==================== hja_seg_disp
## src/rtl/hja_seg_disp_pkg.sv

```systemverilog
// Shared types and constants for the hex-digit debug display.
package hja_seg_disp_pkg;

  typedef enum logic [1:0] {
    IDLE      = 2'd0,
    WAIT_HIGH = 2'd1,
    HELD      = 2'd2,
    WAIT_LOW  = 2'd3
  } db_state_e;

  // Active-high segments, bit order {g,f,e,d,c,b,a}
  localparam logic [6:0] SEG_0 = 7'b0111111;
  localparam logic [6:0] SEG_1 = 7'b0000110;
  localparam logic [6:0] SEG_2 = 7'b1011011;
  localparam logic [6:0] SEG_3 = 7'b1001111;
  localparam logic [6:0] SEG_4 = 7'b1100110;
  localparam logic [6:0] SEG_5 = 7'b1101101;
  localparam logic [6:0] SEG_6 = 7'b1111101;
  localparam logic [6:0] SEG_7 = 7'b0000111;
  localparam logic [6:0] SEG_8 = 7'b1111111;
  localparam logic [6:0] SEG_9 = 7'b1101111;
  localparam logic [6:0] SEG_A = 7'b1110111;
  localparam logic [6:0] SEG_B = 7'b1111100;
  localparam logic [6:0] SEG_C = 7'b0111001;
  localparam logic [6:0] SEG_D = 7'b1011110;
  localparam logic [6:0] SEG_E = 7'b1111001;
  localparam logic [6:0] SEG_F = 7'b1110001;

  localparam logic [15:0][6:0] SEG_LUT = {
    SEG_F, SEG_E, SEG_D, SEG_C,
    SEG_B, SEG_A, SEG_9, SEG_8,
    SEG_7, SEG_6, SEG_5, SEG_4,
    SEG_3, SEG_2, SEG_1, SEG_0
  };

endpackage

```

## src/rtl/hja_seg_disp_hex7seg.sv

```systemverilog
// Combinational nibble to seven-segment decoder.
module hja_hex7seg
  import hja_seg_disp_pkg::*;
(
  input  logic [3:0] nib,
  output logic [6:0] seg
);

  assign seg = SEG_LUT[nib];

endmodule

```

## src/rtl/hja_seg_disp.sv

```systemverilog
// Two-digit hex display of a 16-bit debug word, paging bytes.
// Freeze button support is built only with HJA_SEG_FREEZE_EN.
module hja_seg_disp
  import hja_seg_disp_pkg::*;
#(
  parameter int DWELL     = 50000000,
  parameter int DB_CYCLES = 1000000
) (
  input  logic        clk,
  input  logic        rst,
  input  logic [15:0] led_data,
  input  logic        freeze_btn,
  output logic [6:0]  seg_hi,
  output logic [6:0]  seg_lo,
  output logic        byte_sel,
  output logic        frozen
);

  localparam int DW = (DWELL > 1) ? $clog2(DWELL) : 1;
  localparam logic [DW-1:0] DW_LAST = DW'(DWELL - 1);

  logic [15:0]   snap;
  logic [DW-1:0] dwell_cnt;
  logic [7:0]    shown;
  logic [6:0]    dec_hi;
  logic [6:0]    dec_lo;
  logic          frozen_q;

`ifdef HJA_SEG_FREEZE_EN
  localparam int BW = (DB_CYCLES > 1) ? $clog2(DB_CYCLES) : 1;
  localparam logic [BW-1:0] DB_LAST = BW'(DB_CYCLES - 1);

  logic          sync1;
  logic          btn_s;
  db_state_e     state;
  db_state_e     state_nxt;
  logic [BW-1:0] db_cnt;
  logic [BW-1:0] db_cnt_nxt;
  logic          toggle;

  always_ff @(posedge clk or negedge rst) begin
    if (!rst) begin
      sync1 <= 1'b0;
      btn_s <= 1'b0;
    end else begin
      sync1 <= freeze_btn;
      btn_s <= sync1;
    end
  end

  always_comb begin
    state_nxt  = state;
    db_cnt_nxt = db_cnt + BW'(1);
    toggle     = 1'b0;
    unique case (state)
      IDLE: begin
        db_cnt_nxt = '0;
        if (btn_s) state_nxt = WAIT_HIGH;
      end
      WAIT_HIGH: begin
        if (!btn_s) begin
          state_nxt  = IDLE;
          db_cnt_nxt = '0;
        end else if (db_cnt == DB_LAST) begin
          state_nxt  = HELD;
          db_cnt_nxt = '0;
          toggle     = 1'b1;
        end
      end
      HELD: begin
        db_cnt_nxt = '0;
        if (!btn_s) state_nxt = WAIT_LOW;
      end
      WAIT_LOW: begin
        if (btn_s) begin
          state_nxt  = HELD;
          db_cnt_nxt = '0;
        end else if (db_cnt == DB_LAST) begin
          state_nxt  = IDLE;
          db_cnt_nxt = '0;
        end
      end
    endcase
  end

  always_ff @(posedge clk or negedge rst) begin
    if (!rst) begin
      state    <= IDLE;
      db_cnt   <= '0;
      frozen_q <= 1'b0;
    end else begin
      state    <= state_nxt;
      db_cnt   <= db_cnt_nxt;
      frozen_q <= frozen_q ^ toggle;
    end
  end
`else
  logic unused_btn;
  assign unused_btn = freeze_btn;
  assign frozen_q   = 1'b0;
`endif

  assign shown = byte_sel ? snap[15:8] : snap[7:0];

  hja_hex7seg u_dec_hi (
    .nib (shown[7:4]),
    .seg (dec_hi)
  );

  hja_hex7seg u_dec_lo (
    .nib (shown[3:0]),
    .seg (dec_lo)
  );

  // snap samples on the freezing edge too, since frozen_q is still 0 there
  always_ff @(posedge clk or negedge rst) begin
    if (!rst) begin
      snap      <= '0;
      dwell_cnt <= '0;
      byte_sel  <= 1'b0;
      seg_hi    <= SEG_0;
      seg_lo    <= SEG_0;
    end else begin
      if (!frozen_q) snap <= led_data;
      if (dwell_cnt == DW_LAST) begin
        dwell_cnt <= '0;
        byte_sel  <= ~byte_sel;
      end else begin
        dwell_cnt <= dwell_cnt + DW'(1);
      end
      seg_hi <= dec_hi;
      seg_lo <= dec_lo;
    end
  end

  assign frozen = frozen_q;

endmodule

```

## config.mk

```make
export PLATFORM = sky130hd
export DESIGN_NAME = hja_seg_disp
export DESIGN_NICKNAME = d
export VERILOG_FILES = /design/src/rtl/hja_seg_disp_pkg.sv /design/src/rtl/hja_seg_disp_hex7seg.sv /design/src/rtl/hja_seg_disp.sv
export SDC_FILE = /design/constraint.sdc
export NUM_CORES = 1
export LEC_CHECK = 0
export ABC_AREA = 1
export ABC_CLOCK_PERIOD_IN_PS = 4860
export CORE_ASPECT_RATIO = 1.75
export CORE_MARGIN = 3
export CORE_UTILIZATION = 47
export DETAILED_ROUTE_END_ITERATION = 8
export GPL_ROUTABILITY_DRIVEN = 0
export PLACE_DENSITY = 0.69
export SLEW_MARGIN = 0
export SYNTH_ARGS = -nofsm -noshare
export SYNTH_HDL_FRONTEND = slang
export SYNTH_SLANG_ARGS = --single-unit
```

## constraint.sdc

```tcl
create_clock -name clk -period 4.86 [get_ports clk]
set_input_delay 0.729 -clock clk [delete_from_list [all_inputs] [get_ports clk]]
set_output_delay 0.729 -clock clk [all_outputs]
set_load 0.01 [all_outputs]
```

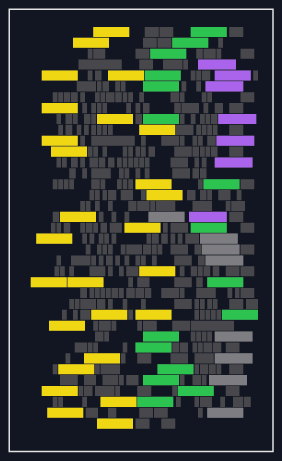
Figure 1: hja_seg_disp, sequential cells coloured by netlist name.
Scale: 4 px per um.
legend:
  green:
    netlist_name: snap
    sequential_cells: 16
  purple:
    netlist_name: seg_lo
    sequential_cells: 7
    where: upper right
  yellow:
    netlist_name: dwell_cnt
    sequential_cells: 26
not coloured: 8

==> results.py <==
# Synthesis and PnR figures
metrics = {
    "power": {
        "power-top-group": "the clock network",
        "clkPwrFrac_pct": 47.8,
        "power_frac_comb_pct": 7.6,
        "power-per-cell-area_mw_per_mm2": 318,
        "p_comb_w": 0.0000858,
    },
    "finish": {
        "n_antenna_cell": 0,
        "ff_count": 57,
        "largest_class": "registers",
        "flop_area_mm2": 0.00144,
    },
    "routing": {
        "num_vias": 2282,
        "ant_nets": 0,
        "drc": 0,
    },
    "synth": {
        "syn-cell-area_mm2": 0.00292,
        "avgSynthCellArea_um2": 8.29,
        "syn-num-nets": 386,
        "ys.flop_type": "dfrtp_1",
    },
    "sta": {
        "worst_pin_slew_ns": 0.706,
        "finalCritPeriodShare_pct": 48.2,
    },
    "hold_path": {
        "hp-class": "flip-flop to flip-flop",
    },
    "worst_setup_path": {
        "critPathTopFamily": "flip-flops",
        "worstSetupStartpointType": "flip-flop",
        "slowest_stage": "dfrtp_1",
    },
    "run_status": {
        "outcome": "complete, no violations",
    },
    "cts": {
        "hold_buffers": 0,
    },
    "grt": {
        "overflow": 0,
        "track_usage_pct": 18.5,
    },
}
[final timing paths]
path                       slack (ns)             to  depth (start not counted)    startpoint
min                              0.46   dwell_cnt[0]                          1  dwell_cnt[0]
max in group asynchronous        3.86  dwell_cnt[21]                          2           rst
max                              2.52       byte_sel                          1      byte_sel
max reg2reg                      2.67      seg_lo[2]                          7      byte_sel
min in group asynchronous        0.53      seg_hi[6]                          2           rst
min reg2reg                      0.46   dwell_cnt[0]                          1  dwell_cnt[0]
[sequential cells by signal, indices dropped and copies added (netlist names)]
| register | flops |
|---|---|
| dwell_cnt | 26 |
| snap | 16 |
| seg_hi | 7 |
| seg_lo | 7 |
| byte_sel | 1 |
[layer usage]
metal | wire [um] | GRT usage (%) | part of all wire, %
met1 | 2090 | 17.7 | 36
met2 | 3260 | 34.3 | 56
met3 | 228 | 4.67 | 3.9
met4 | 213 | 11.7 | 3.7
met5 | 0 | 0 | 0
[cell usage after synthesis (6+ instances only)]
cell     number
ha_1         15
nand3_1      15
dfrtp_1      45
nand2_2       6
o21ai_0       8
inv_1        40
a21oi_1      10
o22ai_1       6
nand2_1      89
dfstp_2      12
nor2_1       64
xor2_1        9

==================== decode_execute_reg
Figure 2. Local utilization (decode_execute_reg).
Scale: 2 px per um. The die is cut into 20 by 20 equal tiles; black is low, pale yellow is high, 0 to 100% covered.
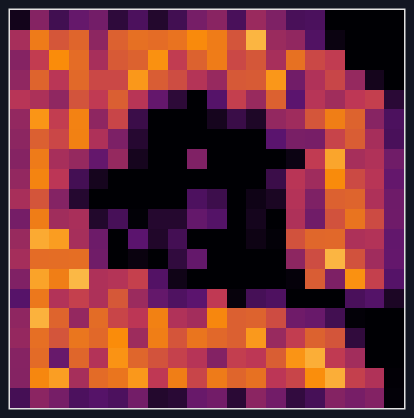
Figure 3. Power grid (decode_execute_reg).
Scale: 2 px per um. Pins as bars on the die edge.
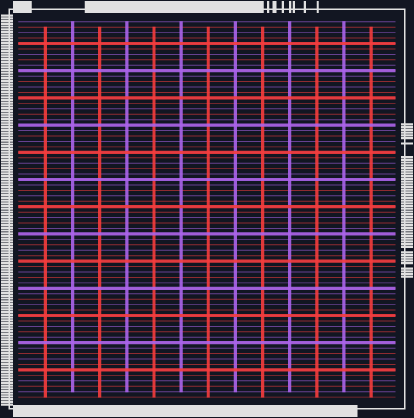
Figure 4. Signal wires on met2 (decode_execute_reg).
Scale: 2 px per um.
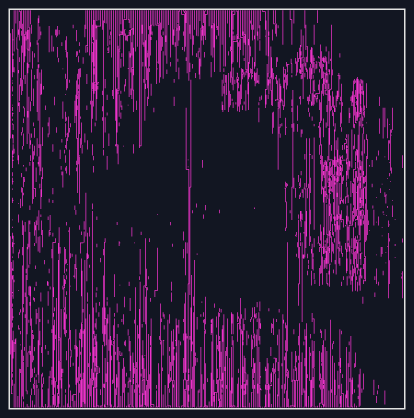
**src/rtl/pd_pkg.sv**
```systemverilog
// Shared definitions for the decode->execute boundary of the five-stage core.
// Holds datapath widths, the bubble instruction, ALU-B select encodings and
// the packed layout of the execute-stage register bank.
package pd_pkg;

  localparam int unsigned XLEN     = 32;
  localparam int unsigned RA_W     = 5;
  localparam logic [XLEN-1:0] NOP_INST = 32'h0000_0013;  // addi x0,x0,0
  localparam logic [RA_W-1:0] X0       = 5'd0;

  // ALU B operand select. Any value with bit 1 set selects the immediate,
  // so SEL_IMM is the canonical encoding of the 2'b1x group.
  localparam logic [1:0] SEL_RS2   = 2'b00;
  localparam logic [1:0] SEL_SHAMT = 2'b01;
  localparam logic [1:0] SEL_IMM   = 2'b10;

  typedef struct packed {
    logic            valid;
    logic [XLEN-1:0] pc;
    logic [XLEN-1:0] inst;
    logic [RA_W-1:0] rs1;
    logic [RA_W-1:0] rs2;
    logic [RA_W-1:0] rd;
    logic [XLEN-1:0] rs1_data;
    logic [XLEN-1:0] rs2_data;
    logic [XLEN-1:0] imm;
    logic [XLEN-1:0] shamt;
    logic            pc_reg1_sel;
    logic [1:0]      imm_rs2_shamt_sel;
    logic            reg_wen;
    logic            mem_read;
    logic            mem_write;
  } ex_regs_t;

  // Bubble: every field zero except the instruction word, which carries a NOP
  // so trace tools and the execute stage see a well-formed instruction.
  function automatic ex_regs_t bubble();
    ex_regs_t b;
    b      = '0;
    b.inst = NOP_INST;
    return b;
  endfunction

endpackage

```
**src/rtl/load_use_detect.sv**
```systemverilog
// Load-use hazard detector (purely combinational).
// Flags when the instruction in decode reads the register that a load now in
// execute will write; the load data is not available for bypass until after
// the memory stage, so decode must wait one cycle.
// Ports:
//   d_valid_i      decode holds a real instruction
//   d_rs1_i/rs2_i  decode source register addresses
//   e_valid_i      execute holds a real instruction
//   e_mem_read_i   execute instruction is a load
//   e_rd_i         execute destination register
//   hz_o           load-use hazard present
module load_use_detect
  import pd_pkg::*;
(
  input  logic            d_valid_i,
  input  logic [RA_W-1:0] d_rs1_i,
  input  logic [RA_W-1:0] d_rs2_i,
  input  logic            e_valid_i,
  input  logic            e_mem_read_i,
  input  logic [RA_W-1:0] e_rd_i,
  output logic            hz_o
);

  // rs2 is compared even when ALU B takes the immediate or shamt; decode
  // does not tell us whether rs2 is really read (stores need it), so we
  // accept an occasional unnecessary bubble.
  assign hz_o = d_valid_i & e_valid_i & e_mem_read_i & (e_rd_i != X0) &
                ((e_rd_i == d_rs1_i) | (e_rd_i == d_rs2_i));

endmodule

```
**src/rtl/decode_execute_reg.sv**
```systemverilog
// Decode->execute pipeline register with load-use hazard control.
// Latches decoded operands/controls every cycle; on a load-use hazard a single
// bubble is inserted while stall_fd holds fetch/decode, and on a taken branch
// resolved in execute (flush) the decode instruction is squashed to a bubble.
// Ports:
//   clock, reset           rising-edge clock, synchronous active-high reset
//   d_*                    decoded instruction fields from the decode stage
//   flush                  taken branch/jump in execute, squash decode
//   e_*                    registered copies of d_*, plus e_valid
//   stall_fd               hold PC and fetch/decode registers this cycle
//   stall_cnt, flush_cnt   bubble counters (load-use / flush), wrap mod 2^32
// Stall protocol: when stall_fd is high this cycle, upstream must present the
// same decode instruction again next cycle; this block consumes the decode
// instruction only on a cycle where stall_fd is low.
module decode_execute_reg
  import pd_pkg::*;
(
  input  logic            clock,
  input  logic            reset,
  input  logic            d_valid,
  input  logic [XLEN-1:0] d_pc,
  input  logic [XLEN-1:0] d_inst,
  input  logic [RA_W-1:0] d_rs1,
  input  logic [RA_W-1:0] d_rs2,
  input  logic [RA_W-1:0] d_rd,
  input  logic [XLEN-1:0] d_rs1_data,
  input  logic [XLEN-1:0] d_rs2_data,
  input  logic [XLEN-1:0] d_imm,
  input  logic [XLEN-1:0] d_shamt,
  input  logic            d_pc_reg1_sel,
  input  logic [1:0]      d_imm_rs2_shamt_sel,
  input  logic            d_reg_wen,
  input  logic            d_mem_read,
  input  logic            d_mem_write,
  input  logic            flush,
  output logic            e_valid,
  output logic [XLEN-1:0] e_pc,
  output logic [XLEN-1:0] e_inst,
  output logic [RA_W-1:0] e_rs1,
  output logic [RA_W-1:0] e_rs2,
  output logic [RA_W-1:0] e_rd,
  output logic [XLEN-1:0] e_rs1_data,
  output logic [XLEN-1:0] e_rs2_data,
  output logic [XLEN-1:0] e_imm,
  output logic [XLEN-1:0] e_shamt,
  output logic            e_pc_reg1_sel,
  output logic [1:0]      e_imm_rs2_shamt_sel,
  output logic            e_reg_wen,
  output logic            e_mem_read,
  output logic            e_mem_write,
  output logic            stall_fd,
  output logic [31:0]     stall_cnt,
  output logic [31:0]     flush_cnt
);

  ex_regs_t    e_q, e_d;
  logic [31:0] stall_cnt_q, stall_cnt_d;
  logic [31:0] flush_cnt_q, flush_cnt_d;
  logic        hz;

  load_use_detect u_load_use_detect (
    .d_valid_i    (d_valid),
    .d_rs1_i      (d_rs1),
    .d_rs2_i      (d_rs2),
    .e_valid_i    (e_q.valid),
    .e_mem_read_i (e_q.mem_read),
    .e_rd_i       (e_q.rd),
    .hz_o         (hz)
  );

  // A flush squashes decode anyway, so holding fetch/decode would be wrong.
  assign stall_fd = hz & ~flush;

  always_comb begin
    e_d         = bubble();
    stall_cnt_d = stall_cnt_q;
    flush_cnt_d = flush_cnt_q;
    if (flush) begin
      flush_cnt_d = flush_cnt_q + 32'd1;
    end else if (hz) begin
      stall_cnt_d = stall_cnt_q + 32'd1;
    end else if (d_valid) begin
      e_d.valid             = 1'b1;
      e_d.pc                = d_pc;
      e_d.inst              = d_inst;
      e_d.rs1               = d_rs1;
      e_d.rs2               = d_rs2;
      e_d.rd                = d_rd;
      e_d.rs1_data          = d_rs1_data;
      e_d.rs2_data          = d_rs2_data;
      e_d.imm               = d_imm;
      e_d.shamt             = d_shamt;
      e_d.pc_reg1_sel       = d_pc_reg1_sel;
      e_d.imm_rs2_shamt_sel = d_imm_rs2_shamt_sel;
      e_d.reg_wen           = d_reg_wen;
      e_d.mem_read          = d_mem_read;
      e_d.mem_write         = d_mem_write;
    end
    // The downstream bypass compares rd without an x0 guard, so a
    // non-writing instruction must never advertise a destination.
    if (!e_d.reg_wen) e_d.rd = X0;
  end

  always_ff @(posedge clock) begin
    if (reset) begin
      e_q         <= bubble();
      stall_cnt_q <= '0;
      flush_cnt_q <= '0;
    end else begin
      e_q         <= e_d;
      stall_cnt_q <= stall_cnt_d;
      flush_cnt_q <= flush_cnt_d;
    end
  end

  assign e_valid             = e_q.valid;
  assign e_pc                = e_q.pc;
  assign e_inst              = e_q.inst;
  assign e_rs1               = e_q.rs1;
  assign e_rs2               = e_q.rs2;
  assign e_rd                = e_q.rd;
  assign e_rs1_data          = e_q.rs1_data;
  assign e_rs2_data          = e_q.rs2_data;
  assign e_imm               = e_q.imm;
  assign e_shamt             = e_q.shamt;
  assign e_pc_reg1_sel       = e_q.pc_reg1_sel;
  assign e_imm_rs2_shamt_sel = e_q.imm_rs2_shamt_sel;
  assign e_reg_wen           = e_q.reg_wen;
  assign e_mem_read          = e_q.mem_read;
  assign e_mem_write         = e_q.mem_write;
  assign stall_cnt           = stall_cnt_q;
  assign flush_cnt           = flush_cnt_q;

endmodule

```
**config.mk**
```make
export PLATFORM = sky130hd
export DESIGN_NAME = decode_execute_reg
export DESIGN_NICKNAME = d
export VERILOG_FILES = /design/src/rtl/pd_pkg.sv /design/src/rtl/load_use_detect.sv /design/src/rtl/decode_execute_reg.sv
export SDC_FILE = /design/constraint.sdc
export NUM_CORES = 1
export LEC_CHECK = 0
export CAP_MARGIN = 0
export CORE_AREA = 4 4 193 195
export CTS_CLUSTER_DIAMETER = 150
export CTS_CLUSTER_SIZE = 25
export DETAILED_ROUTE_END_ITERATION = 10
export DIE_AREA = 0 0 197 199
export GPL_TIMING_DRIVEN = 0
export MAX_ROUTING_LAYER = met4
export SYNTH_ARGS = -nofsm -noshare
export SYNTH_HDL_FRONTEND = slang
export SYNTH_HIERARCHICAL = 1
export SYNTH_SLANG_ARGS = --single-unit
```
**constraint.sdc**
```tcl
create_clock -name clock -period 3.9 [get_ports clock]
set_input_delay 0.585 -clock clock [delete_from_list [all_inputs] [get_ports clock]]
set_output_delay 0.585 -clock clock [all_outputs]
set_load 0.05 [all_outputs]
```
==> results.py <==
# Synthesis and PnR figures
metrics = {
    "cts": {
        "path_clk_slew_ns": 0.11,
    },
    "synth": {
        "postSynth.asyncResetShare_pct": 0,
        "synthSimpleGateAreaFrac_pct": 26.8,
        "synth_adder_area_share_pct": 0.280,
        "yosysWarnings": 6,
        "synth_seq_share_pct": 62.2,
    },
    "hold_path": {
        "hp-start": "flush",
        "worstHoldEndpoint": "flush_cnt[0]",
    },
    "power": {
        "power-per-cell-area_mw_per_mm2": 353,
        "finalPower_w": 0.00526,
        "pwr-share-seq_pct": 55.4,
    },
    "worst_setup_path": {
        "crit_path_end_kind": "primary output",
    },
    "finish": {
        "layout_top_cell": "clkdlybuf4s50_1",
        "logic_area_mm2": 0.00320,
        "clk_share_pct": 2.78,
        "ff_count": 278,
    },
    "run_status": {
        "outcome": "complete, no violations",
    },
    "routing": {
        "drc": 0,
        "met2_length_mm": 16.7,
    },
    "floorplanning": {
        "taps": 461,
    },
    "sta": {
        "setup_violations": 0,
    },
    "run": {
        "tool_warnings": 26,
    },
}
Notes on Figure 2 above:
fullest tile: 85%
tiles over 75% full: 5.2%
emptiest ninth of the die: centre
nearly empty tiles: 19%
mean over tiles: 37%

Notes on Figure 3 above:
legend:
  red:
    net: VSS
  purple:
    net: VDD
rows: 69
met4 straps: 13
met5 straps: 13
met1 rails: 70
die width: 197 um
Core ar.: 0.0354 mm^2
VDD IR max: 0.230 mV
chip height: 199 um

Notes on Figure 4 above:
main direction: vertical
longest straight run: 84.0 um
share of all routed wire: 49%

## worst max path at each step
stage | startpoint | end
3_5_place_dp | d_rs1[2] | stall_fd
5_1_grt | e_rd[2] | e_shamt[15]
4_1_cts | d_rs2[4] | stall_fd
3_3_place_gp | d_rs2[2] | stall_fd
2_1_floorplan | e_rd[2] | stall_fd
6_report | d_rs2[4] | stall_fd
## sequential cells by signal, indices dropped and copies added, names as in the netlist
register and flops:
stall_cnt 32, e_rs2 5, e_mem_write 1, e_pc 32, e_rs2_data 32, e_pc_reg1_sel 1
e_valid 1, e_rs1 5, e_imm 32, e_shamt 32, e_rs1_data 32, e_rd 5
e_imm_rs2_shamt_sel 2, flush_cnt 32, e_reg_wen 1, e_inst 32, e_mem_read 1
## per-stage QoR
step | cell area (um^2) | cells
after floorplan | 8950 | 821
after global placement | 14500 | 1776
after detailed placement | 14500 | 1776
after CTS | 14900 | 1793
after global routing | 14900 | 1800
final | 14900 | 1801
## per-layer routing
metal  global-route usage (%)  up-vias
met5                        -        -
met4                     4.52        0
met3                     5.98       48
met2                     28.2      297
met1                     19.0     3563
li1                         -     3773
## what timing repair did
item | CTS | global route
setup buffers | 0 | 0
setup endpoints to repair | 1 | 1
resized | 1 | 1

==================== alu_op_sequencer
Figure 5. Power grid (alu_op_sequencer).
Scale: 6 px per um. Pins as bars on the die edge.
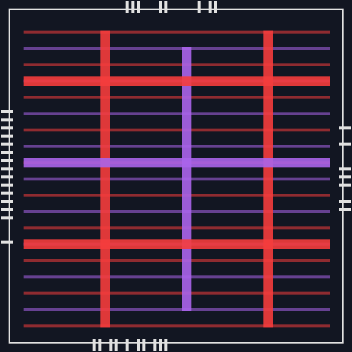
`src/rtl/alu_seq_pkg.sv`:
```
// alu_seq_pkg: command codes, ALU op encodings and sequencer states for alu_op_sequencer
package alu_seq_pkg;
  localparam logic [2:0] CMD_ADD    = 3'b000;
  localparam logic [2:0] CMD_ABSDIF = 3'b001;
  localparam logic [2:0] CMD_SUB    = 3'b010;
  localparam logic [2:0] CMD_ADD2   = 3'b011;
  localparam logic [2:0] CMD_LOAD   = 3'b100;
  localparam logic [2:0] CMD_CLEAR  = 3'b101;
  localparam logic [1:0] ALU_ADD    = 2'b00;
  localparam logic [1:0] ALU_ABSDIF = 2'b01;
  localparam logic [1:0] ALU_SUB    = 2'b10;
  localparam logic [1:0] ALU_ADD2   = 2'b11;
  typedef enum logic [1:0] {S_IDLE, S_SETTLE, S_RESP} seq_state_t;
endpackage

```
`src/rtl/alu_op_sequencer.sv`:
```
// alu_op_sequencer: handshakes commands into an external 4-bit ALU, waits for settle, returns result
module alu_op_sequencer
  import alu_seq_pkg::*;
#(
  parameter int SETTLE_CYCLES = 2,
  localparam int CNT_W = $clog2(SETTLE_CYCLES + 1)
) (
  input  logic       clk,
  input  logic       rst,
  input  logic       cmd_valid,
  output logic       cmd_ready,
  input  logic [2:0] cmd_code,
  input  logic [3:0] cmd_operand,
  output logic [3:0] alu_a,
  output logic [3:0] alu_b,
  output logic [1:0] alu_op,
  input  logic [3:0] alu_result,
  input  logic       alu_overflow,
  input  logic       alu_zero,
  output logic       resp_valid,
  input  logic       resp_ready,
  output logic [3:0] resp_data,
  output logic       resp_overflow,
  output logic       resp_zero,
  output logic       resp_err,
  output logic [3:0] acc
);
  seq_state_t state, state_next;
  logic [CNT_W-1:0] cnt;
  logic accept, is_alu, is_ldclr;
  logic [3:0] ld_val;
  assign cmd_ready = state == S_IDLE;
  assign accept = cmd_valid & cmd_ready;
  assign is_alu = ~cmd_code[2];
  assign is_ldclr = cmd_code == CMD_LOAD || cmd_code == CMD_CLEAR;
  assign ld_val = cmd_code == CMD_LOAD ? cmd_operand : 4'd0;
  always_comb begin
    state_next = state;
    unique case (state)
      S_IDLE:   state_next = accept ? (is_alu ? S_SETTLE : S_RESP) : S_IDLE;
      S_SETTLE: state_next = cnt == '0 ? S_RESP : S_SETTLE;
      S_RESP:   state_next = resp_ready ? S_IDLE : S_RESP;
      default:  state_next = S_IDLE;
    endcase
  end
  always_ff @(posedge clk) begin
    if (rst) begin
      state <= S_IDLE;
      cnt <= '0;
      acc <= '0;
      alu_a <= '0;
      alu_b <= '0;
      alu_op <= '0;
      resp_valid <= 1'b0;
      resp_data <= '0;
      resp_overflow <= 1'b0;
      resp_zero <= 1'b0;
      resp_err <= 1'b0;
    end else begin
      state <= state_next;
      if (accept && is_alu) begin
        alu_a <= acc;
        alu_b <= cmd_operand;
        alu_op <= cmd_code[1:0];
        cnt <= CNT_W'(SETTLE_CYCLES - 1);
      end else if (accept) begin
        // LOAD/CLEAR and reserved codes answer at the accept edge without touching the ALU
        acc <= is_ldclr ? ld_val : acc;
        resp_data <= is_ldclr ? ld_val : acc;
        resp_zero <= is_ldclr && ld_val == 4'd0;
        resp_overflow <= 1'b0;
        resp_err <= ~is_ldclr;
        resp_valid <= 1'b1;
      end
      if (state == S_SETTLE && cnt != '0) cnt <= cnt - 1'b1;
      if (state == S_SETTLE && cnt == '0) begin
        acc <= alu_result;
        resp_data <= alu_result;
        resp_overflow <= alu_overflow;
        resp_zero <= alu_zero;
        resp_err <= 1'b0;
        resp_valid <= 1'b1;
      end
      if (state == S_RESP && resp_ready) resp_valid <= 1'b0;
    end
  end
endmodule

```
`config.mk`:
```
export PLATFORM = sky130hd
export DESIGN_NAME = alu_op_sequencer
export DESIGN_NICKNAME = d
export VERILOG_FILES = /design/src/rtl/alu_seq_pkg.sv /design/src/rtl/alu_op_sequencer.sv
export SDC_FILE = /design/constraint.sdc
export NUM_CORES = 1
export LEC_CHECK = 0
export CORE_MARGIN = 2
export CORE_UTILIZATION = 37
export DETAILED_ROUTE_END_ITERATION = 12
export PLACE_DENSITY = 0.82
export SLEW_MARGIN = 20
export SYNTH_ARGS = -nofsm -noshare
export SYNTH_HDL_FRONTEND = slang
export SYNTH_SLANG_ARGS = --single-unit
```
`constraint.sdc`:
```
create_clock -name clk -period 1.24 [get_ports clk]
set_input_delay 0.186 -clock clk [delete_from_list [all_inputs] [get_ports clk]]
set_output_delay 0.186 -clock clk [all_outputs]
set_load 0.01 [all_outputs]
```
==> results.py <==
# Synthesis and PnR figures
metrics = {
    "grt": {
        "grt_pass1_wl_mm": 4.71,
    },
    "routing": {
        "routed-wl-met3_um": 135,
        "top_layer": "met4",
    },
    "synth": {
        "syn-cell-area_um2": 976,
        "yosys_area_um2": 976,
        "top_logic_kind": "simple AND/OR/NAND/NOR gates",
        "syn-instance-count": 116,
    },
    "finish": {
        "n_antenna_cell": 0,
    },
    "power": {
        "clkPwrFrac_pct": 28.1,
        "p_comb_w": 0.000415,
        "leakage_nw": 0.723,
        "ir_drop_mv": 0.884,
        "p_int_w": 0.00122,
    },
    "sta": {
        "finalCritPeriodShare_pct": 106,
        "setup_ws_ns": -0.0723,
        "setup_violations": 18,
        "fmax_ghz": 0.762,
        "max_slew_margin_pct": 82.4,
    },
    "hold_path": {
        "worstHoldEndpoint": "alu_op[0]",
    },
    "cts": {
        "path_clk_slew_ns": 0.13,
        "hold_buffers": 0,
    },
    "worst_setup_path": {
        "path_buffers": 1,
        "cp.arrival_ns": 1.52,
        "timing.rr.start": "state[1]",
    },
    "floorplanning": {
        "io_pins": 40,
    },
    "run_status": {
        "violations": "negative setup slack",
        "outcome": "finished with violations",
    },
    "run": {
        "max_cap_violations": 0,
    },
}
Notes on Figure 5 above:
legend:
  red:
    net: VSS
  purple:
    net: VDD
signal pins: 40
met4 straps: 3
rows: 18
met1 rails: 19
met5 straps: 3

metrics by stage:
step | worst slack (ns) | setup TNS (ns) | power, W | cells
2_1_floorplan | -0.0519 | -0.649 | 0.000965 | 116
3_3_place_gp | -0.344 | -6.27 | 0.00117 | 198
3_5_place_dp | -0.427 | -7.12 | 0.00119 | 198
4_1_cts | -0.0727 | -0.612 | 0.00165 | 203
5_1_grt | -0.168 | -2.62 | 0.00174 | 204
6_report | -0.0723 | -0.645 | 0.00166 | 204
layout make-up:
cell class	count	area [um^2]
fill	216	845
clock buffer	4	47.5
timing repair buffer	64	549
inverter	4	15.0
tap	30	37.5
sequential	22	450
multi-input combinational	80	556
worst min-delay path, stage by stage, from the launching register on:
cell and delay, ns:
dfxtp_1 0.33, nand2_1 0.05, a21oi_1 0.05
sequential cells by signal, summed over array words and instances, names as in the netlist:
register / flops
acc: 4
alu_a: 4
alu_b: 4
alu_op: 2
cnt: 2
state: 2
resp_err: 1
resp_overflow: 1
resp_valid: 1
resp_zero: 1
repair_timing:
action,CTS,global route
buffers inserted,1,1
pin swaps,8,2
hold endpoints to repair,0,0
cloned,0,0
resized,46,4
endpoints found under the setup margin,45,23

==================== prog_sequencer
Figure 6. Local utilization (prog_sequencer).
Scale: 4 px per um. The die is cut into 6 by 9 equal tiles; black is low, pale yellow is high, 0 to 100% covered.
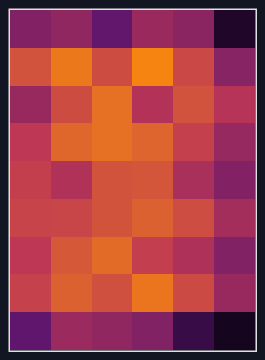
## src/rtl/prog_sequencer.sv

```systemverilog
// Fetch sequencer for the 9-bit CPU: launches one of three resident programs,
// steps PC, resolves BEQ/BNE, detects HALT and guards each run with range and watchdog checks.
module prog_sequencer #(
    parameter int PROD_BASE  = 0,
    parameter int PROD_END   = 29,
    parameter int STRM_BASE  = 30,
    parameter int STRM_END   = 41,
    parameter int PAIR_BASE  = 42,
    parameter int PAIR_END   = 73,
    parameter int MAX_CYCLES = 4096,
    parameter int CNT_W      = 16
) (
    input  logic             CLK,
    input  logic             reset,
    input  logic             start,
    input  logic [1:0]       prog_sel,
    input  logic [8:0]       inst,
    input  logic             zero_flag,
    output logic [7:0]       PC,
    output logic             run,
    output logic             done,
    output logic             fault,
    output logic [1:0]       active_prog,
    output logic [CNT_W-1:0] cycle_cnt,
    output logic [1:0]       o_dbg_state
);

    typedef enum logic [1:0] {
        S_IDLE   = 2'd0,
        S_LAUNCH = 2'd1,
        S_RUN    = 2'd2,
        S_DONE   = 2'd3
    } state_t;

    localparam logic [8:0]       HALT_INST = 9'h1FF;
    localparam logic [3:0]       OP_BEQ    = 4'b1011;
    localparam logic [3:0]       OP_BNE    = 4'b1000;
    localparam logic [CNT_W-1:0] WD_LAST   = CNT_W'(MAX_CYCLES - 1);
    localparam logic [CNT_W-1:0] CNT_MAX   = {CNT_W{1'b1}};

    state_t           r_state;
    logic [7:0]       r_pc;
    logic [CNT_W-1:0] r_cnt;
    logic             r_fault;
    logic [1:0]       r_active;
    logic             r_start_q;

    state_t           w_state_nxt;
    logic [7:0]       w_pc_nxt;
    logic [CNT_W-1:0] w_cnt_nxt;
    logic             w_fault_nxt;
    logic [1:0]       w_active_nxt;

    logic             w_launch_ev;
    logic [3:0]       w_op;
    logic             w_taken;
    logic [7:0]       w_offset;
    logic [7:0]       w_nxt;
    logic [7:0]       w_base;
    logic [7:0]       w_end;
    logic             w_out_of_range;
    logic [CNT_W-1:0] w_cnt_inc;

    // Address window of the program currently owning the fetch stream.
    always_comb begin
        w_base = 8'(PAIR_BASE);
        w_end  = 8'(PAIR_END);
        case (r_active)
            2'd0: begin
                w_base = 8'(PROD_BASE);
                w_end  = 8'(PROD_END);
            end
            2'd1: begin
                w_base = 8'(STRM_BASE);
                w_end  = 8'(STRM_END);
            end
            default: begin
                w_base = 8'(PAIR_BASE);
                w_end  = 8'(PAIR_END);
            end
        endcase
    end

    always_comb begin
        w_launch_ev    = start & ~r_start_q;
        w_op           = inst[8:5];
        w_taken        = ((w_op == OP_BEQ) & zero_flag) | ((w_op == OP_BNE) & ~zero_flag);
        w_offset       = {{3{inst[4]}}, inst[4:0]};
        w_nxt          = w_taken ? (r_pc + w_offset) : (r_pc + 8'd1);
        w_out_of_range = (w_nxt < w_base) || (w_nxt > w_end);
        w_cnt_inc      = (r_cnt == CNT_MAX) ? r_cnt : (r_cnt + 1'b1);
    end

    // Next-state logic; PC is held whenever the run ends.
    always_comb begin
        w_state_nxt  = r_state;
        w_pc_nxt     = r_pc;
        w_cnt_nxt    = r_cnt;
        w_fault_nxt  = r_fault;
        w_active_nxt = r_active;
        case (r_state)
            S_IDLE, S_DONE: begin
                if (w_launch_ev) begin
                    w_active_nxt = prog_sel;
                    if (prog_sel == 2'd3) begin
                        w_state_nxt = S_DONE;
                        w_fault_nxt = 1'b1;
                    end else begin
                        w_state_nxt = S_LAUNCH;
                    end
                end
            end
            S_LAUNCH: begin
                w_pc_nxt    = w_base;
                w_cnt_nxt   = '0;
                w_fault_nxt = 1'b0;
                w_state_nxt = S_RUN;
            end
            S_RUN: begin
                w_cnt_nxt = w_cnt_inc;
                if (inst == HALT_INST) begin
                    w_state_nxt = S_DONE;
                    w_fault_nxt = 1'b0;
                end else if (w_out_of_range || (r_cnt == WD_LAST)) begin
                    w_state_nxt = S_DONE;
                    w_fault_nxt = 1'b1;
                end else begin
                    w_pc_nxt = w_nxt;
                end
            end
            default: w_state_nxt = S_IDLE;
        endcase
    end

    always_ff @(posedge CLK) begin
        if (reset) begin
            r_state   <= S_IDLE;
            r_pc      <= 8'd0;
            r_cnt     <= '0;
            r_fault   <= 1'b0;
            r_active  <= 2'd0;
            r_start_q <= 1'b0;
        end else begin
            r_state   <= w_state_nxt;
            r_pc      <= w_pc_nxt;
            r_cnt     <= w_cnt_nxt;
            r_fault   <= w_fault_nxt;
            r_active  <= w_active_nxt;
            r_start_q <= start;
        end
    end

    assign PC          = r_pc;
    assign run         = (r_state == S_RUN);
    assign done        = (r_state == S_DONE);
    assign fault       = r_fault;
    assign active_prog = r_active;
    assign cycle_cnt   = r_cnt;
    assign o_dbg_state = r_state;

endmodule

```

## config.mk

```make
export PLATFORM = sky130hd
export DESIGN_NAME = prog_sequencer
export DESIGN_NICKNAME = d
export VERILOG_FILES = /design/src/rtl/prog_sequencer.sv
export SDC_FILE = /design/constraint.sdc
export NUM_CORES = 1
export LEC_CHECK = 0
export ABC_CLOCK_PERIOD_IN_PS = 14500
export CAP_MARGIN = 25
export CELL_PAD_IN_SITES_DETAIL_PLACEMENT = 1
export CELL_PAD_IN_SITES_GLOBAL_PLACEMENT = 1
export CORE_ASPECT_RATIO = 1.4
export CORE_UTILIZATION = 41
export CTS_BUF_LIST = sky130_fd_sc_hd__clkbuf_4 sky130_fd_sc_hd__clkbuf_8
export DETAILED_ROUTE_END_ITERATION = 10
export GPL_ROUTABILITY_DRIVEN = 0
export PLACE_DENSITY_LB_ADDON = 0.1
export SYNTH_ARGS = -nofsm -noshare
export SYNTH_HDL_FRONTEND = slang
export SYNTH_SLANG_ARGS = --single-unit
```

## constraint.sdc

```tcl
create_clock -name CLK -period 14.5 [get_ports CLK]
set_clock_uncertainty 0.2 [all_clocks]
set_input_delay 2.9 -clock CLK [delete_from_list [all_inputs] [get_ports CLK]]
set_output_delay 2.9 -clock CLK [all_outputs]
set_load 0.02 [all_outputs]
```

==> results.py <==
# Synthesis and PnR figures
metrics = {
    "finish": {
        "nFillCells": 590,
        "layout_top_cell": "clkdlybuf4s50_1",
        "design_area_mm2": 0.00261,
    },
    "sta": {
        "setup_violations": 0,
        "slew_viol_final": 0,
        "hold_viol_final": 0,
    },
    "power": {
        "p_int_w": 0.000237,
        "clkPwrFrac_pct": 15.2,
        "finalPower_w": 0.000424,
    },
    "cts": {
        "clk_path_buf_depth": 2,
        "post_cts_resized": 0,
        "path_clk_slew_ns": 0.06,
        "numCtsBuffers": 5,
    },
    "grt": {
        "use_met3_pct": 2.44,
        "overflow": 0,
    },
    "worst_setup_path": {
        "path_class": "primary input to flip-flop",
        "timing.rr.start": "PC[0]",
        "r2r-end": "o_dbg_state[0]",
    },
    "placement": {
        "place_area_mm2": 0.00253,
        "dpl.cell_count": 338,
    },
    "hold_path": {
        "hp-class": "flip-flop to flip-flop",
        "whs_path_depth": 1,
    },
    "floorplanning": {
        "die_y_um": 85.1,
        "io_pins": 46,
    },
    "routing": {
        "detail_route.wirelength_mm": 5.48,
        "wl_met1_mm": 2.23,
        "ant_nets": 0,
        "routed-wl-met3_um": 162,
    },
    "synth": {
        "top_cells_by_area": "dfxtp_1, ha_1, xor2_1",
    },
    "run_status": {
        "outcome": "complete, no violations",
    },
}
## Picture notes: Figure 6
mean over tiles: 49%
densest ninth of the die: centre
emptiest ninth of the die: lower right
fullest tile: 73%

-- critical path, cell delays in order --
cell             delay [ns]
clkdlybuf4s50_1        0.44
or3_1                  0.43
a211oi_1               0.42
nand2b_1               0.11
ha_1                   0.22
fa_1                   0.42
a211oi_1               0.23
o21bai_1               0.11
a21oi_1                0.18
xnor2_1                0.13
ha_1                   0.34
nand2_1                0.08
or4_4                  0.51
a211oi_4               0.43
a22oi_2                0.17
mux2_4                 0.33
-- layout make-up --
cell class	instances	area (um^2)	area share [%]
flip-flops and latches	30	601	23.0
repair buffers	45	450	17.2
inverters	12	45.0	1.72
clock buffers	7	83.8	3.21
multi-input cells	189	1360	51.9
well taps	62	77.6	2.97
-- logic make-up after synthesis --
family          share of synthesized area [%]
simple gates                             22.3
compound gates                           19.8
flops                                    29.7
xor+xnor                                 9.34
fa+ha+maj                                12.1
buf+inv                                  3.34
mux                                      3.46
-- power by group through the flow --
stage / clock network (W) / logic (W) / registers (W)
finish: 0.0000646 / 0.000250 / 0.000110
detailed placement: 0 / 0.000251 / 0.000112
global route: 0.0000707 / 0.000275 / 0.000113
global placement: 0 / 0.000244 / 0.000112
CTS: 0.0000675 / 0.000252 / 0.000110
floorplan: 0 / 0.000162 / 0.000123

==================== dispatcher_4rd_8tag
Figure 7. Clock wiring as the flow saved it (dispatcher_4rd_8tag).
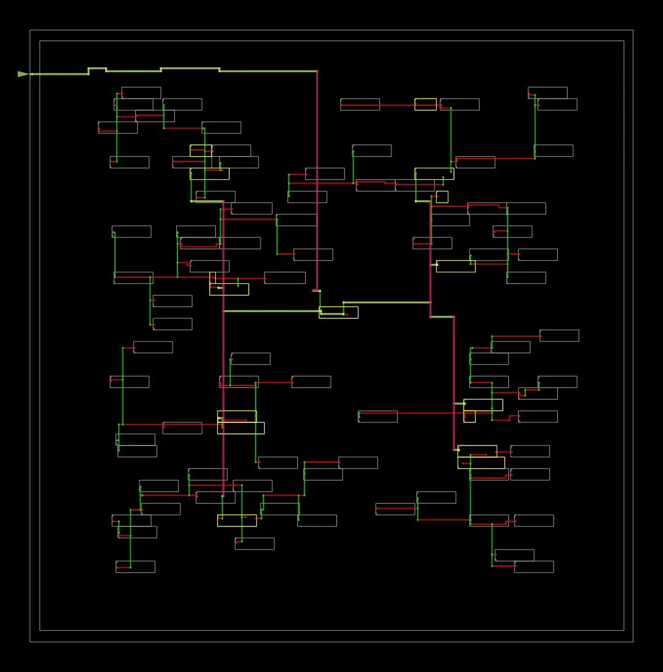
==> config.mk <==
export PLATFORM = sky130hd
export DESIGN_NAME = dispatcher_4rd_8tag
export DESIGN_NICKNAME = d
export VERILOG_FILES = /design/src/rtl/dispatcher_4rd_8tag_pkg.sv /design/src/rtl/dispatcher_4rd_8tag_tag_alloc.sv /design/src/rtl/dispatcher_4rd_8tag.sv
export SDC_FILE = /design/constraint.sdc
export NUM_CORES = 1
export LEC_CHECK = 0
export CAP_MARGIN = 20
export CORE_AREA = 2 2 140 142
export DETAILED_ROUTE_END_ITERATION = 10
export DIE_AREA = 0 0 142 144
export PLACE_DENSITY_LB_ADDON = 0.2
export SLEW_MARGIN = 5
export SYNTH_ARGS = -nofsm -noshare
export SYNTH_HDL_FRONTEND = slang
export SYNTH_SLANG_ARGS = --single-unit
==> constraint.sdc <==
create_clock -name clk_i -period 3.25 [get_ports clk_i]
set_input_delay 0.325 -clock clk_i [delete_from_list [all_inputs] [get_ports clk_i]]
set_output_delay 0.325 -clock clk_i [all_outputs]
set_load 0.005 [all_outputs]
==> src/rtl/dispatcher_4rd_8tag_pkg.sv <==
// Shared constants for the 4-slave tagged-read dispatcher: credit limits,
// slave count, FSM encoding and the slave-select decode helper.
package dispatcher_4rd_8tag_pkg;

   localparam int BUFSIZE_POW     = 3;
   localparam int MAX_OUTSTANDING = 8;
   localparam int NUM_SLAVES      = 4;
   localparam int CNT_WIDTH       = 4;

   // Two-state FSM encoding
   localparam logic [0:0] ST_IDLE  = 1'b0;
   localparam logic [0:0] ST_ISSUE = 1'b1;

   typedef logic [1:0] slave_sel_t;

   // Decode the two top address bits into a one-hot slave request vector
   function automatic logic [NUM_SLAVES-1:0] slave_onehot(input slave_sel_t sel);
      logic [NUM_SLAVES-1:0] oh;
      case (sel)
         2'd0:    oh = 4'b0001;
         2'd1:    oh = 4'b0010;
         2'd2:    oh = 4'b0100;
         2'd3:    oh = 4'b1000;
         default: oh = 4'b0000;
      endcase
      return oh;
   endfunction

endpackage

==> src/rtl/dispatcher_4rd_8tag_tag_alloc.sv <==
// Read-credit and tag allocator: hands out tags modulo 2^TAG_WIDTH, counts
// reads in flight (0..MAX_OUTSTANDING) and flags a retire with nothing in flight.
module tag_alloc
   import dispatcher_4rd_8tag_pkg::*;
#(
   parameter int TAG_WIDTH = BUFSIZE_POW
)
(
   input  logic                 clk_i,
   input  logic                 rst_i,
   input  logic                 alloc,
   input  logic                 retire,
   output logic [TAG_WIDTH-1:0] tag,
   output logic [CNT_WIDTH-1:0] count,
   output logic                 can_alloc,
   output logic                 err
);

   localparam logic [CNT_WIDTH-1:0] CNT_ZERO = {CNT_WIDTH{1'b0}};
   localparam logic [CNT_WIDTH-1:0] CNT_ONE  = CNT_WIDTH'(1);
   localparam logic [CNT_WIDTH-1:0] CNT_MAX  = CNT_WIDTH'(MAX_OUTSTANDING);
   localparam logic [TAG_WIDTH-1:0] TAG_ZERO = {TAG_WIDTH{1'b0}};
   localparam logic [TAG_WIDTH-1:0] TAG_ONE  = TAG_WIDTH'(1);

   logic [TAG_WIDTH-1:0] tag_r;
   logic [CNT_WIDTH-1:0] count_r;
   logic                 err_r;
   logic                 can_alloc_s;
   logic                 alloc_ok_s;
   logic                 retire_ok_s;
   logic                 retire_bad_s;
   logic [CNT_WIDTH-1:0] count_nxt_s;

   // Credit check uses only the registered count so a same-cycle retire never frees a slot early
   always_comb begin
      can_alloc_s  = (count_r < CNT_MAX);
      alloc_ok_s   = alloc && can_alloc_s;
      retire_ok_s  = retire && (count_r != CNT_ZERO);
      retire_bad_s = retire && (count_r == CNT_ZERO);
      case ({alloc_ok_s, retire_ok_s})
         2'b10:   count_nxt_s = count_r + CNT_ONE;
         2'b01:   count_nxt_s = count_r - CNT_ONE;
         default: count_nxt_s = count_r;
      endcase
   end

   // Tag counter, outstanding counter and sticky underflow error
   always_ff @(posedge clk_i or posedge rst_i) begin
      if (rst_i) begin
         tag_r   <= TAG_ZERO;
         count_r <= CNT_ZERO;
         err_r   <= 1'b0;
      end else begin
         count_r <= count_nxt_s;
         if (alloc_ok_s) begin
            tag_r <= tag_r + TAG_ONE;
         end
         if (retire_bad_s) begin
            err_r <= 1'b1;
         end
      end
   end

   assign tag       = tag_r;
   assign count     = count_r;
   assign can_alloc = can_alloc_s;
   assign err       = err_r;

endmodule

==> src/rtl/dispatcher_4rd_8tag.sv <==
// Host-to-4-slave command dispatcher. Reads are tagged and credit-limited to
// MAX_OUTSTANDING in flight; each read tag is pushed to the sequencer tag FIFO
// on accept. Writes go through untagged and without credit.
module dispatcher_4rd_8tag
   import dispatcher_4rd_8tag_pkg::*;
#(
   parameter int TAG_WIDTH  = 3,
   parameter int ADDR_WIDTH = 32,
   parameter int DATA_WIDTH = 32
)
(
   input  logic                  clk_i,
   input  logic                  rst_i,
   input  logic                  host_req_i,
   input  logic                  host_we_i,
   input  logic [ADDR_WIDTH-1:0] host_addr_bi,
   input  logic [DATA_WIDTH-1:0] host_wdata_bi,
   output logic                  host_ack_o,
   output logic                  req0_o,
   input  logic                  ack0_i,
   output logic                  we0_o,
   output logic [ADDR_WIDTH-1:0] addr0_bo,
   output logic [DATA_WIDTH-1:0] wdata0_bo,
   output logic [TAG_WIDTH-1:0]  tag0_bo,
   output logic                  req1_o,
   input  logic                  ack1_i,
   output logic                  we1_o,
   output logic [ADDR_WIDTH-1:0] addr1_bo,
   output logic [DATA_WIDTH-1:0] wdata1_bo,
   output logic [TAG_WIDTH-1:0]  tag1_bo,
   output logic                  req2_o,
   input  logic                  ack2_i,
   output logic                  we2_o,
   output logic [ADDR_WIDTH-1:0] addr2_bo,
   output logic [DATA_WIDTH-1:0] wdata2_bo,
   output logic [TAG_WIDTH-1:0]  tag2_bo,
   output logic                  req3_o,
   input  logic                  ack3_i,
   output logic                  we3_o,
   output logic [ADDR_WIDTH-1:0] addr3_bo,
   output logic [DATA_WIDTH-1:0] wdata3_bo,
   output logic [TAG_WIDTH-1:0]  tag3_bo,
   input  logic                  tag_fifo_full_i,
   output logic                  tag_fifo_wrreq_o,
   output logic [TAG_WIDTH-1:0]  tag_fifo_wdata_bo,
   input  logic                  rsp_i,
   output logic [3:0]            outstanding_bo,
   output logic                  err_o
);

   localparam logic [ADDR_WIDTH-1:0] ADDR_ZERO = {ADDR_WIDTH{1'b0}};
   localparam logic [DATA_WIDTH-1:0] DATA_ZERO = {DATA_WIDTH{1'b0}};
   localparam logic [TAG_WIDTH-1:0]  TAG_ZERO  = {TAG_WIDTH{1'b0}};

   logic [0:0]            state_r;
   logic                  we_r;
   logic [ADDR_WIDTH-1:0] addr_r;
   logic [DATA_WIDTH-1:0] wdata_r;
   logic [TAG_WIDTH-1:0]  tag_r;
   logic [NUM_SLAVES-1:0] req_r;

   slave_sel_t            sel_s;
   logic [NUM_SLAVES-1:0] ack_s;
   logic                  accept_s;
   logic                  rd_accept_s;
   logic                  slave_done_s;
   logic [TAG_WIDTH-1:0]  tag_s;
   logic [CNT_WIDTH-1:0]  count_s;
   logic                  can_alloc_s;
   logic                  err_s;

   assign sel_s = host_addr_bi[ADDR_WIDTH-1 -: 2];
   assign ack_s = {ack3_i, ack2_i, ack1_i, ack0_i};

   // Accept decision: IDLE only; reads also need a credit and room in the tag FIFO
   always_comb begin
      accept_s = 1'b0;
      if ((state_r == ST_IDLE) && host_req_i) begin
         if (host_we_i) begin
            accept_s = 1'b1;
         end else begin
            accept_s = can_alloc_s && !tag_fifo_full_i;
         end
      end else begin
         accept_s = 1'b0;
      end
      rd_accept_s  = accept_s && !host_we_i;
      // Only the acknowledge of the slave currently being requested counts
      slave_done_s = (state_r == ST_ISSUE) && ((req_r & ack_s) != {NUM_SLAVES{1'b0}});
   end

   tag_alloc #(
      .TAG_WIDTH (TAG_WIDTH)
   ) u_tag_alloc (
      .clk_i     (clk_i),
      .rst_i     (rst_i),
      .alloc     (rd_accept_s),
      .retire    (rsp_i),
      .tag       (tag_s),
      .count     (count_s),
      .can_alloc (can_alloc_s),
      .err       (err_s)
   );

   // FSM: latch the command on accept, hold the slave request until that slave acks
   always_ff @(posedge clk_i or posedge rst_i) begin
      if (rst_i) begin
         state_r <= ST_IDLE;
         we_r    <= 1'b0;
         addr_r  <= ADDR_ZERO;
         wdata_r <= DATA_ZERO;
         tag_r   <= TAG_ZERO;
         req_r   <= {NUM_SLAVES{1'b0}};
      end else begin
         case (state_r)
            ST_IDLE: begin
               if (accept_s) begin
                  state_r <= ST_ISSUE;
                  req_r   <= slave_onehot(sel_s);
                  we_r    <= host_we_i;
                  addr_r  <= host_addr_bi;
                  wdata_r <= host_we_i ? host_wdata_bi : DATA_ZERO;
                  tag_r   <= host_we_i ? TAG_ZERO : tag_s;
               end
            end
            ST_ISSUE: begin
               if (slave_done_s) begin
                  state_r <= ST_IDLE;
                  req_r   <= {NUM_SLAVES{1'b0}};
               end
            end
            default: begin
               state_r <= ST_IDLE;
               req_r   <= {NUM_SLAVES{1'b0}};
            end
         endcase
      end
   end

   assign host_ack_o        = accept_s;
   assign tag_fifo_wrreq_o  = rd_accept_s;
   assign tag_fifo_wdata_bo = rd_accept_s ? tag_s : TAG_ZERO;
   assign outstanding_bo    = count_s;
   assign err_o             = err_s;

   // Per-slave command fields are the latched command masked by that slave's request bit
   assign req0_o    = req_r[0];
   assign we0_o     = req_r[0] & we_r;
   assign addr0_bo  = req_r[0] ? addr_r  : ADDR_ZERO;
   assign wdata0_bo = req_r[0] ? wdata_r : DATA_ZERO;
   assign tag0_bo   = req_r[0] ? tag_r   : TAG_ZERO;

   assign req1_o    = req_r[1];
   assign we1_o     = req_r[1] & we_r;
   assign addr1_bo  = req_r[1] ? addr_r  : ADDR_ZERO;
   assign wdata1_bo = req_r[1] ? wdata_r : DATA_ZERO;
   assign tag1_bo   = req_r[1] ? tag_r   : TAG_ZERO;

   assign req2_o    = req_r[2];
   assign we2_o     = req_r[2] & we_r;
   assign addr2_bo  = req_r[2] ? addr_r  : ADDR_ZERO;
   assign wdata2_bo = req_r[2] ? wdata_r : DATA_ZERO;
   assign tag2_bo   = req_r[2] ? tag_r   : TAG_ZERO;

   assign req3_o    = req_r[3];
   assign we3_o     = req_r[3] & we_r;
   assign addr3_bo  = req_r[3] ? addr_r  : ADDR_ZERO;
   assign wdata3_bo = req_r[3] ? wdata_r : DATA_ZERO;
   assign tag3_bo   = req_r[3] ? tag_r   : TAG_ZERO;

endmodule

==> results.py <==
# Synthesis and PnR figures
metrics = {
    "run_status": {
        "outcome": "complete, no violations",
    },
    "finish": {
        "largest_class": "non-clock buffers",
        "nFillCells": 1853,
        "final_core_util_pct": 49.4,
        "logic_gates": 451,
    },
    "sta": {
        "setup_violations": 0,
        "hold_viol_final": 0,
        "setup_tns_ns": 0,
    },
    "grt": {
        "gr-usage-met1_pct": 22.4,
        "grt_pass1_vias": 4779,
        "track_usage_pct": 18.1,
    },
    "worst_setup_path": {
        "path_buffers": 4,
        "crit_path_cell_trace": "clkdlybuf4s50_1 -> buf_4 -> o21bai_4 -> nand2b_4 -> inv_1 -> clkdlybuf4s50_1",
        "path_common_cell": "clkdlybuf4s50_1",
    },
    "synth": {
        "avgSynthCellArea_um2": 9.18,
        "yosysWarnings": 0,
        "compound_area_share_pct": 4.96,
        "yosys-top-cells-count": "and2_1, dfrtp_1, nand2_1",
        "yosys_area_mm2": 0.00532,
    },
    "floorplanning": {
        "fp.coreArea_mm2": 0.0191,
        "taps": 238,
    },
    "placement": {
        "pre_cts_slack_ns": 0.424,
        "port_buffers": 359,
        "place_area_mm2": 0.00909,
    },
    "routing": {
        "drt_iter0_markers": 91,
    },
    "power": {
        "leakage_nw": 3.96,
        "sequentialPower_w": 0.00217,
        "power-per-cell-area_mw_per_mm2": 629,
    },
    "cts": {
        "post_cts_resized": 0,
        "cts_max_level": 3,
    },
}
Notes on Figure 7 above:
worst clock skew: 0.00771 ns
Clock Buffer Count: 12
Clk. pwr: 0.00112 W
Clock Sinks: 81

routing by layer:
| layer | vias to the layer above | wire length [um] |
|---|---|---|
| met5 | - | 0 |
| li1 | 2490 | - |
| met4 | 0 | 266 |
| met3 | 20 | 1210 |
| met1 | 2248 | 7960 |
| met2 | 201 | 9350 |
worst paths after layout:
kind | slack [ns] | cells past startpoint | startpoint | endpoint
max in group asynchronous | 2.11 | 3 | rst_i | u_tag_alloc.count[2]
worst max-delay path | 0.60 | 6 | host_we_i | host_ack_o
min in group clk_i | 0.46 | 1 | u_tag_alloc.err | u_tag_alloc.err
worst min register to register | 0.46 | 1 | u_tag_alloc.err | u_tag_alloc.err
worst max register to register | 0.75 | 10 | state_r | u_tag_alloc.count[2]
worst min-delay path | 0.44 | 2 | rst_i | addr_r[8]
flip-flops by register name (all words and copies together) (netlist names):
register,cells
addr_r,32
wdata_r,32
req_r,4
u_tag_alloc.count,4
tag_r,3
u_tag_alloc.tag,3
state_r,1
u_tag_alloc.err,1
we_r,1

==================== pwm_gen_synch
===== config.mk =====
export PLATFORM = sky130hd
export DESIGN_NAME = pwm_gen_synch
export DESIGN_NICKNAME = d
export VERILOG_FILES = /design/src/rtl/pwm_gen_synch.sv
export SDC_FILE = /design/constraint.sdc
export NUM_CORES = 1
export LEC_CHECK = 0
export ABC_AREA = 1
export CAP_MARGIN = 40
export CORE_MARGIN = 3
export CORE_UTILIZATION = 30
export DETAILED_ROUTE_END_ITERATION = 6
export PLACE_DENSITY_LB_ADDON = 0.2
export SLEW_MARGIN = 25
export SYNTH_ARGS = -nofsm -noshare
export SYNTH_HDL_FRONTEND = slang
export SYNTH_SLANG_ARGS = --single-unit

===== constraint.sdc =====
create_clock -name clk -period 2.2 [get_ports clk]
set_input_delay 0.44 -clock clk [delete_from_list [all_inputs] [get_ports clk]]
set_output_delay 0.44 -clock clk [all_outputs]
set_load 0.005 [all_outputs]

===== src/rtl/pwm_gen_synch.sv =====
// PWM generator driven by an upstream tick, with a double-buffered period/duty configuration.
// Latency: pwm_out, cnt and period_end are registered and update on the same edge; pwm_out tracks cnt with zero lag.
// Backpressure: cfg_ready drops while a shadow configuration is pending; the producer holds cfg_valid until it is accepted.
//
// Ports:
//   clk, reset           rising-edge clock, synchronous active-high reset
//   tick                 count enable from the upstream counter stage
//   start, stop          one-cycle run / stop-at-period-end requests (stop wins when both are high)
//   cfg_valid/cfg_ready  configuration handshake carrying cfg_period (P, period = P+1 ticks) and cfg_duty (D)
//   pwm_out              PWM waveform, active while cnt < D
//   cnt                  current period count
//   period_end           one-cycle pulse after each wrap from P to 0
//   busy                 high while running or finishing the last period
//
// Optional feature: define PWM_ACTIVE_LOW_EN to invert pwm_out (idle/reset level becomes 1).

module pwm_gen_synch #(
   parameter int BITS = 8
) (
   input  logic            clk,
   input  logic            reset,
   input  logic            tick,
   input  logic            start,
   input  logic            stop,
   input  logic            cfg_valid,
   output logic            cfg_ready,
   input  logic [BITS-1:0] cfg_period,
   input  logic [BITS-1:0] cfg_duty,
   output logic            pwm_out,
   output logic [BITS-1:0] cnt,
   output logic            period_end,
   output logic            busy
);

`ifdef PWM_ACTIVE_LOW_EN
   localparam logic PWM_IDLE = 1'b1;
`else
   localparam logic PWM_IDLE = 1'b0;
`endif

   localparam logic [BITS-1:0] ONE = {{(BITS-1){1'b0}}, 1'b1};

   typedef enum logic [1:0] {
      S_IDLE,
      S_RUN,
      S_STOPPING
   } state_t;

   state_t          state, state_nxt;
   logic [BITS-1:0] per_act, duty_act;
   logic [BITS-1:0] per_sh, duty_sh;
   logic [BITS-1:0] per_nxt, duty_nxt, cnt_nxt;
   logic            pending;
   logic            running, wrap, xfer, apply, pwm_nxt;

   always_comb begin
      running   = (state != S_IDLE);
      wrap      = running && tick && (cnt == per_act);
      // xfer and apply are exclusive: one needs pending low, the other pending high.
      xfer      = cfg_valid && !pending;
      apply     = pending && (!running || wrap);
      per_nxt   = apply ? per_sh  : per_act;
      duty_nxt  = apply ? duty_sh : duty_act;

      state_nxt = state;
      cnt_nxt   = cnt;
      case (state)
         S_IDLE: begin
            cnt_nxt = '0;
            if (start && !stop) state_nxt = S_RUN;
         end
         S_RUN: begin
            if (tick) cnt_nxt = wrap ? '0 : cnt + ONE;
            if (stop) state_nxt = S_STOPPING;
         end
         S_STOPPING: begin
            if (tick) cnt_nxt = wrap ? '0 : cnt + ONE;
            if (wrap) state_nxt = S_IDLE;
         end
         default: begin
            state_nxt = S_IDLE;
            cnt_nxt   = '0;
         end
      endcase

      // Compare against the values that will be live after this edge so the
      // output never lags cnt, including on the edge a new duty is applied.
      pwm_nxt = PWM_IDLE;
      if ((state_nxt != S_IDLE) && (cnt_nxt < duty_nxt)) pwm_nxt = ~PWM_IDLE;
   end

   always_ff @(posedge clk) begin
      if (reset) begin
         state      <= S_IDLE;
         cnt        <= '0;
         pwm_out    <= PWM_IDLE;
         period_end <= 1'b0;
         per_act    <= '1;
         duty_act   <= '0;
         per_sh     <= '0;
         duty_sh    <= '0;
         pending    <= 1'b0;
      end else begin
         state      <= state_nxt;
         cnt        <= cnt_nxt;
         pwm_out    <= pwm_nxt;
         period_end <= wrap;
         per_act    <= per_nxt;
         duty_act   <= duty_nxt;
         if (xfer) begin
            per_sh  <= cfg_period;
            duty_sh <= cfg_duty;
            pending <= 1'b1;
         end else if (apply) begin
            pending <= 1'b0;
         end
      end
   end

   assign cfg_ready = !pending;
   assign busy      = (state != S_IDLE);

endmodule


==> results.py <==
# Synthesis and PnR figures
metrics = {
    "routing": {
        "first_pass_iters": 4,
        "detail_route.wirelength_mm": 5.15,
    },
    "worst_setup_path": {
        "setup.worst_path.end": "pwm_out",
        "r2r-end": "pwm_out",
        "crit_path_cell_trace": "inv_2 -> ha_4 -> inv_4 -> nand2_2 -> nor2_2 -> nand2_1 -> nor2_2 -> nand3_2 -> nand2_4 -> nand2_8 -> buf_12 -> mux2i_4 -> ha_4 -> nand2_1 -> inv_1 -> nand2_1 -> nand2_1 -> a21oi_2",
        "critPathLaunch": "state[0]",
    },
    "run": {
        "tool_warnings": 31,
    },
    "placement": {
        "gp_congestion": 0.818,
        "place_area_mm2": 0.00280,
    },
    "run_status": {
        "outcome": "complete, no violations",
    },
    "floorplanning": {
        "dieArea_mm2": 0.00805,
        "rows": 29,
    },
    "synth": {
        "yosysWarnings": 0,
        "netlist.area_leader.share_pct": 42.9,
        "synth.most_common_cell": "nor2_1",
        "yosys_area_mm2": 0.00210,
        "yosys-top-cells-count": "nor2_1, nand2_1, dfxtp_1",
        "ys_cells": 274,
    },
    "finish": {
        "area.growth.synth_to_final_pct": 46.0,
        "design_area_mm2": 0.00307,
        "n_antenna_cell": 0,
    },
    "grt": {
        "track_usage_pct": 13.3,
        "antenna_found_initial": 0,
    },
    "cts": {
        "numCtsBuffers": 5,
        "post_cts_resized": 9,
    },
    "sta": {
        "finalCritPeriodShare_pct": 98.3,
        "hold_viol_final": 0,
    },
}
[logic make-up after synthesis]
logic type,synth area share (%)
compound gates,8.39
fa+ha+maj,7.14
buf+inv,7.20
mux,4.40
xor+xnor,3.75
simple gates,26.3
flops,42.9
[sequential cells by signal, indices dropped and copies added (netlist names)]
register	count
duty_act	8
cnt	8
per_act	8
duty_sh	8
period_end	1
state	2
per_sh	8
pending	1
pwm_out	1
[cell type report]
cell class,count,area [um^2],share of cell area (%)
Tap cell,93,116,3.79
Clock buffer,6,82.6,2.69
Multi-Input combinational cell,192,1190,38.9
Timing Repair Buffer,71,627,20.4
Clock inverter,2,37.5,1.22
Sequential cell,45,905,29.5
Inverter,28,108,3.51
[power groups by stage]
stage,sequential [W],combinational [W],clock [W]
floorplan,0.000916,0.000207,0
global placement,0.000924,0.000357,0
detailed placement,0.000926,0.000362,0
CTS,0.000909,0.000378,0.000678
global route,0.000919,0.000443,0.000707
finish,0.000912,0.000391,0.000657
[per-layer routing]
layer  vias up  GRT usage (%)  wire length (um)
li1       1009              -                 -
met1       864           18.2              2540
met2        40           21.6              2360
met5         -              0                 0
met3         6           2.59               185
met4         0           3.45                68
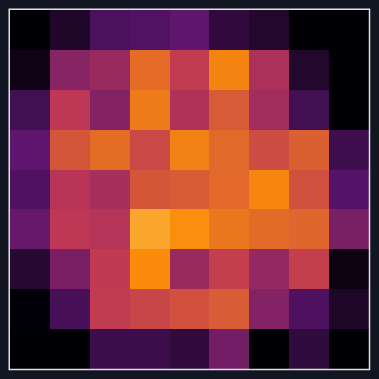
Figure 8: pwm_gen_synch, local utilization.
Scale: 4 px per um. The die is cut into 9 by 9 equal tiles; black is low, pale yellow is high, 0 to 100% covered.
fullest tile: 81%
nearly empty tiles: 12%
emptiest ninth of the die: upper right
Core ar.: 0.00657 mm^2
starting density of the core: 32.0%
final core occ: 46.7%

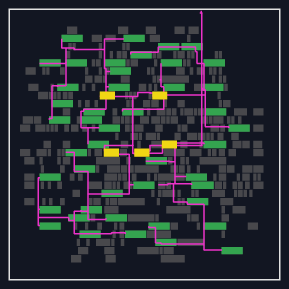
Figure 9: pwm_gen_synch, clock network drawn from the DEF.
Scale: 3 px per um.
legend:
  yellow:
    item: clock-net drivers
    count: 5
  magenta:
    item: clock wires
    length: 598 um
  green:
    item: flip-flops
    count: 45
routed clock nets: 6
Skew-Pair Late Insertion Delay: 0.29 ns
worst clock skew: 0.00480 ns
Clk. pwr: 0.000657 W

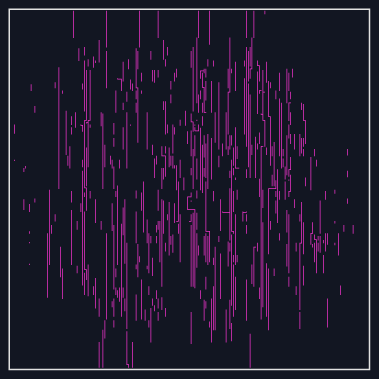
Figure 10: pwm_gen_synch, signal wires on met2.
Scale: 4 px per um.
share of all routed wire: 46%
wire length on this layer: 2,360 um
main direction: vertical
longest straight run: 43.2 um
nets with wire on the layer: 297


==================== fpu_master_regfile_flat
$ cat src/rtl/fpu_regfile_pkg.sv
// Shared types and helpers for the FPU master register file.
// Build option: define FPU_REGFILE_BYPASS_EN for new-data read-during-write.
package fpu_regfile_pkg;

    typedef enum logic {
        ST_INIT = 1'b0,
        ST_RUN  = 1'b1
    } state_e;

    // Address width for a given entry count; never narrower than one bit.
    function automatic int unsigned aw_of(input int unsigned depth);
        return (depth < 2) ? 1 : $clog2(depth);
    endfunction

endpackage

$ cat src/rtl/fpu_master_regfile_if.sv
// Access bus of the FPU master register file: one write port, two read ports, busy flag.
interface fpu_master_regfile_if #(
    parameter int unsigned WIDTH = 32,
    parameter int unsigned DEPTH = 16
);
    import fpu_regfile_pkg::*;

    localparam int unsigned AW = aw_of(DEPTH);

    logic             WREN;
    logic [AW-1:0]    WADDR;
    logic [WIDTH-1:0] DI;
    logic             RDENA;
    logic [AW-1:0]    RADDRA;
    logic             RDENB;
    logic [AW-1:0]    RADDRB;
    logic [WIDTH-1:0] DOA;
    logic [WIDTH-1:0] DOB;
    logic             BUSY;

    modport master (
        output WREN, WADDR, DI, RDENA, RADDRA, RDENB, RADDRB,
        input  DOA, DOB, BUSY
    );

    modport slave (
        input  WREN, WADDR, DI, RDENA, RADDRA, RDENB, RADDRB,
        output DOA, DOB, BUSY
    );

endinterface

$ cat src/rtl/fpu_regfile_rdport.sv
// One registered read port: address range check, optional write bypass, hold when idle.
// Build option: FPU_REGFILE_BYPASS_EN selects new data on a same-address write.
module fpu_regfile_rdport
    import fpu_regfile_pkg::*;
#(
    parameter int unsigned WIDTH = 32,
    parameter int unsigned DEPTH = 16,
    localparam int unsigned AW   = aw_of(DEPTH)
) (
    input  logic             clk,
    input  logic             rst,
    input  logic             en,
    input  logic [AW-1:0]    addr,
    input  logic [WIDTH-1:0] rdata,
    input  logic             wr_en,
    input  logic [AW-1:0]    wr_addr,
    input  logic [WIDTH-1:0] wr_data,
    output logic [WIDTH-1:0] dout
);

    logic             in_range_c;
    logic [WIDTH-1:0] next_c;

    assign in_range_c = ({1'b0, addr} < (AW+1)'(DEPTH));

`ifdef FPU_REGFILE_BYPASS_EN
    // Same-cycle write to the read address forwards the incoming data.
    always_comb begin
        next_c = '0;
        if (in_range_c) begin
            next_c = (wr_en && (wr_addr == addr)) ? wr_data : rdata;
        end
    end
`else
    logic unused_bypass;
    assign unused_bypass = ^{wr_en, wr_addr, wr_data};

    // Old contents are returned; out-of-range reads return zero.
    always_comb begin
        next_c = '0;
        if (in_range_c) begin
            next_c = rdata;
        end
    end
`endif

    // Output register: loads on enable, holds otherwise.
    always_ff @(posedge clk) begin
        if (rst) begin
            dout <= '0;
        end else if (en) begin
            dout <= next_c;
        end
    end

endmodule

$ cat src/rtl/fpu_master_regfile.sv
// FPU master register file: init sweep after reset, one write port, two registered read ports.
// Build option: FPU_REGFILE_BYPASS_EN (read-during-write returns new data).
module fpu_master_regfile
    import fpu_regfile_pkg::*;
#(
    parameter int unsigned      WIDTH      = 32,
    parameter int unsigned      DEPTH      = 16,
    parameter logic [WIDTH-1:0] INIT_VALUE = '0,
    localparam int unsigned     AW         = aw_of(DEPTH)
) (
    input logic                 CLK,
    input logic                 RESET,
    fpu_master_regfile_if.slave bus
);

    state_e           state_q, state_d;
    logic [AW-1:0]    cnt_q, cnt_d;
    logic             busy_q, busy_d;
    logic             run_c;
    logic             wr_ok_c;
    logic [WIDTH-1:0] doa, dob;
    logic [WIDTH-1:0] mem [DEPTH];

    assign run_c   = (state_q == ST_RUN);
    assign wr_ok_c = run_c && bus.WREN && ({1'b0, bus.WADDR} < (AW+1)'(DEPTH));

    // State, sweep counter and busy flag registers.
    always_ff @(posedge CLK) begin
        if (RESET) begin
            state_q <= ST_INIT;
            cnt_q   <= '0;
            busy_q  <= 1'b1;
        end else begin
            state_q <= state_d;
            cnt_q   <= cnt_d;
            busy_q  <= busy_d;
        end
    end

    // Sweep sequencing: walk every entry once, then serve accesses.
    always_comb begin
        state_d = state_q;
        cnt_d   = cnt_q;
        busy_d  = 1'b0;
        case (state_q)
            ST_INIT: begin
                if (cnt_q == AW'(DEPTH - 1)) begin
                    state_d = ST_RUN;
                    cnt_d   = '0;
                end else begin
                    cnt_d = cnt_q + AW'(1);
                end
            end
            ST_RUN: begin
                state_d = ST_RUN;
            end
            default: begin
                state_d = ST_INIT;
                cnt_d   = '0;
            end
        endcase
        busy_d = (state_d == ST_INIT);
    end

    // Storage: sweep writes during init, bus writes during run; reset leaves contents.
    always_ff @(posedge CLK) begin
        if (!RESET) begin
            if (state_q == ST_INIT) begin
                mem[cnt_q] <= INIT_VALUE;
            end else if (wr_ok_c) begin
                mem[bus.WADDR] <= bus.DI;
            end
        end
    end

    fpu_regfile_rdport #(.WIDTH(WIDTH), .DEPTH(DEPTH)) u_rd_a (
        .clk     (CLK),
        .rst     (RESET),
        .en      (run_c && bus.RDENA),
        .addr    (bus.RADDRA),
        .rdata   (mem[bus.RADDRA]),
        .wr_en   (wr_ok_c),
        .wr_addr (bus.WADDR),
        .wr_data (bus.DI),
        .dout    (doa)
    );

    fpu_regfile_rdport #(.WIDTH(WIDTH), .DEPTH(DEPTH)) u_rd_b (
        .clk     (CLK),
        .rst     (RESET),
        .en      (run_c && bus.RDENB),
        .addr    (bus.RADDRB),
        .rdata   (mem[bus.RADDRB]),
        .wr_en   (wr_ok_c),
        .wr_addr (bus.WADDR),
        .wr_data (bus.DI),
        .dout    (dob)
    );

    assign bus.DOA  = doa;
    assign bus.DOB  = dob;
    assign bus.BUSY = busy_q;

endmodule

$ cat src/flat_wrapper.sv
// flat-port wrapper written by rule: the top's interface ports become plain ports
module fpu_master_regfile_flat import fpu_regfile_pkg::*;
#(
    parameter int unsigned      WIDTH      = 32,
    parameter int unsigned      DEPTH      = 16,
    parameter logic [WIDTH-1:0] INIT_VALUE = '0,
    localparam int unsigned     AW         = aw_of(DEPTH)
)
  (CLK, RESET, bus_WREN, bus_WADDR, bus_DI, bus_RDENA, bus_RADDRA, bus_RDENB, bus_RADDRB, bus_DOA, bus_DOB, bus_BUSY);
  fpu_master_regfile_if #(.WIDTH(WIDTH), .DEPTH(DEPTH)) bus_i ();
  input logic CLK;
  input logic RESET;
  input wire logic [$bits(bus_i.WREN)-1:0] bus_WREN;
  input wire logic [$bits(bus_i.WADDR)-1:0] bus_WADDR;
  input wire logic [$bits(bus_i.DI)-1:0] bus_DI;
  input wire logic [$bits(bus_i.RDENA)-1:0] bus_RDENA;
  input wire logic [$bits(bus_i.RADDRA)-1:0] bus_RADDRA;
  input wire logic [$bits(bus_i.RDENB)-1:0] bus_RDENB;
  input wire logic [$bits(bus_i.RADDRB)-1:0] bus_RADDRB;
  output wire logic [$bits(bus_i.DOA)-1:0] bus_DOA;
  output wire logic [$bits(bus_i.DOB)-1:0] bus_DOB;
  output wire logic [$bits(bus_i.BUSY)-1:0] bus_BUSY;
  assign bus_i.WREN = bus_WREN;
  assign bus_i.WADDR = bus_WADDR;
  assign bus_i.DI = bus_DI;
  assign bus_i.RDENA = bus_RDENA;
  assign bus_i.RADDRA = bus_RADDRA;
  assign bus_i.RDENB = bus_RDENB;
  assign bus_i.RADDRB = bus_RADDRB;
  assign bus_DOA = bus_i.DOA;
  assign bus_DOB = bus_i.DOB;
  assign bus_BUSY = bus_i.BUSY;
  fpu_master_regfile #(.WIDTH(WIDTH), .DEPTH(DEPTH), .INIT_VALUE(INIT_VALUE)) u_core (.CLK(CLK), .RESET(RESET), .bus(bus_i));
endmodule
$ cat config.mk
export PLATFORM = sky130hd
export DESIGN_NAME = fpu_master_regfile_flat
export DESIGN_NICKNAME = d
export VERILOG_FILES = /design/src/rtl/fpu_regfile_pkg.sv /design/src/rtl/fpu_master_regfile_if.sv /design/src/rtl/fpu_regfile_rdport.sv /design/src/rtl/fpu_master_regfile.sv /design/src/flat_wrapper.sv
export SDC_FILE = /design/constraint.sdc
export NUM_CORES = 1
export LEC_CHECK = 0
export CAP_MARGIN = 20
export CORE_ASPECT_RATIO = 0.7
export CORE_MARGIN = 3
export CORE_UTILIZATION = 30
export CTS_CLUSTER_SIZE = 12
export DETAILED_ROUTE_END_ITERATION = 12
export HOLD_SLACK_MARGIN = 0.1
export PLACE_DENSITY = 0.54
export REMOVE_ABC_BUFFERS = 1
export SLEW_MARGIN = 20
export SYNTH_ARGS = -nofsm -noshare
export SYNTH_HDL_FRONTEND = slang
export SYNTH_SLANG_ARGS = --single-unit
$ cat constraint.sdc
create_clock -name CLK -period 3.65 [get_ports CLK]
set_clock_uncertainty 0.2 [all_clocks]
set_input_delay 0.73 -clock CLK [delete_from_list [all_inputs] [get_ports CLK]]
set_output_delay 0.73 -clock CLK [all_outputs]
set_load 0.005 [all_outputs]
==> results.py <==
# Synthesis and PnR figures
metrics = {
    "finish": {
        "design_area_mm2": 0.0310,
        "logic_gates": 741,
    },
    "synth": {
        "syn-instance-count": 1442,
    },
    "routing": {
        "drt_iter0_markers": 1367,
        "top_layer": "met4",
        "ant_nets": 0,
        "viasPerCell": 5.44,
        "met2_length_mm": 33.8,
    },
    "floorplanning": {
        "dieArea_mm2": 0.0909,
    },
    "cts": {
        "path_clk_slew_ns": 0.06,
    },
    "worst_setup_path": {
        "slowest_stage": "dfxtp_1",
        "critPathLaunch": "u_core.run_c",
    },
    "run_status": {
        "outcome": "complete, no violations",
    },
    "hold_path": {
        "whs_path_depth": 2,
    },
    "sta": {
        "hold_viol_final": 0,
    },
}
## power breakdown
group          total [W]  internal, W  switching [W]
Clock            0.00559      0.00307        0.00251
Combinational   0.000856     0.000405       0.000451
Sequential       0.00725      0.00722      0.0000315
Total             0.0137       0.0107        0.00300
## synthesized netlist by cell type (15+ instances only)
cell type | n | area (um^2)
edfxtp_1 | 512 | 15400
mux2_2 | 63 | 709
mux2i_1 | 134 | 1340
a221oi_1 | 62 | 543
mux4_1 | 55 | 1450
buf_6 | 26 | 293
o21ai_0 | 54 | 270
a22oi_1 | 64 | 480
dfxtp_1 | 70 | 1400
and2_1 | 34 | 213
buf_2 | 15 | 75.1
mux4_2 | 136 | 3060
nor2_1 | 22 | 82.6
clkbuf_1 | 66 | 248
nand2_1 | 68 | 255
## cell families after synthesis
logic type,Yosys count,share of synthesized area (%)
DFF,582,64.1
muxes,388,25.0
AOI/OAI and AO/OA,205,5.48
and+or+nand+nor,146,2.71
buffers and inverters,119,2.61
xor gates and xnor gates,1,0.0335
adders and majority gates,1,0.0478
## worst max-delay path: cells and delay by family (launching register included)
kind          cells  cell delay, ns
mux               1            0.31
flops             1            0.76
buf+inv           1            0.34
simple gates      3            1.00
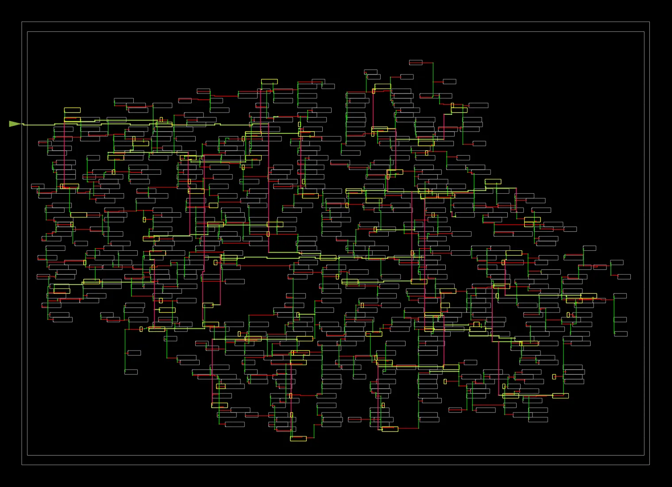
Figure 11: fpu_master_regfile_flat, clock wiring as the flow saved it.
Seq cells: 582
Clock Buffer Count: 101
Clock Sinks: 582
Skew-Pair Late Insertion Delay: 0.63 ns

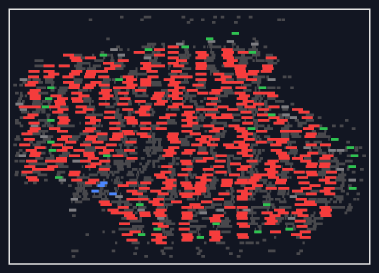
Figure 12: fpu_master_regfile_flat, sequential cells coloured by netlist name.
Scale: 1 px per um.
legend:
  red:
    netlist_name: u_core.mem
    sequential_cells: 512
  green:
    netlist_name: u_core.u_rd_b.dout
    sequential_cells: 32
    where: widely spread
  blue:
    netlist_name: u_core.cnt_q
    sequential_cells: 4
not coloured: 34
sequential share of cell area: 54.2%
Seq. pwr: 0.00725 W


==================== switch_debouncer
$ cat src/rtl/swdb_pkg.sv
// Shared types and defaults for the switch debouncer.
package swdb_pkg;
  localparam int SWDB_WIDTH         = 16;
  localparam int SWDB_DEBOUNCE_10MS = 1_000_000;

  typedef logic [SWDB_WIDTH-1:0] sw_vec_t;
endpackage

$ cat src/rtl/debounce_timer.sv
// Shared stability counter: clears on any input change, counts up and saturates at CYCLES-1.
module debounce_timer #(
  parameter int CYCLES = 4,
  parameter int CNT_W  = (CYCLES > 2) ? $clog2(CYCLES) : 1
) (
  input  logic clk,
  input  logic reset_n,
  input  logic clr,
  input  logic en,
  output logic sat
);
  localparam logic [CNT_W-1:0] CNT_MAX = CNT_W'(CYCLES - 1);

  logic [CNT_W-1:0] r_cnt;

  assign sat = (r_cnt == CNT_MAX);

  always_ff @(posedge clk) begin
    if (!reset_n)       r_cnt <= '0;
    else if (clr)       r_cnt <= '0;
    else if (en && !sat) r_cnt <= r_cnt + 1'b1;
  end
endmodule

$ cat src/rtl/switch_debouncer.sv
// Whole-vector switch debouncer with a coalescing valid/ready change event.
// Optional interrupt output enabled by defining SWITCH_DEBOUNCE_IRQ_EN.
module switch_debouncer
  import swdb_pkg::*;
#(
  parameter int WIDTH           = SWDB_WIDTH,
  parameter int DEBOUNCE_CYCLES = SWDB_DEBOUNCE_10MS
) (
  input  logic             clk,
  input  logic             reset_n,
  input  logic [WIDTH-1:0] sync_value,
  output logic [WIDTH-1:0] stable_value,
  output logic             evt_valid,
  input  logic             evt_ready,
  output logic [WIDTH-1:0] evt_changed
`ifdef SWITCH_DEBOUNCE_IRQ_EN
  ,
  output logic             irq,
  input  logic [WIDTH-1:0] irq_mask
`endif
);
  generate
    if (DEBOUNCE_CYCLES < 2) begin : g_bad_cycles
      $error("switch_debouncer: DEBOUNCE_CYCLES must be >= 2");
    end
  endgenerate

  logic [WIDTH-1:0] r_cand;
  logic [WIDTH-1:0] r_stable;
  logic             r_evt_valid;
  logic [WIDTH-1:0] r_evt_changed;

  logic             w_clr;
  logic             w_sat;
  logic             w_commit;
  logic             w_xfer;
  logic [WIDTH-1:0] w_diff;

  assign w_clr    = (sync_value != r_cand);
  assign w_commit = !w_clr && w_sat && (r_cand != r_stable);
  assign w_diff   = r_cand ^ r_stable;
  assign w_xfer   = r_evt_valid && evt_ready;

  debounce_timer #(.CYCLES(DEBOUNCE_CYCLES)) u_timer (
    .clk     (clk),
    .reset_n (reset_n),
    .clr     (w_clr),
    .en      (!w_clr),
    .sat     (w_sat)
  );

  always_ff @(posedge clk) begin
    if (!reset_n) begin
      r_cand        <= '0;
      r_stable      <= '0;
      r_evt_valid   <= 1'b0;
      r_evt_changed <= '0;
    end else begin
      if (w_clr) r_cand <= sync_value;
      if (w_commit) begin
        r_stable    <= r_cand;
        r_evt_valid <= 1'b1;
        // A commit landing on a transfer starts a fresh event; otherwise pending bits are kept.
        if (!r_evt_valid || w_xfer) r_evt_changed <= w_diff;
        else                        r_evt_changed <= r_evt_changed | w_diff;
      end else if (w_xfer) begin
        r_evt_valid   <= 1'b0;
        r_evt_changed <= '0;
      end
    end
  end

  assign stable_value = r_stable;
  assign evt_valid    = r_evt_valid;
  assign evt_changed  = r_evt_changed;

`ifdef SWITCH_DEBOUNCE_IRQ_EN
  logic r_irq;

  always_ff @(posedge clk) begin
    if (!reset_n) r_irq <= 1'b0;
    else          r_irq <= r_evt_valid && |(r_evt_changed & irq_mask);
  end

  assign irq = r_irq;
`endif
endmodule

$ cat config.mk
export PLATFORM = sky130hd
export DESIGN_NAME = switch_debouncer
export DESIGN_NICKNAME = d
export VERILOG_FILES = /design/src/rtl/swdb_pkg.sv /design/src/rtl/debounce_timer.sv /design/src/rtl/switch_debouncer.sv
export SDC_FILE = /design/constraint.sdc
export NUM_CORES = 1
export LEC_CHECK = 0
export ABC_AREA = 1
export CAP_MARGIN = 20
export CORE_UTILIZATION = 45
export DETAILED_ROUTE_END_ITERATION = 10
export PLACE_DENSITY_LB_ADDON = 0.15
export RECOVER_POWER = 25
export SETUP_SLACK_MARGIN = 0.4
export SYNTH_ARGS = -nofsm -noshare
export SYNTH_HDL_FRONTEND = slang
export SYNTH_SLANG_ARGS = --single-unit
$ cat constraint.sdc
create_clock -name clk -period 2.2 [get_ports clk]
set_input_delay 0.33 -clock clk [delete_from_list [all_inputs] [get_ports clk]]
set_output_delay 0.33 -clock clk [all_outputs]
set_load 0.01 [all_outputs]
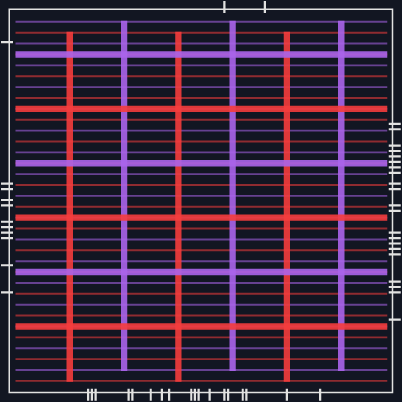
Figure 13: switch_debouncer, power grid.
Scale: 4 px per um. Pins as bars on the die edge.
legend:
  red:
    net: VSS
  purple:
    net: VDD
rows: 33
met1 rails: 34
met4 straps: 6
met5 straps: 6
signal pins: 52
Core ar.: 0.00834 mm^2
chip height: 95.4 um
VDD IR max: 0.301 mV
die width: 95.4 um

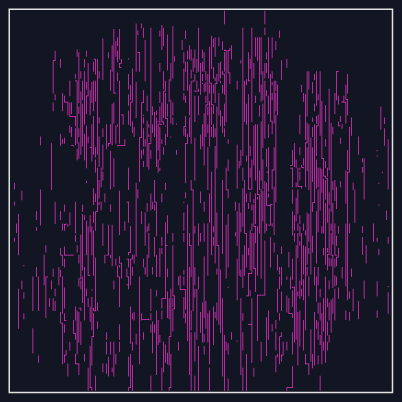
Figure 14: switch_debouncer, signal wires on met2.
Scale: 4 px per um.
longest straight run: 34.0 um
nets with wire on the layer: 524

==> registers in the layout, indices dropped and copies added (netlist names) <==
register and cells:
stable_value 16, evt_changed 16, r_cand 16, u_timer.r_cnt 20, evt_valid 1
==> metrics by stage <==
step | hold slack, ns | utilization [%] | power [W] | cell area [um^2] | cells
global route | 0.250 | 59.7 | 0.00259 | 4980 | 769
floorplan | 0.423 | - | 0.00144 | 3930 | 595
finish | 0.231 | 59.7 | 0.00248 | 4980 | 769
global placement | 0.479 | 54.8 | 0.00152 | 4570 | 746
detailed placement | 0.485 | 54.8 | 0.00152 | 4570 | 746
CTS | 0.500 | 57.3 | 0.00251 | 4780 | 762
==> power by group <==
part / total (W) / internal (W) / switching (W)
logic: 0.000213 / 0.0000880 / 0.000125
registers: 0.00129 / 0.00127 / 0.0000197
clock network: 0.000981 / 0.000519 / 0.000462
total: 0.00248 / 0.00187 / 0.000607
==> metal layers <==
metal / vias to the layer above / routed length (um) / track usage (%)
met5: - / 0 / 0
met4: 0 / 121 / 9.70
met3: 11 / 628 / 5.34
met2: 93 / 4490 / 36.8
met1: 1723 / 4580 / 30.4
li1: 1977 / - / -
==> results.py <==
# Synthesis and PnR figures
metrics = {
    "run_status": {
        "outcome": "complete, no violations",
    },
    "finish": {
        "logic_area_mm2": 0.00213,
        "ff_count": 69,
        "clk_share_pct": 3.69,
    },
    "synth": {
        "netlist.area_leader.share_pct": 35.2,
        "avgSynthCellArea_um2": 6.60,
        "synth-xor-area-share_pct": 1.78,
    },
    "grt": {
        "track_usage_pct": 23.3,
        "antenna_found_initial": 0,
        "grt_pass1_wl_mm": 16.1,
    },
    "sta": {
        "hold_viol_final": 0,
        "setup_violations": 0,
    },
    "placement": {
        "pre_cts_slack_ns": 0.0655,
    },
    "worst_setup_path": {
        "slowest_stage": "nor2_1",
    },
    "routing": {
        "post_drt_wl_per_cell_um": 12.8,
    },
}

==================== chan_fade_ctrl
--- src/rtl/chan_ctrl_pkg.sv ---
// Shared types and default sizing for the channel fading run controller.
package chan_ctrl_pkg;

  localparam int unsigned ACC_W_DEF    = 10;
  localparam int unsigned PERIOD_W_DEF = 8;
  localparam int unsigned CNT_W_DEF    = 16;
  localparam int unsigned MIN_PERIOD   = 2;

  typedef enum logic [2:0] {
    ST_IDLE,
    ST_CLEAR,
    ST_SETTLE,
    ST_LOAD,
    ST_RUN,
    ST_DONE
  } chan_ctrl_state_e;

endpackage

--- src/rtl/chan_fade_integrator.sv ---
// Saturating up/down fading integrator: climbs toward ceil on a 1 bit,
// decays toward 0 on a 0 bit, never wraps.
module chan_fade_integrator
  import chan_ctrl_pkg::*;
#(
  parameter int unsigned ACC_W = ACC_W_DEF
) (
  input  logic             faster_clk,
  input  logic             rst_n,
  input  logic             clear_i,
  input  logic             en_i,
  input  logic             bit_i,
  input  logic [3:0]       up_step_i,
  input  logic [3:0]       dn_step_i,
  input  logic [ACC_W-1:0] ceil_i,
  output logic [ACC_W-1:0] level_o
);

  logic [ACC_W-1:0] level_q;
  logic [ACC_W-1:0] level_d;
  logic [ACC_W:0]   sum_c;

  // One extra bit on the sum so the ceiling compare sees true overflow.
  always_comb begin
    sum_c   = {1'b0, level_q} + (ACC_W+1)'(up_step_i);
    level_d = level_q;
    if (clear_i) begin
      level_d = '0;
    end else if (en_i) begin
      if (bit_i) begin
        level_d = (sum_c > {1'b0, ceil_i}) ? ceil_i : sum_c[ACC_W-1:0];
      end else begin
        level_d = (level_q > ACC_W'(dn_step_i)) ? level_q - ACC_W'(dn_step_i) : '0;
      end
    end
  end

  always_ff @(posedge faster_clk or negedge rst_n) begin
    if (!rst_n) level_q <= '0;
    else        level_q <= level_d;
  end

  assign level_o = level_q;

endmodule

--- src/rtl/chan_fade_ctrl.sv ---
// Channel-emulation run controller: clear, settle, pull stimulus bits one UI
// at a time, drive the fading integrator and slice its level.
// Optional build macro CHAN_FADE_HYST_EN adds slicer hysteresis of +/-HYST.
module chan_fade_ctrl
  import chan_ctrl_pkg::*;
#(
  parameter int unsigned ACC_W    = ACC_W_DEF,
  parameter int unsigned PERIOD_W = PERIOD_W_DEF,
  parameter int unsigned CNT_W    = CNT_W_DEF,
  parameter int unsigned HYST     = 8
) (
  input  logic                faster_clk,
  input  logic                rst_n,
  input  logic                start,
  input  logic                abort,
  input  logic [PERIOD_W-1:0] cfg_period,
  input  logic [CNT_W-1:0]    cfg_nbits,
  input  logic [PERIOD_W-1:0] cfg_settle,
  input  logic [3:0]          cfg_up_step,
  input  logic [3:0]          cfg_dn_step,
  input  logic [ACC_W-1:0]    cfg_ceil,
  input  logic [ACC_W-1:0]    cfg_thresh,
  input  logic                bit_valid,
  input  logic                bit_data,
  output logic                bit_ready,
  output logic                busy,
  output logic                done,
  output logic                ui_strobe,
  output logic [ACC_W-1:0]    chan_level,
  output logic                chan_out,
  output logic                underrun
);

`ifdef CHAN_FADE_HYST_EN
  localparam int unsigned HystEff = HYST;
`else
  // Zero width collapses the band to a plain single-threshold slicer.
  localparam int unsigned HystEff = 0 * HYST;
`endif

  chan_ctrl_state_e    state_q;
  logic [PERIOD_W-1:0] period_q, ui_cnt_q, settle_cnt_q;
  logic [CNT_W-1:0]    bits_left_q;
  logic [3:0]          up_step_q, dn_step_q;
  logic [ACC_W-1:0]    ceil_q, thresh_q;
  logic                cur_bit_q, busy_q, done_q, ui_strobe_q, underrun_q, chan_out_q;

  logic [PERIOD_W-1:0] period_eff_c;
  logic                boundary_c, last_bit_c, bit_ready_c;
  logic [ACC_W:0]      thr_hi_sum_c;
  logic [ACC_W-1:0]    thr_hi_c, thr_lo_c;

  assign period_eff_c = (cfg_period < PERIOD_W'(MIN_PERIOD)) ? PERIOD_W'(MIN_PERIOD) : cfg_period;
  assign boundary_c   = (state_q == ST_RUN) && (ui_cnt_q == '0);
  assign last_bit_c   = (bits_left_q == CNT_W'(1));
  assign bit_ready_c  = !abort && ((state_q == ST_LOAD) || (boundary_c && !last_bit_c));

  // Run sequencer; abort overrides every other transition.
  always_ff @(posedge faster_clk or negedge rst_n) begin
    if (!rst_n) begin
      state_q      <= ST_IDLE;
      period_q     <= '0;
      ui_cnt_q     <= '0;
      settle_cnt_q <= '0;
      bits_left_q  <= '0;
      up_step_q    <= '0;
      dn_step_q    <= '0;
      ceil_q       <= '0;
      thresh_q     <= '0;
      cur_bit_q    <= 1'b0;
      busy_q       <= 1'b0;
      done_q       <= 1'b0;
      ui_strobe_q  <= 1'b0;
      underrun_q   <= 1'b0;
    end else begin
      done_q      <= 1'b0;
      ui_strobe_q <= 1'b0;
      if (abort && (state_q != ST_IDLE)) begin
        state_q <= ST_IDLE;
        busy_q  <= 1'b0;
      end else begin
        unique case (state_q)
          ST_IDLE: begin
            if (start) begin
              period_q     <= period_eff_c;
              settle_cnt_q <= cfg_settle;
              bits_left_q  <= cfg_nbits;
              up_step_q    <= cfg_up_step;
              dn_step_q    <= cfg_dn_step;
              ceil_q       <= cfg_ceil;
              thresh_q     <= cfg_thresh;
              underrun_q   <= 1'b0;
              busy_q       <= 1'b1;
              if (cfg_nbits == '0) begin
                state_q <= ST_DONE;
                done_q  <= 1'b1;
              end else begin
                state_q <= ST_CLEAR;
              end
            end
          end
          ST_CLEAR: state_q <= (settle_cnt_q == '0) ? ST_LOAD : ST_SETTLE;
          ST_SETTLE: begin
            settle_cnt_q <= settle_cnt_q - PERIOD_W'(1);
            if (settle_cnt_q == PERIOD_W'(1)) state_q <= ST_LOAD;
          end
          ST_LOAD: begin
            if (bit_valid) begin
              cur_bit_q <= bit_data;
              ui_cnt_q  <= period_q - PERIOD_W'(1);
              state_q   <= ST_RUN;
            end
          end
          ST_RUN: begin
            if (ui_cnt_q == '0) begin
              bits_left_q <= bits_left_q - CNT_W'(1);
              ui_cnt_q    <= period_q - PERIOD_W'(1);
              if (last_bit_c) begin
                state_q <= ST_DONE;
                done_q  <= 1'b1;
              end else if (bit_valid) begin
                cur_bit_q <= bit_data;
              end else begin
                underrun_q <= 1'b1;
              end
            end else begin
              ui_cnt_q <= ui_cnt_q - PERIOD_W'(1);
              if (ui_cnt_q == PERIOD_W'(1)) ui_strobe_q <= 1'b1;
            end
          end
          ST_DONE: begin
            state_q <= ST_IDLE;
            busy_q  <= 1'b0;
          end
          default: state_q <= ST_IDLE;
        endcase
      end
    end
  end

  chan_fade_integrator #(.ACC_W(ACC_W)) u_integrator (
    .faster_clk (faster_clk),
    .rst_n      (rst_n),
    .clear_i    (state_q == ST_CLEAR),
    .en_i       ((state_q == ST_RUN) && !abort),
    .bit_i      (cur_bit_q),
    .up_step_i  (up_step_q),
    .dn_step_i  (dn_step_q),
    .ceil_i     (ceil_q),
    .level_o    (chan_level)
  );

  // Slicer band edges, saturated at both ends of the level range.
  assign thr_hi_sum_c = {1'b0, thresh_q} + (ACC_W+1)'(HystEff);
  assign thr_hi_c     = thr_hi_sum_c[ACC_W] ? '1 : thr_hi_sum_c[ACC_W-1:0];
  assign thr_lo_c     = (thresh_q > ACC_W'(HystEff)) ? thresh_q - ACC_W'(HystEff) : '0;

  always_ff @(posedge faster_clk or negedge rst_n) begin
    if (!rst_n) begin
      chan_out_q <= 1'b0;
    end else if (state_q == ST_CLEAR) begin
      chan_out_q <= 1'b0;
    end else if (state_q != ST_IDLE) begin
      if (chan_level >= thr_hi_c)     chan_out_q <= 1'b1;
      else if (chan_level < thr_lo_c) chan_out_q <= 1'b0;
    end
  end

  assign bit_ready = bit_ready_c;
  assign busy      = busy_q;
  assign done      = done_q;
  assign ui_strobe = ui_strobe_q;
  assign chan_out  = chan_out_q;
  assign underrun  = underrun_q;

endmodule

--- config.mk ---
export PLATFORM = sky130hd
export DESIGN_NAME = chan_fade_ctrl
export DESIGN_NICKNAME = d
export VERILOG_FILES = /design/src/rtl/chan_ctrl_pkg.sv /design/src/rtl/chan_fade_integrator.sv /design/src/rtl/chan_fade_ctrl.sv
export SDC_FILE = /design/constraint.sdc
export NUM_CORES = 1
export LEC_CHECK = 0
export CORE_MARGIN = 5
export CORE_UTILIZATION = 60
export CTS_BUF_LIST = sky130_fd_sc_hd__clkbuf_4 sky130_fd_sc_hd__clkbuf_8
export DETAILED_ROUTE_END_ITERATION = 10
export GPL_TIMING_DRIVEN = 0
export PLACE_DENSITY = 0.85
export SYNTH_ARGS = -nofsm -noshare
export SYNTH_HDL_FRONTEND = slang
export SYNTH_HIERARCHICAL = 1
export SYNTH_SLANG_ARGS = --single-unit
--- constraint.sdc ---
create_clock -name faster_clk -period 4.8 [get_ports faster_clk]
set_clock_uncertainty 0.1 [all_clocks]
set_input_delay 0.48 -clock faster_clk [delete_from_list [all_inputs] [get_ports faster_clk]]
set_output_delay 0.48 -clock faster_clk [all_outputs]
set_load 0.02 [all_outputs]
==> results.py <==
# Synthesis and PnR figures
metrics = {
    "run_status": {
        "outcome": "complete, no violations",
    },
    "synth": {
        "yosysWarnings": 6,
        "largest_area_cell": "dfrtp_1",
        "postSynth.asyncResetShare_pct": 100,
    },
    "routing": {
        "ant_nets": 0,
        "drc": 0,
        "wl_met1_mm": 7.10,
    },
    "worst_setup_path": {
        "path_common_cell": "ha_1",
        "cp.arrival_ns": 4.33,
        "path_buffers": 2,
    },
    "finish": {
        "buffers_excl_clock": 110,
        "largest_reg_flops": 16,
        "top_register": "bits_left_q",
    },
    "sta": {
        "fmax_ghz": 0.239,
    },
    "placement": {
        "dpl.cell_count": 910,
    },
    "power": {
        "power_frac_comb_pct": 46.6,
    },
    "cts": {
        "numCtsBuffers": 9,
    },
    "floorplanning": {
        "taps": 133,
    },
    "grt": {
        "grt_pass1_wl_mm": 26.1,
    },
}
-- power groups by stage --
stage	Sequential, W	Clock, W	Combinational, W
after floorplan	0.00126	0	0.00124
final	0.00133	0.000634	0.00172
after global placement	0.00131	0	0.00160
after CTS	0.00132	0.000641	0.00170
after detailed placement	0.00133	0	0.00169
after global routing	0.00137	0.000665	0.00193
-- repair_timing --
item,4_1_cts,5_1_grt
buffers inserted,0,0
hold buffers,1,0
endpoints found under the hold margin,24,0
-- worst min-delay path, delay by kind of cell, from the launching register on --
kind | cells | cell delay [ns]
DFF | 1 | 0.35
and+or+nand+nor | 2 | 0.10
-- metrics by stage --
step | hold slack (ns) | area [um^2] | setup TNS, ns
2_1_floorplan | 0.0844 | 5920 | 0
4_1_cts | 0.385 | 7180 | 0
3_5_place_dp | 0.364 | 6930 | 0
5_1_grt | 0.411 | 7180 | 0
3_3_place_gp | 0.360 | 6900 | -4.23
6_report | 0.381 | 7180 | 0
-- kinds of logic (layout without fill, tap and decap cells) --
logic type,after synthesis,count (layout)
compound gates,180,180
xor+xnor,15,15
fa+ha+maj,46,46
buf+inv,83,182
flops,87,87
mux,13,13
simple gates,271,271
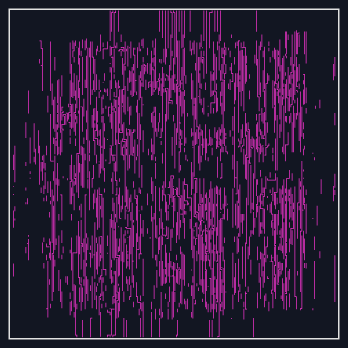
Figure 15: chan_fade_ctrl, signal wires on met2.
Scale: 3 px per um.
main direction: vertical
longest straight run: 43.3 um
share of all routed wire: 45%

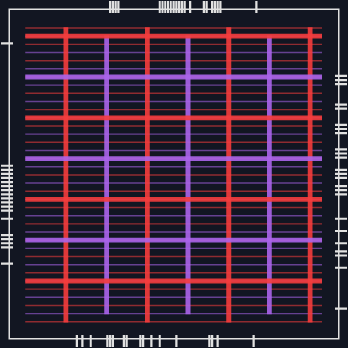
Figure 16: chan_fade_ctrl, power grid.
Scale: 3 px per um. Pins as bars on the die edge.
legend:
  red:
    net: VSS
  purple:
    net: VDD
met4 straps: 7
rows: 36
signal pins: 82
met1 rails: 37
met5 straps: 7
chip height: 109 um
VDD IR max: 0.304 mV
die width: 109 um


==================== mc_control_fsm
Figure 17. Signal wires on met2 (mc_control_fsm).
Scale: 6 px per um.
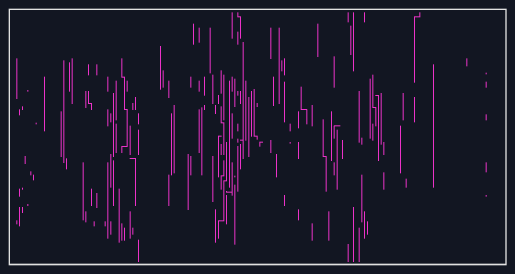
Figure 18. Sequential cells coloured by netlist name (mc_control_fsm).
Scale: 6 px per um.
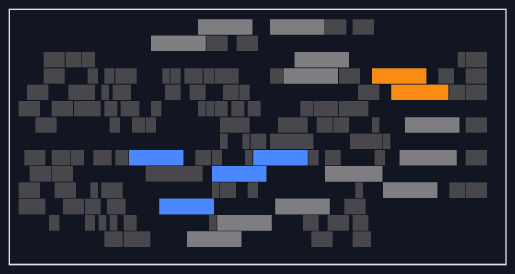
<file path="src/rtl/mips_ctrl_pkg.sv">
// Shared types and encodings for the multi-cycle MIPS control unit and the ALU.
package mips_ctrl_pkg;

   typedef enum logic [3:0] {
      FETCH, DECODE, MEMADR, MEMRD, MEMWB, MEMWR,
      EXECUTE, ALUWB, BRANCH, ADDIEX, ADDIWB, JUMP
   } state_t;

   typedef enum logic [1:0] {
      ALUOP_ADD   = 2'b00,
      ALUOP_SUB   = 2'b01,
      ALUOP_FUNCT = 2'b10
   } aluop_t;

   localparam logic [5:0] OP_RTYPE = 6'b000000;
   localparam logic [5:0] OP_LW    = 6'b100011;
   localparam logic [5:0] OP_SW    = 6'b101011;
   localparam logic [5:0] OP_BEQ   = 6'b000100;
   localparam logic [5:0] OP_BNE   = 6'b000101;
   localparam logic [5:0] OP_ADDI  = 6'b001000;
   localparam logic [5:0] OP_J     = 6'b000010;

   localparam logic [5:0] FUNCT_ADD = 6'b100000;
   localparam logic [5:0] FUNCT_SUB = 6'b100010;
   localparam logic [5:0] FUNCT_AND = 6'b100100;
   localparam logic [5:0] FUNCT_OR  = 6'b100101;
   localparam logic [5:0] FUNCT_SLT = 6'b101010;

   localparam logic [2:0] ALU_AND  = 3'b000;
   localparam logic [2:0] ALU_OR   = 3'b001;
   localparam logic [2:0] ALU_ADD  = 3'b010;
   localparam logic [2:0] ALU_ANDN = 3'b100;
   localparam logic [2:0] ALU_ORN  = 3'b101;
   localparam logic [2:0] ALU_SUB  = 3'b110;
   localparam logic [2:0] ALU_SLT  = 3'b111;

   // Registered control word; pcwrite/branch/bne only feed the pcen equation.
   typedef struct packed {
      logic       pcwrite;
      logic       branch;
      logic       bne;
      logic       iord;
      logic       memwrite;
      logic       irwrite;
      logic       regdst;
      logic       memtoreg;
      logic       regwrite;
      logic       alusrca;
      logic [1:0] alusrcb;
      logic [1:0] pcsrc;
      aluop_t     aluop;
   } ctrl_t;

   function automatic logic isSupportedFunct(input logic [5:0] f);
      return (f == FUNCT_ADD) || (f == FUNCT_SUB) || (f == FUNCT_AND) ||
             (f == FUNCT_OR)  || (f == FUNCT_SLT);
   endfunction

endpackage

</file>
<file path="src/rtl/alu_decoder.sv">
// Combinational ALU control decode from the FSM's aluop and the instruction funct field.
module alu_decoder
   import mips_ctrl_pkg::*;
#(
   parameter int CNTRL_WIDTH = 3
) (
   input  aluop_t                 aluop,
   input  logic [5:0]             funct,
   output logic [CNTRL_WIDTH-1:0] alucontrol
);

   logic [2:0] code;

   // Unknown funct falls back to add; DECODE never lets it reach EXECUTE.
   always_comb begin
      code = ALU_ADD;
      case (aluop)
         ALUOP_ADD: code = ALU_ADD;
         ALUOP_SUB: code = ALU_SUB;
         default: begin
            case (funct)
               FUNCT_ADD: code = ALU_ADD;
               FUNCT_SUB: code = ALU_SUB;
               FUNCT_AND: code = ALU_AND;
               FUNCT_OR:  code = ALU_OR;
               FUNCT_SLT: code = ALU_SLT;
               default:   code = ALU_ADD;
            endcase
         end
      endcase
   end

   assign alucontrol = CNTRL_WIDTH'(code);

endmodule

</file>
<file path="src/rtl/mc_control_fsm.sv">
// Moore control FSM for the multi-cycle MIPS datapath; outputs are registered from the next state.
module mc_control_fsm
   import mips_ctrl_pkg::*;
#(
   parameter int DATA_WIDTH  = 5,
   parameter int CNTRL_WIDTH = 3
) (
   input  logic                   clk,
   input  logic                   reset,
   input  logic [5:0]             op,
   input  logic [5:0]             funct,
   input  logic                   zero,
   output logic                   pcen,
   output logic                   iord,
   output logic                   memwrite,
   output logic                   irwrite,
   output logic                   regdst,
   output logic                   memtoreg,
   output logic                   regwrite,
   output logic                   alusrca,
   output logic [1:0]             alusrcb,
   output logic [1:0]             pcsrc,
   output logic [CNTRL_WIDTH-1:0] alucontrol
);

   if (DATA_WIDTH < 1 || CNTRL_WIDTH < 3) begin : gBadParams
      $error("mc_control_fsm: DATA_WIDTH must be >= 1 and CNTRL_WIDTH >= 3");
   end

   state_t state_q, state_d;
   ctrl_t  ctrl_q, ctrl_d;

   function automatic ctrl_t decodeState(input state_t s, input logic opIsBne);
      ctrl_t c;
      c = '0;
      c.aluop = ALUOP_ADD;
      case (s)
         FETCH: begin
            c.irwrite = 1'b1;
            c.pcwrite = 1'b1;
            c.alusrcb = 2'b01;
         end
         DECODE: c.alusrcb = 2'b11;
         MEMADR, ADDIEX: begin
            c.alusrca = 1'b1;
            c.alusrcb = 2'b10;
         end
         MEMRD: c.iord = 1'b1;
         MEMWB: begin
            c.memtoreg = 1'b1;
            c.regwrite = 1'b1;
         end
         MEMWR: begin
            c.iord     = 1'b1;
            c.memwrite = 1'b1;
         end
         EXECUTE: begin
            c.alusrca = 1'b1;
            c.aluop   = ALUOP_FUNCT;
         end
         ALUWB: begin
            c.regdst   = 1'b1;
            c.regwrite = 1'b1;
         end
         ADDIWB: c.regwrite = 1'b1;
         BRANCH: begin
            c.alusrca = 1'b1;
            c.aluop   = ALUOP_SUB;
            c.pcsrc   = 2'b01;
            c.branch  = 1'b1;
            c.bne     = opIsBne;
         end
         JUMP: begin
            c.pcsrc   = 2'b10;
            c.pcwrite = 1'b1;
         end
         default: c = '0;
      endcase
      return c;
   endfunction

   // Unsupported opcodes and R-type functs retire as NOPs straight from DECODE.
   always_comb begin
      state_d = FETCH;
      case (state_q)
         FETCH: state_d = DECODE;
         DECODE: begin
            case (op)
               OP_LW, OP_SW:   state_d = MEMADR;
               OP_RTYPE:       state_d = isSupportedFunct(funct) ? EXECUTE : FETCH;
               OP_BEQ, OP_BNE: state_d = BRANCH;
               OP_ADDI:        state_d = ADDIEX;
               OP_J:           state_d = JUMP;
               default:        state_d = FETCH;
            endcase
         end
         MEMADR:  state_d = (op == OP_LW) ? MEMRD : MEMWR;
         MEMRD:   state_d = MEMWB;
         EXECUTE: state_d = ALUWB;
         ADDIEX:  state_d = ADDIWB;
         default: state_d = FETCH;
      endcase
   end

   always_comb begin
      ctrl_d = decodeState(state_d, op == OP_BNE);
   end

   always_ff @(posedge clk or posedge reset) begin
      if (reset) begin
         state_q <= FETCH;
         ctrl_q  <= decodeState(FETCH, 1'b0);
      end else begin
         state_q <= state_d;
         ctrl_q  <= ctrl_d;
      end
   end

   alu_decoder #(.CNTRL_WIDTH(CNTRL_WIDTH)) uAluDecoder (
      .aluop      (ctrl_q.aluop),
      .funct      (funct),
      .alucontrol (alucontrol)
   );

   assign pcen     = ctrl_q.pcwrite | (ctrl_q.branch & (zero ^ ctrl_q.bne));
   assign iord     = ctrl_q.iord;
   assign memwrite = ctrl_q.memwrite;
   assign irwrite  = ctrl_q.irwrite;
   assign regdst   = ctrl_q.regdst;
   assign memtoreg = ctrl_q.memtoreg;
   assign regwrite = ctrl_q.regwrite;
   assign alusrca  = ctrl_q.alusrca;
   assign alusrcb  = ctrl_q.alusrcb;
   assign pcsrc    = ctrl_q.pcsrc;

endmodule

</file>
<file path="config.mk">
export PLATFORM = sky130hd
export DESIGN_NAME = mc_control_fsm
export DESIGN_NICKNAME = d
export VERILOG_FILES = /design/src/rtl/mips_ctrl_pkg.sv /design/src/rtl/alu_decoder.sv /design/src/rtl/mc_control_fsm.sv
export SDC_FILE = /design/constraint.sdc
export NUM_CORES = 1
export LEC_CHECK = 0
export CAP_MARGIN = 20
export CORE_ASPECT_RATIO = 0.5
export CORE_UTILIZATION = 30
export DETAILED_ROUTE_END_ITERATION = 10
export GPL_TIMING_DRIVEN = 0
export PLACE_DENSITY_LB_ADDON = 0.08
export SETUP_SLACK_MARGIN = 0.02
export SKIP_CTS_REPAIR_TIMING = 1
export SLEW_MARGIN = 40
export SYNTH_ARGS = -nofsm -noshare
export SYNTH_HDL_FRONTEND = slang
export SYNTH_SLANG_ARGS = --single-unit
</file>
<file path="constraint.sdc">
create_clock -name clk -period 2.35 [get_ports clk]
set_input_delay 0.3525 -clock clk [delete_from_list [all_inputs] [get_ports clk]]
set_output_delay 0.3525 -clock clk [all_outputs]
set_load 0.05 [all_outputs]
</file>
==> results.py <==
# Synthesis and PnR figures
metrics = {
    "cts": {
        "cts_root_buf": "clkbuf_8",
        "cts_max_level": 1,
        "clk_path_buf_depth": 2,
    },
    "floorplanning": {
        "io_pins": 30,
        "die_w_um": 82.6,
    },
    "run_status": {
        "violations": "design-rule violations",
        "outcome": "finished with violations",
    },
    "worst_setup_path": {
        "path_class": "primary input to primary output",
        "r2r-end": "alusrcb[1]",
    },
    "routing": {
        "post_drt_wl_per_cell_um": 12.5,
        "drc": 1,
    },
    "placement": {
        "port_buffers": 29,
    },
    "sta": {
        "fmax_ghz": 0.447,
    },
    "synth": {
        "synth-seq-cells": 18,
        "ys_cells": 91,
        "syn-num-nets": 106,
        "netlist.area_leader.share_pct": 38.6,
    },
    "power": {
        "power-per-cell-area_mw_per_mm2": 885,
        "clkPwrFrac_pct": 18.1,
    },
    "finish": {
        "buffers_excl_clock": 37,
    },
}
About Figure 17:
longest straight run: 20.4 um
share of all routed wire: 38%
met2 GRT Util: 17.0%
Total Wirelength: 2.05 mm

About Figure 18:
legend:
  blue:
    netlist_name: state_q
    sequential_cells: 4
    where: centre
  orange:
    netlist_name: alusrcb
    sequential_cells: 2
not coloured: 12

## worst min path at each step
stage / from / endpoint
floorplan: reset / alusrca
finish: reset / regwrite
global route: reset / regwrite
detailed placement: state_q[1] / memtoreg
global placement: state_q[1] / memtoreg
CTS: reset / ctrl_q[13]
## synth_stat cells (all sizes together), types with 2 or more instances
library cell and n:
a21oi 3, a221oi 2, and2 2, buf 8
dfrtp 15, dfstp 3, inv 6, mux2i 2
nand2 5, nand2b 2, nand3 2, nor2 4
nor2b 3, nor3 3, nor3b 4, nor4 3
o21ai 2, o31ai 3, xor2 2
## critical path: stages
cell and delay (ns):
clkdlybuf4s50_1 0.52, or3b_2 0.47, o22ai_1 0.11, dlymetal6s2s_1 0.43
## registers in the layout, summed over array words and instances, names as in the netlist
register,count
regdst,1
iord,1
alusrca,1
irwrite,1
memwrite,1
alusrcb,2
ctrl_q,4
regwrite,1
pcsrc,1
state_q,4
memtoreg,1
## logic make-up after synthesis
| kind of cell | count (synthesis) |
|---|---|
| simple gates | 37 |
| mux | 2 |
| buf+inv | 14 |
| compound gates | 17 |
| flops | 18 |
| xor+xnor | 3 |

==================== i2c_target_rx
Figure 19. Sequential cells coloured by netlist name (i2c_target_rx).
Scale: 6 px per um.
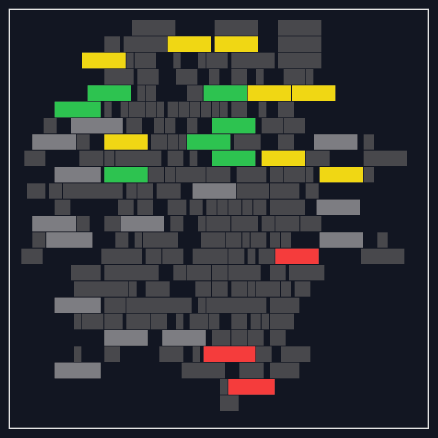
--- src/rtl/i2c_pkg.sv ---
// Shared types and constants for the I2C write-only target receiver.
package i2c_pkg;

  localparam logic [6:0] DEV_ADDR_DEFAULT = 7'h42;

  typedef enum logic [2:0] {
    IDLE     = 3'd0,
    ADDR     = 3'd1,
    ADDR_ACK = 3'd2,
    DATA     = 3'd3,
    DATA_ACK = 3'd4,
    IGNORE   = 3'd5
  } state_e;

  // An addressed write is open from the address ACK until STOP or START.
  function automatic logic is_busy(input state_e s);
    return (s == ADDR_ACK) || (s == DATA) || (s == DATA_ACK);
  endfunction

endpackage

--- src/rtl/i2c_sync_edge.sv ---
// Two-flop synchronizer plus history flop for one I2C line, with rise/fall detect.
// Flops reset to 1 so an idle (pulled-up) bus produces no edge on reset release.
module i2c_sync_edge (
  input  logic clk,
  input  logic rst,
  input  logic line_in,
  output logic level,
  output logic rise,
  output logic fall
);

  logic sync1_q, sync1_d;
  logic sync2_q, sync2_d;
  logic hist_q,  hist_d;

  always_comb begin
    sync1_d = line_in;
    sync2_d = sync1_q;
    hist_d  = sync2_q;
  end

  always_ff @(posedge clk) begin
    if (rst) begin
      sync1_q <= 1'b1;
      sync2_q <= 1'b1;
      hist_q  <= 1'b1;
    end else begin
      sync1_q <= sync1_d;
      sync2_q <= sync2_d;
      hist_q  <= hist_d;
    end
  end

  always_comb begin
    level = sync2_q;
    rise  = sync2_q & ~hist_q;
    fall  = ~sync2_q & hist_q;
  end

endmodule

--- src/rtl/i2c_target_rx.sv ---
// I2C target receiver: matches a 7-bit write address, ACKs every byte and
// delivers each data byte as a one-cycle strobe. Read requests are NACKed.
//
// state    | meaning
// ---------+-------------------------------------------------------------
// IDLE     | bus free or not addressed; waiting for START
// ADDR     | shifting in address + R/W bit
// ADDR_ACK | address matched; drive ACK for one SCL low/high period
// DATA     | shifting in a data byte
// DATA_ACK | data byte taken; drive ACK for one SCL low/high period
// IGNORE   | address mismatch or read; wait for START/STOP, SDA untouched
module i2c_target_rx
  import i2c_pkg::*;
#(
  parameter logic [6:0] DEV_ADDR = DEV_ADDR_DEFAULT
) (
  input  logic       clk,
  input  logic       rst,
  input  logic       scl_in,
  input  logic       sda_in,
  output logic       sda_oe,
  output logic [7:0] rx_data,
  output logic       rx_valid,
  output logic       rx_first,
  output logic       rx_stop,
  output logic       busy
);

  logic scl_lvl, scl_rise, scl_fall;
  logic sda_lvl, sda_rise, sda_fall;

  i2c_sync_edge u_scl_sync (
    .clk     (clk),
    .rst     (rst),
    .line_in (scl_in),
    .level   (scl_lvl),
    .rise    (scl_rise),
    .fall    (scl_fall)
  );

  i2c_sync_edge u_sda_sync (
    .clk     (clk),
    .rst     (rst),
    .line_in (sda_in),
    .level   (sda_lvl),
    .rise    (sda_rise),
    .fall    (sda_fall)
  );

  state_e     state_q, state_d;
  logic [6:0] shift_q, shift_d;
  logic [2:0] bit_cnt_q, bit_cnt_d;
  logic       sda_oe_q, sda_oe_d;
  logic [7:0] rx_data_q, rx_data_d;
  logic       rx_valid_q, rx_valid_d;
  logic       rx_first_q, rx_first_d;
  logic       rx_stop_q, rx_stop_d;
  logic       first_pend_q, first_pend_d;

  logic       start_det, stop_det;
  logic [7:0] byte_in;
  logic       byte_done;
  logic       addr_match;

  always_comb begin
    start_det  = sda_fall & scl_lvl;
    stop_det   = sda_rise & scl_lvl;
    byte_in    = {shift_q, sda_lvl};
    byte_done  = scl_rise && (bit_cnt_q == 3'd7);
    addr_match = (byte_in[7:1] == DEV_ADDR) && !byte_in[0];
  end

  always_ff @(posedge clk) begin
    if (rst) begin
      state_q      <= IDLE;
      shift_q      <= '0;
      bit_cnt_q    <= '0;
      sda_oe_q     <= 1'b0;
      rx_data_q    <= '0;
      rx_valid_q   <= 1'b0;
      rx_first_q   <= 1'b0;
      rx_stop_q    <= 1'b0;
      first_pend_q <= 1'b0;
    end else begin
      state_q      <= state_d;
      shift_q      <= shift_d;
      bit_cnt_q    <= bit_cnt_d;
      sda_oe_q     <= sda_oe_d;
      rx_data_q    <= rx_data_d;
      rx_valid_q   <= rx_valid_d;
      rx_first_q   <= rx_first_d;
      rx_stop_q    <= rx_stop_d;
      first_pend_q <= first_pend_d;
    end
  end

  always_comb begin
    state_d = state_q;
    if (stop_det) begin
      state_d = IDLE;
    end else if (start_det) begin
      state_d = ADDR;
    end else begin
      case (state_q)
        IDLE:     state_d = IDLE;
        ADDR:     if (byte_done) state_d = addr_match ? ADDR_ACK : IGNORE;
        ADDR_ACK,
        DATA_ACK: if (scl_fall && sda_oe_q) state_d = DATA;
        DATA:     if (byte_done) state_d = DATA_ACK;
        IGNORE:   state_d = IGNORE;
        default:  state_d = IDLE;
      endcase
    end
  end

  // Shift register, bit counter and ACK driver; START/STOP abort any partial byte.
  always_comb begin
    shift_d      = shift_q;
    bit_cnt_d    = bit_cnt_q;
    sda_oe_d     = sda_oe_q;
    rx_data_d    = rx_data_q;
    rx_valid_d   = 1'b0;
    rx_first_d   = 1'b0;
    rx_stop_d    = 1'b0;
    first_pend_d = first_pend_q;
    if (stop_det) begin
      bit_cnt_d = '0;
      sda_oe_d  = 1'b0;
      rx_stop_d = is_busy(state_q);
    end else if (start_det) begin
      bit_cnt_d = '0;
      sda_oe_d  = 1'b0;
    end else begin
      case (state_q)
        ADDR, DATA: begin
          if (scl_rise) begin
            shift_d   = byte_in[6:0];
            bit_cnt_d = bit_cnt_q + 3'd1;
          end
          if (byte_done && (state_q == ADDR)) begin
            first_pend_d = addr_match;
          end
          if (byte_done && (state_q == DATA)) begin
            rx_data_d    = byte_in;
            rx_valid_d   = 1'b1;
            rx_first_d   = first_pend_q;
            first_pend_d = 1'b0;
          end
        end
        // First SCL fall after the byte asserts ACK, the next one releases it.
        ADDR_ACK, DATA_ACK: begin
          if (scl_fall) sda_oe_d = ~sda_oe_q;
        end
        default: begin
        end
      endcase
    end
  end

  // SDA is released combinationally on reset or a bus condition so the line
  // is never held for an extra cycle after the transfer is abandoned.
  always_comb begin
    sda_oe   = sda_oe_q & ~rst & ~start_det & ~stop_det;
    rx_data  = rx_data_q;
    rx_valid = rx_valid_q;
    rx_first = rx_first_q;
    rx_stop  = rx_stop_q;
    busy     = is_busy(state_q);
  end

endmodule

--- config.mk ---
export PLATFORM = sky130hd
export DESIGN_NAME = i2c_target_rx
export DESIGN_NICKNAME = d
export VERILOG_FILES = /design/src/rtl/i2c_pkg.sv /design/src/rtl/i2c_sync_edge.sv /design/src/rtl/i2c_target_rx.sv
export SDC_FILE = /design/constraint.sdc
export NUM_CORES = 1
export LEC_CHECK = 0
export CORE_UTILIZATION = 30
export CTS_CLUSTER_DIAMETER = 30
export DETAILED_ROUTE_END_ITERATION = 12
export GPL_TIMING_DRIVEN = 1
export HOLD_SLACK_MARGIN = 0.08
export RECOVER_POWER = 50
export SLEW_MARGIN = 40
export SYNTH_ARGS = -nofsm -noshare
export SYNTH_HDL_FRONTEND = slang
export SYNTH_SLANG_ARGS = --single-unit
--- constraint.sdc ---
create_clock -name clk -period 1.5 [get_ports clk]
set_clock_uncertainty 0.15 [all_clocks]
set_input_delay 0.45 -clock clk [delete_from_list [all_inputs] [get_ports clk]]
set_output_delay 0.45 -clock clk [all_outputs]
set_load 0.05 [all_outputs]
==> results.py <==
# Synthesis and PnR figures
metrics = {
    "routing": {
        "drc": 0,
    },
    "cts": {
        "cts_root_buf": "clkbuf_8",
        "hold_buffers": 0,
    },
    "grt": {
        "antenna_found_initial": 0,
    },
    "worst_setup_path": {
        "critPathLaunch": "u_sda_sync.hist_q",
        "timing.rr.start": "state_q[0]",
    },
    "sta": {
        "finalCritPeriodShare_pct": 117,
        "setup_ws_ns": -0.252,
        "setup_violations": 21,
        "slew_viol_final": 0,
    },
    "synth": {
        "synth.most_common_cell": "dfxtp_1",
        "netlist.area_leader.share_pct": 46.7,
        "syn-instance-count": 143,
        "ys.flop_type": "dfxtp_1",
    },
    "finish": {
        "nFillCells": 385,
    },
    "floorplanning": {
        "die_y_um": 69.6,
    },
    "power": {
        "clkPwrFrac_pct": 38.8,
    },
    "run_status": {
        "outcome": "finished with violations",
        "violations": "negative setup slack",
    },
}
Notes on Figure 19 above:
legend:
  red:
    netlist_name: state_q
    sequential_cells: 3
  yellow:
    netlist_name: rx_data
    sequential_cells: 8
  green:
    netlist_name: shift_q
    sequential_cells: 7
    where: top centre
not coloured: 14

[layer usage]
metal | GRT usage, % | vias to the layer above | share of wire, %
li1 | - | 607 | -
met1 | 16.9 | 607 | 45
met2 | 24.6 | 19 | 49
met3 | 4.51 | 7 | 3.5
met4 | 6.22 | 0 | 1.7
met5 | 0 | - | 0
[power groups by stage]
stage	logic (W)	registers, W	clock network, W
floorplan	0.000166	0.000906	0
global placement	0.000270	0.000913	0
detailed placement	0.000281	0.000915	0
CTS	0.000325	0.000899	0.000824
global route	0.000411	0.000899	0.000862
finish	0.000387	0.000897	0.000813
[kinds of logic (layout without fill, tap and decap cells)]
kind of cell / Yosys count / after routing / synth area share, %
muxes: 10 / 10 / 7.30
and+or+nand+nor: 52 / 52 / 21.5
xor gates and xnor gates: 3 / 3 / 3.29
buffers and inverters: 15 / 72 / 5.20
AOI/OAI and AO/OA: 29 / 29 / 14.1
adders and majority gates: 2 / 2 / 1.82
DFF: 32 / 32 / 46.7
[metrics by stage]
stage	setup TNS [ns]	setup slack [ns]
after CTS	-1.14	-0.269
after global placement	-3.00	-0.447
after global routing	-3.89	-0.296
after floorplan	-0.386	-0.209
final	-2.33	-0.252
after detailed placement	-4.02	-0.459

==================== instr_stream_encoder
$ cat src/rtl/instr_stream_encoder.sv
// Encodes abstract commands into MIPS instruction words, queues them in a small FIFO
// and streams them into instruction memory at consecutive word addresses.
module instr_stream_encoder #(
    parameter int unsigned DEPTH  = 4,
    parameter int unsigned ADDR_W = 32
) (
    input  logic              clk,
    input  logic              rst,
    input  logic              start,
    input  logic [ADDR_W-1:0] base_addr,
    input  logic              cmd_valid,
    output logic              cmd_ready,
    input  logic [3:0]        cmd_kind,
    input  logic [4:0]        cmd_rs,
    input  logic [4:0]        cmd_rt,
    input  logic [4:0]        cmd_rd,
    input  logic [15:0]       cmd_imm,
    input  logic [25:0]       cmd_target,
    input  logic              cmd_last,
    input  logic              imem_ready,
    output logic              imem_we,
    output logic [ADDR_W-1:0] imem_addr,
    output logic [31:0]       imem_wdata,
    output logic [15:0]       count,
    output logic              err,
    output logic              done
);

    localparam int unsigned AW = (DEPTH > 1) ? $clog2(DEPTH) : 1;
    localparam logic [AW:0] FULL_OCC = (AW + 1)'(DEPTH);

    localparam logic [1:0] S_IDLE  = 2'd0;
    localparam logic [1:0] S_LOAD  = 2'd1;
    localparam logic [1:0] S_DRAIN = 2'd2;
    localparam logic [1:0] S_DONE  = 2'd3;

    logic [1:0]    state, state_nx;
    logic [31:0]   mem [DEPTH];
    logic [AW-1:0] wr_ptr, rd_ptr;
    logic [AW:0]   occ;
    logic          full, empty;
    logic          accept, legal, push, pop;
    logic [31:0]   enc_word;

    assign empty      = (occ == '0);
    assign full       = (occ == FULL_OCC);
    assign cmd_ready  = (state == S_LOAD) && !full;
    assign accept     = cmd_valid && cmd_ready;
    assign imem_we    = !empty && imem_ready && ((state == S_LOAD) || (state == S_DRAIN));
    assign pop        = imem_we;
    assign push       = accept && legal;
    assign imem_wdata = mem[rd_ptr];
    assign done       = (state == S_DONE);

    always_comb begin
        legal    = 1'b1;
        enc_word = '0;
        case (cmd_kind)
            4'd0:    enc_word = {6'b000000, cmd_rs, cmd_rt, cmd_rd, 5'd0, 6'b100000};
            4'd1:    enc_word = {6'b000000, cmd_rs, cmd_rt, cmd_rd, 5'd0, 6'b100010};
            4'd2:    enc_word = {6'b000000, cmd_rs, cmd_rt, cmd_rd, 5'd0, 6'b100100};
            4'd3:    enc_word = {6'b000000, cmd_rs, cmd_rt, cmd_rd, 5'd0, 6'b100101};
            4'd4:    enc_word = {6'b000000, cmd_rs, cmd_rt, cmd_rd, 5'd0, 6'b101010};
            4'd5:    enc_word = {6'b100011, cmd_rs, cmd_rt, cmd_imm};
            4'd6:    enc_word = {6'b101011, cmd_rs, cmd_rt, cmd_imm};
            4'd7:    enc_word = {6'b001000, cmd_rs, cmd_rt, cmd_imm};
            4'd8:    enc_word = {6'b001010, cmd_rs, cmd_rt, cmd_imm};
            4'd9:    enc_word = {6'b000100, cmd_rs, cmd_rt, cmd_imm};
            4'd10:   enc_word = {6'b000101, cmd_rs, cmd_rt, cmd_imm};
            4'd11:   enc_word = {6'b000010, cmd_target};
            4'd12:   enc_word = {6'b000011, cmd_target};
            default: legal = 1'b0;
        endcase
    end

    always_comb begin
        state_nx = state;
        case (state)
            S_IDLE:  if (start) state_nx = S_LOAD;
            S_LOAD:  if (accept && cmd_last) state_nx = S_DRAIN;
            S_DRAIN: if (empty) state_nx = S_DONE;
            default: state_nx = S_IDLE;
        endcase
    end

    always_ff @(posedge clk or negedge rst) begin
        if (!rst) state <= S_IDLE;
        else      state <= state_nx;
    end

    // Storage needs no reset: occupancy alone decides what is valid.
    always_ff @(posedge clk) begin
        if (push) mem[wr_ptr] <= enc_word;
    end

    always_ff @(posedge clk or negedge rst) begin
        if (!rst) begin
            wr_ptr <= '0;
            rd_ptr <= '0;
            occ    <= '0;
        end else begin
            if (push) wr_ptr <= wr_ptr + 1'b1;
            if (pop)  rd_ptr <= rd_ptr + 1'b1;
            if (push && !pop)      occ <= occ + 1'b1;
            else if (pop && !push) occ <= occ - 1'b1;
        end
    end

    always_ff @(posedge clk or negedge rst) begin
        if (!rst) begin
            imem_addr <= '0;
            count     <= '0;
            err       <= 1'b0;
        end else if ((state == S_IDLE) && start) begin
            imem_addr <= base_addr;
            count     <= '0;
            err       <= 1'b0;
        end else begin
            if (pop) begin
                imem_addr <= imem_addr + ADDR_W'(4);
                if (count != 16'hFFFF) count <= count + 16'd1;
            end
            if (accept && !legal) err <= 1'b1;
        end
    end

endmodule

$ cat config.mk
export PLATFORM = sky130hd
export DESIGN_NAME = instr_stream_encoder
export DESIGN_NICKNAME = d
export VERILOG_FILES = /design/src/rtl/instr_stream_encoder.sv
export SDC_FILE = /design/constraint.sdc
export NUM_CORES = 1
export LEC_CHECK = 0
export CAP_MARGIN = 30
export CORE_ASPECT_RATIO = 1.4
export CORE_MARGIN = 4
export CORE_UTILIZATION = 40
export DETAILED_ROUTE_END_ITERATION = 6
export GPL_TIMING_DRIVEN = 0
export PLACE_DENSITY = 0.65
export SLEW_MARGIN = 10
export SYNTH_ARGS = -nofsm -noshare
export SYNTH_HDL_FRONTEND = slang
export SYNTH_SLANG_ARGS = --single-unit
$ cat constraint.sdc
create_clock -name clk -period 2.7 [get_ports clk]
set_clock_uncertainty 0.15 [all_clocks]
set_input_delay 0.675 -clock clk [delete_from_list [all_inputs] [get_ports clk]]
set_output_delay 0.675 -clock clk [all_outputs]
set_load 0.02 [all_outputs]
==> results.py <==
# Synthesis and PnR figures
metrics = {
    "finish": {
        "finalNetCount": 958,
        "design_area_mm2": 0.0113,
        "drive_gt1_share_pct": 18.1,
        "top_register": "mem",
    },
    "cts": {
        "post_cts_resized": 96,
        "cts_max_level": 4,
        "cts_post_setup_buffers_inserted": 5,
    },
    "worst_setup_path": {
        "critPathLaunch": "cmd_kind[3]",
        "path_depth": 8,
        "slowest_delay_ns": 0.55,
        "cp.arrival_ns": 2.80,
        "r2r_slack_ns": 0.12,
        "setup.worst_path.end": "occ[1]",
    },
    "synth": {
        "postSynth.asyncResetShare_pct": 31.9,
        "syn-instance-count": 638,
        "ys.flop_type": "edfxtp_1",
        "avgSynthCellArea_um2": 13.3,
        "yosys-top-cells-count": "edfxtp_1, dfrtp_1, nand2_1",
    },
    "routing": {
        "first_pass_iters": 5,
        "detail_route.wirelength_mm": 23.3,
    },
    "sta": {
        "setup_tns_ns": 0,
        "finalCritPeriodShare_pct": 97.5,
        "fmax_ghz": 0.380,
        "worst_pin_slew_ns": 0.872,
        "whs_ns": 0.141,
    },
    "run_status": {
        "outcome": "complete, no violations",
    },
}
==> area by class of cell <==
class / count / area share (%)
Tap cell: 256 / 2.83
Buffer: 41 / 2.20
Multi-Input combinational cell: 393 / 27.7
Clock buffer: 17 / 3.75
Sequential cell: 182 / 45.7
Inverter: 20 / 0.695
Clock inverter: 15 / 1.59
Timing Repair Buffer: 192 / 15.5
==> placed cells by master (no fill, tap or decap), types with 15 or more instances in the layout <==
| cell | n |
|---|---|
| a21oi_1 | 22 |
| a22o_1 | 19 |
| a31oi_1 | 19 |
| clkbuf_1 | 23 |
| clkbuf_16 | 18 |
| clkbuf_2 | 34 |
| clkdlybuf4s50_1 | 144 |
| dfrtp_1 | 54 |
| edfxtp_1 | 124 |
| inv_1 | 16 |
| mux4_2 | 31 |
| nand2_1 | 48 |
| nand3_1 | 16 |
| nor2_1 | 29 |
| o21ai_0 | 19 |
| o31ai_1 | 16 |
| or4_1 | 15 |
==> metal layers <==
layer  share of wire [%]  vias up  GRT usage (%)
li1                    -     2916              -
met1                  40     3163           23.6
met2                  50      267           33.0
met3                 7.2       51           6.28
met4                 2.7        2           7.27
met5               0.047        -              0
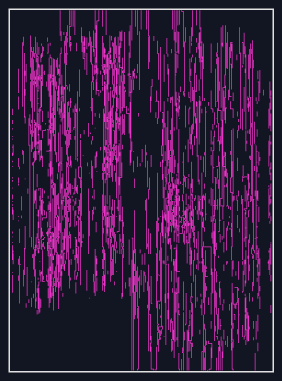
Figure 20: instr_stream_encoder, signal wires on met2.
Scale: 2 px per um.
nets with wire on the layer: 856
wire length on this layer: 11,600 um
share of all routed wire: 50%
main direction: vertical

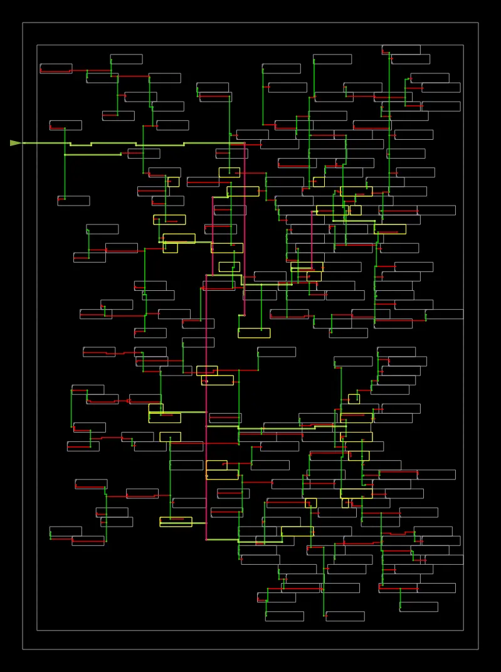
Figure 21: instr_stream_encoder, clock wiring as the flow saved it.
Clock Buffer Count: 17
CTS Buf Count: 17
Clk. pwr: 0.00248 W
Clock Sinks: 182

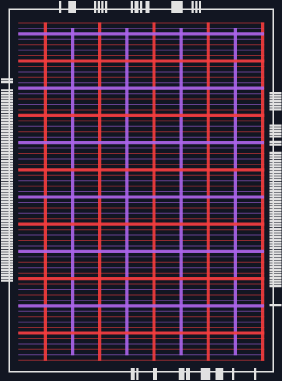
Figure 22: instr_stream_encoder, power grid.
Scale: 2 px per um. Pins as bars on the die edge.
legend:
  red:
    net: VSS
  purple:
    net: VDD
signal pins: 183
met1 rails: 63
Core ar.: 0.0207 mm^2
die width: 131 um
chip height: 181 um
VDD IR max: 0.490 mV


==================== mult_sequencer
Figure 23. Signal wires on met2 (mult_sequencer).
Scale: 3 px per um.
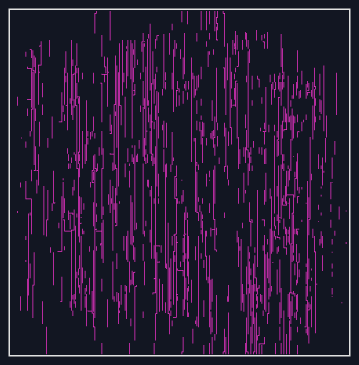
Figure 24. Clock wiring as the flow saved it (mult_sequencer).
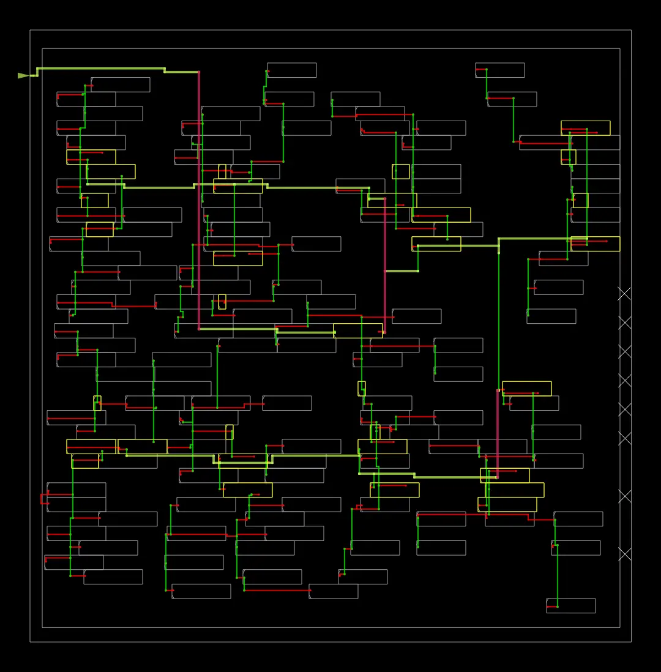
## config.mk

```make
export PLATFORM = sky130hd
export DESIGN_NAME = mult_sequencer
export DESIGN_NICKNAME = d
export VERILOG_FILES = /design/src/rtl/mult_sequencer_pkg.sv /design/src/rtl/mult_operand_fifo.sv /design/src/rtl/mult_sequencer.sv
export SDC_FILE = /design/constraint.sdc
export NUM_CORES = 1
export LEC_CHECK = 0
export ABC_AREA = 1
export CORE_AREA = 2 2 111 113
export DETAILED_ROUTE_END_ITERATION = 10
export DIE_AREA = 0 0 113 115
export PLACE_DENSITY_LB_ADDON = 0.05
export SKIP_CTS_REPAIR_TIMING = 1
export SLEW_MARGIN = 20
export SYNTH_ARGS = -nofsm -noshare
export SYNTH_HDL_FRONTEND = slang
export SYNTH_SLANG_ARGS = --single-unit
```

## constraint.sdc

```tcl
create_clock -name clk -period 5.8 [get_ports clk]
set_clock_uncertainty 0.05 [all_clocks]
set_input_delay 1.16 -clock clk [delete_from_list [all_inputs] [get_ports clk]]
set_output_delay 1.16 -clock clk [all_outputs]
set_load 0.005 [all_outputs]
```

## src/rtl/mult_sequencer_pkg.sv

```systemverilog
// Shared widths, FSM encoding and result codes for the multiply sequencer.
package mult_sequencer_pkg;
  localparam int OP_W   = 8;
  localparam int PROD_W = 16;
  localparam int FIFO_W = 2 * OP_W;

  localparam logic [PROD_W-1:0] ERR_CODE = 16'hFFFF;

  typedef enum logic [1:0] {S_IDLE, S_ISSUE, S_WAIT, S_HOLD} state_t;

  typedef struct packed {
    logic [OP_W-1:0] a;
    logic [OP_W-1:0] b;
  } opnd_t;

  // A zero operand means the product is known without running the multiplier.
  function automatic logic has_zero(opnd_t o);
    return (o.a == '0) || (o.b == '0);
  endfunction
endpackage

```

## src/rtl/mult_operand_fifo.sv

```systemverilog
// Operand-pair FIFO; full is not relieved by a pop in the same cycle.
module mult_operand_fifo
  import mult_sequencer_pkg::*;
#(
  parameter int DEPTH = 4
) (
  input  logic              clk,
  input  logic              rst,
  input  logic              push,
  input  logic [FIFO_W-1:0] wdata,
  input  logic              pop,
  output logic [FIFO_W-1:0] rdata,
  output logic              full,
  output logic              empty
);
  localparam int AW = $clog2(DEPTH);

  logic [FIFO_W-1:0] mem [DEPTH];
  logic [AW-1:0]     wptr, rptr;
  logic [AW:0]       cnt;
  logic              do_push, do_pop;

  assign do_push = push && !full;
  assign do_pop  = pop && !empty;
  assign full    = (cnt == (AW+1)'(DEPTH));
  assign empty   = (cnt == '0);
  assign rdata   = mem[rptr];

  // Power-of-two depth lets the pointers wrap by plain overflow.
  always_ff @(posedge clk or posedge rst) begin
    if (rst) begin
      wptr <= '0;
      rptr <= '0;
      cnt  <= '0;
    end else begin
      if (do_push) wptr <= wptr + 1'b1;
      if (do_pop)  rptr <= rptr + 1'b1;
      case ({do_push, do_pop})
        2'b10:   cnt <= cnt + 1'b1;
        2'b01:   cnt <= cnt - 1'b1;
        default: cnt <= cnt;
      endcase
    end
  end

  always_ff @(posedge clk) begin
    if (do_push) mem[wptr] <= wdata;
  end
endmodule

```

## src/rtl/mult_sequencer.sv

```systemverilog
// Feeds queued operand pairs to an external shift-add multiplier and holds each result until taken.
module mult_sequencer
  import mult_sequencer_pkg::*;
#(
  parameter int DEPTH   = 4,
  parameter int TIMEOUT = 512
) (
  input  logic              clk,
  input  logic              rst,
  input  logic              in_valid,
  output logic              in_ready,
  input  logic [OP_W-1:0]   in_a,
  input  logic [OP_W-1:0]   in_b,
  output logic [OP_W-1:0]   ma,
  output logic [OP_W-1:0]   mb,
  output logic              ms,
  input  logic              mdone,
  input  logic [PROD_W-1:0] mrp,
  output logic              out_valid,
  input  logic              out_ready,
  output logic [PROD_W-1:0] out_p,
  output logic              out_err
);
  localparam int CW = $clog2(TIMEOUT + 1);
  localparam logic [CW-1:0] TO_LAST = CW'(TIMEOUT - 1);

  state_t        state;
  logic [CW-1:0] cnt;
  opnd_t         head;
  logic          full, empty, pop;

  assign pop      = (state == S_IDLE) && !empty;
  assign in_ready = !full;

  mult_operand_fifo #(.DEPTH(DEPTH)) u_fifo (
    .clk   (clk),
    .rst   (rst),
    .push  (in_valid),
    .wdata ({in_a, in_b}),
    .pop   (pop),
    .rdata (head),
    .full  (full),
    .empty (empty)
  );

  always_ff @(posedge clk or posedge rst) begin
    if (rst) begin
      state     <= S_IDLE;
      cnt       <= '0;
      ma        <= '0;
      mb        <= '0;
      ms        <= 1'b0;
      out_valid <= 1'b0;
      out_p     <= '0;
      out_err   <= 1'b0;
    end else begin
      case (state)
        S_IDLE: if (!empty) begin
          if (has_zero(head)) begin
            out_p     <= '0;
            out_err   <= 1'b0;
            out_valid <= 1'b1;
            state     <= S_HOLD;
          end else begin
            ma    <= head.a;
            mb    <= head.b;
            ms    <= 1'b1;
            state <= S_ISSUE;
          end
        end
        S_ISSUE: begin
          ms    <= 1'b0;
          cnt   <= '0;
          state <= S_WAIT;
        end
        // Completion wins over a timeout landing in the same cycle.
        S_WAIT: begin
          if (mdone) begin
            out_p     <= mrp;
            out_err   <= 1'b0;
            out_valid <= 1'b1;
            state     <= S_HOLD;
          end else if (cnt == TO_LAST) begin
            out_p     <= ERR_CODE;
            out_err   <= 1'b1;
            out_valid <= 1'b1;
            state     <= S_HOLD;
          end else begin
            cnt <= cnt + 1'b1;
          end
        end
        S_HOLD: if (out_ready) begin
          out_valid <= 1'b0;
          state     <= S_IDLE;
        end
        default: state <= S_IDLE;
      endcase
    end
  end
endmodule

```

==> results.py <==
# Synthesis and PnR figures
metrics = {
    "run_status": {
        "outcome": "finished with violations",
        "violations": "design-rule violations",
    },
    "finish": {
        "nFillCells": 1055,
        "layout_top_cell": "nand2_1",
        "logic_area_mm2": 0.00159,
        "largest_reg_flops": 64,
        "final_core_util_pct": 55.6,
    },
    "worst_setup_path": {
        "cp.required_ns": 6.04,
        "slowest_stage": "clkdlybuf4s50_1",
        "crit_path_cell_trace": "clkdlybuf4s50_1 -> nor2_1 -> o21ai_2 -> nand2_1 -> a21oi_4 -> nand2_4 -> nand2_1 -> nand2_1",
        "path_class": "primary input to flip-flop",
        "worstSetupStartpointType": "primary input",
    },
    "cts": {
        "cts_max_level": 4,
        "path_clk_slew_ns": 0.05,
        "clk_path_buf_depth": 2,
    },
    "floorplanning": {
        "io_pins": 73,
        "floorplanUtilization_pct": 44.0,
    },
    "placement": {
        "hpwl_mm": 6.77,
    },
    "sta": {
        "whs_ns": 0.417,
    },
    "routing": {
        "drc": 8,
    },
    "synth": {
        "synthMuxAreaShare_pct": 0,
    },
    "power": {
        "power_frac_comb_pct": 34.6,
    },
}
About Figure 23:
nets with wire on the layer: 471
share of all routed wire: 47%
main direction: vertical

About Figure 24:
Seq cells: 118
Clock Buffer Count: 25
Clock Sinks: 118

[path summary, 6_finish.rpt]
path / endpoint / slack, ns / cells past startpoint
setup / recovery: out_p[2] / 2.62 / 8
setup reg to reg: out_p[2] / 3.20 / 10
hold / removal: out_p[10] / 0.42 / 2
max in group asynchronous: u_fifo.wptr[0] / 4.02 / 3
hold reg to reg: out_p[10] / 0.42 / 2
min in group asynchronous: ma[0] / 1.20 / 3
[synth_stat cells, drive strengths merged]
library cell,number,area share [%]
a21oi,20,2.1
a2bb2oi,1,0.17
buf,18,2.9
clkbuf,3,0.22
dfrtp,54,26
edfxtp,64,37
fa,1,0.39
ha,11,2.7
inv,47,3.5
nand2,166,12
nand3,63,6.3
nand3b,1,0.14
nor2,20,1.4
nor3,4,0.48
nor3b,2,0.29
nor4,1,0.12
o21ai,29,2.9
xnor2,2,0.34
xor2,5,0.84
[per-layer routing]
| metal | GRT usage [%] | up-vias | part of all wire, % |
|---|---|---|---|
| met5 | 0 | - | 0 |
| met2 | 27.9 | 75 | 47 |
| li1 | - | 1827 | - |
| met4 | 6.67 | 0 | 1.2 |
| met3 | 5.38 | 11 | 5.7 |
| met1 | 23.2 | 1690 | 46 |

==================== hpdl_line_editor
Figure 25. Signal wires on met2 (hpdl_line_editor).
Scale: 6 px per um.
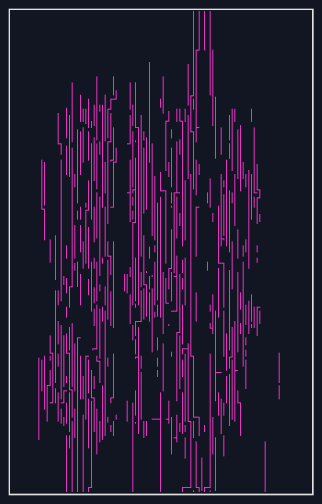
Figure 26. Sequential cells coloured by netlist name (hpdl_line_editor).
Scale: 6 px per um.
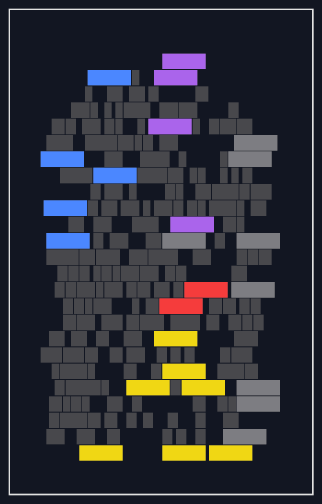
Figure 27. Power grid (hpdl_line_editor).
Scale: 6 px per um. Pins as bars on the die edge.
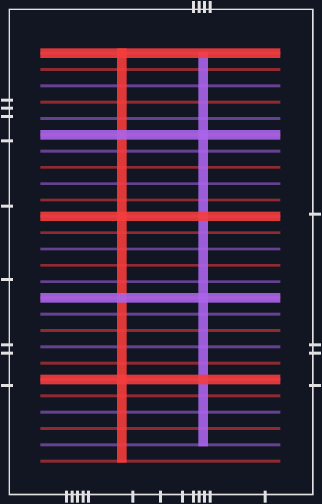
--- config.mk ---
export PLATFORM = sky130hd
export DESIGN_NAME = hpdl_line_editor
export DESIGN_NICKNAME = d
export VERILOG_FILES = /design/src/rtl/hpdl_line_editor_pkg.sv /design/src/rtl/hpdl_line_editor_classify.sv /design/src/rtl/hpdl_line_editor.sv
export SDC_FILE = /design/constraint.sdc
export NUM_CORES = 1
export LEC_CHECK = 0
export CORE_ASPECT_RATIO = 1.75
export CORE_MARGIN = 5
export CORE_UTILIZATION = 60
export DETAILED_ROUTE_END_ITERATION = 12
export DONT_BUFFER_PORTS = 1
export MAX_ROUTING_LAYER = met4
export PLACE_DENSITY = 0.76
export SYNTH_ARGS = -nofsm -noshare
export SYNTH_HDL_FRONTEND = slang
export SYNTH_HIERARCHICAL = 1
export SYNTH_SLANG_ARGS = --single-unit
--- constraint.sdc ---
create_clock -name CLK -period 4.1 [get_ports CLK]
set_input_delay 1.025 -clock CLK [delete_from_list [all_inputs] [get_ports CLK]]
set_output_delay 1.025 -clock CLK [all_outputs]
set_load 0.05 [all_outputs]
--- src/rtl/hpdl_line_editor_pkg.sv ---
// Shared constants, FSM state codes and character classes for the HPDL-1414 line editor.
package hpdl_pkg;

  localparam logic [7:0] CHAR_BKSP  = 8'h08;
  localparam logic [7:0] CHAR_CR    = 8'h0D;
  localparam logic [7:0] CHAR_FF    = 8'h0C;
  localparam logic [7:0] CHAR_SPACE = 8'h20;
  localparam logic [7:0] PRINT_LO   = 8'h20;
  localparam logic [7:0] PRINT_HI   = 8'h5F;

  localparam logic [1:0] ST_IDLE   = 2'd0;
  localparam logic [1:0] ST_WRITE  = 2'd1;
  localparam logic [1:0] ST_CLEAR  = 2'd2;
  localparam logic [1:0] ST_SCROLL = 2'd3;

  typedef enum logic [2:0] {
    CLS_PRINT,
    CLS_BKSP,
    CLS_CR,
    CLS_FF,
    CLS_DROP
  } char_class_t;

endpackage

--- src/rtl/hpdl_line_editor_classify.sv ---
// Combinational byte classifier: folds lower case onto upper case and sorts the byte
// into printable / backspace / carriage return / form feed / dropped.
module hpdl_char_classify
  import hpdl_pkg::*;
(
  input  logic [7:0]  i_byte,
  output char_class_t o_class,
  output logic [6:0]  o_code
);

  logic [7:0] w_fold;

  always_comb begin
    w_fold = i_byte;
    if (i_byte >= 8'h61 && i_byte <= 8'h7A) begin
      w_fold = i_byte - 8'h20;
    end
    o_code = w_fold[6:0];
    if (w_fold >= PRINT_LO && w_fold <= PRINT_HI) begin
      o_class = CLS_PRINT;
    end else if (i_byte == CHAR_BKSP) begin
      o_class = CLS_BKSP;
    end else if (i_byte == CHAR_CR) begin
      o_class = CLS_CR;
    end else if (i_byte == CHAR_FF) begin
      o_class = CLS_FF;
    end else begin
      o_class = CLS_DROP;
    end
  end

endmodule

--- src/rtl/hpdl_line_editor.sv ---
// Turns received bytes into a synchronous write stream for the HPDL-1414 character memory.
// Define HPDL_SCROLL_EN to scroll the line left when a character arrives past the last place.
module hpdl_line_editor
  import hpdl_pkg::*;
#(
  parameter int DEPTH = 16,
  parameter int AW    = 4
) (
  input  logic          CLK,
  input  logic          RST,
  input  logic [7:0]    i_rx_data,
  input  logic          i_rx_valid,
  output logic          o_rx_ready,
  output logic          o_wr_en,
  output logic [AW-1:0] o_wr_addr,
  output logic [6:0]    o_wr_data,
  output logic [AW:0]   o_cursor,
  output logic          o_busy
);

  localparam logic [AW:0] W_DEPTH = (AW+1)'(DEPTH);
  localparam logic [AW:0] W_ONE   = (AW+1)'(1);

  logic [1:0]    r_state;
  logic [AW:0]   r_idx;
  logic [AW:0]   r_cursor;
  logic          r_wr_en;
  logic [AW-1:0] r_wr_addr;
  logic [6:0]    r_wr_data;
  logic          r_rx_ready;
  logic          r_busy;
`ifdef HPDL_SCROLL_EN
  // Only the scroll rewrite reads the shadow, so it exists only in that build.
  logic [6:0]    r_shadow [DEPTH];
`endif

  char_class_t   w_class;
  logic [6:0]    w_code;
  logic          w_accept;
  logic [AW:0]   w_cur_dec;

  hpdl_char_classify u_classify (
    .i_byte  (i_rx_data),
    .o_class (w_class),
    .o_code  (w_code)
  );

  assign w_accept  = i_rx_valid && r_rx_ready;
  assign w_cur_dec = r_cursor - W_ONE;

  // Ready and busy are registered alongside the state so they always mirror it.
  always_ff @(posedge CLK) begin
    if (RST) begin
      r_state    <= ST_CLEAR;
      r_idx      <= '0;
      r_cursor   <= '0;
      r_wr_en    <= 1'b0;
      r_wr_addr  <= '0;
      r_wr_data  <= CHAR_SPACE[6:0];
      r_rx_ready <= 1'b0;
      r_busy     <= 1'b1;
    end else begin
      r_wr_en <= 1'b0;
      case (r_state)
        ST_IDLE: begin
          if (w_accept) begin
            r_state    <= ST_WRITE;
            r_rx_ready <= 1'b0;
            case (w_class)
              CLS_PRINT: begin
                if (r_cursor != W_DEPTH) begin
                  r_wr_en   <= 1'b1;
                  r_wr_addr <= r_cursor[AW-1:0];
                  r_wr_data <= w_code;
                  r_cursor  <= r_cursor + W_ONE;
`ifdef HPDL_SCROLL_EN
                  r_shadow[r_cursor[AW-1:0]] <= w_code;
                end else begin
                  // Address 0 goes out on the accept edge, taking what shifts into place 0.
                  for (int unsigned i = 0; i < DEPTH - 1; i++) begin
                    r_shadow[i] <= r_shadow[i+1];
                  end
                  r_shadow[DEPTH-1] <= w_code;
                  r_wr_en   <= 1'b1;
                  r_wr_addr <= '0;
                  r_wr_data <= r_shadow[1];
                  r_idx     <= W_ONE;
                  r_state   <= ST_SCROLL;
                  r_busy    <= 1'b1;
`endif
                end
              end
              CLS_BKSP: begin
                if (r_cursor != '0) begin
                  r_wr_en   <= 1'b1;
                  r_wr_addr <= w_cur_dec[AW-1:0];
                  r_wr_data <= CHAR_SPACE[6:0];
                  r_cursor  <= w_cur_dec;
`ifdef HPDL_SCROLL_EN
                  r_shadow[w_cur_dec[AW-1:0]] <= CHAR_SPACE[6:0];
`endif
                end
              end
              CLS_CR: r_cursor <= '0;
              CLS_FF: begin
                r_state <= ST_CLEAR;
                r_idx   <= '0;
                r_busy  <= 1'b1;
              end
              default: ;
            endcase
          end
        end
        ST_WRITE: begin
          r_state    <= ST_IDLE;
          r_rx_ready <= 1'b1;
        end
        ST_CLEAR: begin
          if (r_idx != W_DEPTH) begin
            r_wr_en   <= 1'b1;
            r_wr_addr <= r_idx[AW-1:0];
            r_wr_data <= CHAR_SPACE[6:0];
            r_idx     <= r_idx + W_ONE;
`ifdef HPDL_SCROLL_EN
            r_shadow[r_idx[AW-1:0]] <= CHAR_SPACE[6:0];
`endif
          end else begin
            r_state    <= ST_IDLE;
            r_rx_ready <= 1'b1;
            r_busy     <= 1'b0;
            r_cursor   <= '0;
          end
        end
`ifdef HPDL_SCROLL_EN
        ST_SCROLL: begin
          if (r_idx != W_DEPTH) begin
            r_wr_en   <= 1'b1;
            r_wr_addr <= r_idx[AW-1:0];
            r_wr_data <= r_shadow[r_idx[AW-1:0]];
            r_idx     <= r_idx + W_ONE;
          end else begin
            r_state    <= ST_IDLE;
            r_rx_ready <= 1'b1;
            r_busy     <= 1'b0;
          end
        end
`endif
        default: begin
          r_state    <= ST_IDLE;
          r_rx_ready <= 1'b1;
          r_busy     <= 1'b0;
        end
      endcase
    end
  end

  assign o_rx_ready = r_rx_ready;
  assign o_wr_en    = r_wr_en;
  assign o_wr_addr  = r_wr_addr;
  assign o_wr_data  = r_wr_data;
  assign o_cursor   = r_cursor;
  assign o_busy     = r_busy;

endmodule

==> results.py <==
# Synthesis and PnR figures
metrics = {
    "placement": {
        "place_area_mm2": 0.00165,
        "gp_congestion": 0.907,
        "hpwl_mm": 3.08,
    },
    "grt": {
        "grt_pass1_wl_mm": 6.76,
        "use_met3_pct": 3.34,
    },
    "hold_path": {
        "hp-class": "flip-flop to flip-flop",
    },
    "finish": {
        "largest_class": "combinational gates",
        "design_area_mm2": 0.00170,
        "clkbuf_count": 4,
        "n_all_inverters": 12,
        "comb_area_share_pct": 60.7,
    },
    "worst_setup_path": {
        "slowest_stage": "or4_4",
        "path_class": "primary input to flip-flop",
    },
    "run_status": {
        "outcome": "complete, no violations",
    },
    "synth": {
        "edf_count": 0,
        "avgSynthCellArea_um2": 8.14,
    },
    "cts": {
        "cts_root_buf": "clkbuf_8",
    },
    "power": {
        "leakage_nw": 0.587,
        "switching_share_pct": 22.8,
    },
    "floorplanning": {
        "io_pins": 30,
    },
    "run": {
        "tool_warnings": 28,
    },
    "sta": {
        "max_slew_margin_pct": 49.4,
    },
}
Notes on Figure 25 above:
longest straight run: 30.3 um
wire length on this layer: 2,130 um
nets with wire on the layer: 172
main direction: vertical
share of all routed wire: 52%

Notes on Figure 26 above:
legend:
  red:
    netlist_name: r_state
    sequential_cells: 2
  blue:
    netlist_name: o_cursor
    sequential_cells: 5
  purple:
    netlist_name: o_wr_addr
    sequential_cells: 4
    where: top centre
  yellow:
    netlist_name: o_wr_data
    sequential_cells: 7
    where: bottom centre
not coloured: 8

Notes on Figure 27 above:
legend:
  red:
    net: VSS
  purple:
    net: VDD
met4 straps: 2
rows: 25
signal pins: 30
met5 straps: 5

==> cells in the final DEF (no fill, tap or decap), types with 4 or more instances in the layout <==
cell	count
nand2_1	7
nor3_1	6
ha_1	6
o21ai_0	18
inv_1	11
nand4_1	6
nand2b_1	4
nor2_1	13
clkbuf_8	4
a21o_1	4
a21oi_1	24
dfxtp_1	26
==> path summary, 6_finish.rpt <==
path              slack, ns    startpoint          end  depth (start not counted)
hold / removal         0.49      r_idx[4]     r_idx[4]                          2
setup reg to reg       1.47   o_cursor[0]  o_cursor[4]                          6
setup / recovery       0.98  i_rx_data[5]  o_cursor[4]                          8
hold reg to reg        0.49      r_idx[4]     r_idx[4]                          2
==> stage by stage <==
| step | setup slack [ns] | hold slack, ns |
|---|---|---|
| 3_3_place_gp | 0.796 | 0.463 |
| 2_1_floorplan | 0.902 | 0.446 |
| 6_report | 0.979 | 0.486 |
| 3_5_place_dp | 0.728 | 0.479 |
| 5_1_grt | 0.822 | 0.514 |
| 4_1_cts | 1.01 | 0.493 |
==> worst max-delay path, delay by kind of cell <==
family	cells	cell delay, ns
AND-OR/OR-AND	2	0.51
adder cells (fa/ha/maj)	1	0.31
buffers and inverters	1	0.03
AND/OR/NAND/NOR	4	1.41

==================== bin2bcd_seq
Figure 28. Sequential cells coloured by netlist name (bin2bcd_seq).
Scale: 4 px per um.
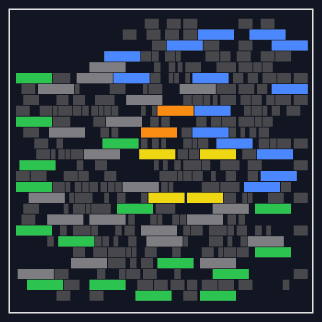
Figure 29. Clock wiring as the flow saved it (bin2bcd_seq).
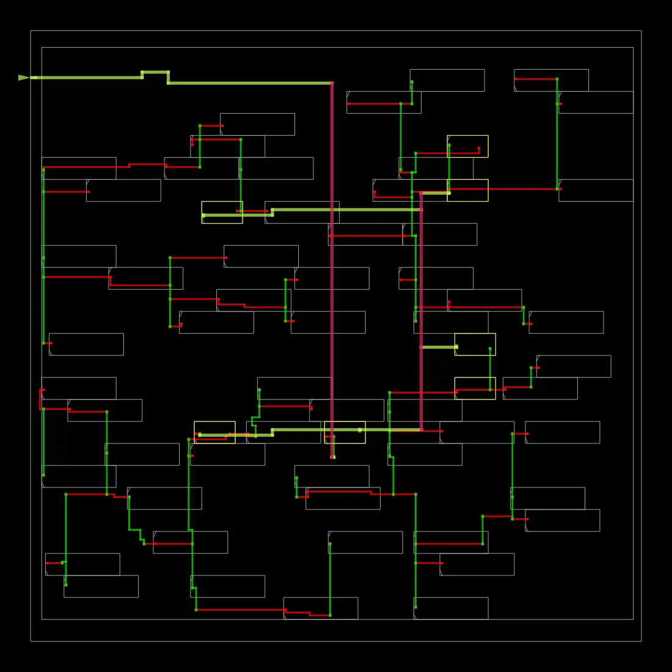
<file path="src/rtl/bcd_pkg.sv">
// Shared constants and state encoding for the sequential binary-to-BCD converter.
package bcd_pkg;

   localparam int DEF_BIN_W   = 14;
   localparam int DEF_DIGITS  = 4;
   localparam int DEF_MAX_VAL = 9999;
   localparam int NIB_W       = 4;

   typedef enum logic [1:0] {
      IDLE  = 2'd0,
      SHIFT = 2'd1,
      DONE  = 2'd2
   } state_t;

endpackage

</file>
<file path="src/rtl/bcd_add3.sv">
// Double-dabble nibble correction: add 3 to any digit of 5 or more before it is doubled.
module bcd_add3
   import bcd_pkg::*;
(
   input  logic [NIB_W-1:0] nib,
   output logic [NIB_W-1:0] corr
);

   assign corr = (nib >= NIB_W'(5)) ? nib + NIB_W'(3) : nib;

endmodule

</file>
<file path="src/rtl/bin2bcd_seq.sv">
// Sequential binary-to-BCD converter, one bit per clock, with saturation to MAX_VAL and
// digit outputs that only change when a conversion completes.
module bin2bcd_seq
   import bcd_pkg::*;
#(
   parameter int BIN_W   = DEF_BIN_W,
   parameter int DIGITS  = DEF_DIGITS,
   parameter int MAX_VAL = DEF_MAX_VAL
) (
   input  logic             clk,
   input  logic             rst_n,
   input  logic             start,
   input  logic [BIN_W-1:0] bin,
   output logic             busy,
   output logic             done,
   output logic             overflow,
   output logic [NIB_W-1:0] dig3,
   output logic [NIB_W-1:0] dig2,
   output logic [NIB_W-1:0] dig1,
   output logic [NIB_W-1:0] dig0
);

   localparam int BCD_W = DIGITS * NIB_W;
   localparam int CNT_W = $clog2(BIN_W);

   state_t                   state;
   logic [BCD_W-1:0]         bcd;
   logic [BCD_W-1:0]         bcd_corr;
   logic [BCD_W-1:0]         dig_q;
   logic [BIN_W-1:0]         bin_reg;
   logic [CNT_W-1:0]         cnt;
   logic                     ovf_pend;
   logic [BCD_W+BIN_W-1:0]   shift_next;

   for (genvar i = 0; i < DIGITS; i++) begin : g_add3
      bcd_add3 u_add3 (
         .nib  (bcd[i*NIB_W +: NIB_W]),
         .corr (bcd_corr[i*NIB_W +: NIB_W])
      );
   end

   // Saturation keeps the thousands digit below 10, so the bit shifted out the top is always 0.
   assign shift_next = {bcd_corr, bin_reg} << 1;

   always_ff @(posedge clk or negedge rst_n) begin
      if (!rst_n) begin
         state    <= IDLE;
         busy     <= 1'b0;
         done     <= 1'b0;
         overflow <= 1'b0;
         dig_q    <= '0;
         bcd      <= '0;
         bin_reg  <= '0;
         cnt      <= '0;
         ovf_pend <= 1'b0;
      end else begin
         // NOTE: non-blocking assignments let the default below be overridden later in the
         // same block while every register still samples pre-edge values.
         done <= 1'b0;
         case (state)
            IDLE, DONE: begin
               if (start) begin
                  if (bin > BIN_W'(MAX_VAL)) begin
                     bin_reg  <= BIN_W'(MAX_VAL);
                     ovf_pend <= 1'b1;
                  end else begin
                     bin_reg  <= bin;
                     ovf_pend <= 1'b0;
                  end
                  bcd   <= '0;
                  cnt   <= CNT_W'(BIN_W - 1);
                  busy  <= 1'b1;
                  state <= SHIFT;
               end else begin
                  state <= IDLE;
               end
            end
            SHIFT: begin
               bcd     <= shift_next[BCD_W+BIN_W-1 -: BCD_W];
               bin_reg <= shift_next[BIN_W-1:0];
               cnt     <= cnt - CNT_W'(1);
               if (cnt == '0) begin
                  dig_q    <= shift_next[BCD_W+BIN_W-1 -: BCD_W];
                  overflow <= ovf_pend;
                  done     <= 1'b1;
                  busy     <= 1'b0;
                  state    <= DONE;
               end
            end
            default: state <= IDLE;
         endcase
      end
   end

   assign dig3 = dig_q[3*NIB_W +: NIB_W];
   assign dig2 = dig_q[2*NIB_W +: NIB_W];
   assign dig1 = dig_q[1*NIB_W +: NIB_W];
   assign dig0 = dig_q[0*NIB_W +: NIB_W];

endmodule

</file>
<file path="config.mk">
export PLATFORM = sky130hd
export DESIGN_NAME = bin2bcd_seq
export DESIGN_NICKNAME = d
export VERILOG_FILES = /design/src/rtl/bcd_pkg.sv /design/src/rtl/bcd_add3.sv /design/src/rtl/bin2bcd_seq.sv
export SDC_FILE = /design/constraint.sdc
export NUM_CORES = 1
export LEC_CHECK = 0
export CORE_MARGIN = 1
export CORE_UTILIZATION = 50
export CTS_CLUSTER_DIAMETER = 120
export DETAILED_ROUTE_END_ITERATION = 12
export MAX_ROUTING_LAYER = met4
export PLACE_DENSITY = 0.74
export SLEW_MARGIN = 40
export SYNTH_ARGS = -nofsm -noshare
export SYNTH_HDL_FRONTEND = slang
export SYNTH_SLANG_ARGS = --single-unit
</file>
<file path="constraint.sdc">
create_clock -name clk -period 2.1 [get_ports clk]
set_clock_uncertainty 0.05 [all_clocks]
set_input_delay 0.21 -clock clk [delete_from_list [all_inputs] [get_ports clk]]
set_output_delay 0.21 -clock clk [all_outputs]
set_load 0.05 [all_outputs]
</file>
==> results.py <==
# Synthesis and PnR figures
metrics = {
    "finish": {
        "flop_area_mm2": 0.00140,
        "drive_gt1_share_pct": 14.3,
        "buffers_excl_clock": 45,
    },
    "routing": {
        "drt_iter0_markers": 115,
        "drc": 0,
        "first_pass_iters": 4,
    },
    "grt": {
        "grt_pass1_vias": 1893,
        "grt_max_degree": 25,
        "antenna_found_initial": 0,
    },
    "power": {
        "switchingPower_w": 0.00223,
        "leakage_nw": 1.42,
    },
    "synth": {
        "yosysWarnings": 0,
        "synth_seq_share_pct": 51.9,
        "synthSimpleGateAreaFrac_pct": 12.8,
        "synth-seq-cells": 56,
    },
    "worst_setup_path": {
        "crit_path_cell_trace": "clkdlybuf4s50_1",
        "worstSetupStartpointType": "flip-flop",
        "timing.rr.start": "cnt[0]",
        "r2r-end": "dig_q[6]",
    },
    "hold_path": {
        "hp-class": "primary input to async pin",
    },
    "placement": {
        "place_area_mm2": 0.00313,
        "gp_congestion": 0.832,
        "port_buffers": 35,
    },
    "sta": {
        "setup_ws_ns": 0.337,
    },
    "cts": {
        "cts_post_setup_buffers_inserted": 0,
    },
    "run_status": {
        "outcome": "complete, no violations",
    },
    "run": {
        "max_cap_violations": 0,
    },
}
Notes on Figure 28 above:
legend:
  green:
    netlist_name: dig_q
    sequential_cells: 16
  orange:
    netlist_name: state
    sequential_cells: 2
  blue:
    netlist_name: bin_reg
    sequential_cells: 14
  yellow:
    netlist_name: cnt
    sequential_cells: 4
    where: centre
not coloured: 20

Notes on Figure 29 above:
Clock Buffer Count: 7
Seq cells: 56

[cells in the mapped netlist, types with 5 or more instances]
| cell | number | area, um^2 |
|---|---|---|
| dfrtp_1 | 56 | 1400 |
| o21ai_0 | 24 | 120 |
| nand2_1 | 21 | 78.8 |
| mux2_2 | 16 | 180 |
| a21oi_1 | 12 | 60.1 |
| inv_1 | 12 | 45.0 |
| a22o_1 | 9 | 78.8 |
| ha_1 | 9 | 113 |
| nor3b_1 | 9 | 67.6 |
| nor3_1 | 8 | 40.0 |
| a221o_1 | 7 | 70.1 |
| mux2i_1 | 7 | 70.1 |
| a31oi_1 | 6 | 37.5 |
| buf_2 | 6 | 30.0 |
| nand2b_1 | 6 | 37.5 |
| a211oi_1 | 5 | 37.5 |
[metal layers]
metal | GRT usage, % | wire length, um | vias to the layer above
li1 | - | - | 969
met1 | 28.9 | 2620 | 929
met2 | 32.6 | 2380 | 46
met3 | 6.08 | 276 | 6
met4 | 8.02 | 75 | 0
met5 | - | 0 | -
[repair_timing]
item                                   4_1_cts  5_1_grt
hold buffers                                 1        0
setup endpoints to repair                    0        0
endpoints found under the hold margin       22        0

==================== vm_change_dispenser
Figure 30. Clock wiring as the flow saved it (vm_change_dispenser).
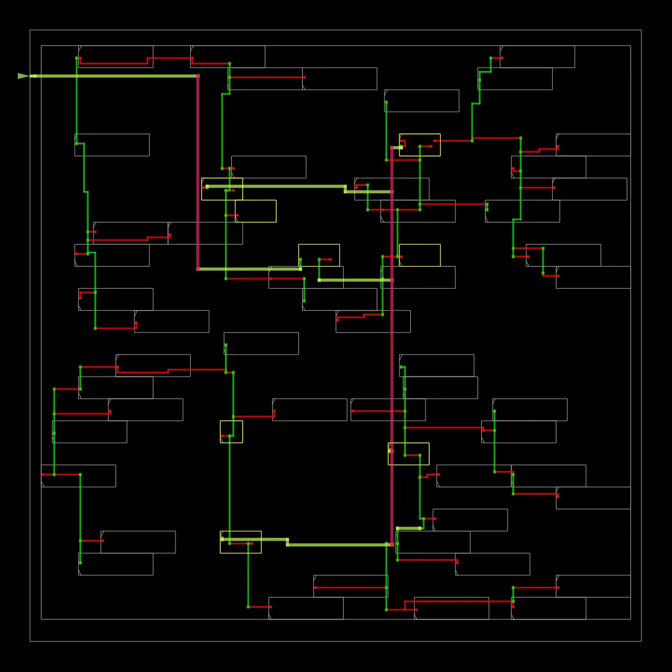
Figure 31. Local utilization (vm_change_dispenser).
Scale: 4 px per um. The die is cut into 8 by 8 equal tiles; black is low, pale yellow is high, 0 to 100% covered.
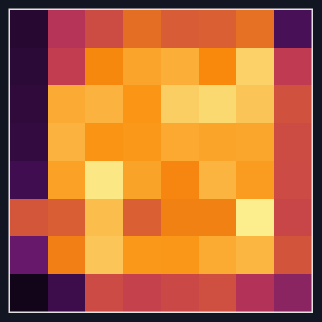
### config.mk
export PLATFORM = sky130hd
export DESIGN_NAME = vm_change_dispenser
export DESIGN_NICKNAME = d
export VERILOG_FILES = /design/src/rtl/vm_pkg.sv /design/src/rtl/vm_pulse_gen.sv /design/src/rtl/vm_change_dispenser.sv
export SDC_FILE = /design/constraint.sdc
export NUM_CORES = 1
export LEC_CHECK = 0
export CAP_MARGIN = 10
export CORE_UTILIZATION = 62
export DETAILED_ROUTE_END_ITERATION = 7
export HOLD_SLACK_MARGIN = 0.03
export PLACE_DENSITY = 0.86
export SKIP_CTS_REPAIR_TIMING = 1
export SYNTH_ARGS = -nofsm -noshare
export SYNTH_HDL_FRONTEND = slang
export SYNTH_HIERARCHICAL = 1
export SYNTH_SLANG_ARGS = --single-unit
### constraint.sdc
create_clock -name clk -period 7.66 [get_ports clk]
set_clock_uncertainty 0.2 [all_clocks]
set_input_delay 1.915 -clock clk [delete_from_list [all_inputs] [get_ports clk]]
set_output_delay 1.915 -clock clk [all_outputs]
set_load 0.01 [all_outputs]
### src/rtl/vm_pkg.sv
// Shared definitions for the change dispenser: FSM state codes, pulse generator phases,
// frame geometry and coin denominations.
package vm_pkg;

    localparam int FRAME_BEATS = 6;
    localparam int MAX_ITEM    = 6;
    localparam int NUM_COINS   = 5;

    // Hopper index: 0=50, 1=20, 2=10, 3=5, 4=1
    typedef logic [2:0] coin_idx_t;

    localparam logic [6:0] DENOM [NUM_COINS] = '{7'd50, 7'd20, 7'd10, 7'd5, 7'd1};

    // Dispenser FSM states
    localparam logic [2:0] ST_IDLE       = 3'd0;
    localparam logic [2:0] ST_CAPTURE    = 3'd1;
    localparam logic [2:0] ST_ITEM_PULSE = 3'd2;
    localparam logic [2:0] ST_ITEM_WAIT  = 3'd3;
    localparam logic [2:0] ST_COIN_SEL   = 3'd4;
    localparam logic [2:0] ST_COIN_PULSE = 3'd5;
    localparam logic [2:0] ST_COIN_WAIT  = 3'd6;
    localparam logic [2:0] ST_DONE       = 3'd7;

    // Pulse generator phases
    localparam logic [1:0] PG_IDLE  = 2'd0;
    localparam logic [1:0] PG_PULSE = 2'd1;
    localparam logic [1:0] PG_WAIT  = 2'd2;

    // Value of one coin from hopper idx, widened to the payout accumulator width
    function automatic logic [10:0] denom_value(input coin_idx_t idx);
        logic [10:0] v;
        v = '0;
        for (int i = 0; i < NUM_COINS; i++) begin
            if (idx == coin_idx_t'(i)) v = {4'b0, DENOM[i]};
        end
        return v;
    endfunction

endpackage

### src/rtl/vm_pulse_gen.sv
// One-unit handshake engine: a start strobe launches a PULSE_W-cycle pulse, then waits for an
// ack. With DISP_TIMEOUT_EN defined the wait gives up after ACK_TIMEOUT cycles.
module vm_pulse_gen
    import vm_pkg::*;
#(
    parameter int unsigned PULSE_W     = 4,
    parameter int unsigned ACK_TIMEOUT = 255
) (
    input  logic clk,
    input  logic rst,
    input  logic i_start,
    input  logic i_ack,
    output logic o_pulse,
    output logic o_pulse_last,
    output logic o_ack_seen,
    output logic o_timeout
);

    localparam int unsigned PCW = (PULSE_W > 1) ? $clog2(PULSE_W) : 1;

    logic [1:0]     r_phase;
    logic [PCW-1:0] r_pcnt;

    assign o_pulse      = (r_phase == PG_PULSE);
    assign o_pulse_last = o_pulse && (r_pcnt == PCW'(PULSE_W - 1));
    assign o_ack_seen   = (r_phase == PG_WAIT) && i_ack;

    // Phase sequencing; a start always restarts the pulse from its first cycle
    always_ff @(posedge clk or posedge rst) begin
        if (rst) begin
            r_phase <= PG_IDLE;
            r_pcnt  <= '0;
        end else if (i_start) begin
            r_phase <= PG_PULSE;
            r_pcnt  <= '0;
        end else begin
            case (r_phase)
                PG_PULSE: begin
                    if (o_pulse_last) r_phase <= PG_WAIT;
                    else              r_pcnt  <= r_pcnt + PCW'(1);
                end
                PG_WAIT: begin
                    if (o_ack_seen || o_timeout) r_phase <= PG_IDLE;
                end
                default: r_phase <= PG_IDLE;
            endcase
        end
    end

`ifdef DISP_TIMEOUT_EN
    localparam int unsigned TCW = $clog2(ACK_TIMEOUT + 1);

    logic [TCW-1:0] r_wcnt;

    // Wait-cycle counter, zero on the first wait cycle
    always_ff @(posedge clk or posedge rst) begin
        if (rst)                        r_wcnt <= '0;
        else if (r_phase != PG_WAIT)    r_wcnt <= '0;
        else                            r_wcnt <= r_wcnt + TCW'(1);
    end

    assign o_timeout = (r_phase == PG_WAIT) && !i_ack && (r_wcnt == TCW'(ACK_TIMEOUT - 1));
`else
    logic w_unused_tmo;
    assign w_unused_tmo = (ACK_TIMEOUT == 0);
    assign o_timeout    = 1'b0;
`endif

endmodule

### src/rtl/vm_change_dispenser.sv
// Change dispenser: captures the 6-beat result frame, vends the item, then ejects coins largest
// denomination first, one pulse/ack handshake per unit. Optional DISP_TIMEOUT_EN adds an ack
// timeout that abandons the remaining payout and raises a sticky fault.
module vm_change_dispenser
    import vm_pkg::*;
#(
    parameter int unsigned PULSE_W     = 4,
    parameter int unsigned ACK_TIMEOUT = 255
) (
    input  logic        clk,
    input  logic        rst,
    input  logic        in_valid,
    input  logic [3:0]  in_data,
    output logic        item_req,
    output logic [2:0]  item_id,
    input  logic        item_ack,
    output logic [2:0]  coin_sel,
    output logic        coin_pulse,
    input  logic        coin_ack,
    output logic        busy,
    output logic        done,
    output logic        frame_err,
    output logic        frame_drop,
    output logic [10:0] dispensed_total,
    output logic        fault
);

    logic [2:0]  r_state;
    logic [2:0]  r_beat_cnt;
    logic [3:0]  r_item;
    logic [3:0]  r_cnt [NUM_COINS];
    coin_idx_t   r_sel;
    logic [10:0] r_total;
    logic        r_frame_err;
    logic        r_frame_drop;
    logic        r_drop_run;

    logic [2:0]  w_state_d;
    logic        w_err;
    logic        w_pg_start;
    logic        w_pick_valid;
    coin_idx_t   w_pick;
    logic        w_accept;
    logic        w_drop_beat;
    logic        w_pg_ack_in;
    logic        w_pg_pulse;
    logic        w_pg_last;
    logic        w_pg_ack;
    logic        w_pg_tmo;

    vm_pulse_gen #(
        .PULSE_W     (PULSE_W),
        .ACK_TIMEOUT (ACK_TIMEOUT)
    ) u_pulse_gen (
        .clk          (clk),
        .rst          (rst),
        .i_start      (w_pg_start),
        .i_ack        (w_pg_ack_in),
        .o_pulse      (w_pg_pulse),
        .o_pulse_last (w_pg_last),
        .o_ack_seen   (w_pg_ack),
        .o_timeout    (w_pg_tmo)
    );

    // Only the ack belonging to the current wait state reaches the handshake engine
    assign w_pg_ack_in = ((r_state == ST_ITEM_WAIT) && item_ack) ||
                         ((r_state == ST_COIN_WAIT) && coin_ack);

    assign w_accept    = in_valid && ((r_state == ST_IDLE) || (r_state == ST_DONE));
    assign w_drop_beat = in_valid && (r_state >= ST_ITEM_PULSE) && (r_state <= ST_COIN_WAIT);

    // Lowest-index hopper with coins left, i.e. the largest remaining denomination
    always_comb begin
        w_pick_valid = 1'b0;
        w_pick       = '0;
        for (int i = NUM_COINS - 1; i >= 0; i--) begin
            if (r_cnt[i] != 4'd0) begin
                w_pick_valid = 1'b1;
                w_pick       = coin_idx_t'(i);
            end
        end
    end

    // Next state, pulse launch and frame error decode
    always_comb begin
        w_state_d  = r_state;
        w_err      = 1'b0;
        w_pg_start = 1'b0;
        case (r_state)
            ST_IDLE: if (in_valid) w_state_d = ST_CAPTURE;
            ST_CAPTURE: begin
                if (!in_valid) begin
                    w_state_d = ST_IDLE;
                    w_err     = 1'b1;
                end else if (r_beat_cnt == 3'(FRAME_BEATS - 1)) begin
                    if (r_item > 4'(MAX_ITEM)) begin
                        w_state_d = ST_IDLE;
                        w_err     = 1'b1;
                    end else if (r_item == 4'd0) begin
                        w_state_d = ST_COIN_SEL;
                    end else begin
                        w_state_d  = ST_ITEM_PULSE;
                        w_pg_start = 1'b1;
                    end
                end
            end
            ST_ITEM_PULSE: if (w_pg_last) w_state_d = ST_ITEM_WAIT;
            ST_ITEM_WAIT: begin
                if (w_pg_ack)      w_state_d = ST_COIN_SEL;
                else if (w_pg_tmo) w_state_d = ST_DONE;
            end
            ST_COIN_SEL: begin
                if (w_pick_valid) begin
                    w_state_d  = ST_COIN_PULSE;
                    w_pg_start = 1'b1;
                end else begin
                    w_state_d = ST_DONE;
                end
            end
            ST_COIN_PULSE: if (w_pg_last) w_state_d = ST_COIN_WAIT;
            ST_COIN_WAIT: begin
                if (w_pg_ack)      w_state_d = ST_COIN_SEL;
                else if (w_pg_tmo) w_state_d = ST_DONE;
            end
            ST_DONE: w_state_d = in_valid ? ST_CAPTURE : ST_IDLE;
            default: w_state_d = ST_IDLE;
        endcase
    end

    // State, frame storage, coin bookkeeping and status pulses
    always_ff @(posedge clk or posedge rst) begin
        if (rst) begin
            r_state      <= ST_IDLE;
            r_beat_cnt   <= '0;
            r_item       <= '0;
            r_cnt        <= '{default: '0};
            r_sel        <= '0;
            r_total      <= '0;
            r_frame_err  <= 1'b0;
            r_frame_drop <= 1'b0;
            r_drop_run   <= 1'b0;
        end else begin
            r_state      <= w_state_d;
            r_frame_err  <= w_err;
            // One drop pulse per contiguous run of ignored beats
            r_frame_drop <= w_drop_beat && !r_drop_run;
            r_drop_run   <= w_drop_beat;
            if (w_accept) begin
                r_item     <= in_data;
                r_beat_cnt <= 3'd1;
                r_cnt      <= '{default: '0};
                r_total    <= '0;
            end
            if ((r_state == ST_CAPTURE) && in_valid) begin
                r_beat_cnt <= r_beat_cnt + 3'd1;
                for (int i = 0; i < NUM_COINS; i++) begin
                    if (r_beat_cnt == 3'(i + 1)) r_cnt[i] <= in_data;
                end
            end
            if ((r_state == ST_COIN_SEL) && w_pick_valid) r_sel <= w_pick;
            if ((r_state == ST_COIN_WAIT) && w_pg_ack) begin
                r_total <= r_total + denom_value(r_sel);
                for (int i = 0; i < NUM_COINS; i++) begin
                    if (r_sel == coin_idx_t'(i)) r_cnt[i] <= r_cnt[i] - 4'd1;
                end
            end
        end
    end

`ifdef DISP_TIMEOUT_EN
    logic r_fault;

    // Sticky ack-timeout flag, cleared when the next frame is accepted
    always_ff @(posedge clk or posedge rst) begin
        if (rst)                                                 r_fault <= 1'b0;
        else if (w_accept)                                       r_fault <= 1'b0;
        else if (((r_state == ST_ITEM_WAIT) || (r_state == ST_COIN_WAIT)) && w_pg_tmo)
                                                                 r_fault <= 1'b1;
    end

    assign fault = r_fault;
`else
    assign fault = 1'b0;
`endif

    assign item_req        = w_pg_pulse && (r_state == ST_ITEM_PULSE);
    assign coin_pulse      = w_pg_pulse && (r_state == ST_COIN_PULSE);
    assign item_id         = r_item[2:0];
    assign coin_sel        = r_sel;
    assign busy            = (r_state != ST_IDLE) && (r_state != ST_DONE);
    assign done            = (r_state == ST_DONE);
    assign frame_err       = r_frame_err;
    assign frame_drop      = r_frame_drop;
    assign dispensed_total = r_total;

endmodule

==> results.py <==
# Synthesis and PnR figures
metrics = {
    "run_status": {
        "outcome": "complete, no violations",
    },
    "power": {
        "pwr-share-seq_pct": 38.8,
    },
    "routing": {
        "viasPerCell": 6.23,
    },
    "hold_path": {
        "whs_path_depth": 1,
    },
    "cts": {
        "path_clk_slew_ns": 0.10,
    },
    "placement": {
        "dpl.cell_count": 446,
        "gp_congestion": 0.873,
    },
    "worst_setup_path": {
        "reg2regPathDepth": 9,
        "path_class": "primary input to flip-flop",
        "crit_path_end_kind": "flip-flop",
    },
    "finish": {
        "nFillCells": 416,
        "area.growth.synth_to_final_pct": 10.4,
        "flop_area_mm2": 0.00128,
        "final_core_util_pct": 71.7,
    },
    "floorplanning": {
        "rows": 26,
        "die_w_um": 75.4,
        "floorplanUtilization_pct": 64.9,
    },
    "sta": {
        "setup_tns_ns": 0,
    },
    "synth": {
        "ys.flop_type": "dfrtp_1",
        "synth-xor-area-share_pct": 1.05,
    },
}
About Figure 30:
CTS Buf Count: 5
Clock Sinks: 51

About Figure 31:
mean over tiles: 63%
fullest tile: 96%
tiles over 75% full: 42%

[synth_stat cells (3+ instances only)]
master	number	area share, %
a211oi_1	7	1.6
a21o_1	5	1.1
a21oi_1	20	3.0
a221o_1	3	0.90
a221oi_1	5	1.3
a31oi_1	3	0.56
a32oi_1	3	0.79
and3_1	7	1.3
buf_2	5	0.75
buf_4	10	2.2
clkbuf_1	7	0.79
dfrtp_1	51	38
ha_1	19	7.1
inv_1	27	3.0
mux2i_1	8	2.4
nand2_1	36	4.0
nand2b_1	6	1.1
nand3_1	12	1.8
nand3b_1	4	0.90
nor2_1	20	2.2
nor3_1	12	1.8
nor3_2	4	1.2
nor3b_1	7	1.6
o211ai_1	4	0.90
o21ai_0	24	3.6
or3_1	5	0.94
xor2_1	3	0.79
[sequential cells by signal, indices dropped and copies added, names as in the netlist]
| name | flops |
|---|---|
| r_beat_cnt | 3 |
| r_item | 4 |
| r_cnt | 20 |
| coin_sel | 3 |
| frame_err | 1 |
| u_pulse_gen/r_pcnt | 2 |
| dispensed_total | 11 |
| r_drop_run | 1 |
| r_state | 3 |
| u_pulse_gen/r_phase | 2 |
| frame_drop | 1 |

==================== clock_set_ctrl
Figure 32. Power grid (clock_set_ctrl).
Scale: 4 px per um. Pins as bars on the die edge.
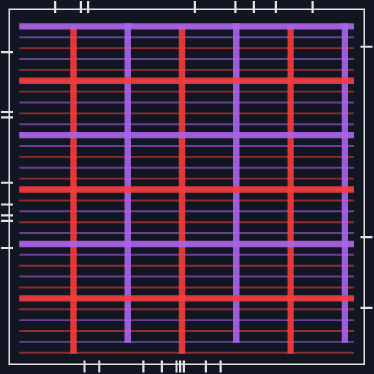
Figure 33. Sequential cells coloured by netlist name (clock_set_ctrl).
Scale: 4 px per um.
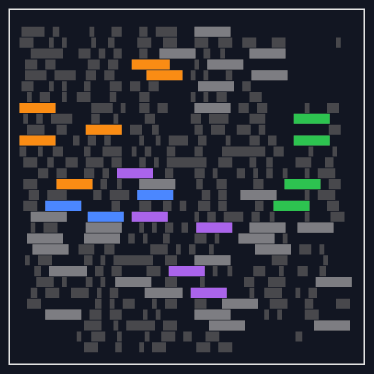
Figure 34. Clock wiring as the flow saved it (clock_set_ctrl).
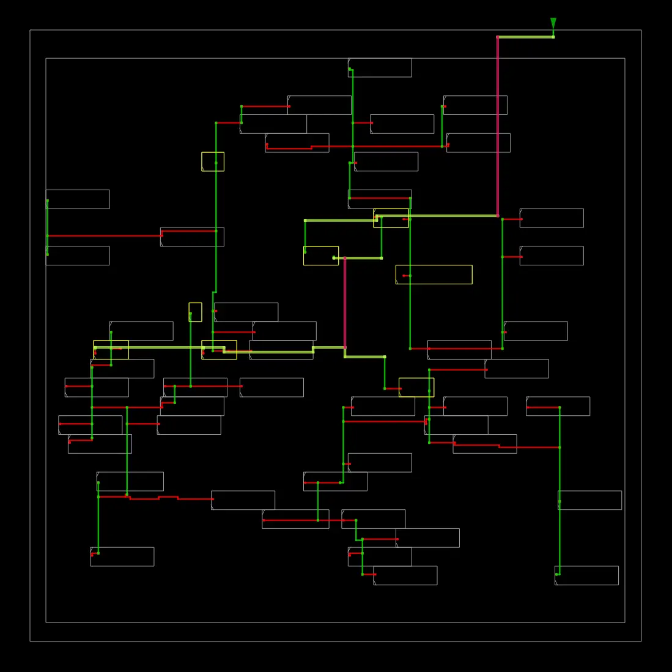
`src/rtl/clock_set_ctrl.sv`:
```
// clock_set_ctrl: button-driven time/alarm setting controller for an alarm clock.
// Optional snooze feature: define CLOCK_SET_CTRL_SNOOZE_EN.
// Ports: clk, reset (async, active-low); btn_mode/btn_inc/btn_set raw buttons;
//   tick_1s 1 Hz pulse; alarm_in from the alarm clock;
//   H_in1/H_in0/M_in1/M_in0 BCD edit values; LD_time/LD_alarm/STOP_al/AL_ON
//   alarm clock controls; buzz buzzer drive; mode_ind 00 idle/01 time/10 alarm/11 load.
module clock_set_ctrl #(
    parameter int LD_HOLD   = 16,
    parameter int TIMEOUT_S = 10,
    parameter int SNOOZE_S  = 300
) (
    input  logic       clk,
    input  logic       reset,
    input  logic       btn_mode,
    input  logic       btn_inc,
    input  logic       btn_set,
    input  logic       tick_1s,
    input  logic       alarm_in,
    output logic [1:0] H_in1,
    output logic [3:0] H_in0,
    output logic [3:0] M_in1,
    output logic [3:0] M_in0,
    output logic       LD_time,
    output logic       LD_alarm,
    output logic       STOP_al,
    output logic       AL_ON,
    output logic       buzz,
    output logic [1:0] mode_ind
);

    localparam int LW = $clog2(LD_HOLD + 1);
    localparam int TW = $clog2(TIMEOUT_S + 1);

    typedef enum logic [2:0] {
        IDLE, T_HOUR, T_MIN, T_LOAD, A_HOUR, A_MIN, A_LOAD
    } state_t;

    state_t        state, state_nxt;
    logic [1:0]    mode_nxt;
    logic [1:0]    rst_sync;
    logic          rst_n;
    logic [2:0]    s_mode, s_inc, s_set;
    logic          e_mode, e_inc, e_set;
    logic          ev_mode, ev_inc, ev_set, any_ev;
    logic          in_edit, in_load, ld_done, tmo_hit;
    logic          stop_req, al_toggle;
    logic [4:0]    hour;
    logic [5:0]    min;
    logic [LW-1:0] ld_cnt, stop_cnt;
    logic [TW-1:0] tmo_cnt;
    logic [1:0]    h_t;
    logic [2:0]    m_t;

    // Reset asserts immediately, releases on a clock edge.
    always_ff @(posedge clk or negedge reset) begin
        if (!reset) rst_sync <= '0;
        else        rst_sync <= {rst_sync[0], 1'b1};
    end
    assign rst_n = rst_sync[1];

    // [0] meta flop, [1] synchronized level, [2] previous level.
    always_ff @(posedge clk or negedge rst_n) begin
        if (!rst_n) begin
            s_mode <= '0;
            s_inc  <= '0;
            s_set  <= '0;
        end else begin
            s_mode <= {s_mode[1:0], btn_mode};
            s_inc  <= {s_inc[1:0], btn_inc};
            s_set  <= {s_set[1:0], btn_set};
        end
    end

    assign e_mode  = s_mode[1] & ~s_mode[2];
    assign e_inc   = s_inc[1] & ~s_inc[2];
    assign e_set   = s_set[1] & ~s_set[2];
    assign ev_set  = e_set;
    assign ev_mode = e_mode & ~e_set;
    assign ev_inc  = e_inc & ~e_set & ~e_mode;
    assign any_ev  = e_set | e_mode | e_inc;

    assign in_edit = (state == T_HOUR) || (state == T_MIN) ||
                     (state == A_HOUR) || (state == A_MIN);
    assign in_load = (state == T_LOAD) || (state == A_LOAD);
    assign ld_done = (ld_cnt == LW'(LD_HOLD - 1));
    assign tmo_hit = in_edit && !any_ev && tick_1s &&
                     (tmo_cnt == TW'(TIMEOUT_S - 1));
    assign stop_req = (state == IDLE) && ev_set && alarm_in;

    always_ff @(posedge clk or negedge rst_n) begin
        if (!rst_n) state <= IDLE;
        else        state <= state_nxt;
    end

    always_comb begin
        state_nxt = state;
        unique case (state)
            IDLE:   if (ev_mode) state_nxt = T_HOUR;
            T_HOUR: begin
                if (ev_set)       state_nxt = T_MIN;
                else if (ev_mode) state_nxt = A_HOUR;
                else if (tmo_hit) state_nxt = IDLE;
            end
            A_HOUR: begin
                if (ev_set)       state_nxt = A_MIN;
                else if (ev_mode) state_nxt = IDLE;
                else if (tmo_hit) state_nxt = IDLE;
            end
            T_MIN: begin
                if (ev_set)       state_nxt = T_LOAD;
                else if (ev_mode) state_nxt = IDLE;
                else if (tmo_hit) state_nxt = IDLE;
            end
            A_MIN: begin
                if (ev_set)       state_nxt = A_LOAD;
                else if (ev_mode) state_nxt = IDLE;
                else if (tmo_hit) state_nxt = IDLE;
            end
            T_LOAD: if (ld_done) state_nxt = IDLE;
            A_LOAD: if (ld_done) state_nxt = IDLE;
            default: state_nxt = IDLE;
        endcase
    end

    always_comb begin
        mode_nxt = 2'b00;
        unique case (state_nxt)
            T_HOUR, T_MIN:  mode_nxt = 2'b01;
            A_HOUR, A_MIN:  mode_nxt = 2'b10;
            T_LOAD, A_LOAD: mode_nxt = 2'b11;
            default:        mode_nxt = 2'b00;
        endcase
    end

    // Indicators and load strobes registered from the next state.
    always_ff @(posedge clk or negedge rst_n) begin
        if (!rst_n) begin
            mode_ind <= 2'b00;
            LD_time  <= 1'b0;
            LD_alarm <= 1'b0;
        end else begin
            mode_ind <= mode_nxt;
            LD_time  <= (state_nxt == T_LOAD);
            LD_alarm <= (state_nxt == A_LOAD);
        end
    end

    always_ff @(posedge clk or negedge rst_n) begin
        if (!rst_n) begin
            ld_cnt  <= '0;
            tmo_cnt <= '0;
        end else begin
            if (in_load) ld_cnt <= ld_done ? '0 : ld_cnt + 1'b1;
            else         ld_cnt <= '0;
            if (!in_edit || any_ev || (state_nxt != state))
                tmo_cnt <= '0;
            else if (tick_1s)
                tmo_cnt <= tmo_cnt + 1'b1;
        end
    end

    always_ff @(posedge clk or negedge rst_n) begin
        if (!rst_n) begin
            hour <= '0;
            min  <= '0;
        end else if (ev_inc) begin
            if ((state == T_HOUR) || (state == A_HOUR))
                hour <= (hour == 5'd23) ? 5'd0 : hour + 5'd1;
            if ((state == T_MIN) || (state == A_MIN))
                min <= (min == 6'd59) ? 6'd0 : min + 6'd1;
        end
    end

    // STOP_al runs on its own counter so a mode event can leave IDLE mid-pulse.
    always_ff @(posedge clk or negedge rst_n) begin
        if (!rst_n) begin
            stop_cnt <= '0;
            STOP_al  <= 1'b0;
        end else if (stop_req) begin
            stop_cnt <= LW'(LD_HOLD);
            STOP_al  <= 1'b1;
        end else begin
            if (stop_cnt != '0) stop_cnt <= stop_cnt - 1'b1;
            STOP_al <= (stop_cnt > LW'(1));
        end
    end

`ifdef CLOCK_SET_CTRL_SNOOZE_EN
    localparam int SW = $clog2(SNOOZE_S + 1);
    logic          snz_on;
    logic [SW-1:0] snz_cnt;

    assign al_toggle = !alarm_in;

    always_ff @(posedge clk or negedge rst_n) begin
        if (!rst_n) begin
            snz_on  <= 1'b0;
            snz_cnt <= '0;
        end else if (!alarm_in || stop_req) begin
            snz_on  <= 1'b0;
            snz_cnt <= '0;
        end else if ((state == IDLE) && ev_inc) begin
            snz_on  <= 1'b1;
            snz_cnt <= '0;
        end else if (snz_on && tick_1s) begin
            if (snz_cnt == SW'(SNOOZE_S - 1)) begin
                snz_on  <= 1'b0;
                snz_cnt <= '0;
            end else begin
                snz_cnt <= snz_cnt + 1'b1;
            end
        end
    end

    always_ff @(posedge clk or negedge rst_n) begin
        if (!rst_n) buzz <= 1'b0;
        else        buzz <= alarm_in & AL_ON & ~snz_on;
    end
`else
    assign al_toggle = 1'b1;

    always_ff @(posedge clk or negedge rst_n) begin
        if (!rst_n) buzz <= 1'b0;
        else        buzz <= alarm_in & AL_ON;
    end
`endif

    always_ff @(posedge clk or negedge rst_n) begin
        if (!rst_n)
            AL_ON <= 1'b0;
        else if ((state == IDLE) && ev_inc && al_toggle)
            AL_ON <= ~AL_ON;
    end

    // Binary to BCD by range compare; units = value - 10*tens.
    always_comb begin
        h_t = 2'd0;
        if (hour >= 5'd20)      h_t = 2'd2;
        else if (hour >= 5'd10) h_t = 2'd1;
        m_t = 3'd0;
        if (min >= 6'd50)      m_t = 3'd5;
        else if (min >= 6'd40) m_t = 3'd4;
        else if (min >= 6'd30) m_t = 3'd3;
        else if (min >= 6'd20) m_t = 3'd2;
        else if (min >= 6'd10) m_t = 3'd1;
        H_in1 = h_t;
        H_in0 = 4'(hour - ({3'b000, h_t} * 5'd10));
        M_in1 = {1'b0, m_t};
        M_in0 = 4'(min - ({3'b000, m_t} * 6'd10));
    end

endmodule

```
`config.mk`:
```
export PLATFORM = sky130hd
export DESIGN_NAME = clock_set_ctrl
export DESIGN_NICKNAME = d
export VERILOG_FILES = /design/src/rtl/clock_set_ctrl.sv
export SDC_FILE = /design/constraint.sdc
export NUM_CORES = 1
export LEC_CHECK = 0
export CAP_MARGIN = 20
export CELL_PAD_IN_SITES_DETAIL_PLACEMENT = 2
export CELL_PAD_IN_SITES_GLOBAL_PLACEMENT = 2
export CORE_MARGIN = 2
export CORE_UTILIZATION = 35
export DETAILED_ROUTE_END_ITERATION = 8
export PLACE_DENSITY = 0.78
export SLEW_MARGIN = 20
export SYNTH_ARGS = -nofsm -noshare
export SYNTH_HDL_FRONTEND = slang
export SYNTH_SLANG_ARGS = --single-unit
export TNS_END_PERCENT = 1
```
`constraint.sdc`:
```
create_clock -name clk -period 2.9 [get_ports clk]
set_clock_uncertainty 0.2 [all_clocks]
set_input_delay 0.435 -clock clk [delete_from_list [all_inputs] [get_ports clk]]
set_output_delay 0.435 -clock clk [all_outputs]
set_load 0.005 [all_outputs]
```
==> results.py <==
# Synthesis and PnR figures
metrics = {
    "run_status": {
        "outcome": "finished with violations",
        "violations": "negative setup slack",
    },
    "sta": {
        "setup_violations": 2,
        "setup_ws_ns": -0.225,
    },
    "synth": {
        "postSynth.asyncResetShare_pct": 100,
        "synth-seq-cells": 46,
        "avgSynthCellArea_um2": 9.67,
        "largest_area_cell": "dfrtp_1",
        "ys_cells": 258,
    },
    "worst_setup_path": {
        "crit_path_cell_trace": "nor2b_4 -> a221oi_2 -> nor2_1 -> a311oi_2 -> ha_2 -> fa_2 -> inv_1 -> clkbuf_2",
        "critPathTopFamily": "adder cells",
        "reg2regPathDepth": 5,
        "cp.required_ns": 2.27,
    },
    "finish": {
        "design_area_mm2": 0.00313,
    },
    "power": {
        "switchingPower_w": 0.00111,
        "pwr-share-seq_pct": 33.4,
        "ir_drop_mv": 0.630,
    },
    "grt": {
        "antenna_found_initial": 0,
    },
}
## Picture notes: Figure 32
legend:
  red:
    net: VSS
  purple:
    net: VDD
signal pins: 28
met4 straps: 6

## Picture notes: Figure 33
legend:
  orange:
    netlist_name: min
    sequential_cells: 6
  green:
    netlist_name: tmo_cnt
    sequential_cells: 4
    where: middle right
  purple:
    netlist_name: ld_cnt
    sequential_cells: 5
  blue:
    netlist_name: s_mode
    sequential_cells: 3
not coloured: 28

## Picture notes: Figure 34
Clk. pwr: 0.000490 W
CTS Buf Count: 5
Seq cells: 46

registers in the layout, summed over array words and instances, names as in the netlist, 3 cells and up:
register  cells
min           6
hour          5
ld_cnt        5
stop_cnt      5
tmo_cnt       4
s_inc         3
s_mode        3
s_set         3
state         3
final cells by class:
class,count,area (um^2)
clock buffer,5,68.8
clock inverter,3,43.8
sequential,46,1150
inverter,19,71.3
tap,96,120
timing repair buffer,47,423
multi-input combinational,177,1250
fill,738,3700
routing by layer:
metal | up-vias | GRT usage (%) | wire (um)
li1 | 932 | - | -
met1 | 1018 | 21.6 | 2740
met2 | 20 | 30.0 | 3330
met3 | 6 | 3.64 | 138
met4 | 0 | 3.58 | 60
met5 | - | 0 | 0
cells by family after synthesis:
family	Yosys count	synth area share (%)
flip-flops	46	46.2
XOR/XNOR	14	4.92
AND-OR/OR-AND	45	12.5
AND/OR/NAND/NOR	94	19.0
adder cells (fa/ha/maj)	15	8.13
multiplexers	7	2.96
buffers and inverters	35	6.02
other	2	0.301
what timing repair did:
action | CTS | global route
endpoints found under the setup margin | 5 | 5
gates resized | 17 | 11
buffers inserted | 2 | 1
pin swaps | 8 | 9

==================== rssb_loader
Figure 35. Sequential cells coloured by netlist name (rssb_loader).
Scale: 6 px per um.
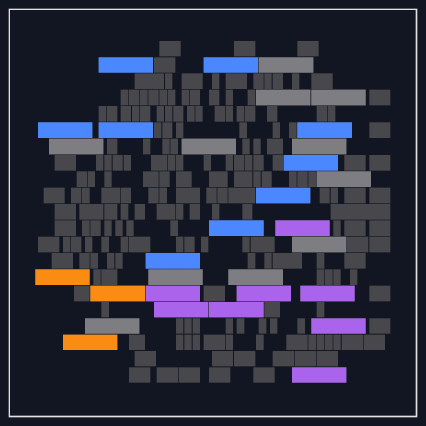
Figure 36. Local utilization (rssb_loader).
Scale: 6 px per um. The die is cut into 7 by 7 equal tiles; black is low, pale yellow is high, 0 to 100% covered.
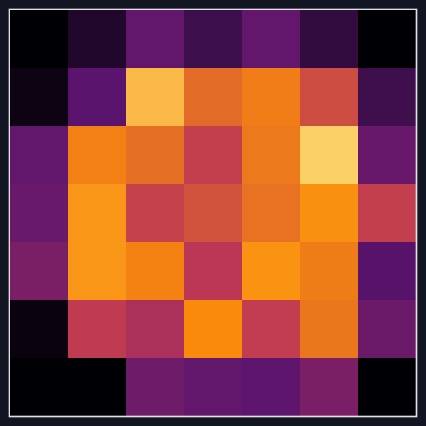
===== config.mk =====
export PLATFORM = sky130hd
export DESIGN_NAME = rssb_loader
export DESIGN_NICKNAME = d
export VERILOG_FILES = /design/src/rtl/rssb_loader.sv
export SDC_FILE = /design/constraint.sdc
export NUM_CORES = 1
export LEC_CHECK = 0
export ABC_AREA = 1
export CAP_MARGIN = 5
export CORE_MARGIN = 4
export CORE_UTILIZATION = 40
export DETAILED_ROUTE_END_ITERATION = 8
export GPL_TIMING_DRIVEN = 0
export PLACE_DENSITY_LB_ADDON = 0.2
export SKIP_CTS_REPAIR_TIMING = 1
export SLEW_MARGIN = 0
export SYNTH_ARGS = -nofsm -noshare
export SYNTH_HDL_FRONTEND = slang
export SYNTH_SLANG_ARGS = --single-unit

===== constraint.sdc =====
create_clock -name clk -period 2.6 [get_ports clk]
set_input_delay 0.39 -clock clk [delete_from_list [all_inputs] [get_ports clk]]
set_output_delay 0.39 -clock clk [all_outputs]
set_load 0.05 [all_outputs]

===== src/rtl/rssb_loader.sv =====
// rssb_loader: program loader on the write side of the RSSB data memory.
// Takes a valid/ready word stream and writes it into memory from address 0
// upward. The core is held in reset while loading and released once the
// last word has been written.
//
// Ports:
//   clk, rst            clock (rising edge), asynchronous active-low reset
//   start               single-cycle (re)load request
//   in_valid/in_data/in_last/in_ready   input word stream
//   mem_write/mem_addr/mem_wdata        memory write port (registered)
//   core_rst            active-low core reset (0 = core held)
//   done                program loaded, core running
//   err                 memory filled without in_last
//   word_count          words written in the current/last load
module rssb_loader #(
    parameter int WIDTH = 8
) (
    input  logic             clk,
    input  logic             rst,
    input  logic             start,
    input  logic             in_valid,
    input  logic [WIDTH-1:0] in_data,
    input  logic             in_last,
    output logic             in_ready,
    output logic             mem_write,
    output logic [WIDTH-1:0] mem_addr,
    output logic [WIDTH-1:0] mem_wdata,
    output logic             core_rst,
    output logic             done,
    output logic             err,
    output logic [WIDTH:0]   word_count
);

    typedef enum logic [2:0] {
        IDLE    = 3'd0,
        LOAD    = 3'd1,
        RELEASE = 3'd2,
        RUN     = 3'd3,
        ERROR   = 3'd4
    } state_t;

    state_t state, state_nxt;

    logic             xfer;
    logic             restart;
    logic             at_top;
    logic [WIDTH-1:0] ptr;

    // The write pointer is the low part of word_count: both start at zero and
    // advance together, and the pointer never has to wrap because reaching
    // the top address without in_last ends the load.
    assign ptr      = word_count[WIDTH-1:0];
    assign at_top   = &ptr;
    assign in_ready = (state == LOAD);
    assign xfer     = in_valid && (state == LOAD);
    assign restart  = start && (state inside {IDLE, RUN, ERROR});

    always_ff @(posedge clk or negedge rst) begin
        if (!rst) state <= IDLE;
        else      state <= state_nxt;
    end

    always_comb begin
        state_nxt = state;
        case (state)
            IDLE:    if (start) state_nxt = LOAD;
            LOAD: begin
                if (xfer) begin
                    if (in_last)     state_nxt = RELEASE;
                    else if (at_top) state_nxt = ERROR;
                end
            end
            RELEASE: state_nxt = RUN;
            RUN:     if (start) state_nxt = LOAD;
            ERROR:   if (start) state_nxt = LOAD;
            default: state_nxt = IDLE;
        endcase
    end

    always_ff @(posedge clk or negedge rst) begin
        if (!rst) begin
            mem_write  <= 1'b0;
            mem_addr   <= '0;
            mem_wdata  <= '0;
            core_rst   <= 1'b0;
            done       <= 1'b0;
            err        <= 1'b0;
            word_count <= '0;
        end else begin
            mem_write <= xfer;
            if (xfer) begin
                mem_addr   <= ptr;
                mem_wdata  <= in_data;
                word_count <= word_count + (WIDTH+1)'(1);
            end
            if (restart) begin
                word_count <= '0;
                err        <= 1'b0;
            end
            if (xfer && !in_last && at_top) err <= 1'b1;
            // Keyed off the next state: core_rst rises only on entry to RUN,
            // one cycle after the final write, and drops on the same edge a
            // reload leaves RUN.
            core_rst <= (state_nxt == RUN);
            done     <= (state_nxt == RUN);
        end
    end

endmodule

==> results.py <==
# Synthesis and PnR figures
metrics = {
    "sta": {
        "whs_ns": 0.464,
        "period_minus_slack_ns": 2.21,
    },
    "placement": {
        "dpl.cell_count": 261,
    },
    "finish": {
        "buf_share_pct": 25.1,
        "largest_class": "registers",
        "clk_share_pct": 3.45,
        "finalNetCount": 236,
        "area.growth.synth_to_final_pct": 40.4,
        "n_all_inverters": 16,
    },
    "synth": {
        "synth_seq_share_pct": 54.5,
        "yosysWarnings": 0,
        "avgSynthCellArea_um2": 8.27,
        "syn-num-nets": 186,
        "compound_area_share_pct": 5.36,
        "yosys_area_mm2": 0.00142,
    },
    "run_status": {
        "outcome": "complete, no violations",
    },
    "routing": {
        "post_drt_wl_per_cell_um": 12.0,
    },
    "grt": {
        "grt_pass1_wl_mm": 5.80,
        "grt_pass1_vias": 1336,
    },
    "worst_setup_path": {
        "critPathLaunch": "state[2]",
        "cp.arrival_ns": 1.82,
        "crit_path_end_kind": "primary output",
        "setup.worst_path.end": "in_ready",
        "cp.required_ns": 2.21,
    },
    "power": {
        "finalPower_w": 0.00216,
    },
    "floorplanning": {
        "die_y_um": 67.6,
        "floorplanUtilization_pct": 42.0,
    },
    "cts": {
        "insertion_delay_ns": 0.34,
    },
}
Notes on Figure 35 above:
legend:
  orange:
    netlist_name: state
    sequential_cells: 3
  purple:
    netlist_name: mem_wdata
    sequential_cells: 8
  blue:
    netlist_name: word_count
    sequential_cells: 9
not coloured: 11

Notes on Figure 36 above:
nearly empty tiles: 10%
fullest tile: 90%
mean over tiles: 42%
tiles over 75% full: 12%

-- worst max-delay path, stage by stage, from the launching register on --
cell             delay (ns)
dfrtp_1                0.43
inv_2                  0.08
nand3_2                0.10
inv_1                  0.09
clkdlybuf4s50_1        0.80
-- flip-flops by register name (all words and copies together) (netlist names) --
register	cells
word_count	9
done	1
err	1
mem_wdata	8
state	3
mem_write	1
mem_addr	8
-- stage by stage --
step | setup slack [ns] | util, %
floorplan | 1.00 | -
global placement | 0.612 | 56.1
detailed placement | 0.751 | 56.9
CTS | 0.379 | 58.9
global route | 0.312 | 58.9
finish | 0.393 | 58.9
-- layer usage --
metal  vias to the layer above  part of all wire [%]
met3                         9                   4.7
met2                        38                    49
met4                         0                   2.1
met5                         -                     0
met1                       598                    44
li1                        642                     -
-- power breakdown --
group	total, W	internal, W	switching [W]
clock network	0.000317	0.000159	0.000158
registers	0.000695	0.000608	0.0000871
logic	0.00114	0.000373	0.000771
total	0.00216	0.00114	0.00102

==================== boot_loader
Figure 37. Local utilization (boot_loader).
Scale: 4 px per um. The die is cut into 10 by 10 equal tiles; black is low, pale yellow is high, 0 to 100% covered.
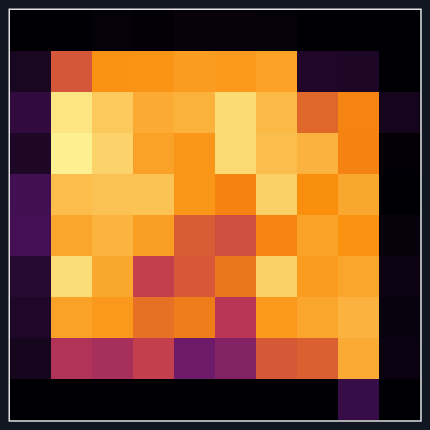
Figure 38. Clock wiring as the flow saved it (boot_loader).
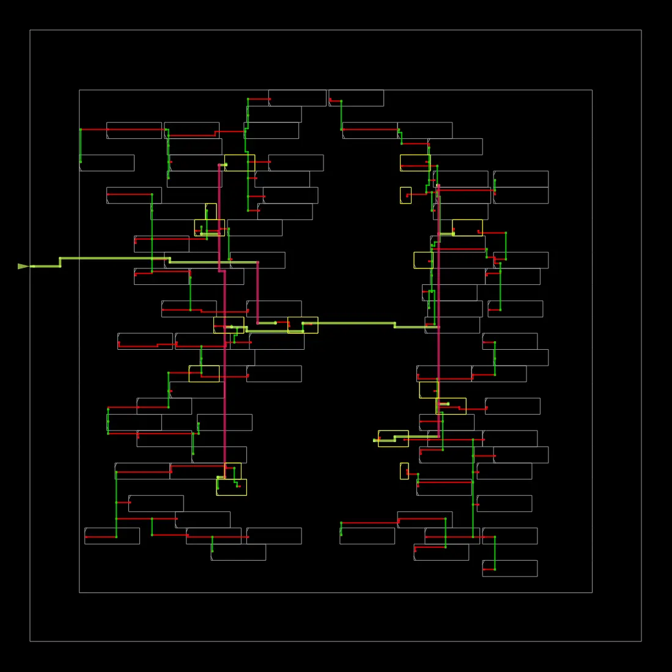
File: src/rtl/boot_loader.sv
// Boot loader: receives a length-prefixed little-endian program image over a
// byte-wide valid/ready link, writes it word by word into the instruction/data
// RAM while holding the cpu in reset, then releases the cpu and hands the
// memory port over to it. A reload pulse in RUN starts a fresh load.
module boot_loader #(
    parameter int AWIDTH    = 16,
    parameter int DWIDTH    = 16,
    parameter int BASE_ADDR = 0
) (
    input  logic              clk,
    input  logic              rst,
    input  logic [7:0]        in_data,
    input  logic              in_valid,
    output logic              in_ready,
    input  logic              reload,
    output logic              cpu_rst,
    output logic              done,
    input  logic              cpu_re,
    input  logic              cpu_we,
    input  logic [AWIDTH-2:0] cpu_addr,
    input  logic [DWIDTH-1:0] cpu_wdata,
    output logic              mem_re,
    output logic              mem_we,
    output logic [AWIDTH-2:0] mem_addr,
    output logic [DWIDTH-1:0] mem_wdata
);

    localparam int AW = AWIDTH - 1;

    localparam logic [2:0] S_LEN_LO = 3'd0;
    localparam logic [2:0] S_LEN_HI = 3'd1;
    localparam logic [2:0] S_DAT_LO = 3'd2;
    localparam logic [2:0] S_DAT_HI = 3'd3;
    localparam logic [2:0] S_RUN    = 3'd4;

    localparam logic [AW-1:0] BASE_W = AW'(BASE_ADDR);

    logic [2:0]        state_r;
    logic [7:0]        lo_r;        // holds LEN_LO or a word's LO byte
    logic [15:0]       len_r;
    logic [15:0]       count_r;     // words written in this image
    logic              ld_we_r;
    logic [AW-1:0]     ld_addr_r;
    logic [DWIDTH-1:0] ld_wdata_r;
    logic              in_ready_r;
    logic              cpu_rst_r;
    logic              done_r;

    logic              xfer;
    logic [15:0]       hi_lo;
    logic [AW-1:0]     addr_next;
    logic              sel_cpu;

    assign xfer      = in_valid & in_ready_r;
    assign hi_lo     = {in_data, lo_r};
    // Word address wraps modulo the memory size.
    assign addr_next = BASE_W + AW'(count_r);

    // The final loader write is still on the bus during the first RUN cycle,
    // so the cpu only takes over the port once that write has gone out.
    assign sel_cpu   = (state_r == S_RUN) && !ld_we_r;

    assign in_ready  = in_ready_r;
    assign cpu_rst   = cpu_rst_r;
    assign done      = done_r;

    // Load sequencer: byte parsing, word assembly, write issue and cpu release.
    always_ff @(posedge clk or negedge rst) begin
        if (!rst) begin
            state_r    <= S_LEN_LO;
            lo_r       <= 8'h00;
            len_r      <= 16'h0000;
            count_r    <= 16'h0000;
            ld_we_r    <= 1'b0;
            ld_addr_r  <= BASE_W;
            ld_wdata_r <= '0;
            in_ready_r <= 1'b0;
            cpu_rst_r  <= 1'b1;
            done_r     <= 1'b0;
        end else begin
            ld_we_r <= 1'b0;
            case (state_r)
                S_LEN_LO: begin
                    in_ready_r <= 1'b1;
                    if (xfer) begin
                        lo_r    <= in_data;
                        state_r <= S_LEN_HI;
                    end
                end
                S_LEN_HI: begin
                    in_ready_r <= 1'b1;
                    if (xfer) begin
                        len_r <= hi_lo;
                        if (hi_lo == 16'h0000) begin
                            state_r    <= S_RUN;
                            in_ready_r <= 1'b0;
                            cpu_rst_r  <= 1'b0;
                            done_r     <= 1'b1;
                        end else begin
                            state_r <= S_DAT_LO;
                        end
                    end
                end
                S_DAT_LO: begin
                    in_ready_r <= 1'b1;
                    if (xfer) begin
                        lo_r    <= in_data;
                        state_r <= S_DAT_HI;
                    end
                end
                S_DAT_HI: begin
                    in_ready_r <= 1'b1;
                    if (xfer) begin
                        ld_we_r    <= 1'b1;
                        ld_addr_r  <= addr_next;
                        ld_wdata_r <= DWIDTH'(hi_lo);
                        count_r    <= count_r + 16'd1;
                        if (count_r == len_r - 16'd1) begin
                            state_r    <= S_RUN;
                            in_ready_r <= 1'b0;
                            cpu_rst_r  <= 1'b0;
                            done_r     <= 1'b1;
                        end else begin
                            state_r <= S_DAT_LO;
                        end
                    end
                end
                S_RUN: begin
                    in_ready_r <= reload;
                    if (reload) begin
                        state_r   <= S_LEN_LO;
                        cpu_rst_r <= 1'b1;
                        done_r    <= 1'b0;
                        count_r   <= 16'h0000;
                        ld_addr_r <= BASE_W;
                    end
                end
                default: begin
                    state_r    <= S_LEN_LO;
                    in_ready_r <= 1'b0;
                    cpu_rst_r  <= 1'b1;
                    done_r     <= 1'b0;
                    count_r    <= 16'h0000;
                end
            endcase
        end
    end

    // Memory port mux: cpu passthrough in RUN, loader registers otherwise.
    always_comb begin
        mem_re    = 1'b0;
        mem_we    = 1'b0;
        mem_addr  = ld_addr_r;
        mem_wdata = ld_wdata_r;
        if (sel_cpu) begin
            mem_re    = cpu_re;
            mem_we    = cpu_we;
            mem_addr  = cpu_addr;
            mem_wdata = cpu_wdata;
        end else begin
            mem_re    = 1'b0;
            mem_we    = ld_we_r;
            mem_addr  = ld_addr_r;
            mem_wdata = ld_wdata_r;
        end
    end

endmodule

File: config.mk
export PLATFORM = sky130hd
export DESIGN_NAME = boot_loader
export DESIGN_NICKNAME = d
export VERILOG_FILES = /design/src/rtl/boot_loader.sv
export SDC_FILE = /design/constraint.sdc
export NUM_CORES = 1
export LEC_CHECK = 0
export CAP_MARGIN = 0
export CORE_MARGIN = 8
export CORE_UTILIZATION = 55
export DETAILED_ROUTE_END_ITERATION = 7
export HOLD_SLACK_MARGIN = 0.08
export PLACE_DENSITY = 0.89
export SYNTH_ARGS = -nofsm -noshare
export SYNTH_HDL_FRONTEND = slang
export SYNTH_SLANG_ARGS = --single-unit
File: constraint.sdc
create_clock -name clk -period 7.2 [get_ports clk]
set_clock_uncertainty 0.1 [all_clocks]
set_input_delay 1.44 -clock clk [delete_from_list [all_inputs] [get_ports clk]]
set_output_delay 1.44 -clock clk [all_outputs]
set_load 0.02 [all_outputs]
==> results.py <==
# Synthesis and PnR figures
metrics = {
    "worst_setup_path": {
        "crit_path_cell_trace": "nor2_1 -> nand2_1 -> nor2_2 -> buf_4 -> mux2_2 -> clkdlybuf4s50_1",
        "slowest_stage": "nor2_2",
    },
    "finish": {
        "largest_class": "combinational gates",
        "layout_top_cell": "clkdlybuf4s50_1",
    },
    "synth": {
        "synth.most_common_cell": "dfrtp_1",
    },
    "run": {
        "max_cap_violations": 0,
    },
    "routing": {
        "drt_iter0_markers": 110,
        "first_pass_iters": 4,
    },
    "sta": {
        "whs_ns": 0.404,
    },
    "floorplanning": {
        "floorplanUtilization_pct": 56.8,
    },
    "power": {
        "power-top-group": "combinational logic",
        "switchingPower_w": 0.000764,
    },
    "grt": {
        "grt_pass1_vias": 3180,
        "grt_max_degree": 79,
        "busiest_layer": "met2",
    },
    "cts": {
        "clk_path_buf_depth": 2,
        "cts_max_level": 3,
    },
    "run_status": {
        "outcome": "complete, no violations",
    },
    "hold_path": {
        "hp-class": "flip-flop to flip-flop",
    },
    "placement": {
        "place_area_mm2": 0.00497,
    },
}
## Picture notes: Figure 37
nearly empty tiles: 23%
tiles over 75% full: 41%
emptiest ninth of the die: upper right
fullest tile: 97%
mean over tiles: 48%

## Picture notes: Figure 38
Skew-Pair Late Insertion Delay: 0.35 ns
CTS Buf Count: 9
Clock Buffer Count: 11

[sequential cells by signal (all words and copies together), names as in the netlist]
name / cells
count_r: 16
len_r: 16
ld_we_r: 1
in_ready: 1
lo_r: 8
done: 1
ld_wdata_r: 16
cpu_rst: 1
ld_addr_r: 15
state_r: 3
[worst register-to-register path: stages (launching register included)]
cell      delay (ns)
dfrtp_1         0.45
inv_1           0.09
ha_1            0.18
or3b_1          0.44
nor4_1          0.35
a21oi_1         0.14
nor4_4          0.34
nand4_2         0.19
a211oi_2        0.30
o21ai_0         0.12
[worst max path at each step]
| stage | start | end | slack (ns) | depth (start not counted) |
|---|---|---|---|---|
| after global placement | state_r[1] | mem_wdata[0] | 2.96 | 6 |
| after global routing | state_r[1] | mem_wdata[2] | 2.23 | 6 |
| after CTS | state_r[1] | mem_wdata[15] | 2.40 | 6 |
| after floorplan | state_r[1] | mem_addr[0] | 3.89 | 6 |
| final | state_r[1] | mem_wdata[1] | 2.42 | 6 |
| after detailed placement | state_r[1] | mem_wdata[1] | 2.82 | 6 |

==================== cpu_sequencer
File: src/rtl/cpu_pkg.sv
// Shared opcode, addressing-mode, field-position and state definitions for the sequencer.
// Pure declarations; no timing or flow control.
package cpu_pkg;

  localparam int INSTR_W = 49;
  localparam int OPC_HI  = 48;
  localparam int OPC_LO  = 44;
  localparam int MODE_HI = 43;
  localparam int MODE_LO = 42;
  localparam int LIT_HI  = 31;
  localparam int LIT_LO  = 0;

  localparam logic [4:0] OP_NOP  = 5'h00;
  localparam logic [4:0] OP_LD   = 5'h01;
  localparam logic [4:0] OP_ST   = 5'h02;
  localparam logic [4:0] OP_ADD  = 5'h03;
  localparam logic [4:0] OP_SUB  = 5'h04;
  localparam logic [4:0] OP_AND  = 5'h05;
  localparam logic [4:0] OP_OR   = 5'h06;
  localparam logic [4:0] OP_XOR  = 5'h07;
  localparam logic [4:0] OP_NOT  = 5'h08;
  localparam logic [4:0] OP_SL   = 5'h09;
  localparam logic [4:0] OP_SR   = 5'h0A;
  localparam logic [4:0] OP_BZ   = 5'h10;
  localparam logic [4:0] OP_BNZ  = 5'h11;
  localparam logic [4:0] OP_BRA  = 5'h12;
  localparam logic [4:0] OP_HALT = 5'h1F;

  localparam logic [1:0] MODE_IMM = 2'd0;
  localparam logic [1:0] MODE_DIR = 2'd1;
  localparam logic [1:0] MODE_IND = 2'd2;
  localparam logic [1:0] MODE_REG = 2'd3;

  typedef enum logic [2:0] {
    S_IDLE      = 3'd0,
    S_FETCH     = 3'd1,
    S_DECODE    = 3'd2,
    S_EXECUTE   = 3'd3,
    S_WRITEBACK = 3'd4,
    S_HALT      = 3'd5
  } state_t;

  function automatic logic is_branch(input logic [4:0] op);
    return (op == OP_BZ) || (op == OP_BNZ) || (op == OP_BRA);
  endfunction

endpackage

File: src/rtl/pc_unit.sv
// Program counter: reset, branch-target load, or +1 (wrapping); one-cycle update.
// No flow control; load takes priority over increment.
module pc_unit #(
  parameter int              PC_W     = 8,
  parameter logic [PC_W-1:0] RESET_PC = '0
) (
  input  logic            clk,
  input  logic            rst,
  input  logic            inc,
  input  logic            load,
  input  logic [PC_W-1:0] target,
  output logic [PC_W-1:0] pc
);

  always_ff @(posedge clk) begin
    if (rst)       pc <= RESET_PC;
    else if (load) pc <= target;
    else if (inc)  pc <= pc + PC_W'(1);
  end

endmodule

File: src/rtl/cpu_sequencer.sv
// Multi-cycle fetch/decode/execute/writeback control: 4 cycles per instruction, 3 per branch.
// run is sampled in IDLE and at the end of WRITEBACK only; write enables pulse once in WRITEBACK.
module cpu_sequencer
  import cpu_pkg::*;
#(
  parameter int              PC_W     = 8,
  parameter logic [PC_W-1:0] RESET_PC = '0,
  parameter logic [4:0]      HALT_OP  = 5'h1F
) (
  input  logic            clk,
  input  logic            rst,
  input  logic            run,
  output logic [PC_W-1:0] rom_addr,
  input  logic [48:0]     rom_data,
  output logic [48:0]     ir,
  input  logic            dec_register_load,
  input  logic            dec_ram_wr,
  input  logic            alu_zero,
  output logic            register_load,
  output logic            ram_wr,
  output logic [PC_W-1:0] pc,
  output logic [2:0]      state,
  output logic            halted
);

  state_t      state_q;
  logic [48:0] ir_q;
  logic        z_q;
  logic [4:0]  opcode;
  logic        branch_taken;
  logic        pc_inc;
  logic        pc_load;

  assign opcode = ir_q[OPC_HI:OPC_LO];

  always_comb begin
    branch_taken = 1'b0;
    case (opcode)
      OP_BRA:  branch_taken = 1'b1;
      OP_BZ:   branch_taken = z_q;
      OP_BNZ:  branch_taken = !z_q;
      default: branch_taken = 1'b0;
    endcase
  end

  assign pc_inc  = (state_q == S_DECODE);
  assign pc_load = (state_q == S_EXECUTE) && branch_taken;

  pc_unit #(
    .PC_W     (PC_W),
    .RESET_PC (RESET_PC)
  ) u_pc (
    .clk    (clk),
    .rst    (rst),
    .inc    (pc_inc),
    .load   (pc_load),
    .target (ir_q[PC_W-1:0]),
    .pc     (pc)
  );

  always_ff @(posedge clk) begin
    if (rst) begin
      state_q <= S_IDLE;
      ir_q    <= '0;
      z_q     <= 1'b0;
    end else begin
      case (state_q)
        S_IDLE:    if (run) state_q <= S_FETCH;
        S_FETCH:   state_q <= S_DECODE;
        S_DECODE: begin
          ir_q    <= rom_data;
          state_q <= S_EXECUTE;
        end
        S_EXECUTE: begin
          if (is_branch(opcode))     state_q <= S_FETCH;
          else if (opcode == HALT_OP) state_q <= S_HALT;
          else                       state_q <= S_WRITEBACK;
        end
        S_WRITEBACK: begin
          if (dec_register_load) z_q <= alu_zero;
          state_q <= run ? S_FETCH : S_IDLE;
        end
        S_HALT:    state_q <= S_HALT;
        default:   state_q <= S_IDLE;
      endcase
    end
  end

  // Gated by rst so a reset landing in WRITEBACK suppresses the write that cycle.
  assign register_load = (state_q == S_WRITEBACK) && !rst && dec_register_load;
  assign ram_wr        = (state_q == S_WRITEBACK) && !rst && dec_ram_wr;

  assign rom_addr = pc;
  assign ir       = ir_q;
  assign state    = state_q;
  assign halted   = (state_q == S_HALT);

endmodule
File: config.mk
export PLATFORM = sky130hd
export DESIGN_NAME = cpu_sequencer
export DESIGN_NICKNAME = d
export VERILOG_FILES = /design/src/rtl/cpu_pkg.sv /design/src/rtl/pc_unit.sv /design/src/rtl/cpu_sequencer.sv
export SDC_FILE = /design/constraint.sdc
export NUM_CORES = 1
export LEC_CHECK = 0
export CORE_UTILIZATION = 25
export DETAILED_ROUTE_END_ITERATION = 10
export MAX_ROUTING_LAYER = met4
export PLACE_DENSITY = 0.54
export SETUP_SLACK_MARGIN = 0.1
export SLEW_MARGIN = 15
export SYNTH_ARGS = -nofsm -noshare
export SYNTH_HDL_FRONTEND = slang
export SYNTH_SLANG_ARGS = --single-unit
export TNS_END_PERCENT = 1
File: constraint.sdc
create_clock -name clk -period 2.6 [get_ports clk]
set_input_delay 0.78 -clock clk [delete_from_list [all_inputs] [get_ports clk]]
set_output_delay 0.78 -clock clk [all_outputs]
set_load 0.01 [all_outputs]
==> results.py <==
# Synthesis and PnR figures
metrics = {
    "finish": {
        "clkbuf_count": 10,
        "clk_share_pct": 6.38,
        "final_core_util_pct": 41.9,
        "ff_count": 61,
        "design_area_mm2": 0.00412,
    },
    "synth": {
        "synth-xor-area-share_pct": 0.344,
        "synth-seq-cells": 61,
        "yosysWarnings": 0,
    },
    "routing": {
        "drc": 0,
    },
    "run_status": {
        "outcome": "complete, no violations",
    },
    "power": {
        "finalPower_w": 0.00263,
    },
    "worst_setup_path": {
        "reg2regPathDepth": 5,
    },
    "cts": {
        "cts_post_setup_buffers_inserted": 0,
        "path_clk_slew_ns": 0.06,
    },
    "hold_path": {
        "whs_path_depth": 2,
    },
    "grt": {
        "grt_pass1_wl_mm": 11.5,
    },
    "sta": {
        "rsz0062_at_grt": "false",
    },
}
## sequential cells by signal, indices dropped and copies added, names as in the netlist
| name | cells |
|---|---|
| u_pc.pc | 8 |
| ir | 49 |
| z_q | 1 |
| state | 3 |
## worst max-delay path, stage by stage
cell and delay, ns:
clkdlybuf4s50_1 0.46, and2_1 0.12, dlygate4sd2_1 0.26
## power groups by stage
stage / Combinational (W) / Clock (W) / Sequential [W]
final: 0.000475 / 0.00111 / 0.00104
after global routing: 0.000522 / 0.00120 / 0.00105
after floorplan: 0.000195 / 0 / 0.00108
after detailed placement: 0.000482 / 0 / 0.00106
after global placement: 0.000478 / 0 / 0.00106
after CTS: 0.000484 / 0.00115 / 0.00104
## per-layer routing
| layer | vias up | wire, um | track usage, % |
|---|---|---|---|
| li1 | 1305 | - | - |
| met5 | - | 0 | - |
| met2 | 76 | 3540 | 23.4 |
| met4 | 0 | 63 | 4.23 |
| met1 | 1180 | 3480 | 17.8 |
| met3 | 5 | 385 | 4.81 |
## cells in the final DEF, fill, tap and decap left out, drive strengths merged, types with 5 or more instances in the layout
master and instances:
buf 10, o211ai 9, clkbuf 10, a21oi 54
nand2 103, nor3 5, nor2 9, dfxtp 61
clkdlybuf4s50 122, nand3 7
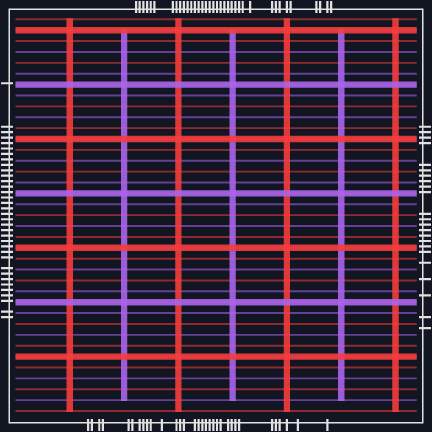
Figure 39: cpu_sequencer, power grid.
Scale: 4 px per um. Pins as bars on the die edge.
legend:
  red:
    net: VSS
  purple:
    net: VDD
met1 rails: 37
signal pins: 126
met5 straps: 7
rows: 36

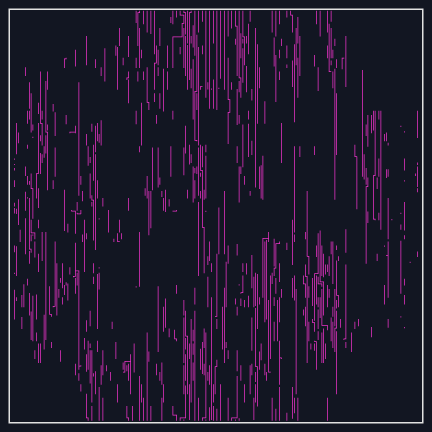
Figure 40: cpu_sequencer, signal wires on met2.
Scale: 4 px per um.
share of all routed wire: 47%
wire length on this layer: 3,540 um


==================== resource_arbiter_flat
Figure 41. Sequential cells coloured by netlist name (resource_arbiter_flat).
Scale: 3 px per um.
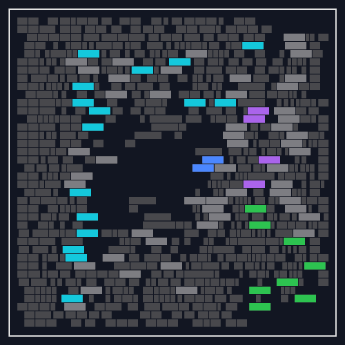
Figure 42. Signal wires on met2 (resource_arbiter_flat).
Scale: 3 px per um.
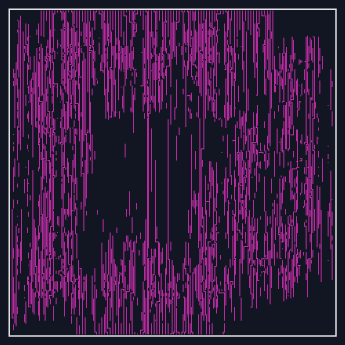
[src/rtl/resource_arbiter_if.sv]
// Requester-side and resource-side bus of the resource arbiter.
// The slave modport is the arbiter's view; master is the surrounding logic
// (resource branches plus the external resource).
interface resource_arbiter_if #(
    parameter int N_REQ        = 4,
    parameter int DATA_WIDTH   = 16,
    parameter int HANDLE_WIDTH = 8
);
    logic [N_REQ-1:0]              req_read;
    logic [N_REQ-1:0]              req_write;
    logic [N_REQ*HANDLE_WIDTH-1:0] req_handle;
    logic [N_REQ*DATA_WIDTH-1:0]   req_arg_a;
    logic [N_REQ*DATA_WIDTH-1:0]   req_arg_b;
    logic [N_REQ-1:0]              req_read_valid;
    logic [N_REQ-1:0]              req_write_ack;
    logic [DATA_WIDTH-1:0]         req_data;
    logic                          res_read_req;
    logic                          res_write_req;
    logic [HANDLE_WIDTH-1:0]       res_handle;
    logic [DATA_WIDTH-1:0]         res_arg_a;
    logic [DATA_WIDTH-1:0]         res_arg_b;
    logic [DATA_WIDTH-1:0]         res_data;
    logic                          res_read_valid;
    logic                          res_write_ack;

    modport slave (
        input  req_read, req_write, req_handle, req_arg_a, req_arg_b,
        input  res_data, res_read_valid, res_write_ack,
        output req_read_valid, req_write_ack, req_data,
        output res_read_req, res_write_req, res_handle, res_arg_a, res_arg_b
    );

    modport master (
        output req_read, req_write, req_handle, req_arg_a, req_arg_b,
        output res_data, res_read_valid, res_write_ack,
        input  req_read_valid, req_write_ack, req_data,
        input  res_read_req, res_write_req, res_handle, res_arg_a, res_arg_b
    );
endinterface

[src/rtl/resource_arbiter.sv]
// Round-robin arbiter sharing one external resource port among N_REQ branches,
// with a watchdog that force-completes a stalled transaction.
//
// state   | meaning
// IDLE    | no transaction; grant the next requester in round-robin order
// BUSY    | request presented to the resource; wait for matching response or timeout
// RELEASE | one quiet cycle so the served requester can drop its level request
module resource_arbiter #(
    parameter int N_REQ        = 4,
    parameter int DATA_WIDTH   = 16,
    parameter int HANDLE_WIDTH = 8,
    parameter int TIMEOUT      = 255
) (
    input  logic                     clk,
    input  logic                     reset,
    input  logic                     enable,
    resource_arbiter_if.slave        bus,
    output logic [$clog2(N_REQ)-1:0] grant_id,
    output logic                     timeout_err
);
    localparam int IW = $clog2(N_REQ);
    // The watchdog is a down-counter loaded so it reaches zero in the
    // TIMEOUT-th BUSY cycle.
    localparam int TW = (TIMEOUT > 1) ? $clog2(TIMEOUT) : 1;
    localparam logic [TW-1:0] TIMER_LOAD = TW'(TIMEOUT - 1);

    typedef enum logic [1:0] {IDLE, BUSY, RELEASE} state_t;

    state_t                  state_q, state_d;
    logic [IW-1:0]           ptr_q, ptr_d, grant_q, grant_d;
    logic [TW-1:0]           timer_q, timer_d;
    logic                    rd_req_q, rd_req_d, wr_req_q, wr_req_d;
    logic [HANDLE_WIDTH-1:0] handle_q, handle_d;
    logic [DATA_WIDTH-1:0]   arg_a_q, arg_a_d, arg_b_q, arg_b_d, data_q, data_d;
    logic [N_REQ-1:0]        rd_valid_q, rd_valid_d, wr_ack_q, wr_ack_d;
    logic                    tmo_q, tmo_d;
    logic [N_REQ-1:0]        req_any;
    logic                    found;
    logic [IW-1:0]           sel;
    logic                    done_rd, done_wr, expired;

    assign req_any = bus.req_read | bus.req_write;
    // A response of the wrong type never matches the outstanding request.
    assign done_rd = rd_req_q & bus.res_read_valid;
    assign done_wr = wr_req_q & bus.res_write_ack;
    assign expired = (timer_q == '0);

    // Round-robin pick: first requester at or after ptr, wrapping around.
    always_comb begin
        found = 1'b0;
        sel   = ptr_q;
        for (int i = 0; i < N_REQ; i++) begin
            if (!found && req_any[i] && (IW'(i) >= ptr_q)) begin
                found = 1'b1;
                sel   = IW'(i);
            end
        end
        for (int i = 0; i < N_REQ; i++) begin
            if (!found && req_any[i]) begin
                found = 1'b1;
                sel   = IW'(i);
            end
        end
    end

    // Next-state and next-output logic; completion pulses default to zero.
    always_comb begin
        state_d    = state_q;
        ptr_d      = ptr_q;
        grant_d    = grant_q;
        timer_d    = timer_q;
        rd_req_d   = rd_req_q;
        wr_req_d   = wr_req_q;
        handle_d   = handle_q;
        arg_a_d    = arg_a_q;
        arg_b_d    = arg_b_q;
        data_d     = data_q;
        tmo_d      = tmo_q;
        rd_valid_d = '0;
        wr_ack_d   = '0;
        case (state_q)
            IDLE: begin
                if (found) begin
                    grant_d  = sel;
                    handle_d = bus.req_handle[sel*HANDLE_WIDTH +: HANDLE_WIDTH];
                    arg_a_d  = bus.req_arg_a[sel*DATA_WIDTH +: DATA_WIDTH];
                    arg_b_d  = bus.req_arg_b[sel*DATA_WIDTH +: DATA_WIDTH];
                    // Write wins when both request lines are high.
                    wr_req_d = bus.req_write[sel];
                    rd_req_d = ~bus.req_write[sel];
                    timer_d  = TIMER_LOAD;
                    state_d  = BUSY;
                end
            end
            BUSY: begin
                if (done_rd || done_wr || expired) begin
                    // A real response in the expiry cycle still counts as normal.
                    if (rd_req_q) begin
                        rd_valid_d[grant_q] = 1'b1;
                        data_d = done_rd ? bus.res_data : '0;
                    end else begin
                        wr_ack_d[grant_q] = 1'b1;
                        if (!done_wr) data_d = '0;
                    end
                    if (!(done_rd || done_wr)) tmo_d = 1'b1;
                    rd_req_d = 1'b0;
                    wr_req_d = 1'b0;
                    ptr_d    = (grant_q == IW'(N_REQ - 1)) ? '0 : grant_q + 1'b1;
                    state_d  = RELEASE;
                end else begin
                    timer_d = timer_q - 1'b1;
                end
            end
            RELEASE: state_d = IDLE;
            default: state_d = IDLE;
        endcase
    end

    // State and output registers; everything holds while enable is low.
    always_ff @(posedge clk) begin
        if (reset) begin
            state_q    <= IDLE;
            ptr_q      <= '0;
            grant_q    <= '0;
            timer_q    <= '0;
            rd_req_q   <= 1'b0;
            wr_req_q   <= 1'b0;
            handle_q   <= '0;
            arg_a_q    <= '0;
            arg_b_q    <= '0;
            data_q     <= '0;
            tmo_q      <= 1'b0;
            rd_valid_q <= '0;
            wr_ack_q   <= '0;
        end else if (enable) begin
            state_q    <= state_d;
            ptr_q      <= ptr_d;
            grant_q    <= grant_d;
            timer_q    <= timer_d;
            rd_req_q   <= rd_req_d;
            wr_req_q   <= wr_req_d;
            handle_q   <= handle_d;
            arg_a_q    <= arg_a_d;
            arg_b_q    <= arg_b_d;
            data_q     <= data_d;
            tmo_q      <= tmo_d;
            rd_valid_q <= rd_valid_d;
            wr_ack_q   <= wr_ack_d;
        end
    end

    assign bus.res_read_req   = rd_req_q;
    assign bus.res_write_req  = wr_req_q;
    assign bus.res_handle     = handle_q;
    assign bus.res_arg_a      = arg_a_q;
    assign bus.res_arg_b      = arg_b_q;
    assign bus.req_read_valid = rd_valid_q;
    assign bus.req_write_ack  = wr_ack_q;
    assign bus.req_data       = data_q;
    assign grant_id           = grant_q;
    assign timeout_err        = tmo_q;
endmodule

[src/flat_wrapper.sv]
// flat-port wrapper written by rule: the top's interface ports become plain ports
module resource_arbiter_flat 
#(
    parameter int N_REQ        = 4,
    parameter int DATA_WIDTH   = 16,
    parameter int HANDLE_WIDTH = 8,
    parameter int TIMEOUT      = 255
)
  (clk, reset, enable, grant_id, timeout_err, bus_req_read, bus_req_write, bus_req_handle, bus_req_arg_a, bus_req_arg_b, bus_res_data, bus_res_read_valid, bus_res_write_ack, bus_req_read_valid, bus_req_write_ack, bus_req_data, bus_res_read_req, bus_res_write_req, bus_res_handle, bus_res_arg_a, bus_res_arg_b);
  resource_arbiter_if #(.N_REQ(N_REQ), .DATA_WIDTH(DATA_WIDTH), .HANDLE_WIDTH(HANDLE_WIDTH)) bus_i ();
  input  logic clk;
  input  logic reset;
  input  logic enable;
  output logic [$clog2(N_REQ)-1:0] grant_id;
  output logic timeout_err;
  input wire logic [$bits(bus_i.req_read)-1:0] bus_req_read;
  input wire logic [$bits(bus_i.req_write)-1:0] bus_req_write;
  input wire logic [$bits(bus_i.req_handle)-1:0] bus_req_handle;
  input wire logic [$bits(bus_i.req_arg_a)-1:0] bus_req_arg_a;
  input wire logic [$bits(bus_i.req_arg_b)-1:0] bus_req_arg_b;
  input wire logic [$bits(bus_i.res_data)-1:0] bus_res_data;
  input wire logic [$bits(bus_i.res_read_valid)-1:0] bus_res_read_valid;
  input wire logic [$bits(bus_i.res_write_ack)-1:0] bus_res_write_ack;
  output wire logic [$bits(bus_i.req_read_valid)-1:0] bus_req_read_valid;
  output wire logic [$bits(bus_i.req_write_ack)-1:0] bus_req_write_ack;
  output wire logic [$bits(bus_i.req_data)-1:0] bus_req_data;
  output wire logic [$bits(bus_i.res_read_req)-1:0] bus_res_read_req;
  output wire logic [$bits(bus_i.res_write_req)-1:0] bus_res_write_req;
  output wire logic [$bits(bus_i.res_handle)-1:0] bus_res_handle;
  output wire logic [$bits(bus_i.res_arg_a)-1:0] bus_res_arg_a;
  output wire logic [$bits(bus_i.res_arg_b)-1:0] bus_res_arg_b;
  assign bus_i.req_read = bus_req_read;
  assign bus_i.req_write = bus_req_write;
  assign bus_i.req_handle = bus_req_handle;
  assign bus_i.req_arg_a = bus_req_arg_a;
  assign bus_i.req_arg_b = bus_req_arg_b;
  assign bus_i.res_data = bus_res_data;
  assign bus_i.res_read_valid = bus_res_read_valid;
  assign bus_i.res_write_ack = bus_res_write_ack;
  assign bus_req_read_valid = bus_i.req_read_valid;
  assign bus_req_write_ack = bus_i.req_write_ack;
  assign bus_req_data = bus_i.req_data;
  assign bus_res_read_req = bus_i.res_read_req;
  assign bus_res_write_req = bus_i.res_write_req;
  assign bus_res_handle = bus_i.res_handle;
  assign bus_res_arg_a = bus_i.res_arg_a;
  assign bus_res_arg_b = bus_i.res_arg_b;
  resource_arbiter #(.N_REQ(N_REQ), .DATA_WIDTH(DATA_WIDTH), .HANDLE_WIDTH(HANDLE_WIDTH), .TIMEOUT(TIMEOUT)) u_core (.clk(clk), .reset(reset), .enable(enable), .bus(bus_i), .grant_id(grant_id), .timeout_err(timeout_err));
endmodule
[config.mk]
export PLATFORM = sky130hd
export DESIGN_NAME = resource_arbiter_flat
export DESIGN_NICKNAME = d
export VERILOG_FILES = /design/src/rtl/resource_arbiter_if.sv /design/src/rtl/resource_arbiter.sv /design/src/flat_wrapper.sv
export SDC_FILE = /design/constraint.sdc
export NUM_CORES = 1
export LEC_CHECK = 0
export CORE_MARGIN = 2
export CORE_UTILIZATION = 42
export CTS_BUF_LIST = sky130_fd_sc_hd__clkbuf_16
export CTS_CLUSTER_DIAMETER = 30
export DETAILED_ROUTE_END_ITERATION = 6
export PLACE_DENSITY = 0.95
export REMOVE_ABC_BUFFERS = 1
export SLEW_MARGIN = 10
export SYNTH_ARGS = -nofsm -noshare
export SYNTH_HDL_FRONTEND = slang
export SYNTH_SLANG_ARGS = --single-unit
export TNS_END_PERCENT = 10
[constraint.sdc]
create_clock -name clk -period 4.2 [get_ports clk]
set_clock_uncertainty 0.05 [all_clocks]
set_input_delay 1.26 -clock clk [delete_from_list [all_inputs] [get_ports clk]]
set_output_delay 1.26 -clock clk [all_outputs]
set_load 0.005 [all_outputs]
==> results.py <==
# Synthesis and PnR figures
metrics = {
    "finish": {
        "clk_share_pct": 4.23,
        "logic_area_mm2": 0.00272,
    },
    "floorplanning": {
        "taps": 140,
        "io_pins": 258,
    },
    "worst_setup_path": {
        "slowest_stage": "a21oi_4",
    },
    "power": {
        "power_frac_comb_pct": 25.7,
        "leakage_nw": 2.85,
    },
    "sta": {
        "slew_viol_final": 0,
    },
    "placement": {
        "hpwl_mm": 12.7,
        "gp_congestion": 0.845,
    },
    "routing": {
        "ant_nets": 0,
        "post_drt_wl_per_cell_um": 18.8,
    },
    "cts": {
        "cts_tree": "yes",
        "clk_path_buf_depth": 2,
        "cts_root_buf": "clkbuf_16",
    },
    "run_status": {
        "outcome": "complete, no violations",
    },
    "synth": {
        "synth.most_common_cell": "dfxtp_1",
        "ys_cells": 516,
    },
    "grt": {
        "grt_pass1_vias": 5234,
    },
}
About Figure 41:
legend:
  purple:
    netlist_name: u_core.bus.req_write_ack
    sequential_cells: 4
    where: middle right
  blue:
    netlist_name: u_core.ptr_q
    sequential_cells: 2
  green:
    netlist_name: u_core.timer_q
    sequential_cells: 8
    where: lower right
  cyan:
    netlist_name: u_core.bus.res_arg_a
    sequential_cells: 16
not coloured: 51
sequential share of cell area: 21.4%
Flop area: 0.00162 mm^2
Seq. pwr: 0.000859 W

About Figure 42:
main direction: vertical
wire length on this layer: 9,020 um
longest straight run: 46.6 um

[metrics by stage]
step | setup TNS [ns] | total power (W)
after CTS | 0 | 0.00229
final | 0 | 0.00228
after detailed placement | 0 | 0.00146
after global placement | 0 | 0.00143
after global routing | 0 | 0.00237
after floorplan | -12.26 | 0.00111
[registers in the layout, summed over array words and instances (netlist names), 2 cells and up]
signal / count
u_core.bus.req_write_ack: 4
u_core.ptr_q: 2
u_core.bus.req_read_valid: 4
u_core.bus.res_arg_a: 16
u_core.bus.res_handle: 8
u_core.bus.res_arg_b: 16
u_core.grant_id: 2
u_core.state_q: 2
u_core.timer_q: 8
u_core.bus.req_data: 16
[power by group through the flow]
stage | clock (W) | combinational (W) | sequential [W]
after CTS | 0.000849 | 0.000586 | 0.000858
after detailed placement | 0 | 0.000584 | 0.000874
after floorplan | 0 | 0.000239 | 0.000869
after global routing | 0.000882 | 0.000624 | 0.000865
final | 0.000836 | 0.000587 | 0.000859
after global placement | 0 | 0.000561 | 0.000872
[worst register-to-register path, cell delays in order (launching register included)]
cell      delay (ns)
dfxtp_1         0.34
nand2b_1        0.17
a311o_1         0.42
or2_1           0.31
a21oi_4         0.89
a221o_1         0.33

==================== reg_access_arbiter
### src/rtl/reg_set_pkg.sv
`default_nettype none
// ============================================================================
// Package     : reg_set_pkg
// Description : SD host register-set map constants, FSM states and requester
//               ids. REG_ARB_W1C_EN adds the read-modify-write states.
// Revision    : 1.0 - initial release
// ============================================================================
package reg_set_pkg;

  localparam int unsigned ADDR_W_DEF = 7;
  localparam int unsigned DATA_W_DEF = 16;

  localparam int unsigned RESP_LO    = 6;
  localparam int unsigned RESP_HI    = 13;
  localparam int unsigned PSTATE_LO  = 16;
  localparam int unsigned PSTATE_HI  = 17;
  localparam int unsigned CAPS_LO    = 32;
  localparam int unsigned CAPS_HI    = 39;
  localparam int unsigned VERSION    = 127;
  localparam int unsigned INT_NORMAL = 24;
  localparam int unsigned INT_ERROR  = 25;

`ifdef REG_ARB_W1C_EN
  typedef enum logic [2:0] {
    ST_IDLE   = 3'd0,
    ST_ACCESS = 3'd1,
    ST_RDATA  = 3'd2,
    ST_RMW_RD = 3'd3,
    ST_RMW_WR = 3'd4
  } arb_state_e;
`else
  typedef enum logic [2:0] {
    ST_IDLE   = 3'd0,
    ST_ACCESS = 3'd1,
    ST_RDATA  = 3'd2
  } arb_state_e;
`endif

  typedef enum logic {
    REQ_HOST = 1'b0,
    REQ_CORE = 1'b1
  } req_id_e;

  // Words the host may read but never modify.
  function automatic logic is_host_ro(input int unsigned a);
    return (a >= RESP_LO && a <= RESP_HI) || (a >= PSTATE_LO && a <= PSTATE_HI) ||
           (a >= CAPS_LO && a <= CAPS_HI) || (a == VERSION);
  endfunction

  function automatic logic is_int_status(input int unsigned a);
    return (a == INT_NORMAL) || (a == INT_ERROR);
  endfunction

endpackage
`default_nettype wire

### src/rtl/rr_arb2.sv
`default_nettype none
// ============================================================================
// Module      : rr_arb2
// Description : Two-requester round-robin arbiter; the last-grant pointer
//               advances on every grant and resets to host-first.
// Revision    : 1.0 - initial release
// ============================================================================
module rr_arb2
  import reg_set_pkg::*;
(
  input  logic clk,
  input  logic rst_n,
  input  logic en,
  input  logic req_host,
  input  logic req_core,
  output logic gnt_host,
  output logic gnt_core
);

  req_id_e last_q;
  req_id_e last_d;

  always_comb begin
    gnt_host = en && req_host && (!req_core || (last_q == REQ_CORE));
    gnt_core = en && req_core && (!req_host || (last_q == REQ_HOST));
    last_d   = last_q;
    if (gnt_host) begin
      last_d = REQ_HOST;
    end else if (gnt_core) begin
      last_d = REQ_CORE;
    end
  end

  // Pretending the core went last gives the host first turn out of reset.
  always_ff @(posedge clk or negedge rst_n) begin
    if (!rst_n) begin
      last_q <= REQ_CORE;
    end else begin
      last_q <= last_d;
    end
  end

endmodule
`default_nettype wire

### src/rtl/reg_access_arbiter.sv
`default_nettype none
// ============================================================================
// Module      : reg_access_arbiter
// Description : Sequences host and SD-core accesses to the single-port register
//               memory. REG_ARB_W1C_EN enables W1C/W1S RMW on words 24/25.
// Revision    : 1.0 - initial release
// ============================================================================
module reg_access_arbiter #(
  parameter int ADDR_W = reg_set_pkg::ADDR_W_DEF,
  parameter int DATA_W = reg_set_pkg::DATA_W_DEF
) (
  input  logic              clk,
  input  logic              rst_n,
  input  logic              host_req,
  input  logic              host_we,
  input  logic [ADDR_W-1:0] host_addr,
  input  logic [DATA_W-1:0] host_wdata,
  input  logic [1:0]        host_be,
  output logic              host_gnt,
  output logic              host_rvalid,
  output logic [DATA_W-1:0] host_rdata,
  input  logic              core_req,
  input  logic              core_we,
  input  logic [ADDR_W-1:0] core_addr,
  input  logic [DATA_W-1:0] core_wdata,
  input  logic [1:0]        core_be,
  output logic              core_gnt,
  output logic              core_rvalid,
  output logic [DATA_W-1:0] core_rdata,
  output logic              mem_en,
  output logic              mem_we,
  output logic [ADDR_W-1:0] mem_addr,
  output logic [DATA_W-1:0] mem_wdata,
  output logic [1:0]        mem_be,
  input  logic [DATA_W-1:0] mem_rdata,
  output logic              busy
);

  import reg_set_pkg::*;

  arb_state_e        state_q, state_d;
  req_id_e           owner_q, owner_d;
  logic              we_q, we_d;
  logic [ADDR_W-1:0] addr_q, addr_d;
  logic [DATA_W-1:0] wdata_q, wdata_d;
  logic              mem_en_q, mem_en_d;
  logic              mem_we_q, mem_we_d;
  logic [1:0]        mem_be_q, mem_be_d;
  logic              host_rvalid_q, host_rvalid_d;
  logic              core_rvalid_q, core_rvalid_d;
  logic [DATA_W-1:0] host_rdata_q, host_rdata_d;
  logic [DATA_W-1:0] core_rdata_q, core_rdata_d;
  logic              busy_q, busy_d;
`ifdef REG_ARB_W1C_EN
  logic [1:0]        be_q, be_d;
  logic [DATA_W-1:0] be_mask;
  logic [DATA_W-1:0] merged;
`endif

  logic              gnt_host, gnt_core;
  logic              sel_we;
  logic [ADDR_W-1:0] sel_addr;
  logic [DATA_W-1:0] sel_wdata;
  logic [1:0]        sel_be;

  // No grant may escape while reset is held, even with a request pending.
  rr_arb2 u_arb (
    .clk      (clk),
    .rst_n    (rst_n),
    .en       ((state_q == ST_IDLE) && rst_n),
    .req_host (host_req),
    .req_core (core_req),
    .gnt_host (gnt_host),
    .gnt_core (gnt_core)
  );

  always_comb begin
    sel_we    = gnt_core ? core_we    : host_we;
    sel_addr  = gnt_core ? core_addr  : host_addr;
    sel_wdata = gnt_core ? core_wdata : host_wdata;
    sel_be    = gnt_core ? core_be    : host_be;
  end

  always_comb begin
    state_d       = state_q;
    owner_d       = owner_q;
    we_d          = we_q;
    addr_d        = addr_q;
    wdata_d       = wdata_q;
`ifdef REG_ARB_W1C_EN
    be_d          = be_q;
`endif
    mem_en_d      = 1'b0;
    mem_we_d      = 1'b0;
    mem_be_d      = 2'b00;
    host_rvalid_d = 1'b0;
    core_rvalid_d = 1'b0;
    host_rdata_d  = host_rdata_q;
    core_rdata_d  = core_rdata_q;

    case (state_q)
      ST_IDLE: begin
        if (gnt_host || gnt_core) begin
          owner_d = gnt_core ? REQ_CORE : REQ_HOST;
          we_d    = sel_we;
          addr_d  = sel_addr;
          wdata_d = sel_wdata;
`ifdef REG_ARB_W1C_EN
          be_d    = sel_be;
`endif
          state_d = ST_ACCESS;
          if (!sel_we) begin
            mem_en_d = 1'b1;
            mem_be_d = 2'b11;
          end
`ifdef REG_ARB_W1C_EN
          else if (is_int_status(32'(sel_addr))) begin
            state_d  = ST_RMW_RD;
            mem_en_d = 1'b1;
            mem_be_d = 2'b11;
          end
`endif
          // Host writes to read-only words still take the slot but never strobe.
          else if (!(gnt_host && is_host_ro(32'(sel_addr)))) begin
            mem_en_d = 1'b1;
            mem_we_d = 1'b1;
            mem_be_d = sel_be;
          end
        end
      end
      ST_ACCESS: begin
        state_d = we_q ? ST_IDLE : ST_RDATA;
      end
      ST_RDATA: begin
        state_d = ST_IDLE;
        if (owner_q == REQ_CORE) begin
          core_rvalid_d = 1'b1;
          core_rdata_d  = mem_rdata;
        end else begin
          host_rvalid_d = 1'b1;
          host_rdata_d  = mem_rdata;
        end
      end
`ifdef REG_ARB_W1C_EN
      ST_RMW_RD: begin
        state_d  = ST_RMW_WR;
        mem_en_d = 1'b1;
        mem_we_d = 1'b1;
        mem_be_d = 2'b11;
      end
      ST_RMW_WR: begin
        state_d = ST_IDLE;
      end
`endif
      default: begin
        state_d = ST_IDLE;
      end
    endcase

    busy_d = (state_d != ST_IDLE);
  end

  always_ff @(posedge clk or negedge rst_n) begin
    if (!rst_n) begin
      state_q       <= ST_IDLE;
      owner_q       <= REQ_HOST;
      we_q          <= 1'b0;
      addr_q        <= '0;
      wdata_q       <= '0;
`ifdef REG_ARB_W1C_EN
      be_q          <= 2'b00;
`endif
      mem_en_q      <= 1'b0;
      mem_we_q      <= 1'b0;
      mem_be_q      <= 2'b00;
      host_rvalid_q <= 1'b0;
      core_rvalid_q <= 1'b0;
      host_rdata_q  <= '0;
      core_rdata_q  <= '0;
      busy_q        <= 1'b0;
    end else begin
      state_q       <= state_d;
      owner_q       <= owner_d;
      we_q          <= we_d;
      addr_q        <= addr_d;
      wdata_q       <= wdata_d;
`ifdef REG_ARB_W1C_EN
      be_q          <= be_d;
`endif
      mem_en_q      <= mem_en_d;
      mem_we_q      <= mem_we_d;
      mem_be_q      <= mem_be_d;
      host_rvalid_q <= host_rvalid_d;
      core_rvalid_q <= core_rvalid_d;
      host_rdata_q  <= host_rdata_d;
      core_rdata_q  <= core_rdata_d;
      busy_q        <= busy_d;
    end
  end

`ifdef REG_ARB_W1C_EN
  // Old value arrives from memory during RMW_WR and is merged on the fly.
  assign be_mask   = {{(DATA_W/2){be_q[1]}}, {(DATA_W/2){be_q[0]}}};
  assign merged    = (owner_q == REQ_HOST) ? (mem_rdata & ~(wdata_q & be_mask))
                                           : (mem_rdata |  (wdata_q & be_mask));
  assign mem_wdata = (state_q == ST_RMW_WR) ? merged : wdata_q;
`else
  assign mem_wdata = wdata_q;
`endif

  assign host_gnt    = gnt_host;
  assign core_gnt    = gnt_core;
  assign host_rvalid = host_rvalid_q;
  assign host_rdata  = host_rdata_q;
  assign core_rvalid = core_rvalid_q;
  assign core_rdata  = core_rdata_q;
  assign mem_en      = mem_en_q;
  assign mem_we      = mem_we_q;
  assign mem_addr    = addr_q;
  assign mem_be      = mem_be_q;
  assign busy        = busy_q;

endmodule
`default_nettype wire

### config.mk
export PLATFORM = sky130hd
export DESIGN_NAME = reg_access_arbiter
export DESIGN_NICKNAME = d
export VERILOG_FILES = /design/src/rtl/reg_set_pkg.sv /design/src/rtl/rr_arb2.sv /design/src/rtl/reg_access_arbiter.sv
export SDC_FILE = /design/constraint.sdc
export NUM_CORES = 1
export LEC_CHECK = 0
export CORE_ASPECT_RATIO = 0.5
export CORE_MARGIN = 2
export CORE_UTILIZATION = 37
export CTS_CLUSTER_SIZE = 30
export DETAILED_ROUTE_END_ITERATION = 16
export PLACE_DENSITY = 0.77
export SYNTH_ARGS = -nofsm -noshare
export SYNTH_HDL_FRONTEND = slang
export SYNTH_SLANG_ARGS = --single-unit
### constraint.sdc
create_clock -name clk -period 1.8 [get_ports clk]
set_input_delay 0.27 -clock clk [delete_from_list [all_inputs] [get_ports clk]]
set_output_delay 0.27 -clock clk [all_outputs]
set_load 0.05 [all_outputs]
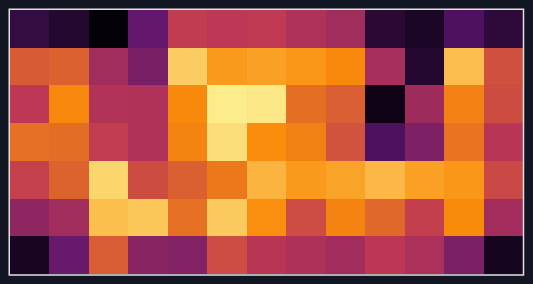
Figure 43: reg_access_arbiter, local utilization.
Scale: 4 px per um. The die is cut into 13 by 7 equal tiles; black is low, pale yellow is high, 0 to 100% covered.
mean over tiles: 55%
fullest tile: 96%
nearly empty tiles: 1.1%
tiles over 75% full: 22%
final core occ: 64.2%
Core ar.: 0.00740 mm^2

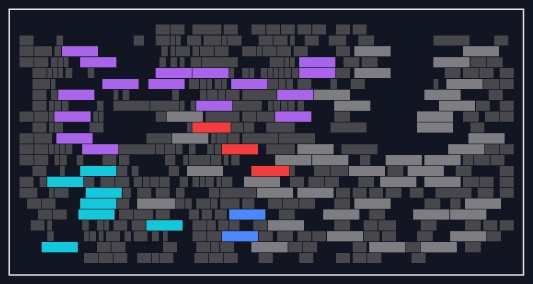
Figure 44: reg_access_arbiter, sequential cells coloured by netlist name.
Scale: 4 px per um.
legend:
  purple:
    netlist_name: mem_wdata
    sequential_cells: 16
  red:
    netlist_name: state_q
    sequential_cells: 3
  blue:
    netlist_name: mem_be
    sequential_cells: 2
  cyan:
    netlist_name: mem_addr
    sequential_cells: 7
    where: lower left
not coloured: 40

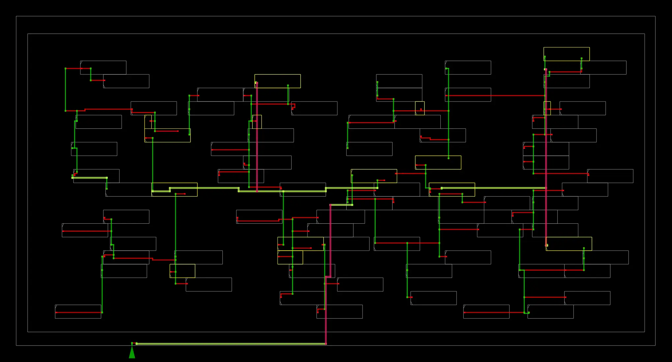
Figure 45: reg_access_arbiter, clock wiring as the flow saved it.
worst clock skew: 0.00262 ns
Clk. pwr: 0.00157 W
Seq cells: 68
CTS Buf Count: 9

==> metrics by stage <==
stage	total power [W]	setup slack (ns)	instances	util, %
2_1_floorplan	0.00399	0.0734	239	-
3_3_place_gp	0.00509	-0.000796	475	59.8
3_5_place_dp	0.00515	-0.0560	475	59.8
4_1_cts	0.00677	-0.0126	493	63.9
5_1_grt	0.00697	-0.0350	493	64.2
6_report	0.00668	0.0136	493	64.2
==> cell families (layout without fill, tap and decap cells) <==
group | after synthesis | after routing | share of synthesized area [%]
other | 1 | 1 | 0.131
buffers and inverters | 14 | 172 | 2.76
AND-OR/OR-AND | 17 | 17 | 3.55
multiplexers | 40 | 40 | 15.4
AND/OR/NAND/NOR | 99 | 99 | 18.4
flip-flops | 68 | 68 | 59.7
==> final timing paths <==
kind	startpoint	to	slack (ns)
hold reg to reg	we_q	state_q[1]	0.46
setup / recovery	state_q[0]	host_gnt	0.01
setup reg to reg	state_q[0]	mem_be[1]	0.04
min in group clk	we_q	state_q[1]	0.46
max in group asynchronous	rst_n	state_q[1]	0.97
hold / removal	rst_n	mem_wdata[10]	0.21
==> results.py <==
# Synthesis and PnR figures
metrics = {
    "finish": {
        "logic_gates": 157,
        "n_all_inverters": 3,
        "comb_area_share_pct": 22.9,
        "clkbuf_count": 13,
        "layout_top_cell": "clkdlybuf4s50_1",
        "design_area_mm2": 0.00475,
        "drive_gt1_share_pct": 21.2,
    },
    "grt": {
        "busiest_layer": "met2",
    },
    "sta": {
        "max_slew_margin_pct": 42.2,
    },
    "hold_path": {
        "hp-class": "primary input to async pin",
    },
    "routing": {
        "detail_route.wirelength_mm": 7.67,
        "drt_iter0_markers": 168,
        "top_layer": "met4",
        "drc": 0,
    },
    "power": {
        "sequentialPower_w": 0.00218,
        "power_frac_comb_pct": 43.9,
    },
    "worst_setup_path": {
        "slowest_stage": "dfrtp_1",
        "path_class": "flip-flop to primary output",
        "slowest_delay_ns": 0.41,
    },
    "floorplanning": {
        "die_w_um": 128,
    },
    "cts": {
        "post_cts_resized": 5,
    },
    "synth": {
        "ys_cells": 239,
        "avgSynthCellArea_um2": 11.9,
    },
    "run_status": {
        "outcome": "complete, no violations",
    },
}

==================== txline_tx_sequencer
Figure 46. Power grid (txline_tx_sequencer).
Scale: 6 px per um. Pins as bars on the die edge.
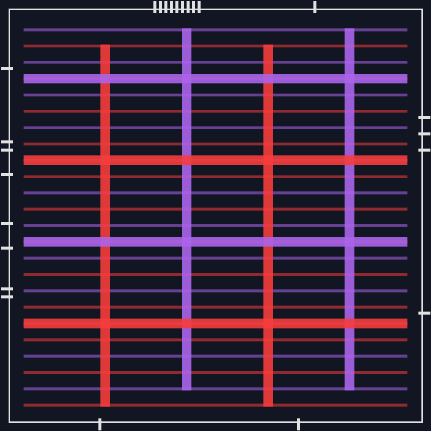
Figure 47. Clock wiring as the flow saved it (txline_tx_sequencer).
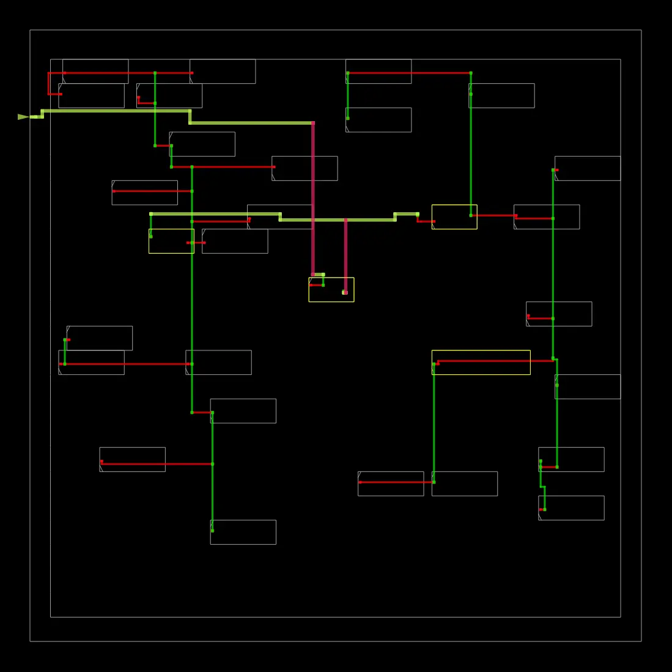
### src/rtl/txline_seq_pkg.sv
// Shared types and constants for the txline transmit sequencer.
// Holds the FSM state encoding and the preamble pattern used by the RTL and its checker.
// Preamble bit i is PRE_PATTERN[i % 32], giving 1,0,1,0... starting with 1.
package txline_seq_pkg;

  typedef enum logic [1:0] {
    ST_IDLE,
    ST_PRE,
    ST_DATA,
    ST_GAP
  } seq_state_t;

  // Alternating preamble, bit 0 first; the pattern repeats every two bits so
  // any preamble length is covered by indexing modulo 32.
  localparam logic [31:0] PRE_PATTERN = 32'h5555_5555;

  function automatic logic pre_bit(input logic [4:0] i);
    return PRE_PATTERN[i];
  endfunction

endpackage

### src/rtl/txline_tx_sequencer_ui_timer.sv
// UI timer: counts clocks 0..UI_CYC-1 inside one unit interval.
// Latency: ui_end and the look-ahead strobes are combinational from the count register.
// Backpressure: none; clr holds the count at 0, otherwise it free-runs.
module ui_timer #(
  parameter int UI_CYC = 4
) (
  input  logic clk,
  input  logic rst,
  input  logic clr,
  output logic ui_end,
  output logic ui_start_nxt,
  output logic ui_end_nxt
);

  localparam int CW = (UI_CYC > 1) ? $clog2(UI_CYC) : 1;

  logic [CW-1:0] cnt;
  logic [CW-1:0] cnt_nxt;

  assign ui_end       = (cnt == CW'(UI_CYC - 1));
  assign ui_start_nxt = (cnt_nxt == '0);
  assign ui_end_nxt   = (cnt_nxt == CW'(UI_CYC - 1));

  // Next count: cleared on request, wraps at the end of each UI
  always_comb begin
    cnt_nxt = cnt + 1'b1;
    if (clr || ui_end) begin
      cnt_nxt = '0;
    end
  end

  // Count register
  always_ff @(posedge clk) begin
    if (rst) begin
      cnt <= '0;
    end else begin
      cnt <= cnt_nxt;
    end
  end

endmodule

### src/rtl/txline_tx_sequencer.sv
// txline sequencer: serializes words MSB-first at UI_CYC clocks/bit with preamble and idle gap.
// Latency: first preamble (or data) UI begins the clock after the accepting edge.
// Backpressure: s_ready only in IDLE, in the last clock of a non-last word, or while underrun.
module txline_tx_sequencer
  import txline_seq_pkg::*;
#(
  parameter int WIDTH    = 8,
  parameter int UI_CYC   = 4,
  parameter int PRE_LEN  = 4,
  parameter int IDLE_MIN = 2,
  parameter int RS_W     = 3
) (
  input  logic             clk,
  input  logic             rst,
  input  logic [RS_W-1:0]  cfg_rs_code,
  input  logic             cfg_inv,
  input  logic             s_valid,
  input  logic [WIDTH-1:0] s_data,
  input  logic             s_last,
  output logic             s_ready,
  output logic             din,
  output logic             drv_en,
  output logic [RS_W-1:0]  rs_sel,
  output logic             bit_strobe,
  output logic             busy
);

  // idx counts preamble bits, data bits or gap UIs depending on state
  localparam int IDX_MAX = (WIDTH > PRE_LEN) ?
                           ((WIDTH > IDLE_MIN) ? WIDTH : IDLE_MIN) :
                           ((PRE_LEN > IDLE_MIN) ? PRE_LEN : IDLE_MIN);
  localparam int IDX_W = (IDX_MAX > 1) ? $clog2(IDX_MAX) : 1;
  localparam logic [IDX_W-1:0] IDX_DLAST = IDX_W'(WIDTH - 1);
  localparam logic [IDX_W-1:0] IDX_PLAST = IDX_W'(PRE_LEN - 1);
  localparam logic [IDX_W-1:0] IDX_GLAST = IDX_W'(IDLE_MIN - 1);
  // A one-bit word's first UI is also its last, so a freshly loaded word may need s_ready at once
  localparam logic ONE_BIT = (WIDTH == 1);

  seq_state_t       state;
  logic [IDX_W-1:0] idx;
  logic             under;
  logic [WIDTH-1:0] shreg;
  logic [WIDTH-1:0] shreg_sh;
  logic             last_q;
  logic             inv_q;
  logic             accept;
  logic             ui_end;
  logic             ui_start_nxt;
  logic             ui_end_nxt;

  assign accept   = s_valid && s_ready;
  assign shreg_sh = shreg << 1;

  // UI timing is frozen at 0 while idle or starved so the next UI starts cleanly
  ui_timer #(
    .UI_CYC(UI_CYC)
  ) u_ui_timer (
    .clk         (clk),
    .rst         (rst),
    .clr         ((state == ST_IDLE) || under),
    .ui_end      (ui_end),
    .ui_start_nxt(ui_start_nxt),
    .ui_end_nxt  (ui_end_nxt)
  );

  // Burst FSM with registered driver outputs and handshake
  always_ff @(posedge clk) begin
    if (rst) begin
      state      <= ST_IDLE;
      idx        <= '0;
      under      <= 1'b0;
      shreg      <= '0;
      last_q     <= 1'b0;
      inv_q      <= 1'b0;
      din        <= 1'b0;
      drv_en     <= 1'b0;
      rs_sel     <= '0;
      s_ready    <= 1'b0;
      bit_strobe <= 1'b0;
      busy       <= 1'b0;
    end else begin
      case (state)
        ST_IDLE: begin
          if (accept) begin
            shreg      <= s_data;
            last_q     <= s_last;
            inv_q      <= cfg_inv;
            rs_sel     <= cfg_rs_code;
            idx        <= '0;
            drv_en     <= 1'b1;
            busy       <= 1'b1;
            bit_strobe <= ui_start_nxt;
            if (PRE_LEN > 0) begin
              state   <= ST_PRE;
              din     <= pre_bit(5'd0);
              s_ready <= 1'b0;
            end else begin
              state   <= ST_DATA;
              din     <= s_data[WIDTH-1] ^ cfg_inv;
              s_ready <= ONE_BIT && ui_end_nxt && !s_last;
            end
          end else begin
            s_ready    <= 1'b1;
            din        <= 1'b0;
            drv_en     <= 1'b0;
            bit_strobe <= 1'b0;
            busy       <= 1'b0;
          end
        end

        ST_PRE: begin
          s_ready    <= 1'b0;
          bit_strobe <= ui_start_nxt;
          if (ui_end) begin
            if (idx == IDX_PLAST) begin
              state   <= ST_DATA;
              idx     <= '0;
              din     <= shreg[WIDTH-1] ^ inv_q;
              s_ready <= ONE_BIT && ui_end_nxt && !last_q;
            end else begin
              idx <= idx + 1'b1;
              din <= pre_bit(5'(idx) + 5'd1);
            end
          end
        end

        ST_DATA: begin
          if (accept) begin
            // next word: either back-to-back or ending an underrun
            under      <= 1'b0;
            shreg      <= s_data;
            last_q     <= s_last;
            idx        <= '0;
            din        <= s_data[WIDTH-1] ^ inv_q;
            bit_strobe <= ui_start_nxt;
            s_ready    <= ONE_BIT && ui_end_nxt && !s_last;
          end else if (under) begin
            din        <= 1'b0;
            bit_strobe <= 1'b0;
            s_ready    <= 1'b1;
          end else if (ui_end && (idx == IDX_DLAST)) begin
            bit_strobe <= 1'b0;
            din        <= 1'b0;
            if (last_q) begin
              state   <= ST_GAP;
              idx     <= '0;
              drv_en  <= 1'b0;
              s_ready <= 1'b0;
            end else begin
              // starved: keep the line driven low until a word shows up
              under   <= 1'b1;
              s_ready <= 1'b1;
            end
          end else if (ui_end) begin
            shreg      <= shreg_sh;
            idx        <= idx + 1'b1;
            din        <= shreg_sh[WIDTH-1] ^ inv_q;
            bit_strobe <= ui_start_nxt;
            s_ready    <= ((idx + 1'b1) == IDX_DLAST) && ui_end_nxt && !last_q;
          end else begin
            bit_strobe <= ui_start_nxt;
            s_ready    <= (idx == IDX_DLAST) && ui_end_nxt && !last_q;
          end
        end

        ST_GAP: begin
          din        <= 1'b0;
          drv_en     <= 1'b0;
          bit_strobe <= 1'b0;
          if (ui_end) begin
            if (idx == IDX_GLAST) begin
              state   <= ST_IDLE;
              idx     <= '0;
              busy    <= 1'b0;
              s_ready <= 1'b1;
            end else begin
              idx <= idx + 1'b1;
            end
          end
        end

        default: begin
          state <= ST_IDLE;
        end
      endcase
    end
  end

endmodule

### config.mk
export PLATFORM = sky130hd
export DESIGN_NAME = txline_tx_sequencer
export DESIGN_NICKNAME = d
export VERILOG_FILES = /design/src/rtl/txline_seq_pkg.sv /design/src/rtl/txline_tx_sequencer_ui_timer.sv /design/src/rtl/txline_tx_sequencer.sv
export SDC_FILE = /design/constraint.sdc
export NUM_CORES = 1
export LEC_CHECK = 0
export CAP_MARGIN = 20
export CELL_PAD_IN_SITES_DETAIL_PLACEMENT = 1
export CELL_PAD_IN_SITES_GLOBAL_PLACEMENT = 2
export CORE_MARGIN = 2
export CORE_UTILIZATION = 37
export DETAILED_ROUTE_END_ITERATION = 8
export DONT_BUFFER_PORTS = 1
export PLACE_DENSITY = 0.87
export SKIP_CTS_REPAIR_TIMING = 1
export SLEW_MARGIN = 10
export SYNTH_ARGS = -nofsm -noshare
export SYNTH_HDL_FRONTEND = slang
export SYNTH_SLANG_ARGS = --single-unit
### constraint.sdc
create_clock -name clk -period 2.4 [get_ports clk]
set_input_delay 0.48 -clock clk [delete_from_list [all_inputs] [get_ports clk]]
set_output_delay 0.48 -clock clk [all_outputs]
set_load 0.005 [all_outputs]
==> results.py <==
# Synthesis and PnR figures
metrics = {
    "worst_setup_path": {
        "cp.required_ns": 2.58,
        "cp.arrival_ns": 2.38,
    },
    "routing": {
        "met2_length_mm": 2.04,
        "num_vias": 1326,
        "wl_met1_mm": 1.75,
        "routed-wl-met3_um": 181,
    },
    "finish": {
        "largestRegisters": "shreg (8), idx (3), rs_sel (3)",
        "design_area_mm2": 0.00164,
        "finalNetCount": 209,
        "logic_area_um2": 920,
        "comb_area_share_pct": 56.0,
        "top_register": "shreg",
        "ff_count": 26,
        "layout_top_cell": "nand2_1",
    },
    "synth": {
        "netlist.area_leader.share_pct": 33.7,
        "synth-xor-area-share_pct": 1.70,
        "syn-cell-area_mm2": 0.00154,
        "synth_seq_share_pct": 33.7,
        "yosys_area_mm2": 0.00154,
        "yosys-top-cells-count": "nand2_1, dfxtp_1, nor2_1",
    },
    "run_status": {
        "outcome": "complete, no violations",
    },
    "cts": {
        "path_clk_slew_ns": 0.09,
        "cts_tree": "yes",
        "cts_max_level": 1,
    },
    "power": {
        "finalPower_w": 0.00172,
    },
    "grt": {
        "gr-usage-met1_pct": 21.9,
        "grt_max_degree": 29,
    },
    "sta": {
        "setup_tns_ns": 0,
    },
    "run": {
        "max_cap_violations": 0,
    },
    "placement": {
        "port_buffers": 0,
    },
}
Notes on Figure 46 above:
legend:
  red:
    net: VSS
  purple:
    net: VDD
met4 straps: 4
met1 rails: 24
signal pins: 24
chip height: 68.6 um
VDD IR max: 0.486 mV
die width: 68.6 um
Core ar.: 0.00400 mm^2

Notes on Figure 47 above:
Skew-Pair Late Insertion Delay: 0.28 ns
Clock Sinks: 26

[through the flow]
step | utilization (%) | worst slack, ns | std cells | hold WS (ns)
2_1_floorplan | - | 0.419 | 185 | 0.429
3_3_place_gp | 39.3 | 0.312 | 227 | 0.460
5_1_grt | 41.0 | 0.00978 | 231 | 0.246
6_report | 41.0 | 0.196 | 231 | 0.261
4_1_cts | 41.0 | 0.143 | 231 | 0.253
3_5_place_dp | 39.3 | 0.178 | 227 | 0.466
[final timing paths]
check / from / end / slack (ns) / cells past startpoint
worst max-delay path: idx[0] / shreg[3] / 0.20 / 6
worst min-delay path: rst / shreg[7] / 0.26 / 1
worst max register to register: idx[0] / shreg[3] / 0.20 / 6
worst min register to register: shreg[0] / shreg[0] / 0.47 / 2
[worst max-delay path, delay by kind of cell (launching register included)]
kind                     cells  cell delay (ns)
adder cells (fa/ha/maj)      2             0.50
AND/OR/NAND/NOR              2             0.58
AND-OR/OR-AND                2             0.66
flip-flops                   1             0.37
[power breakdown]
group	switching (W)	leakage (nW)	internal, W
Sequential	0.0000864	0.212	0.000528
Combinational	0.000441	0.341	0.000295
Clock	0.000145	0.0357	0.000223


==> notes/layouts.md <==
Pictures saved along the way, in no particular order.

Sequential cells coloured by netlist name.
(a)
Scale: 2 px per um.
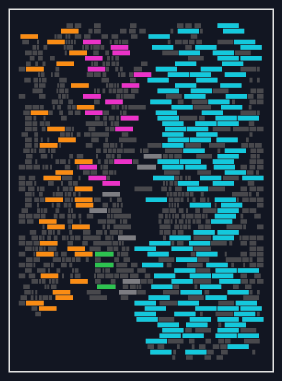
(b)
Scale: 6 px per um.
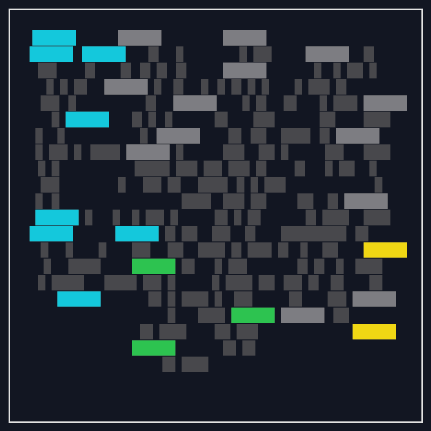
(c)
Scale: 4 px per um.
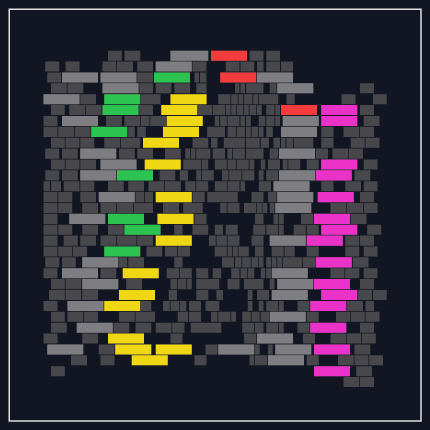
(d)
Scale: 6 px per um.
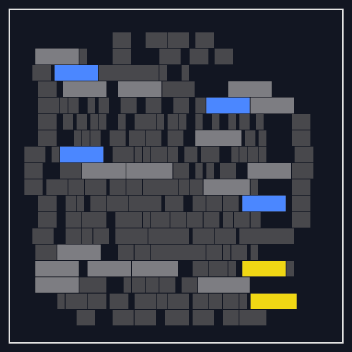
(e)
Scale: 4 px per um.
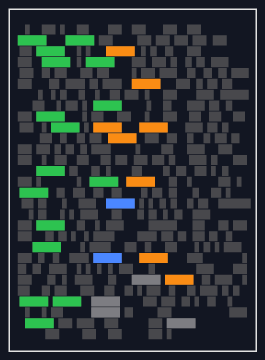
(f)
Scale: 4 px per um.
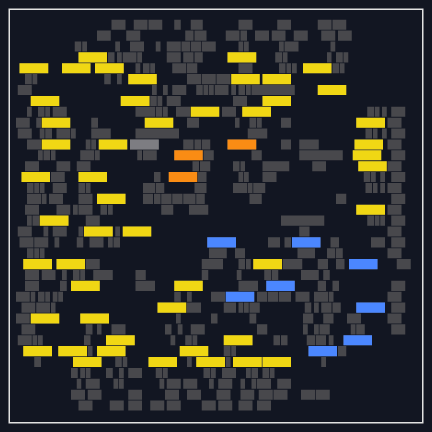
Of these, largest die: (a)
Of these, most sequential cells: (a)
txline_tx_sequencer: (b)
cpu_sequencer: (f)
alu_op_sequencer: (d)
prog_sequencer: (e)
instr_stream_encoder: (a)
boot_loader: (c)


## Gallery

Clock wiring as the flow saved it.
panel A
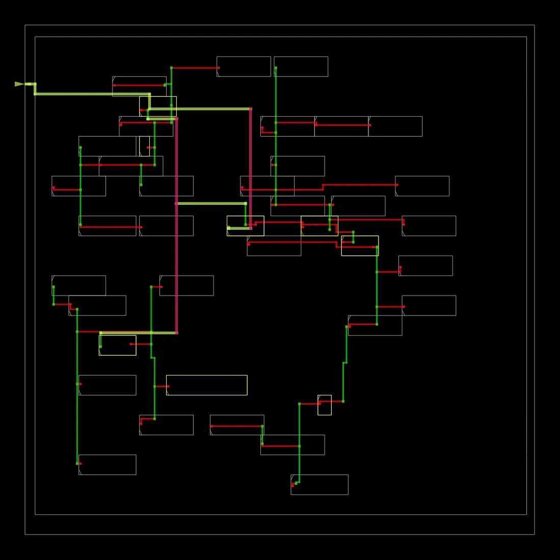
panel B
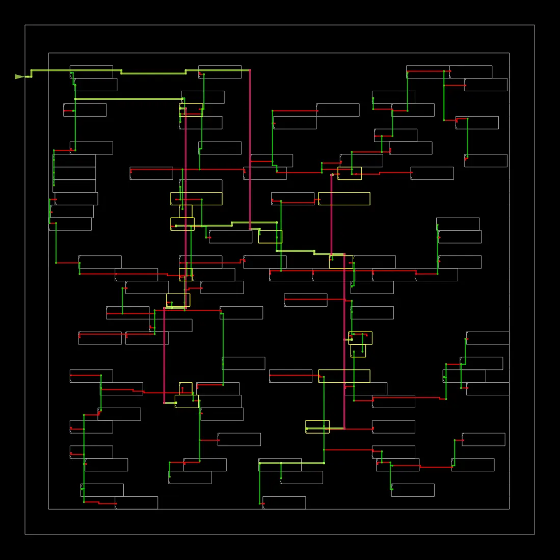
panel C
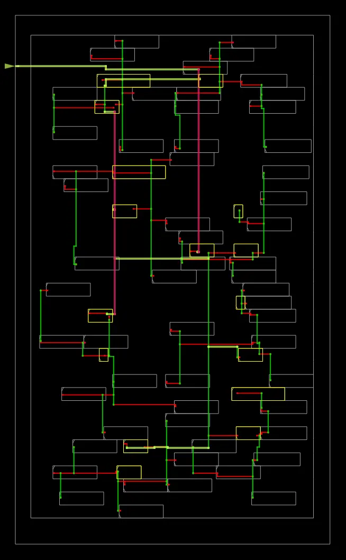
panel D
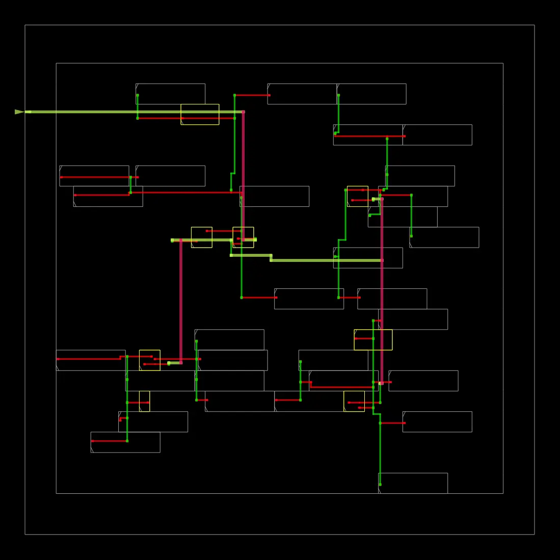
panel E
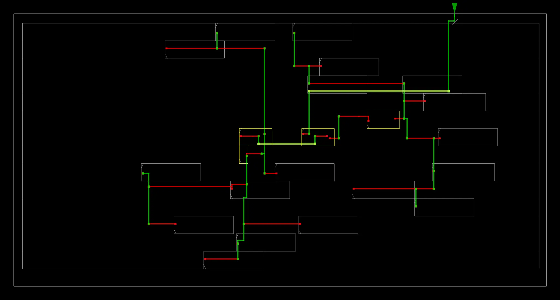
panel F
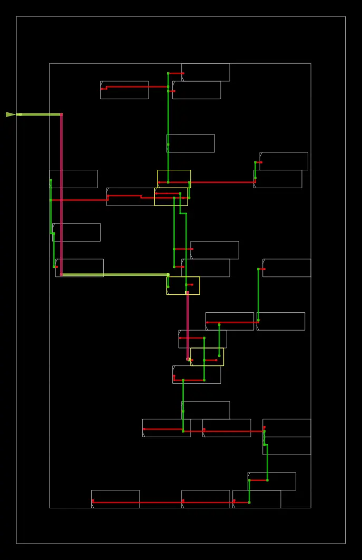
Panel A comes from i2c_target_rx.
Panel B comes from chan_fade_ctrl.
Panel E comes from mc_control_fsm.
Panel C comes from hja_seg_disp.
Panel F comes from hpdl_line_editor.
Panel D comes from rssb_loader.
The one with the fewest sequential cells is panel E.
The one with the most sequential cells is panel B.

No activity file was given, so power comes from the tool's default toggle rates.
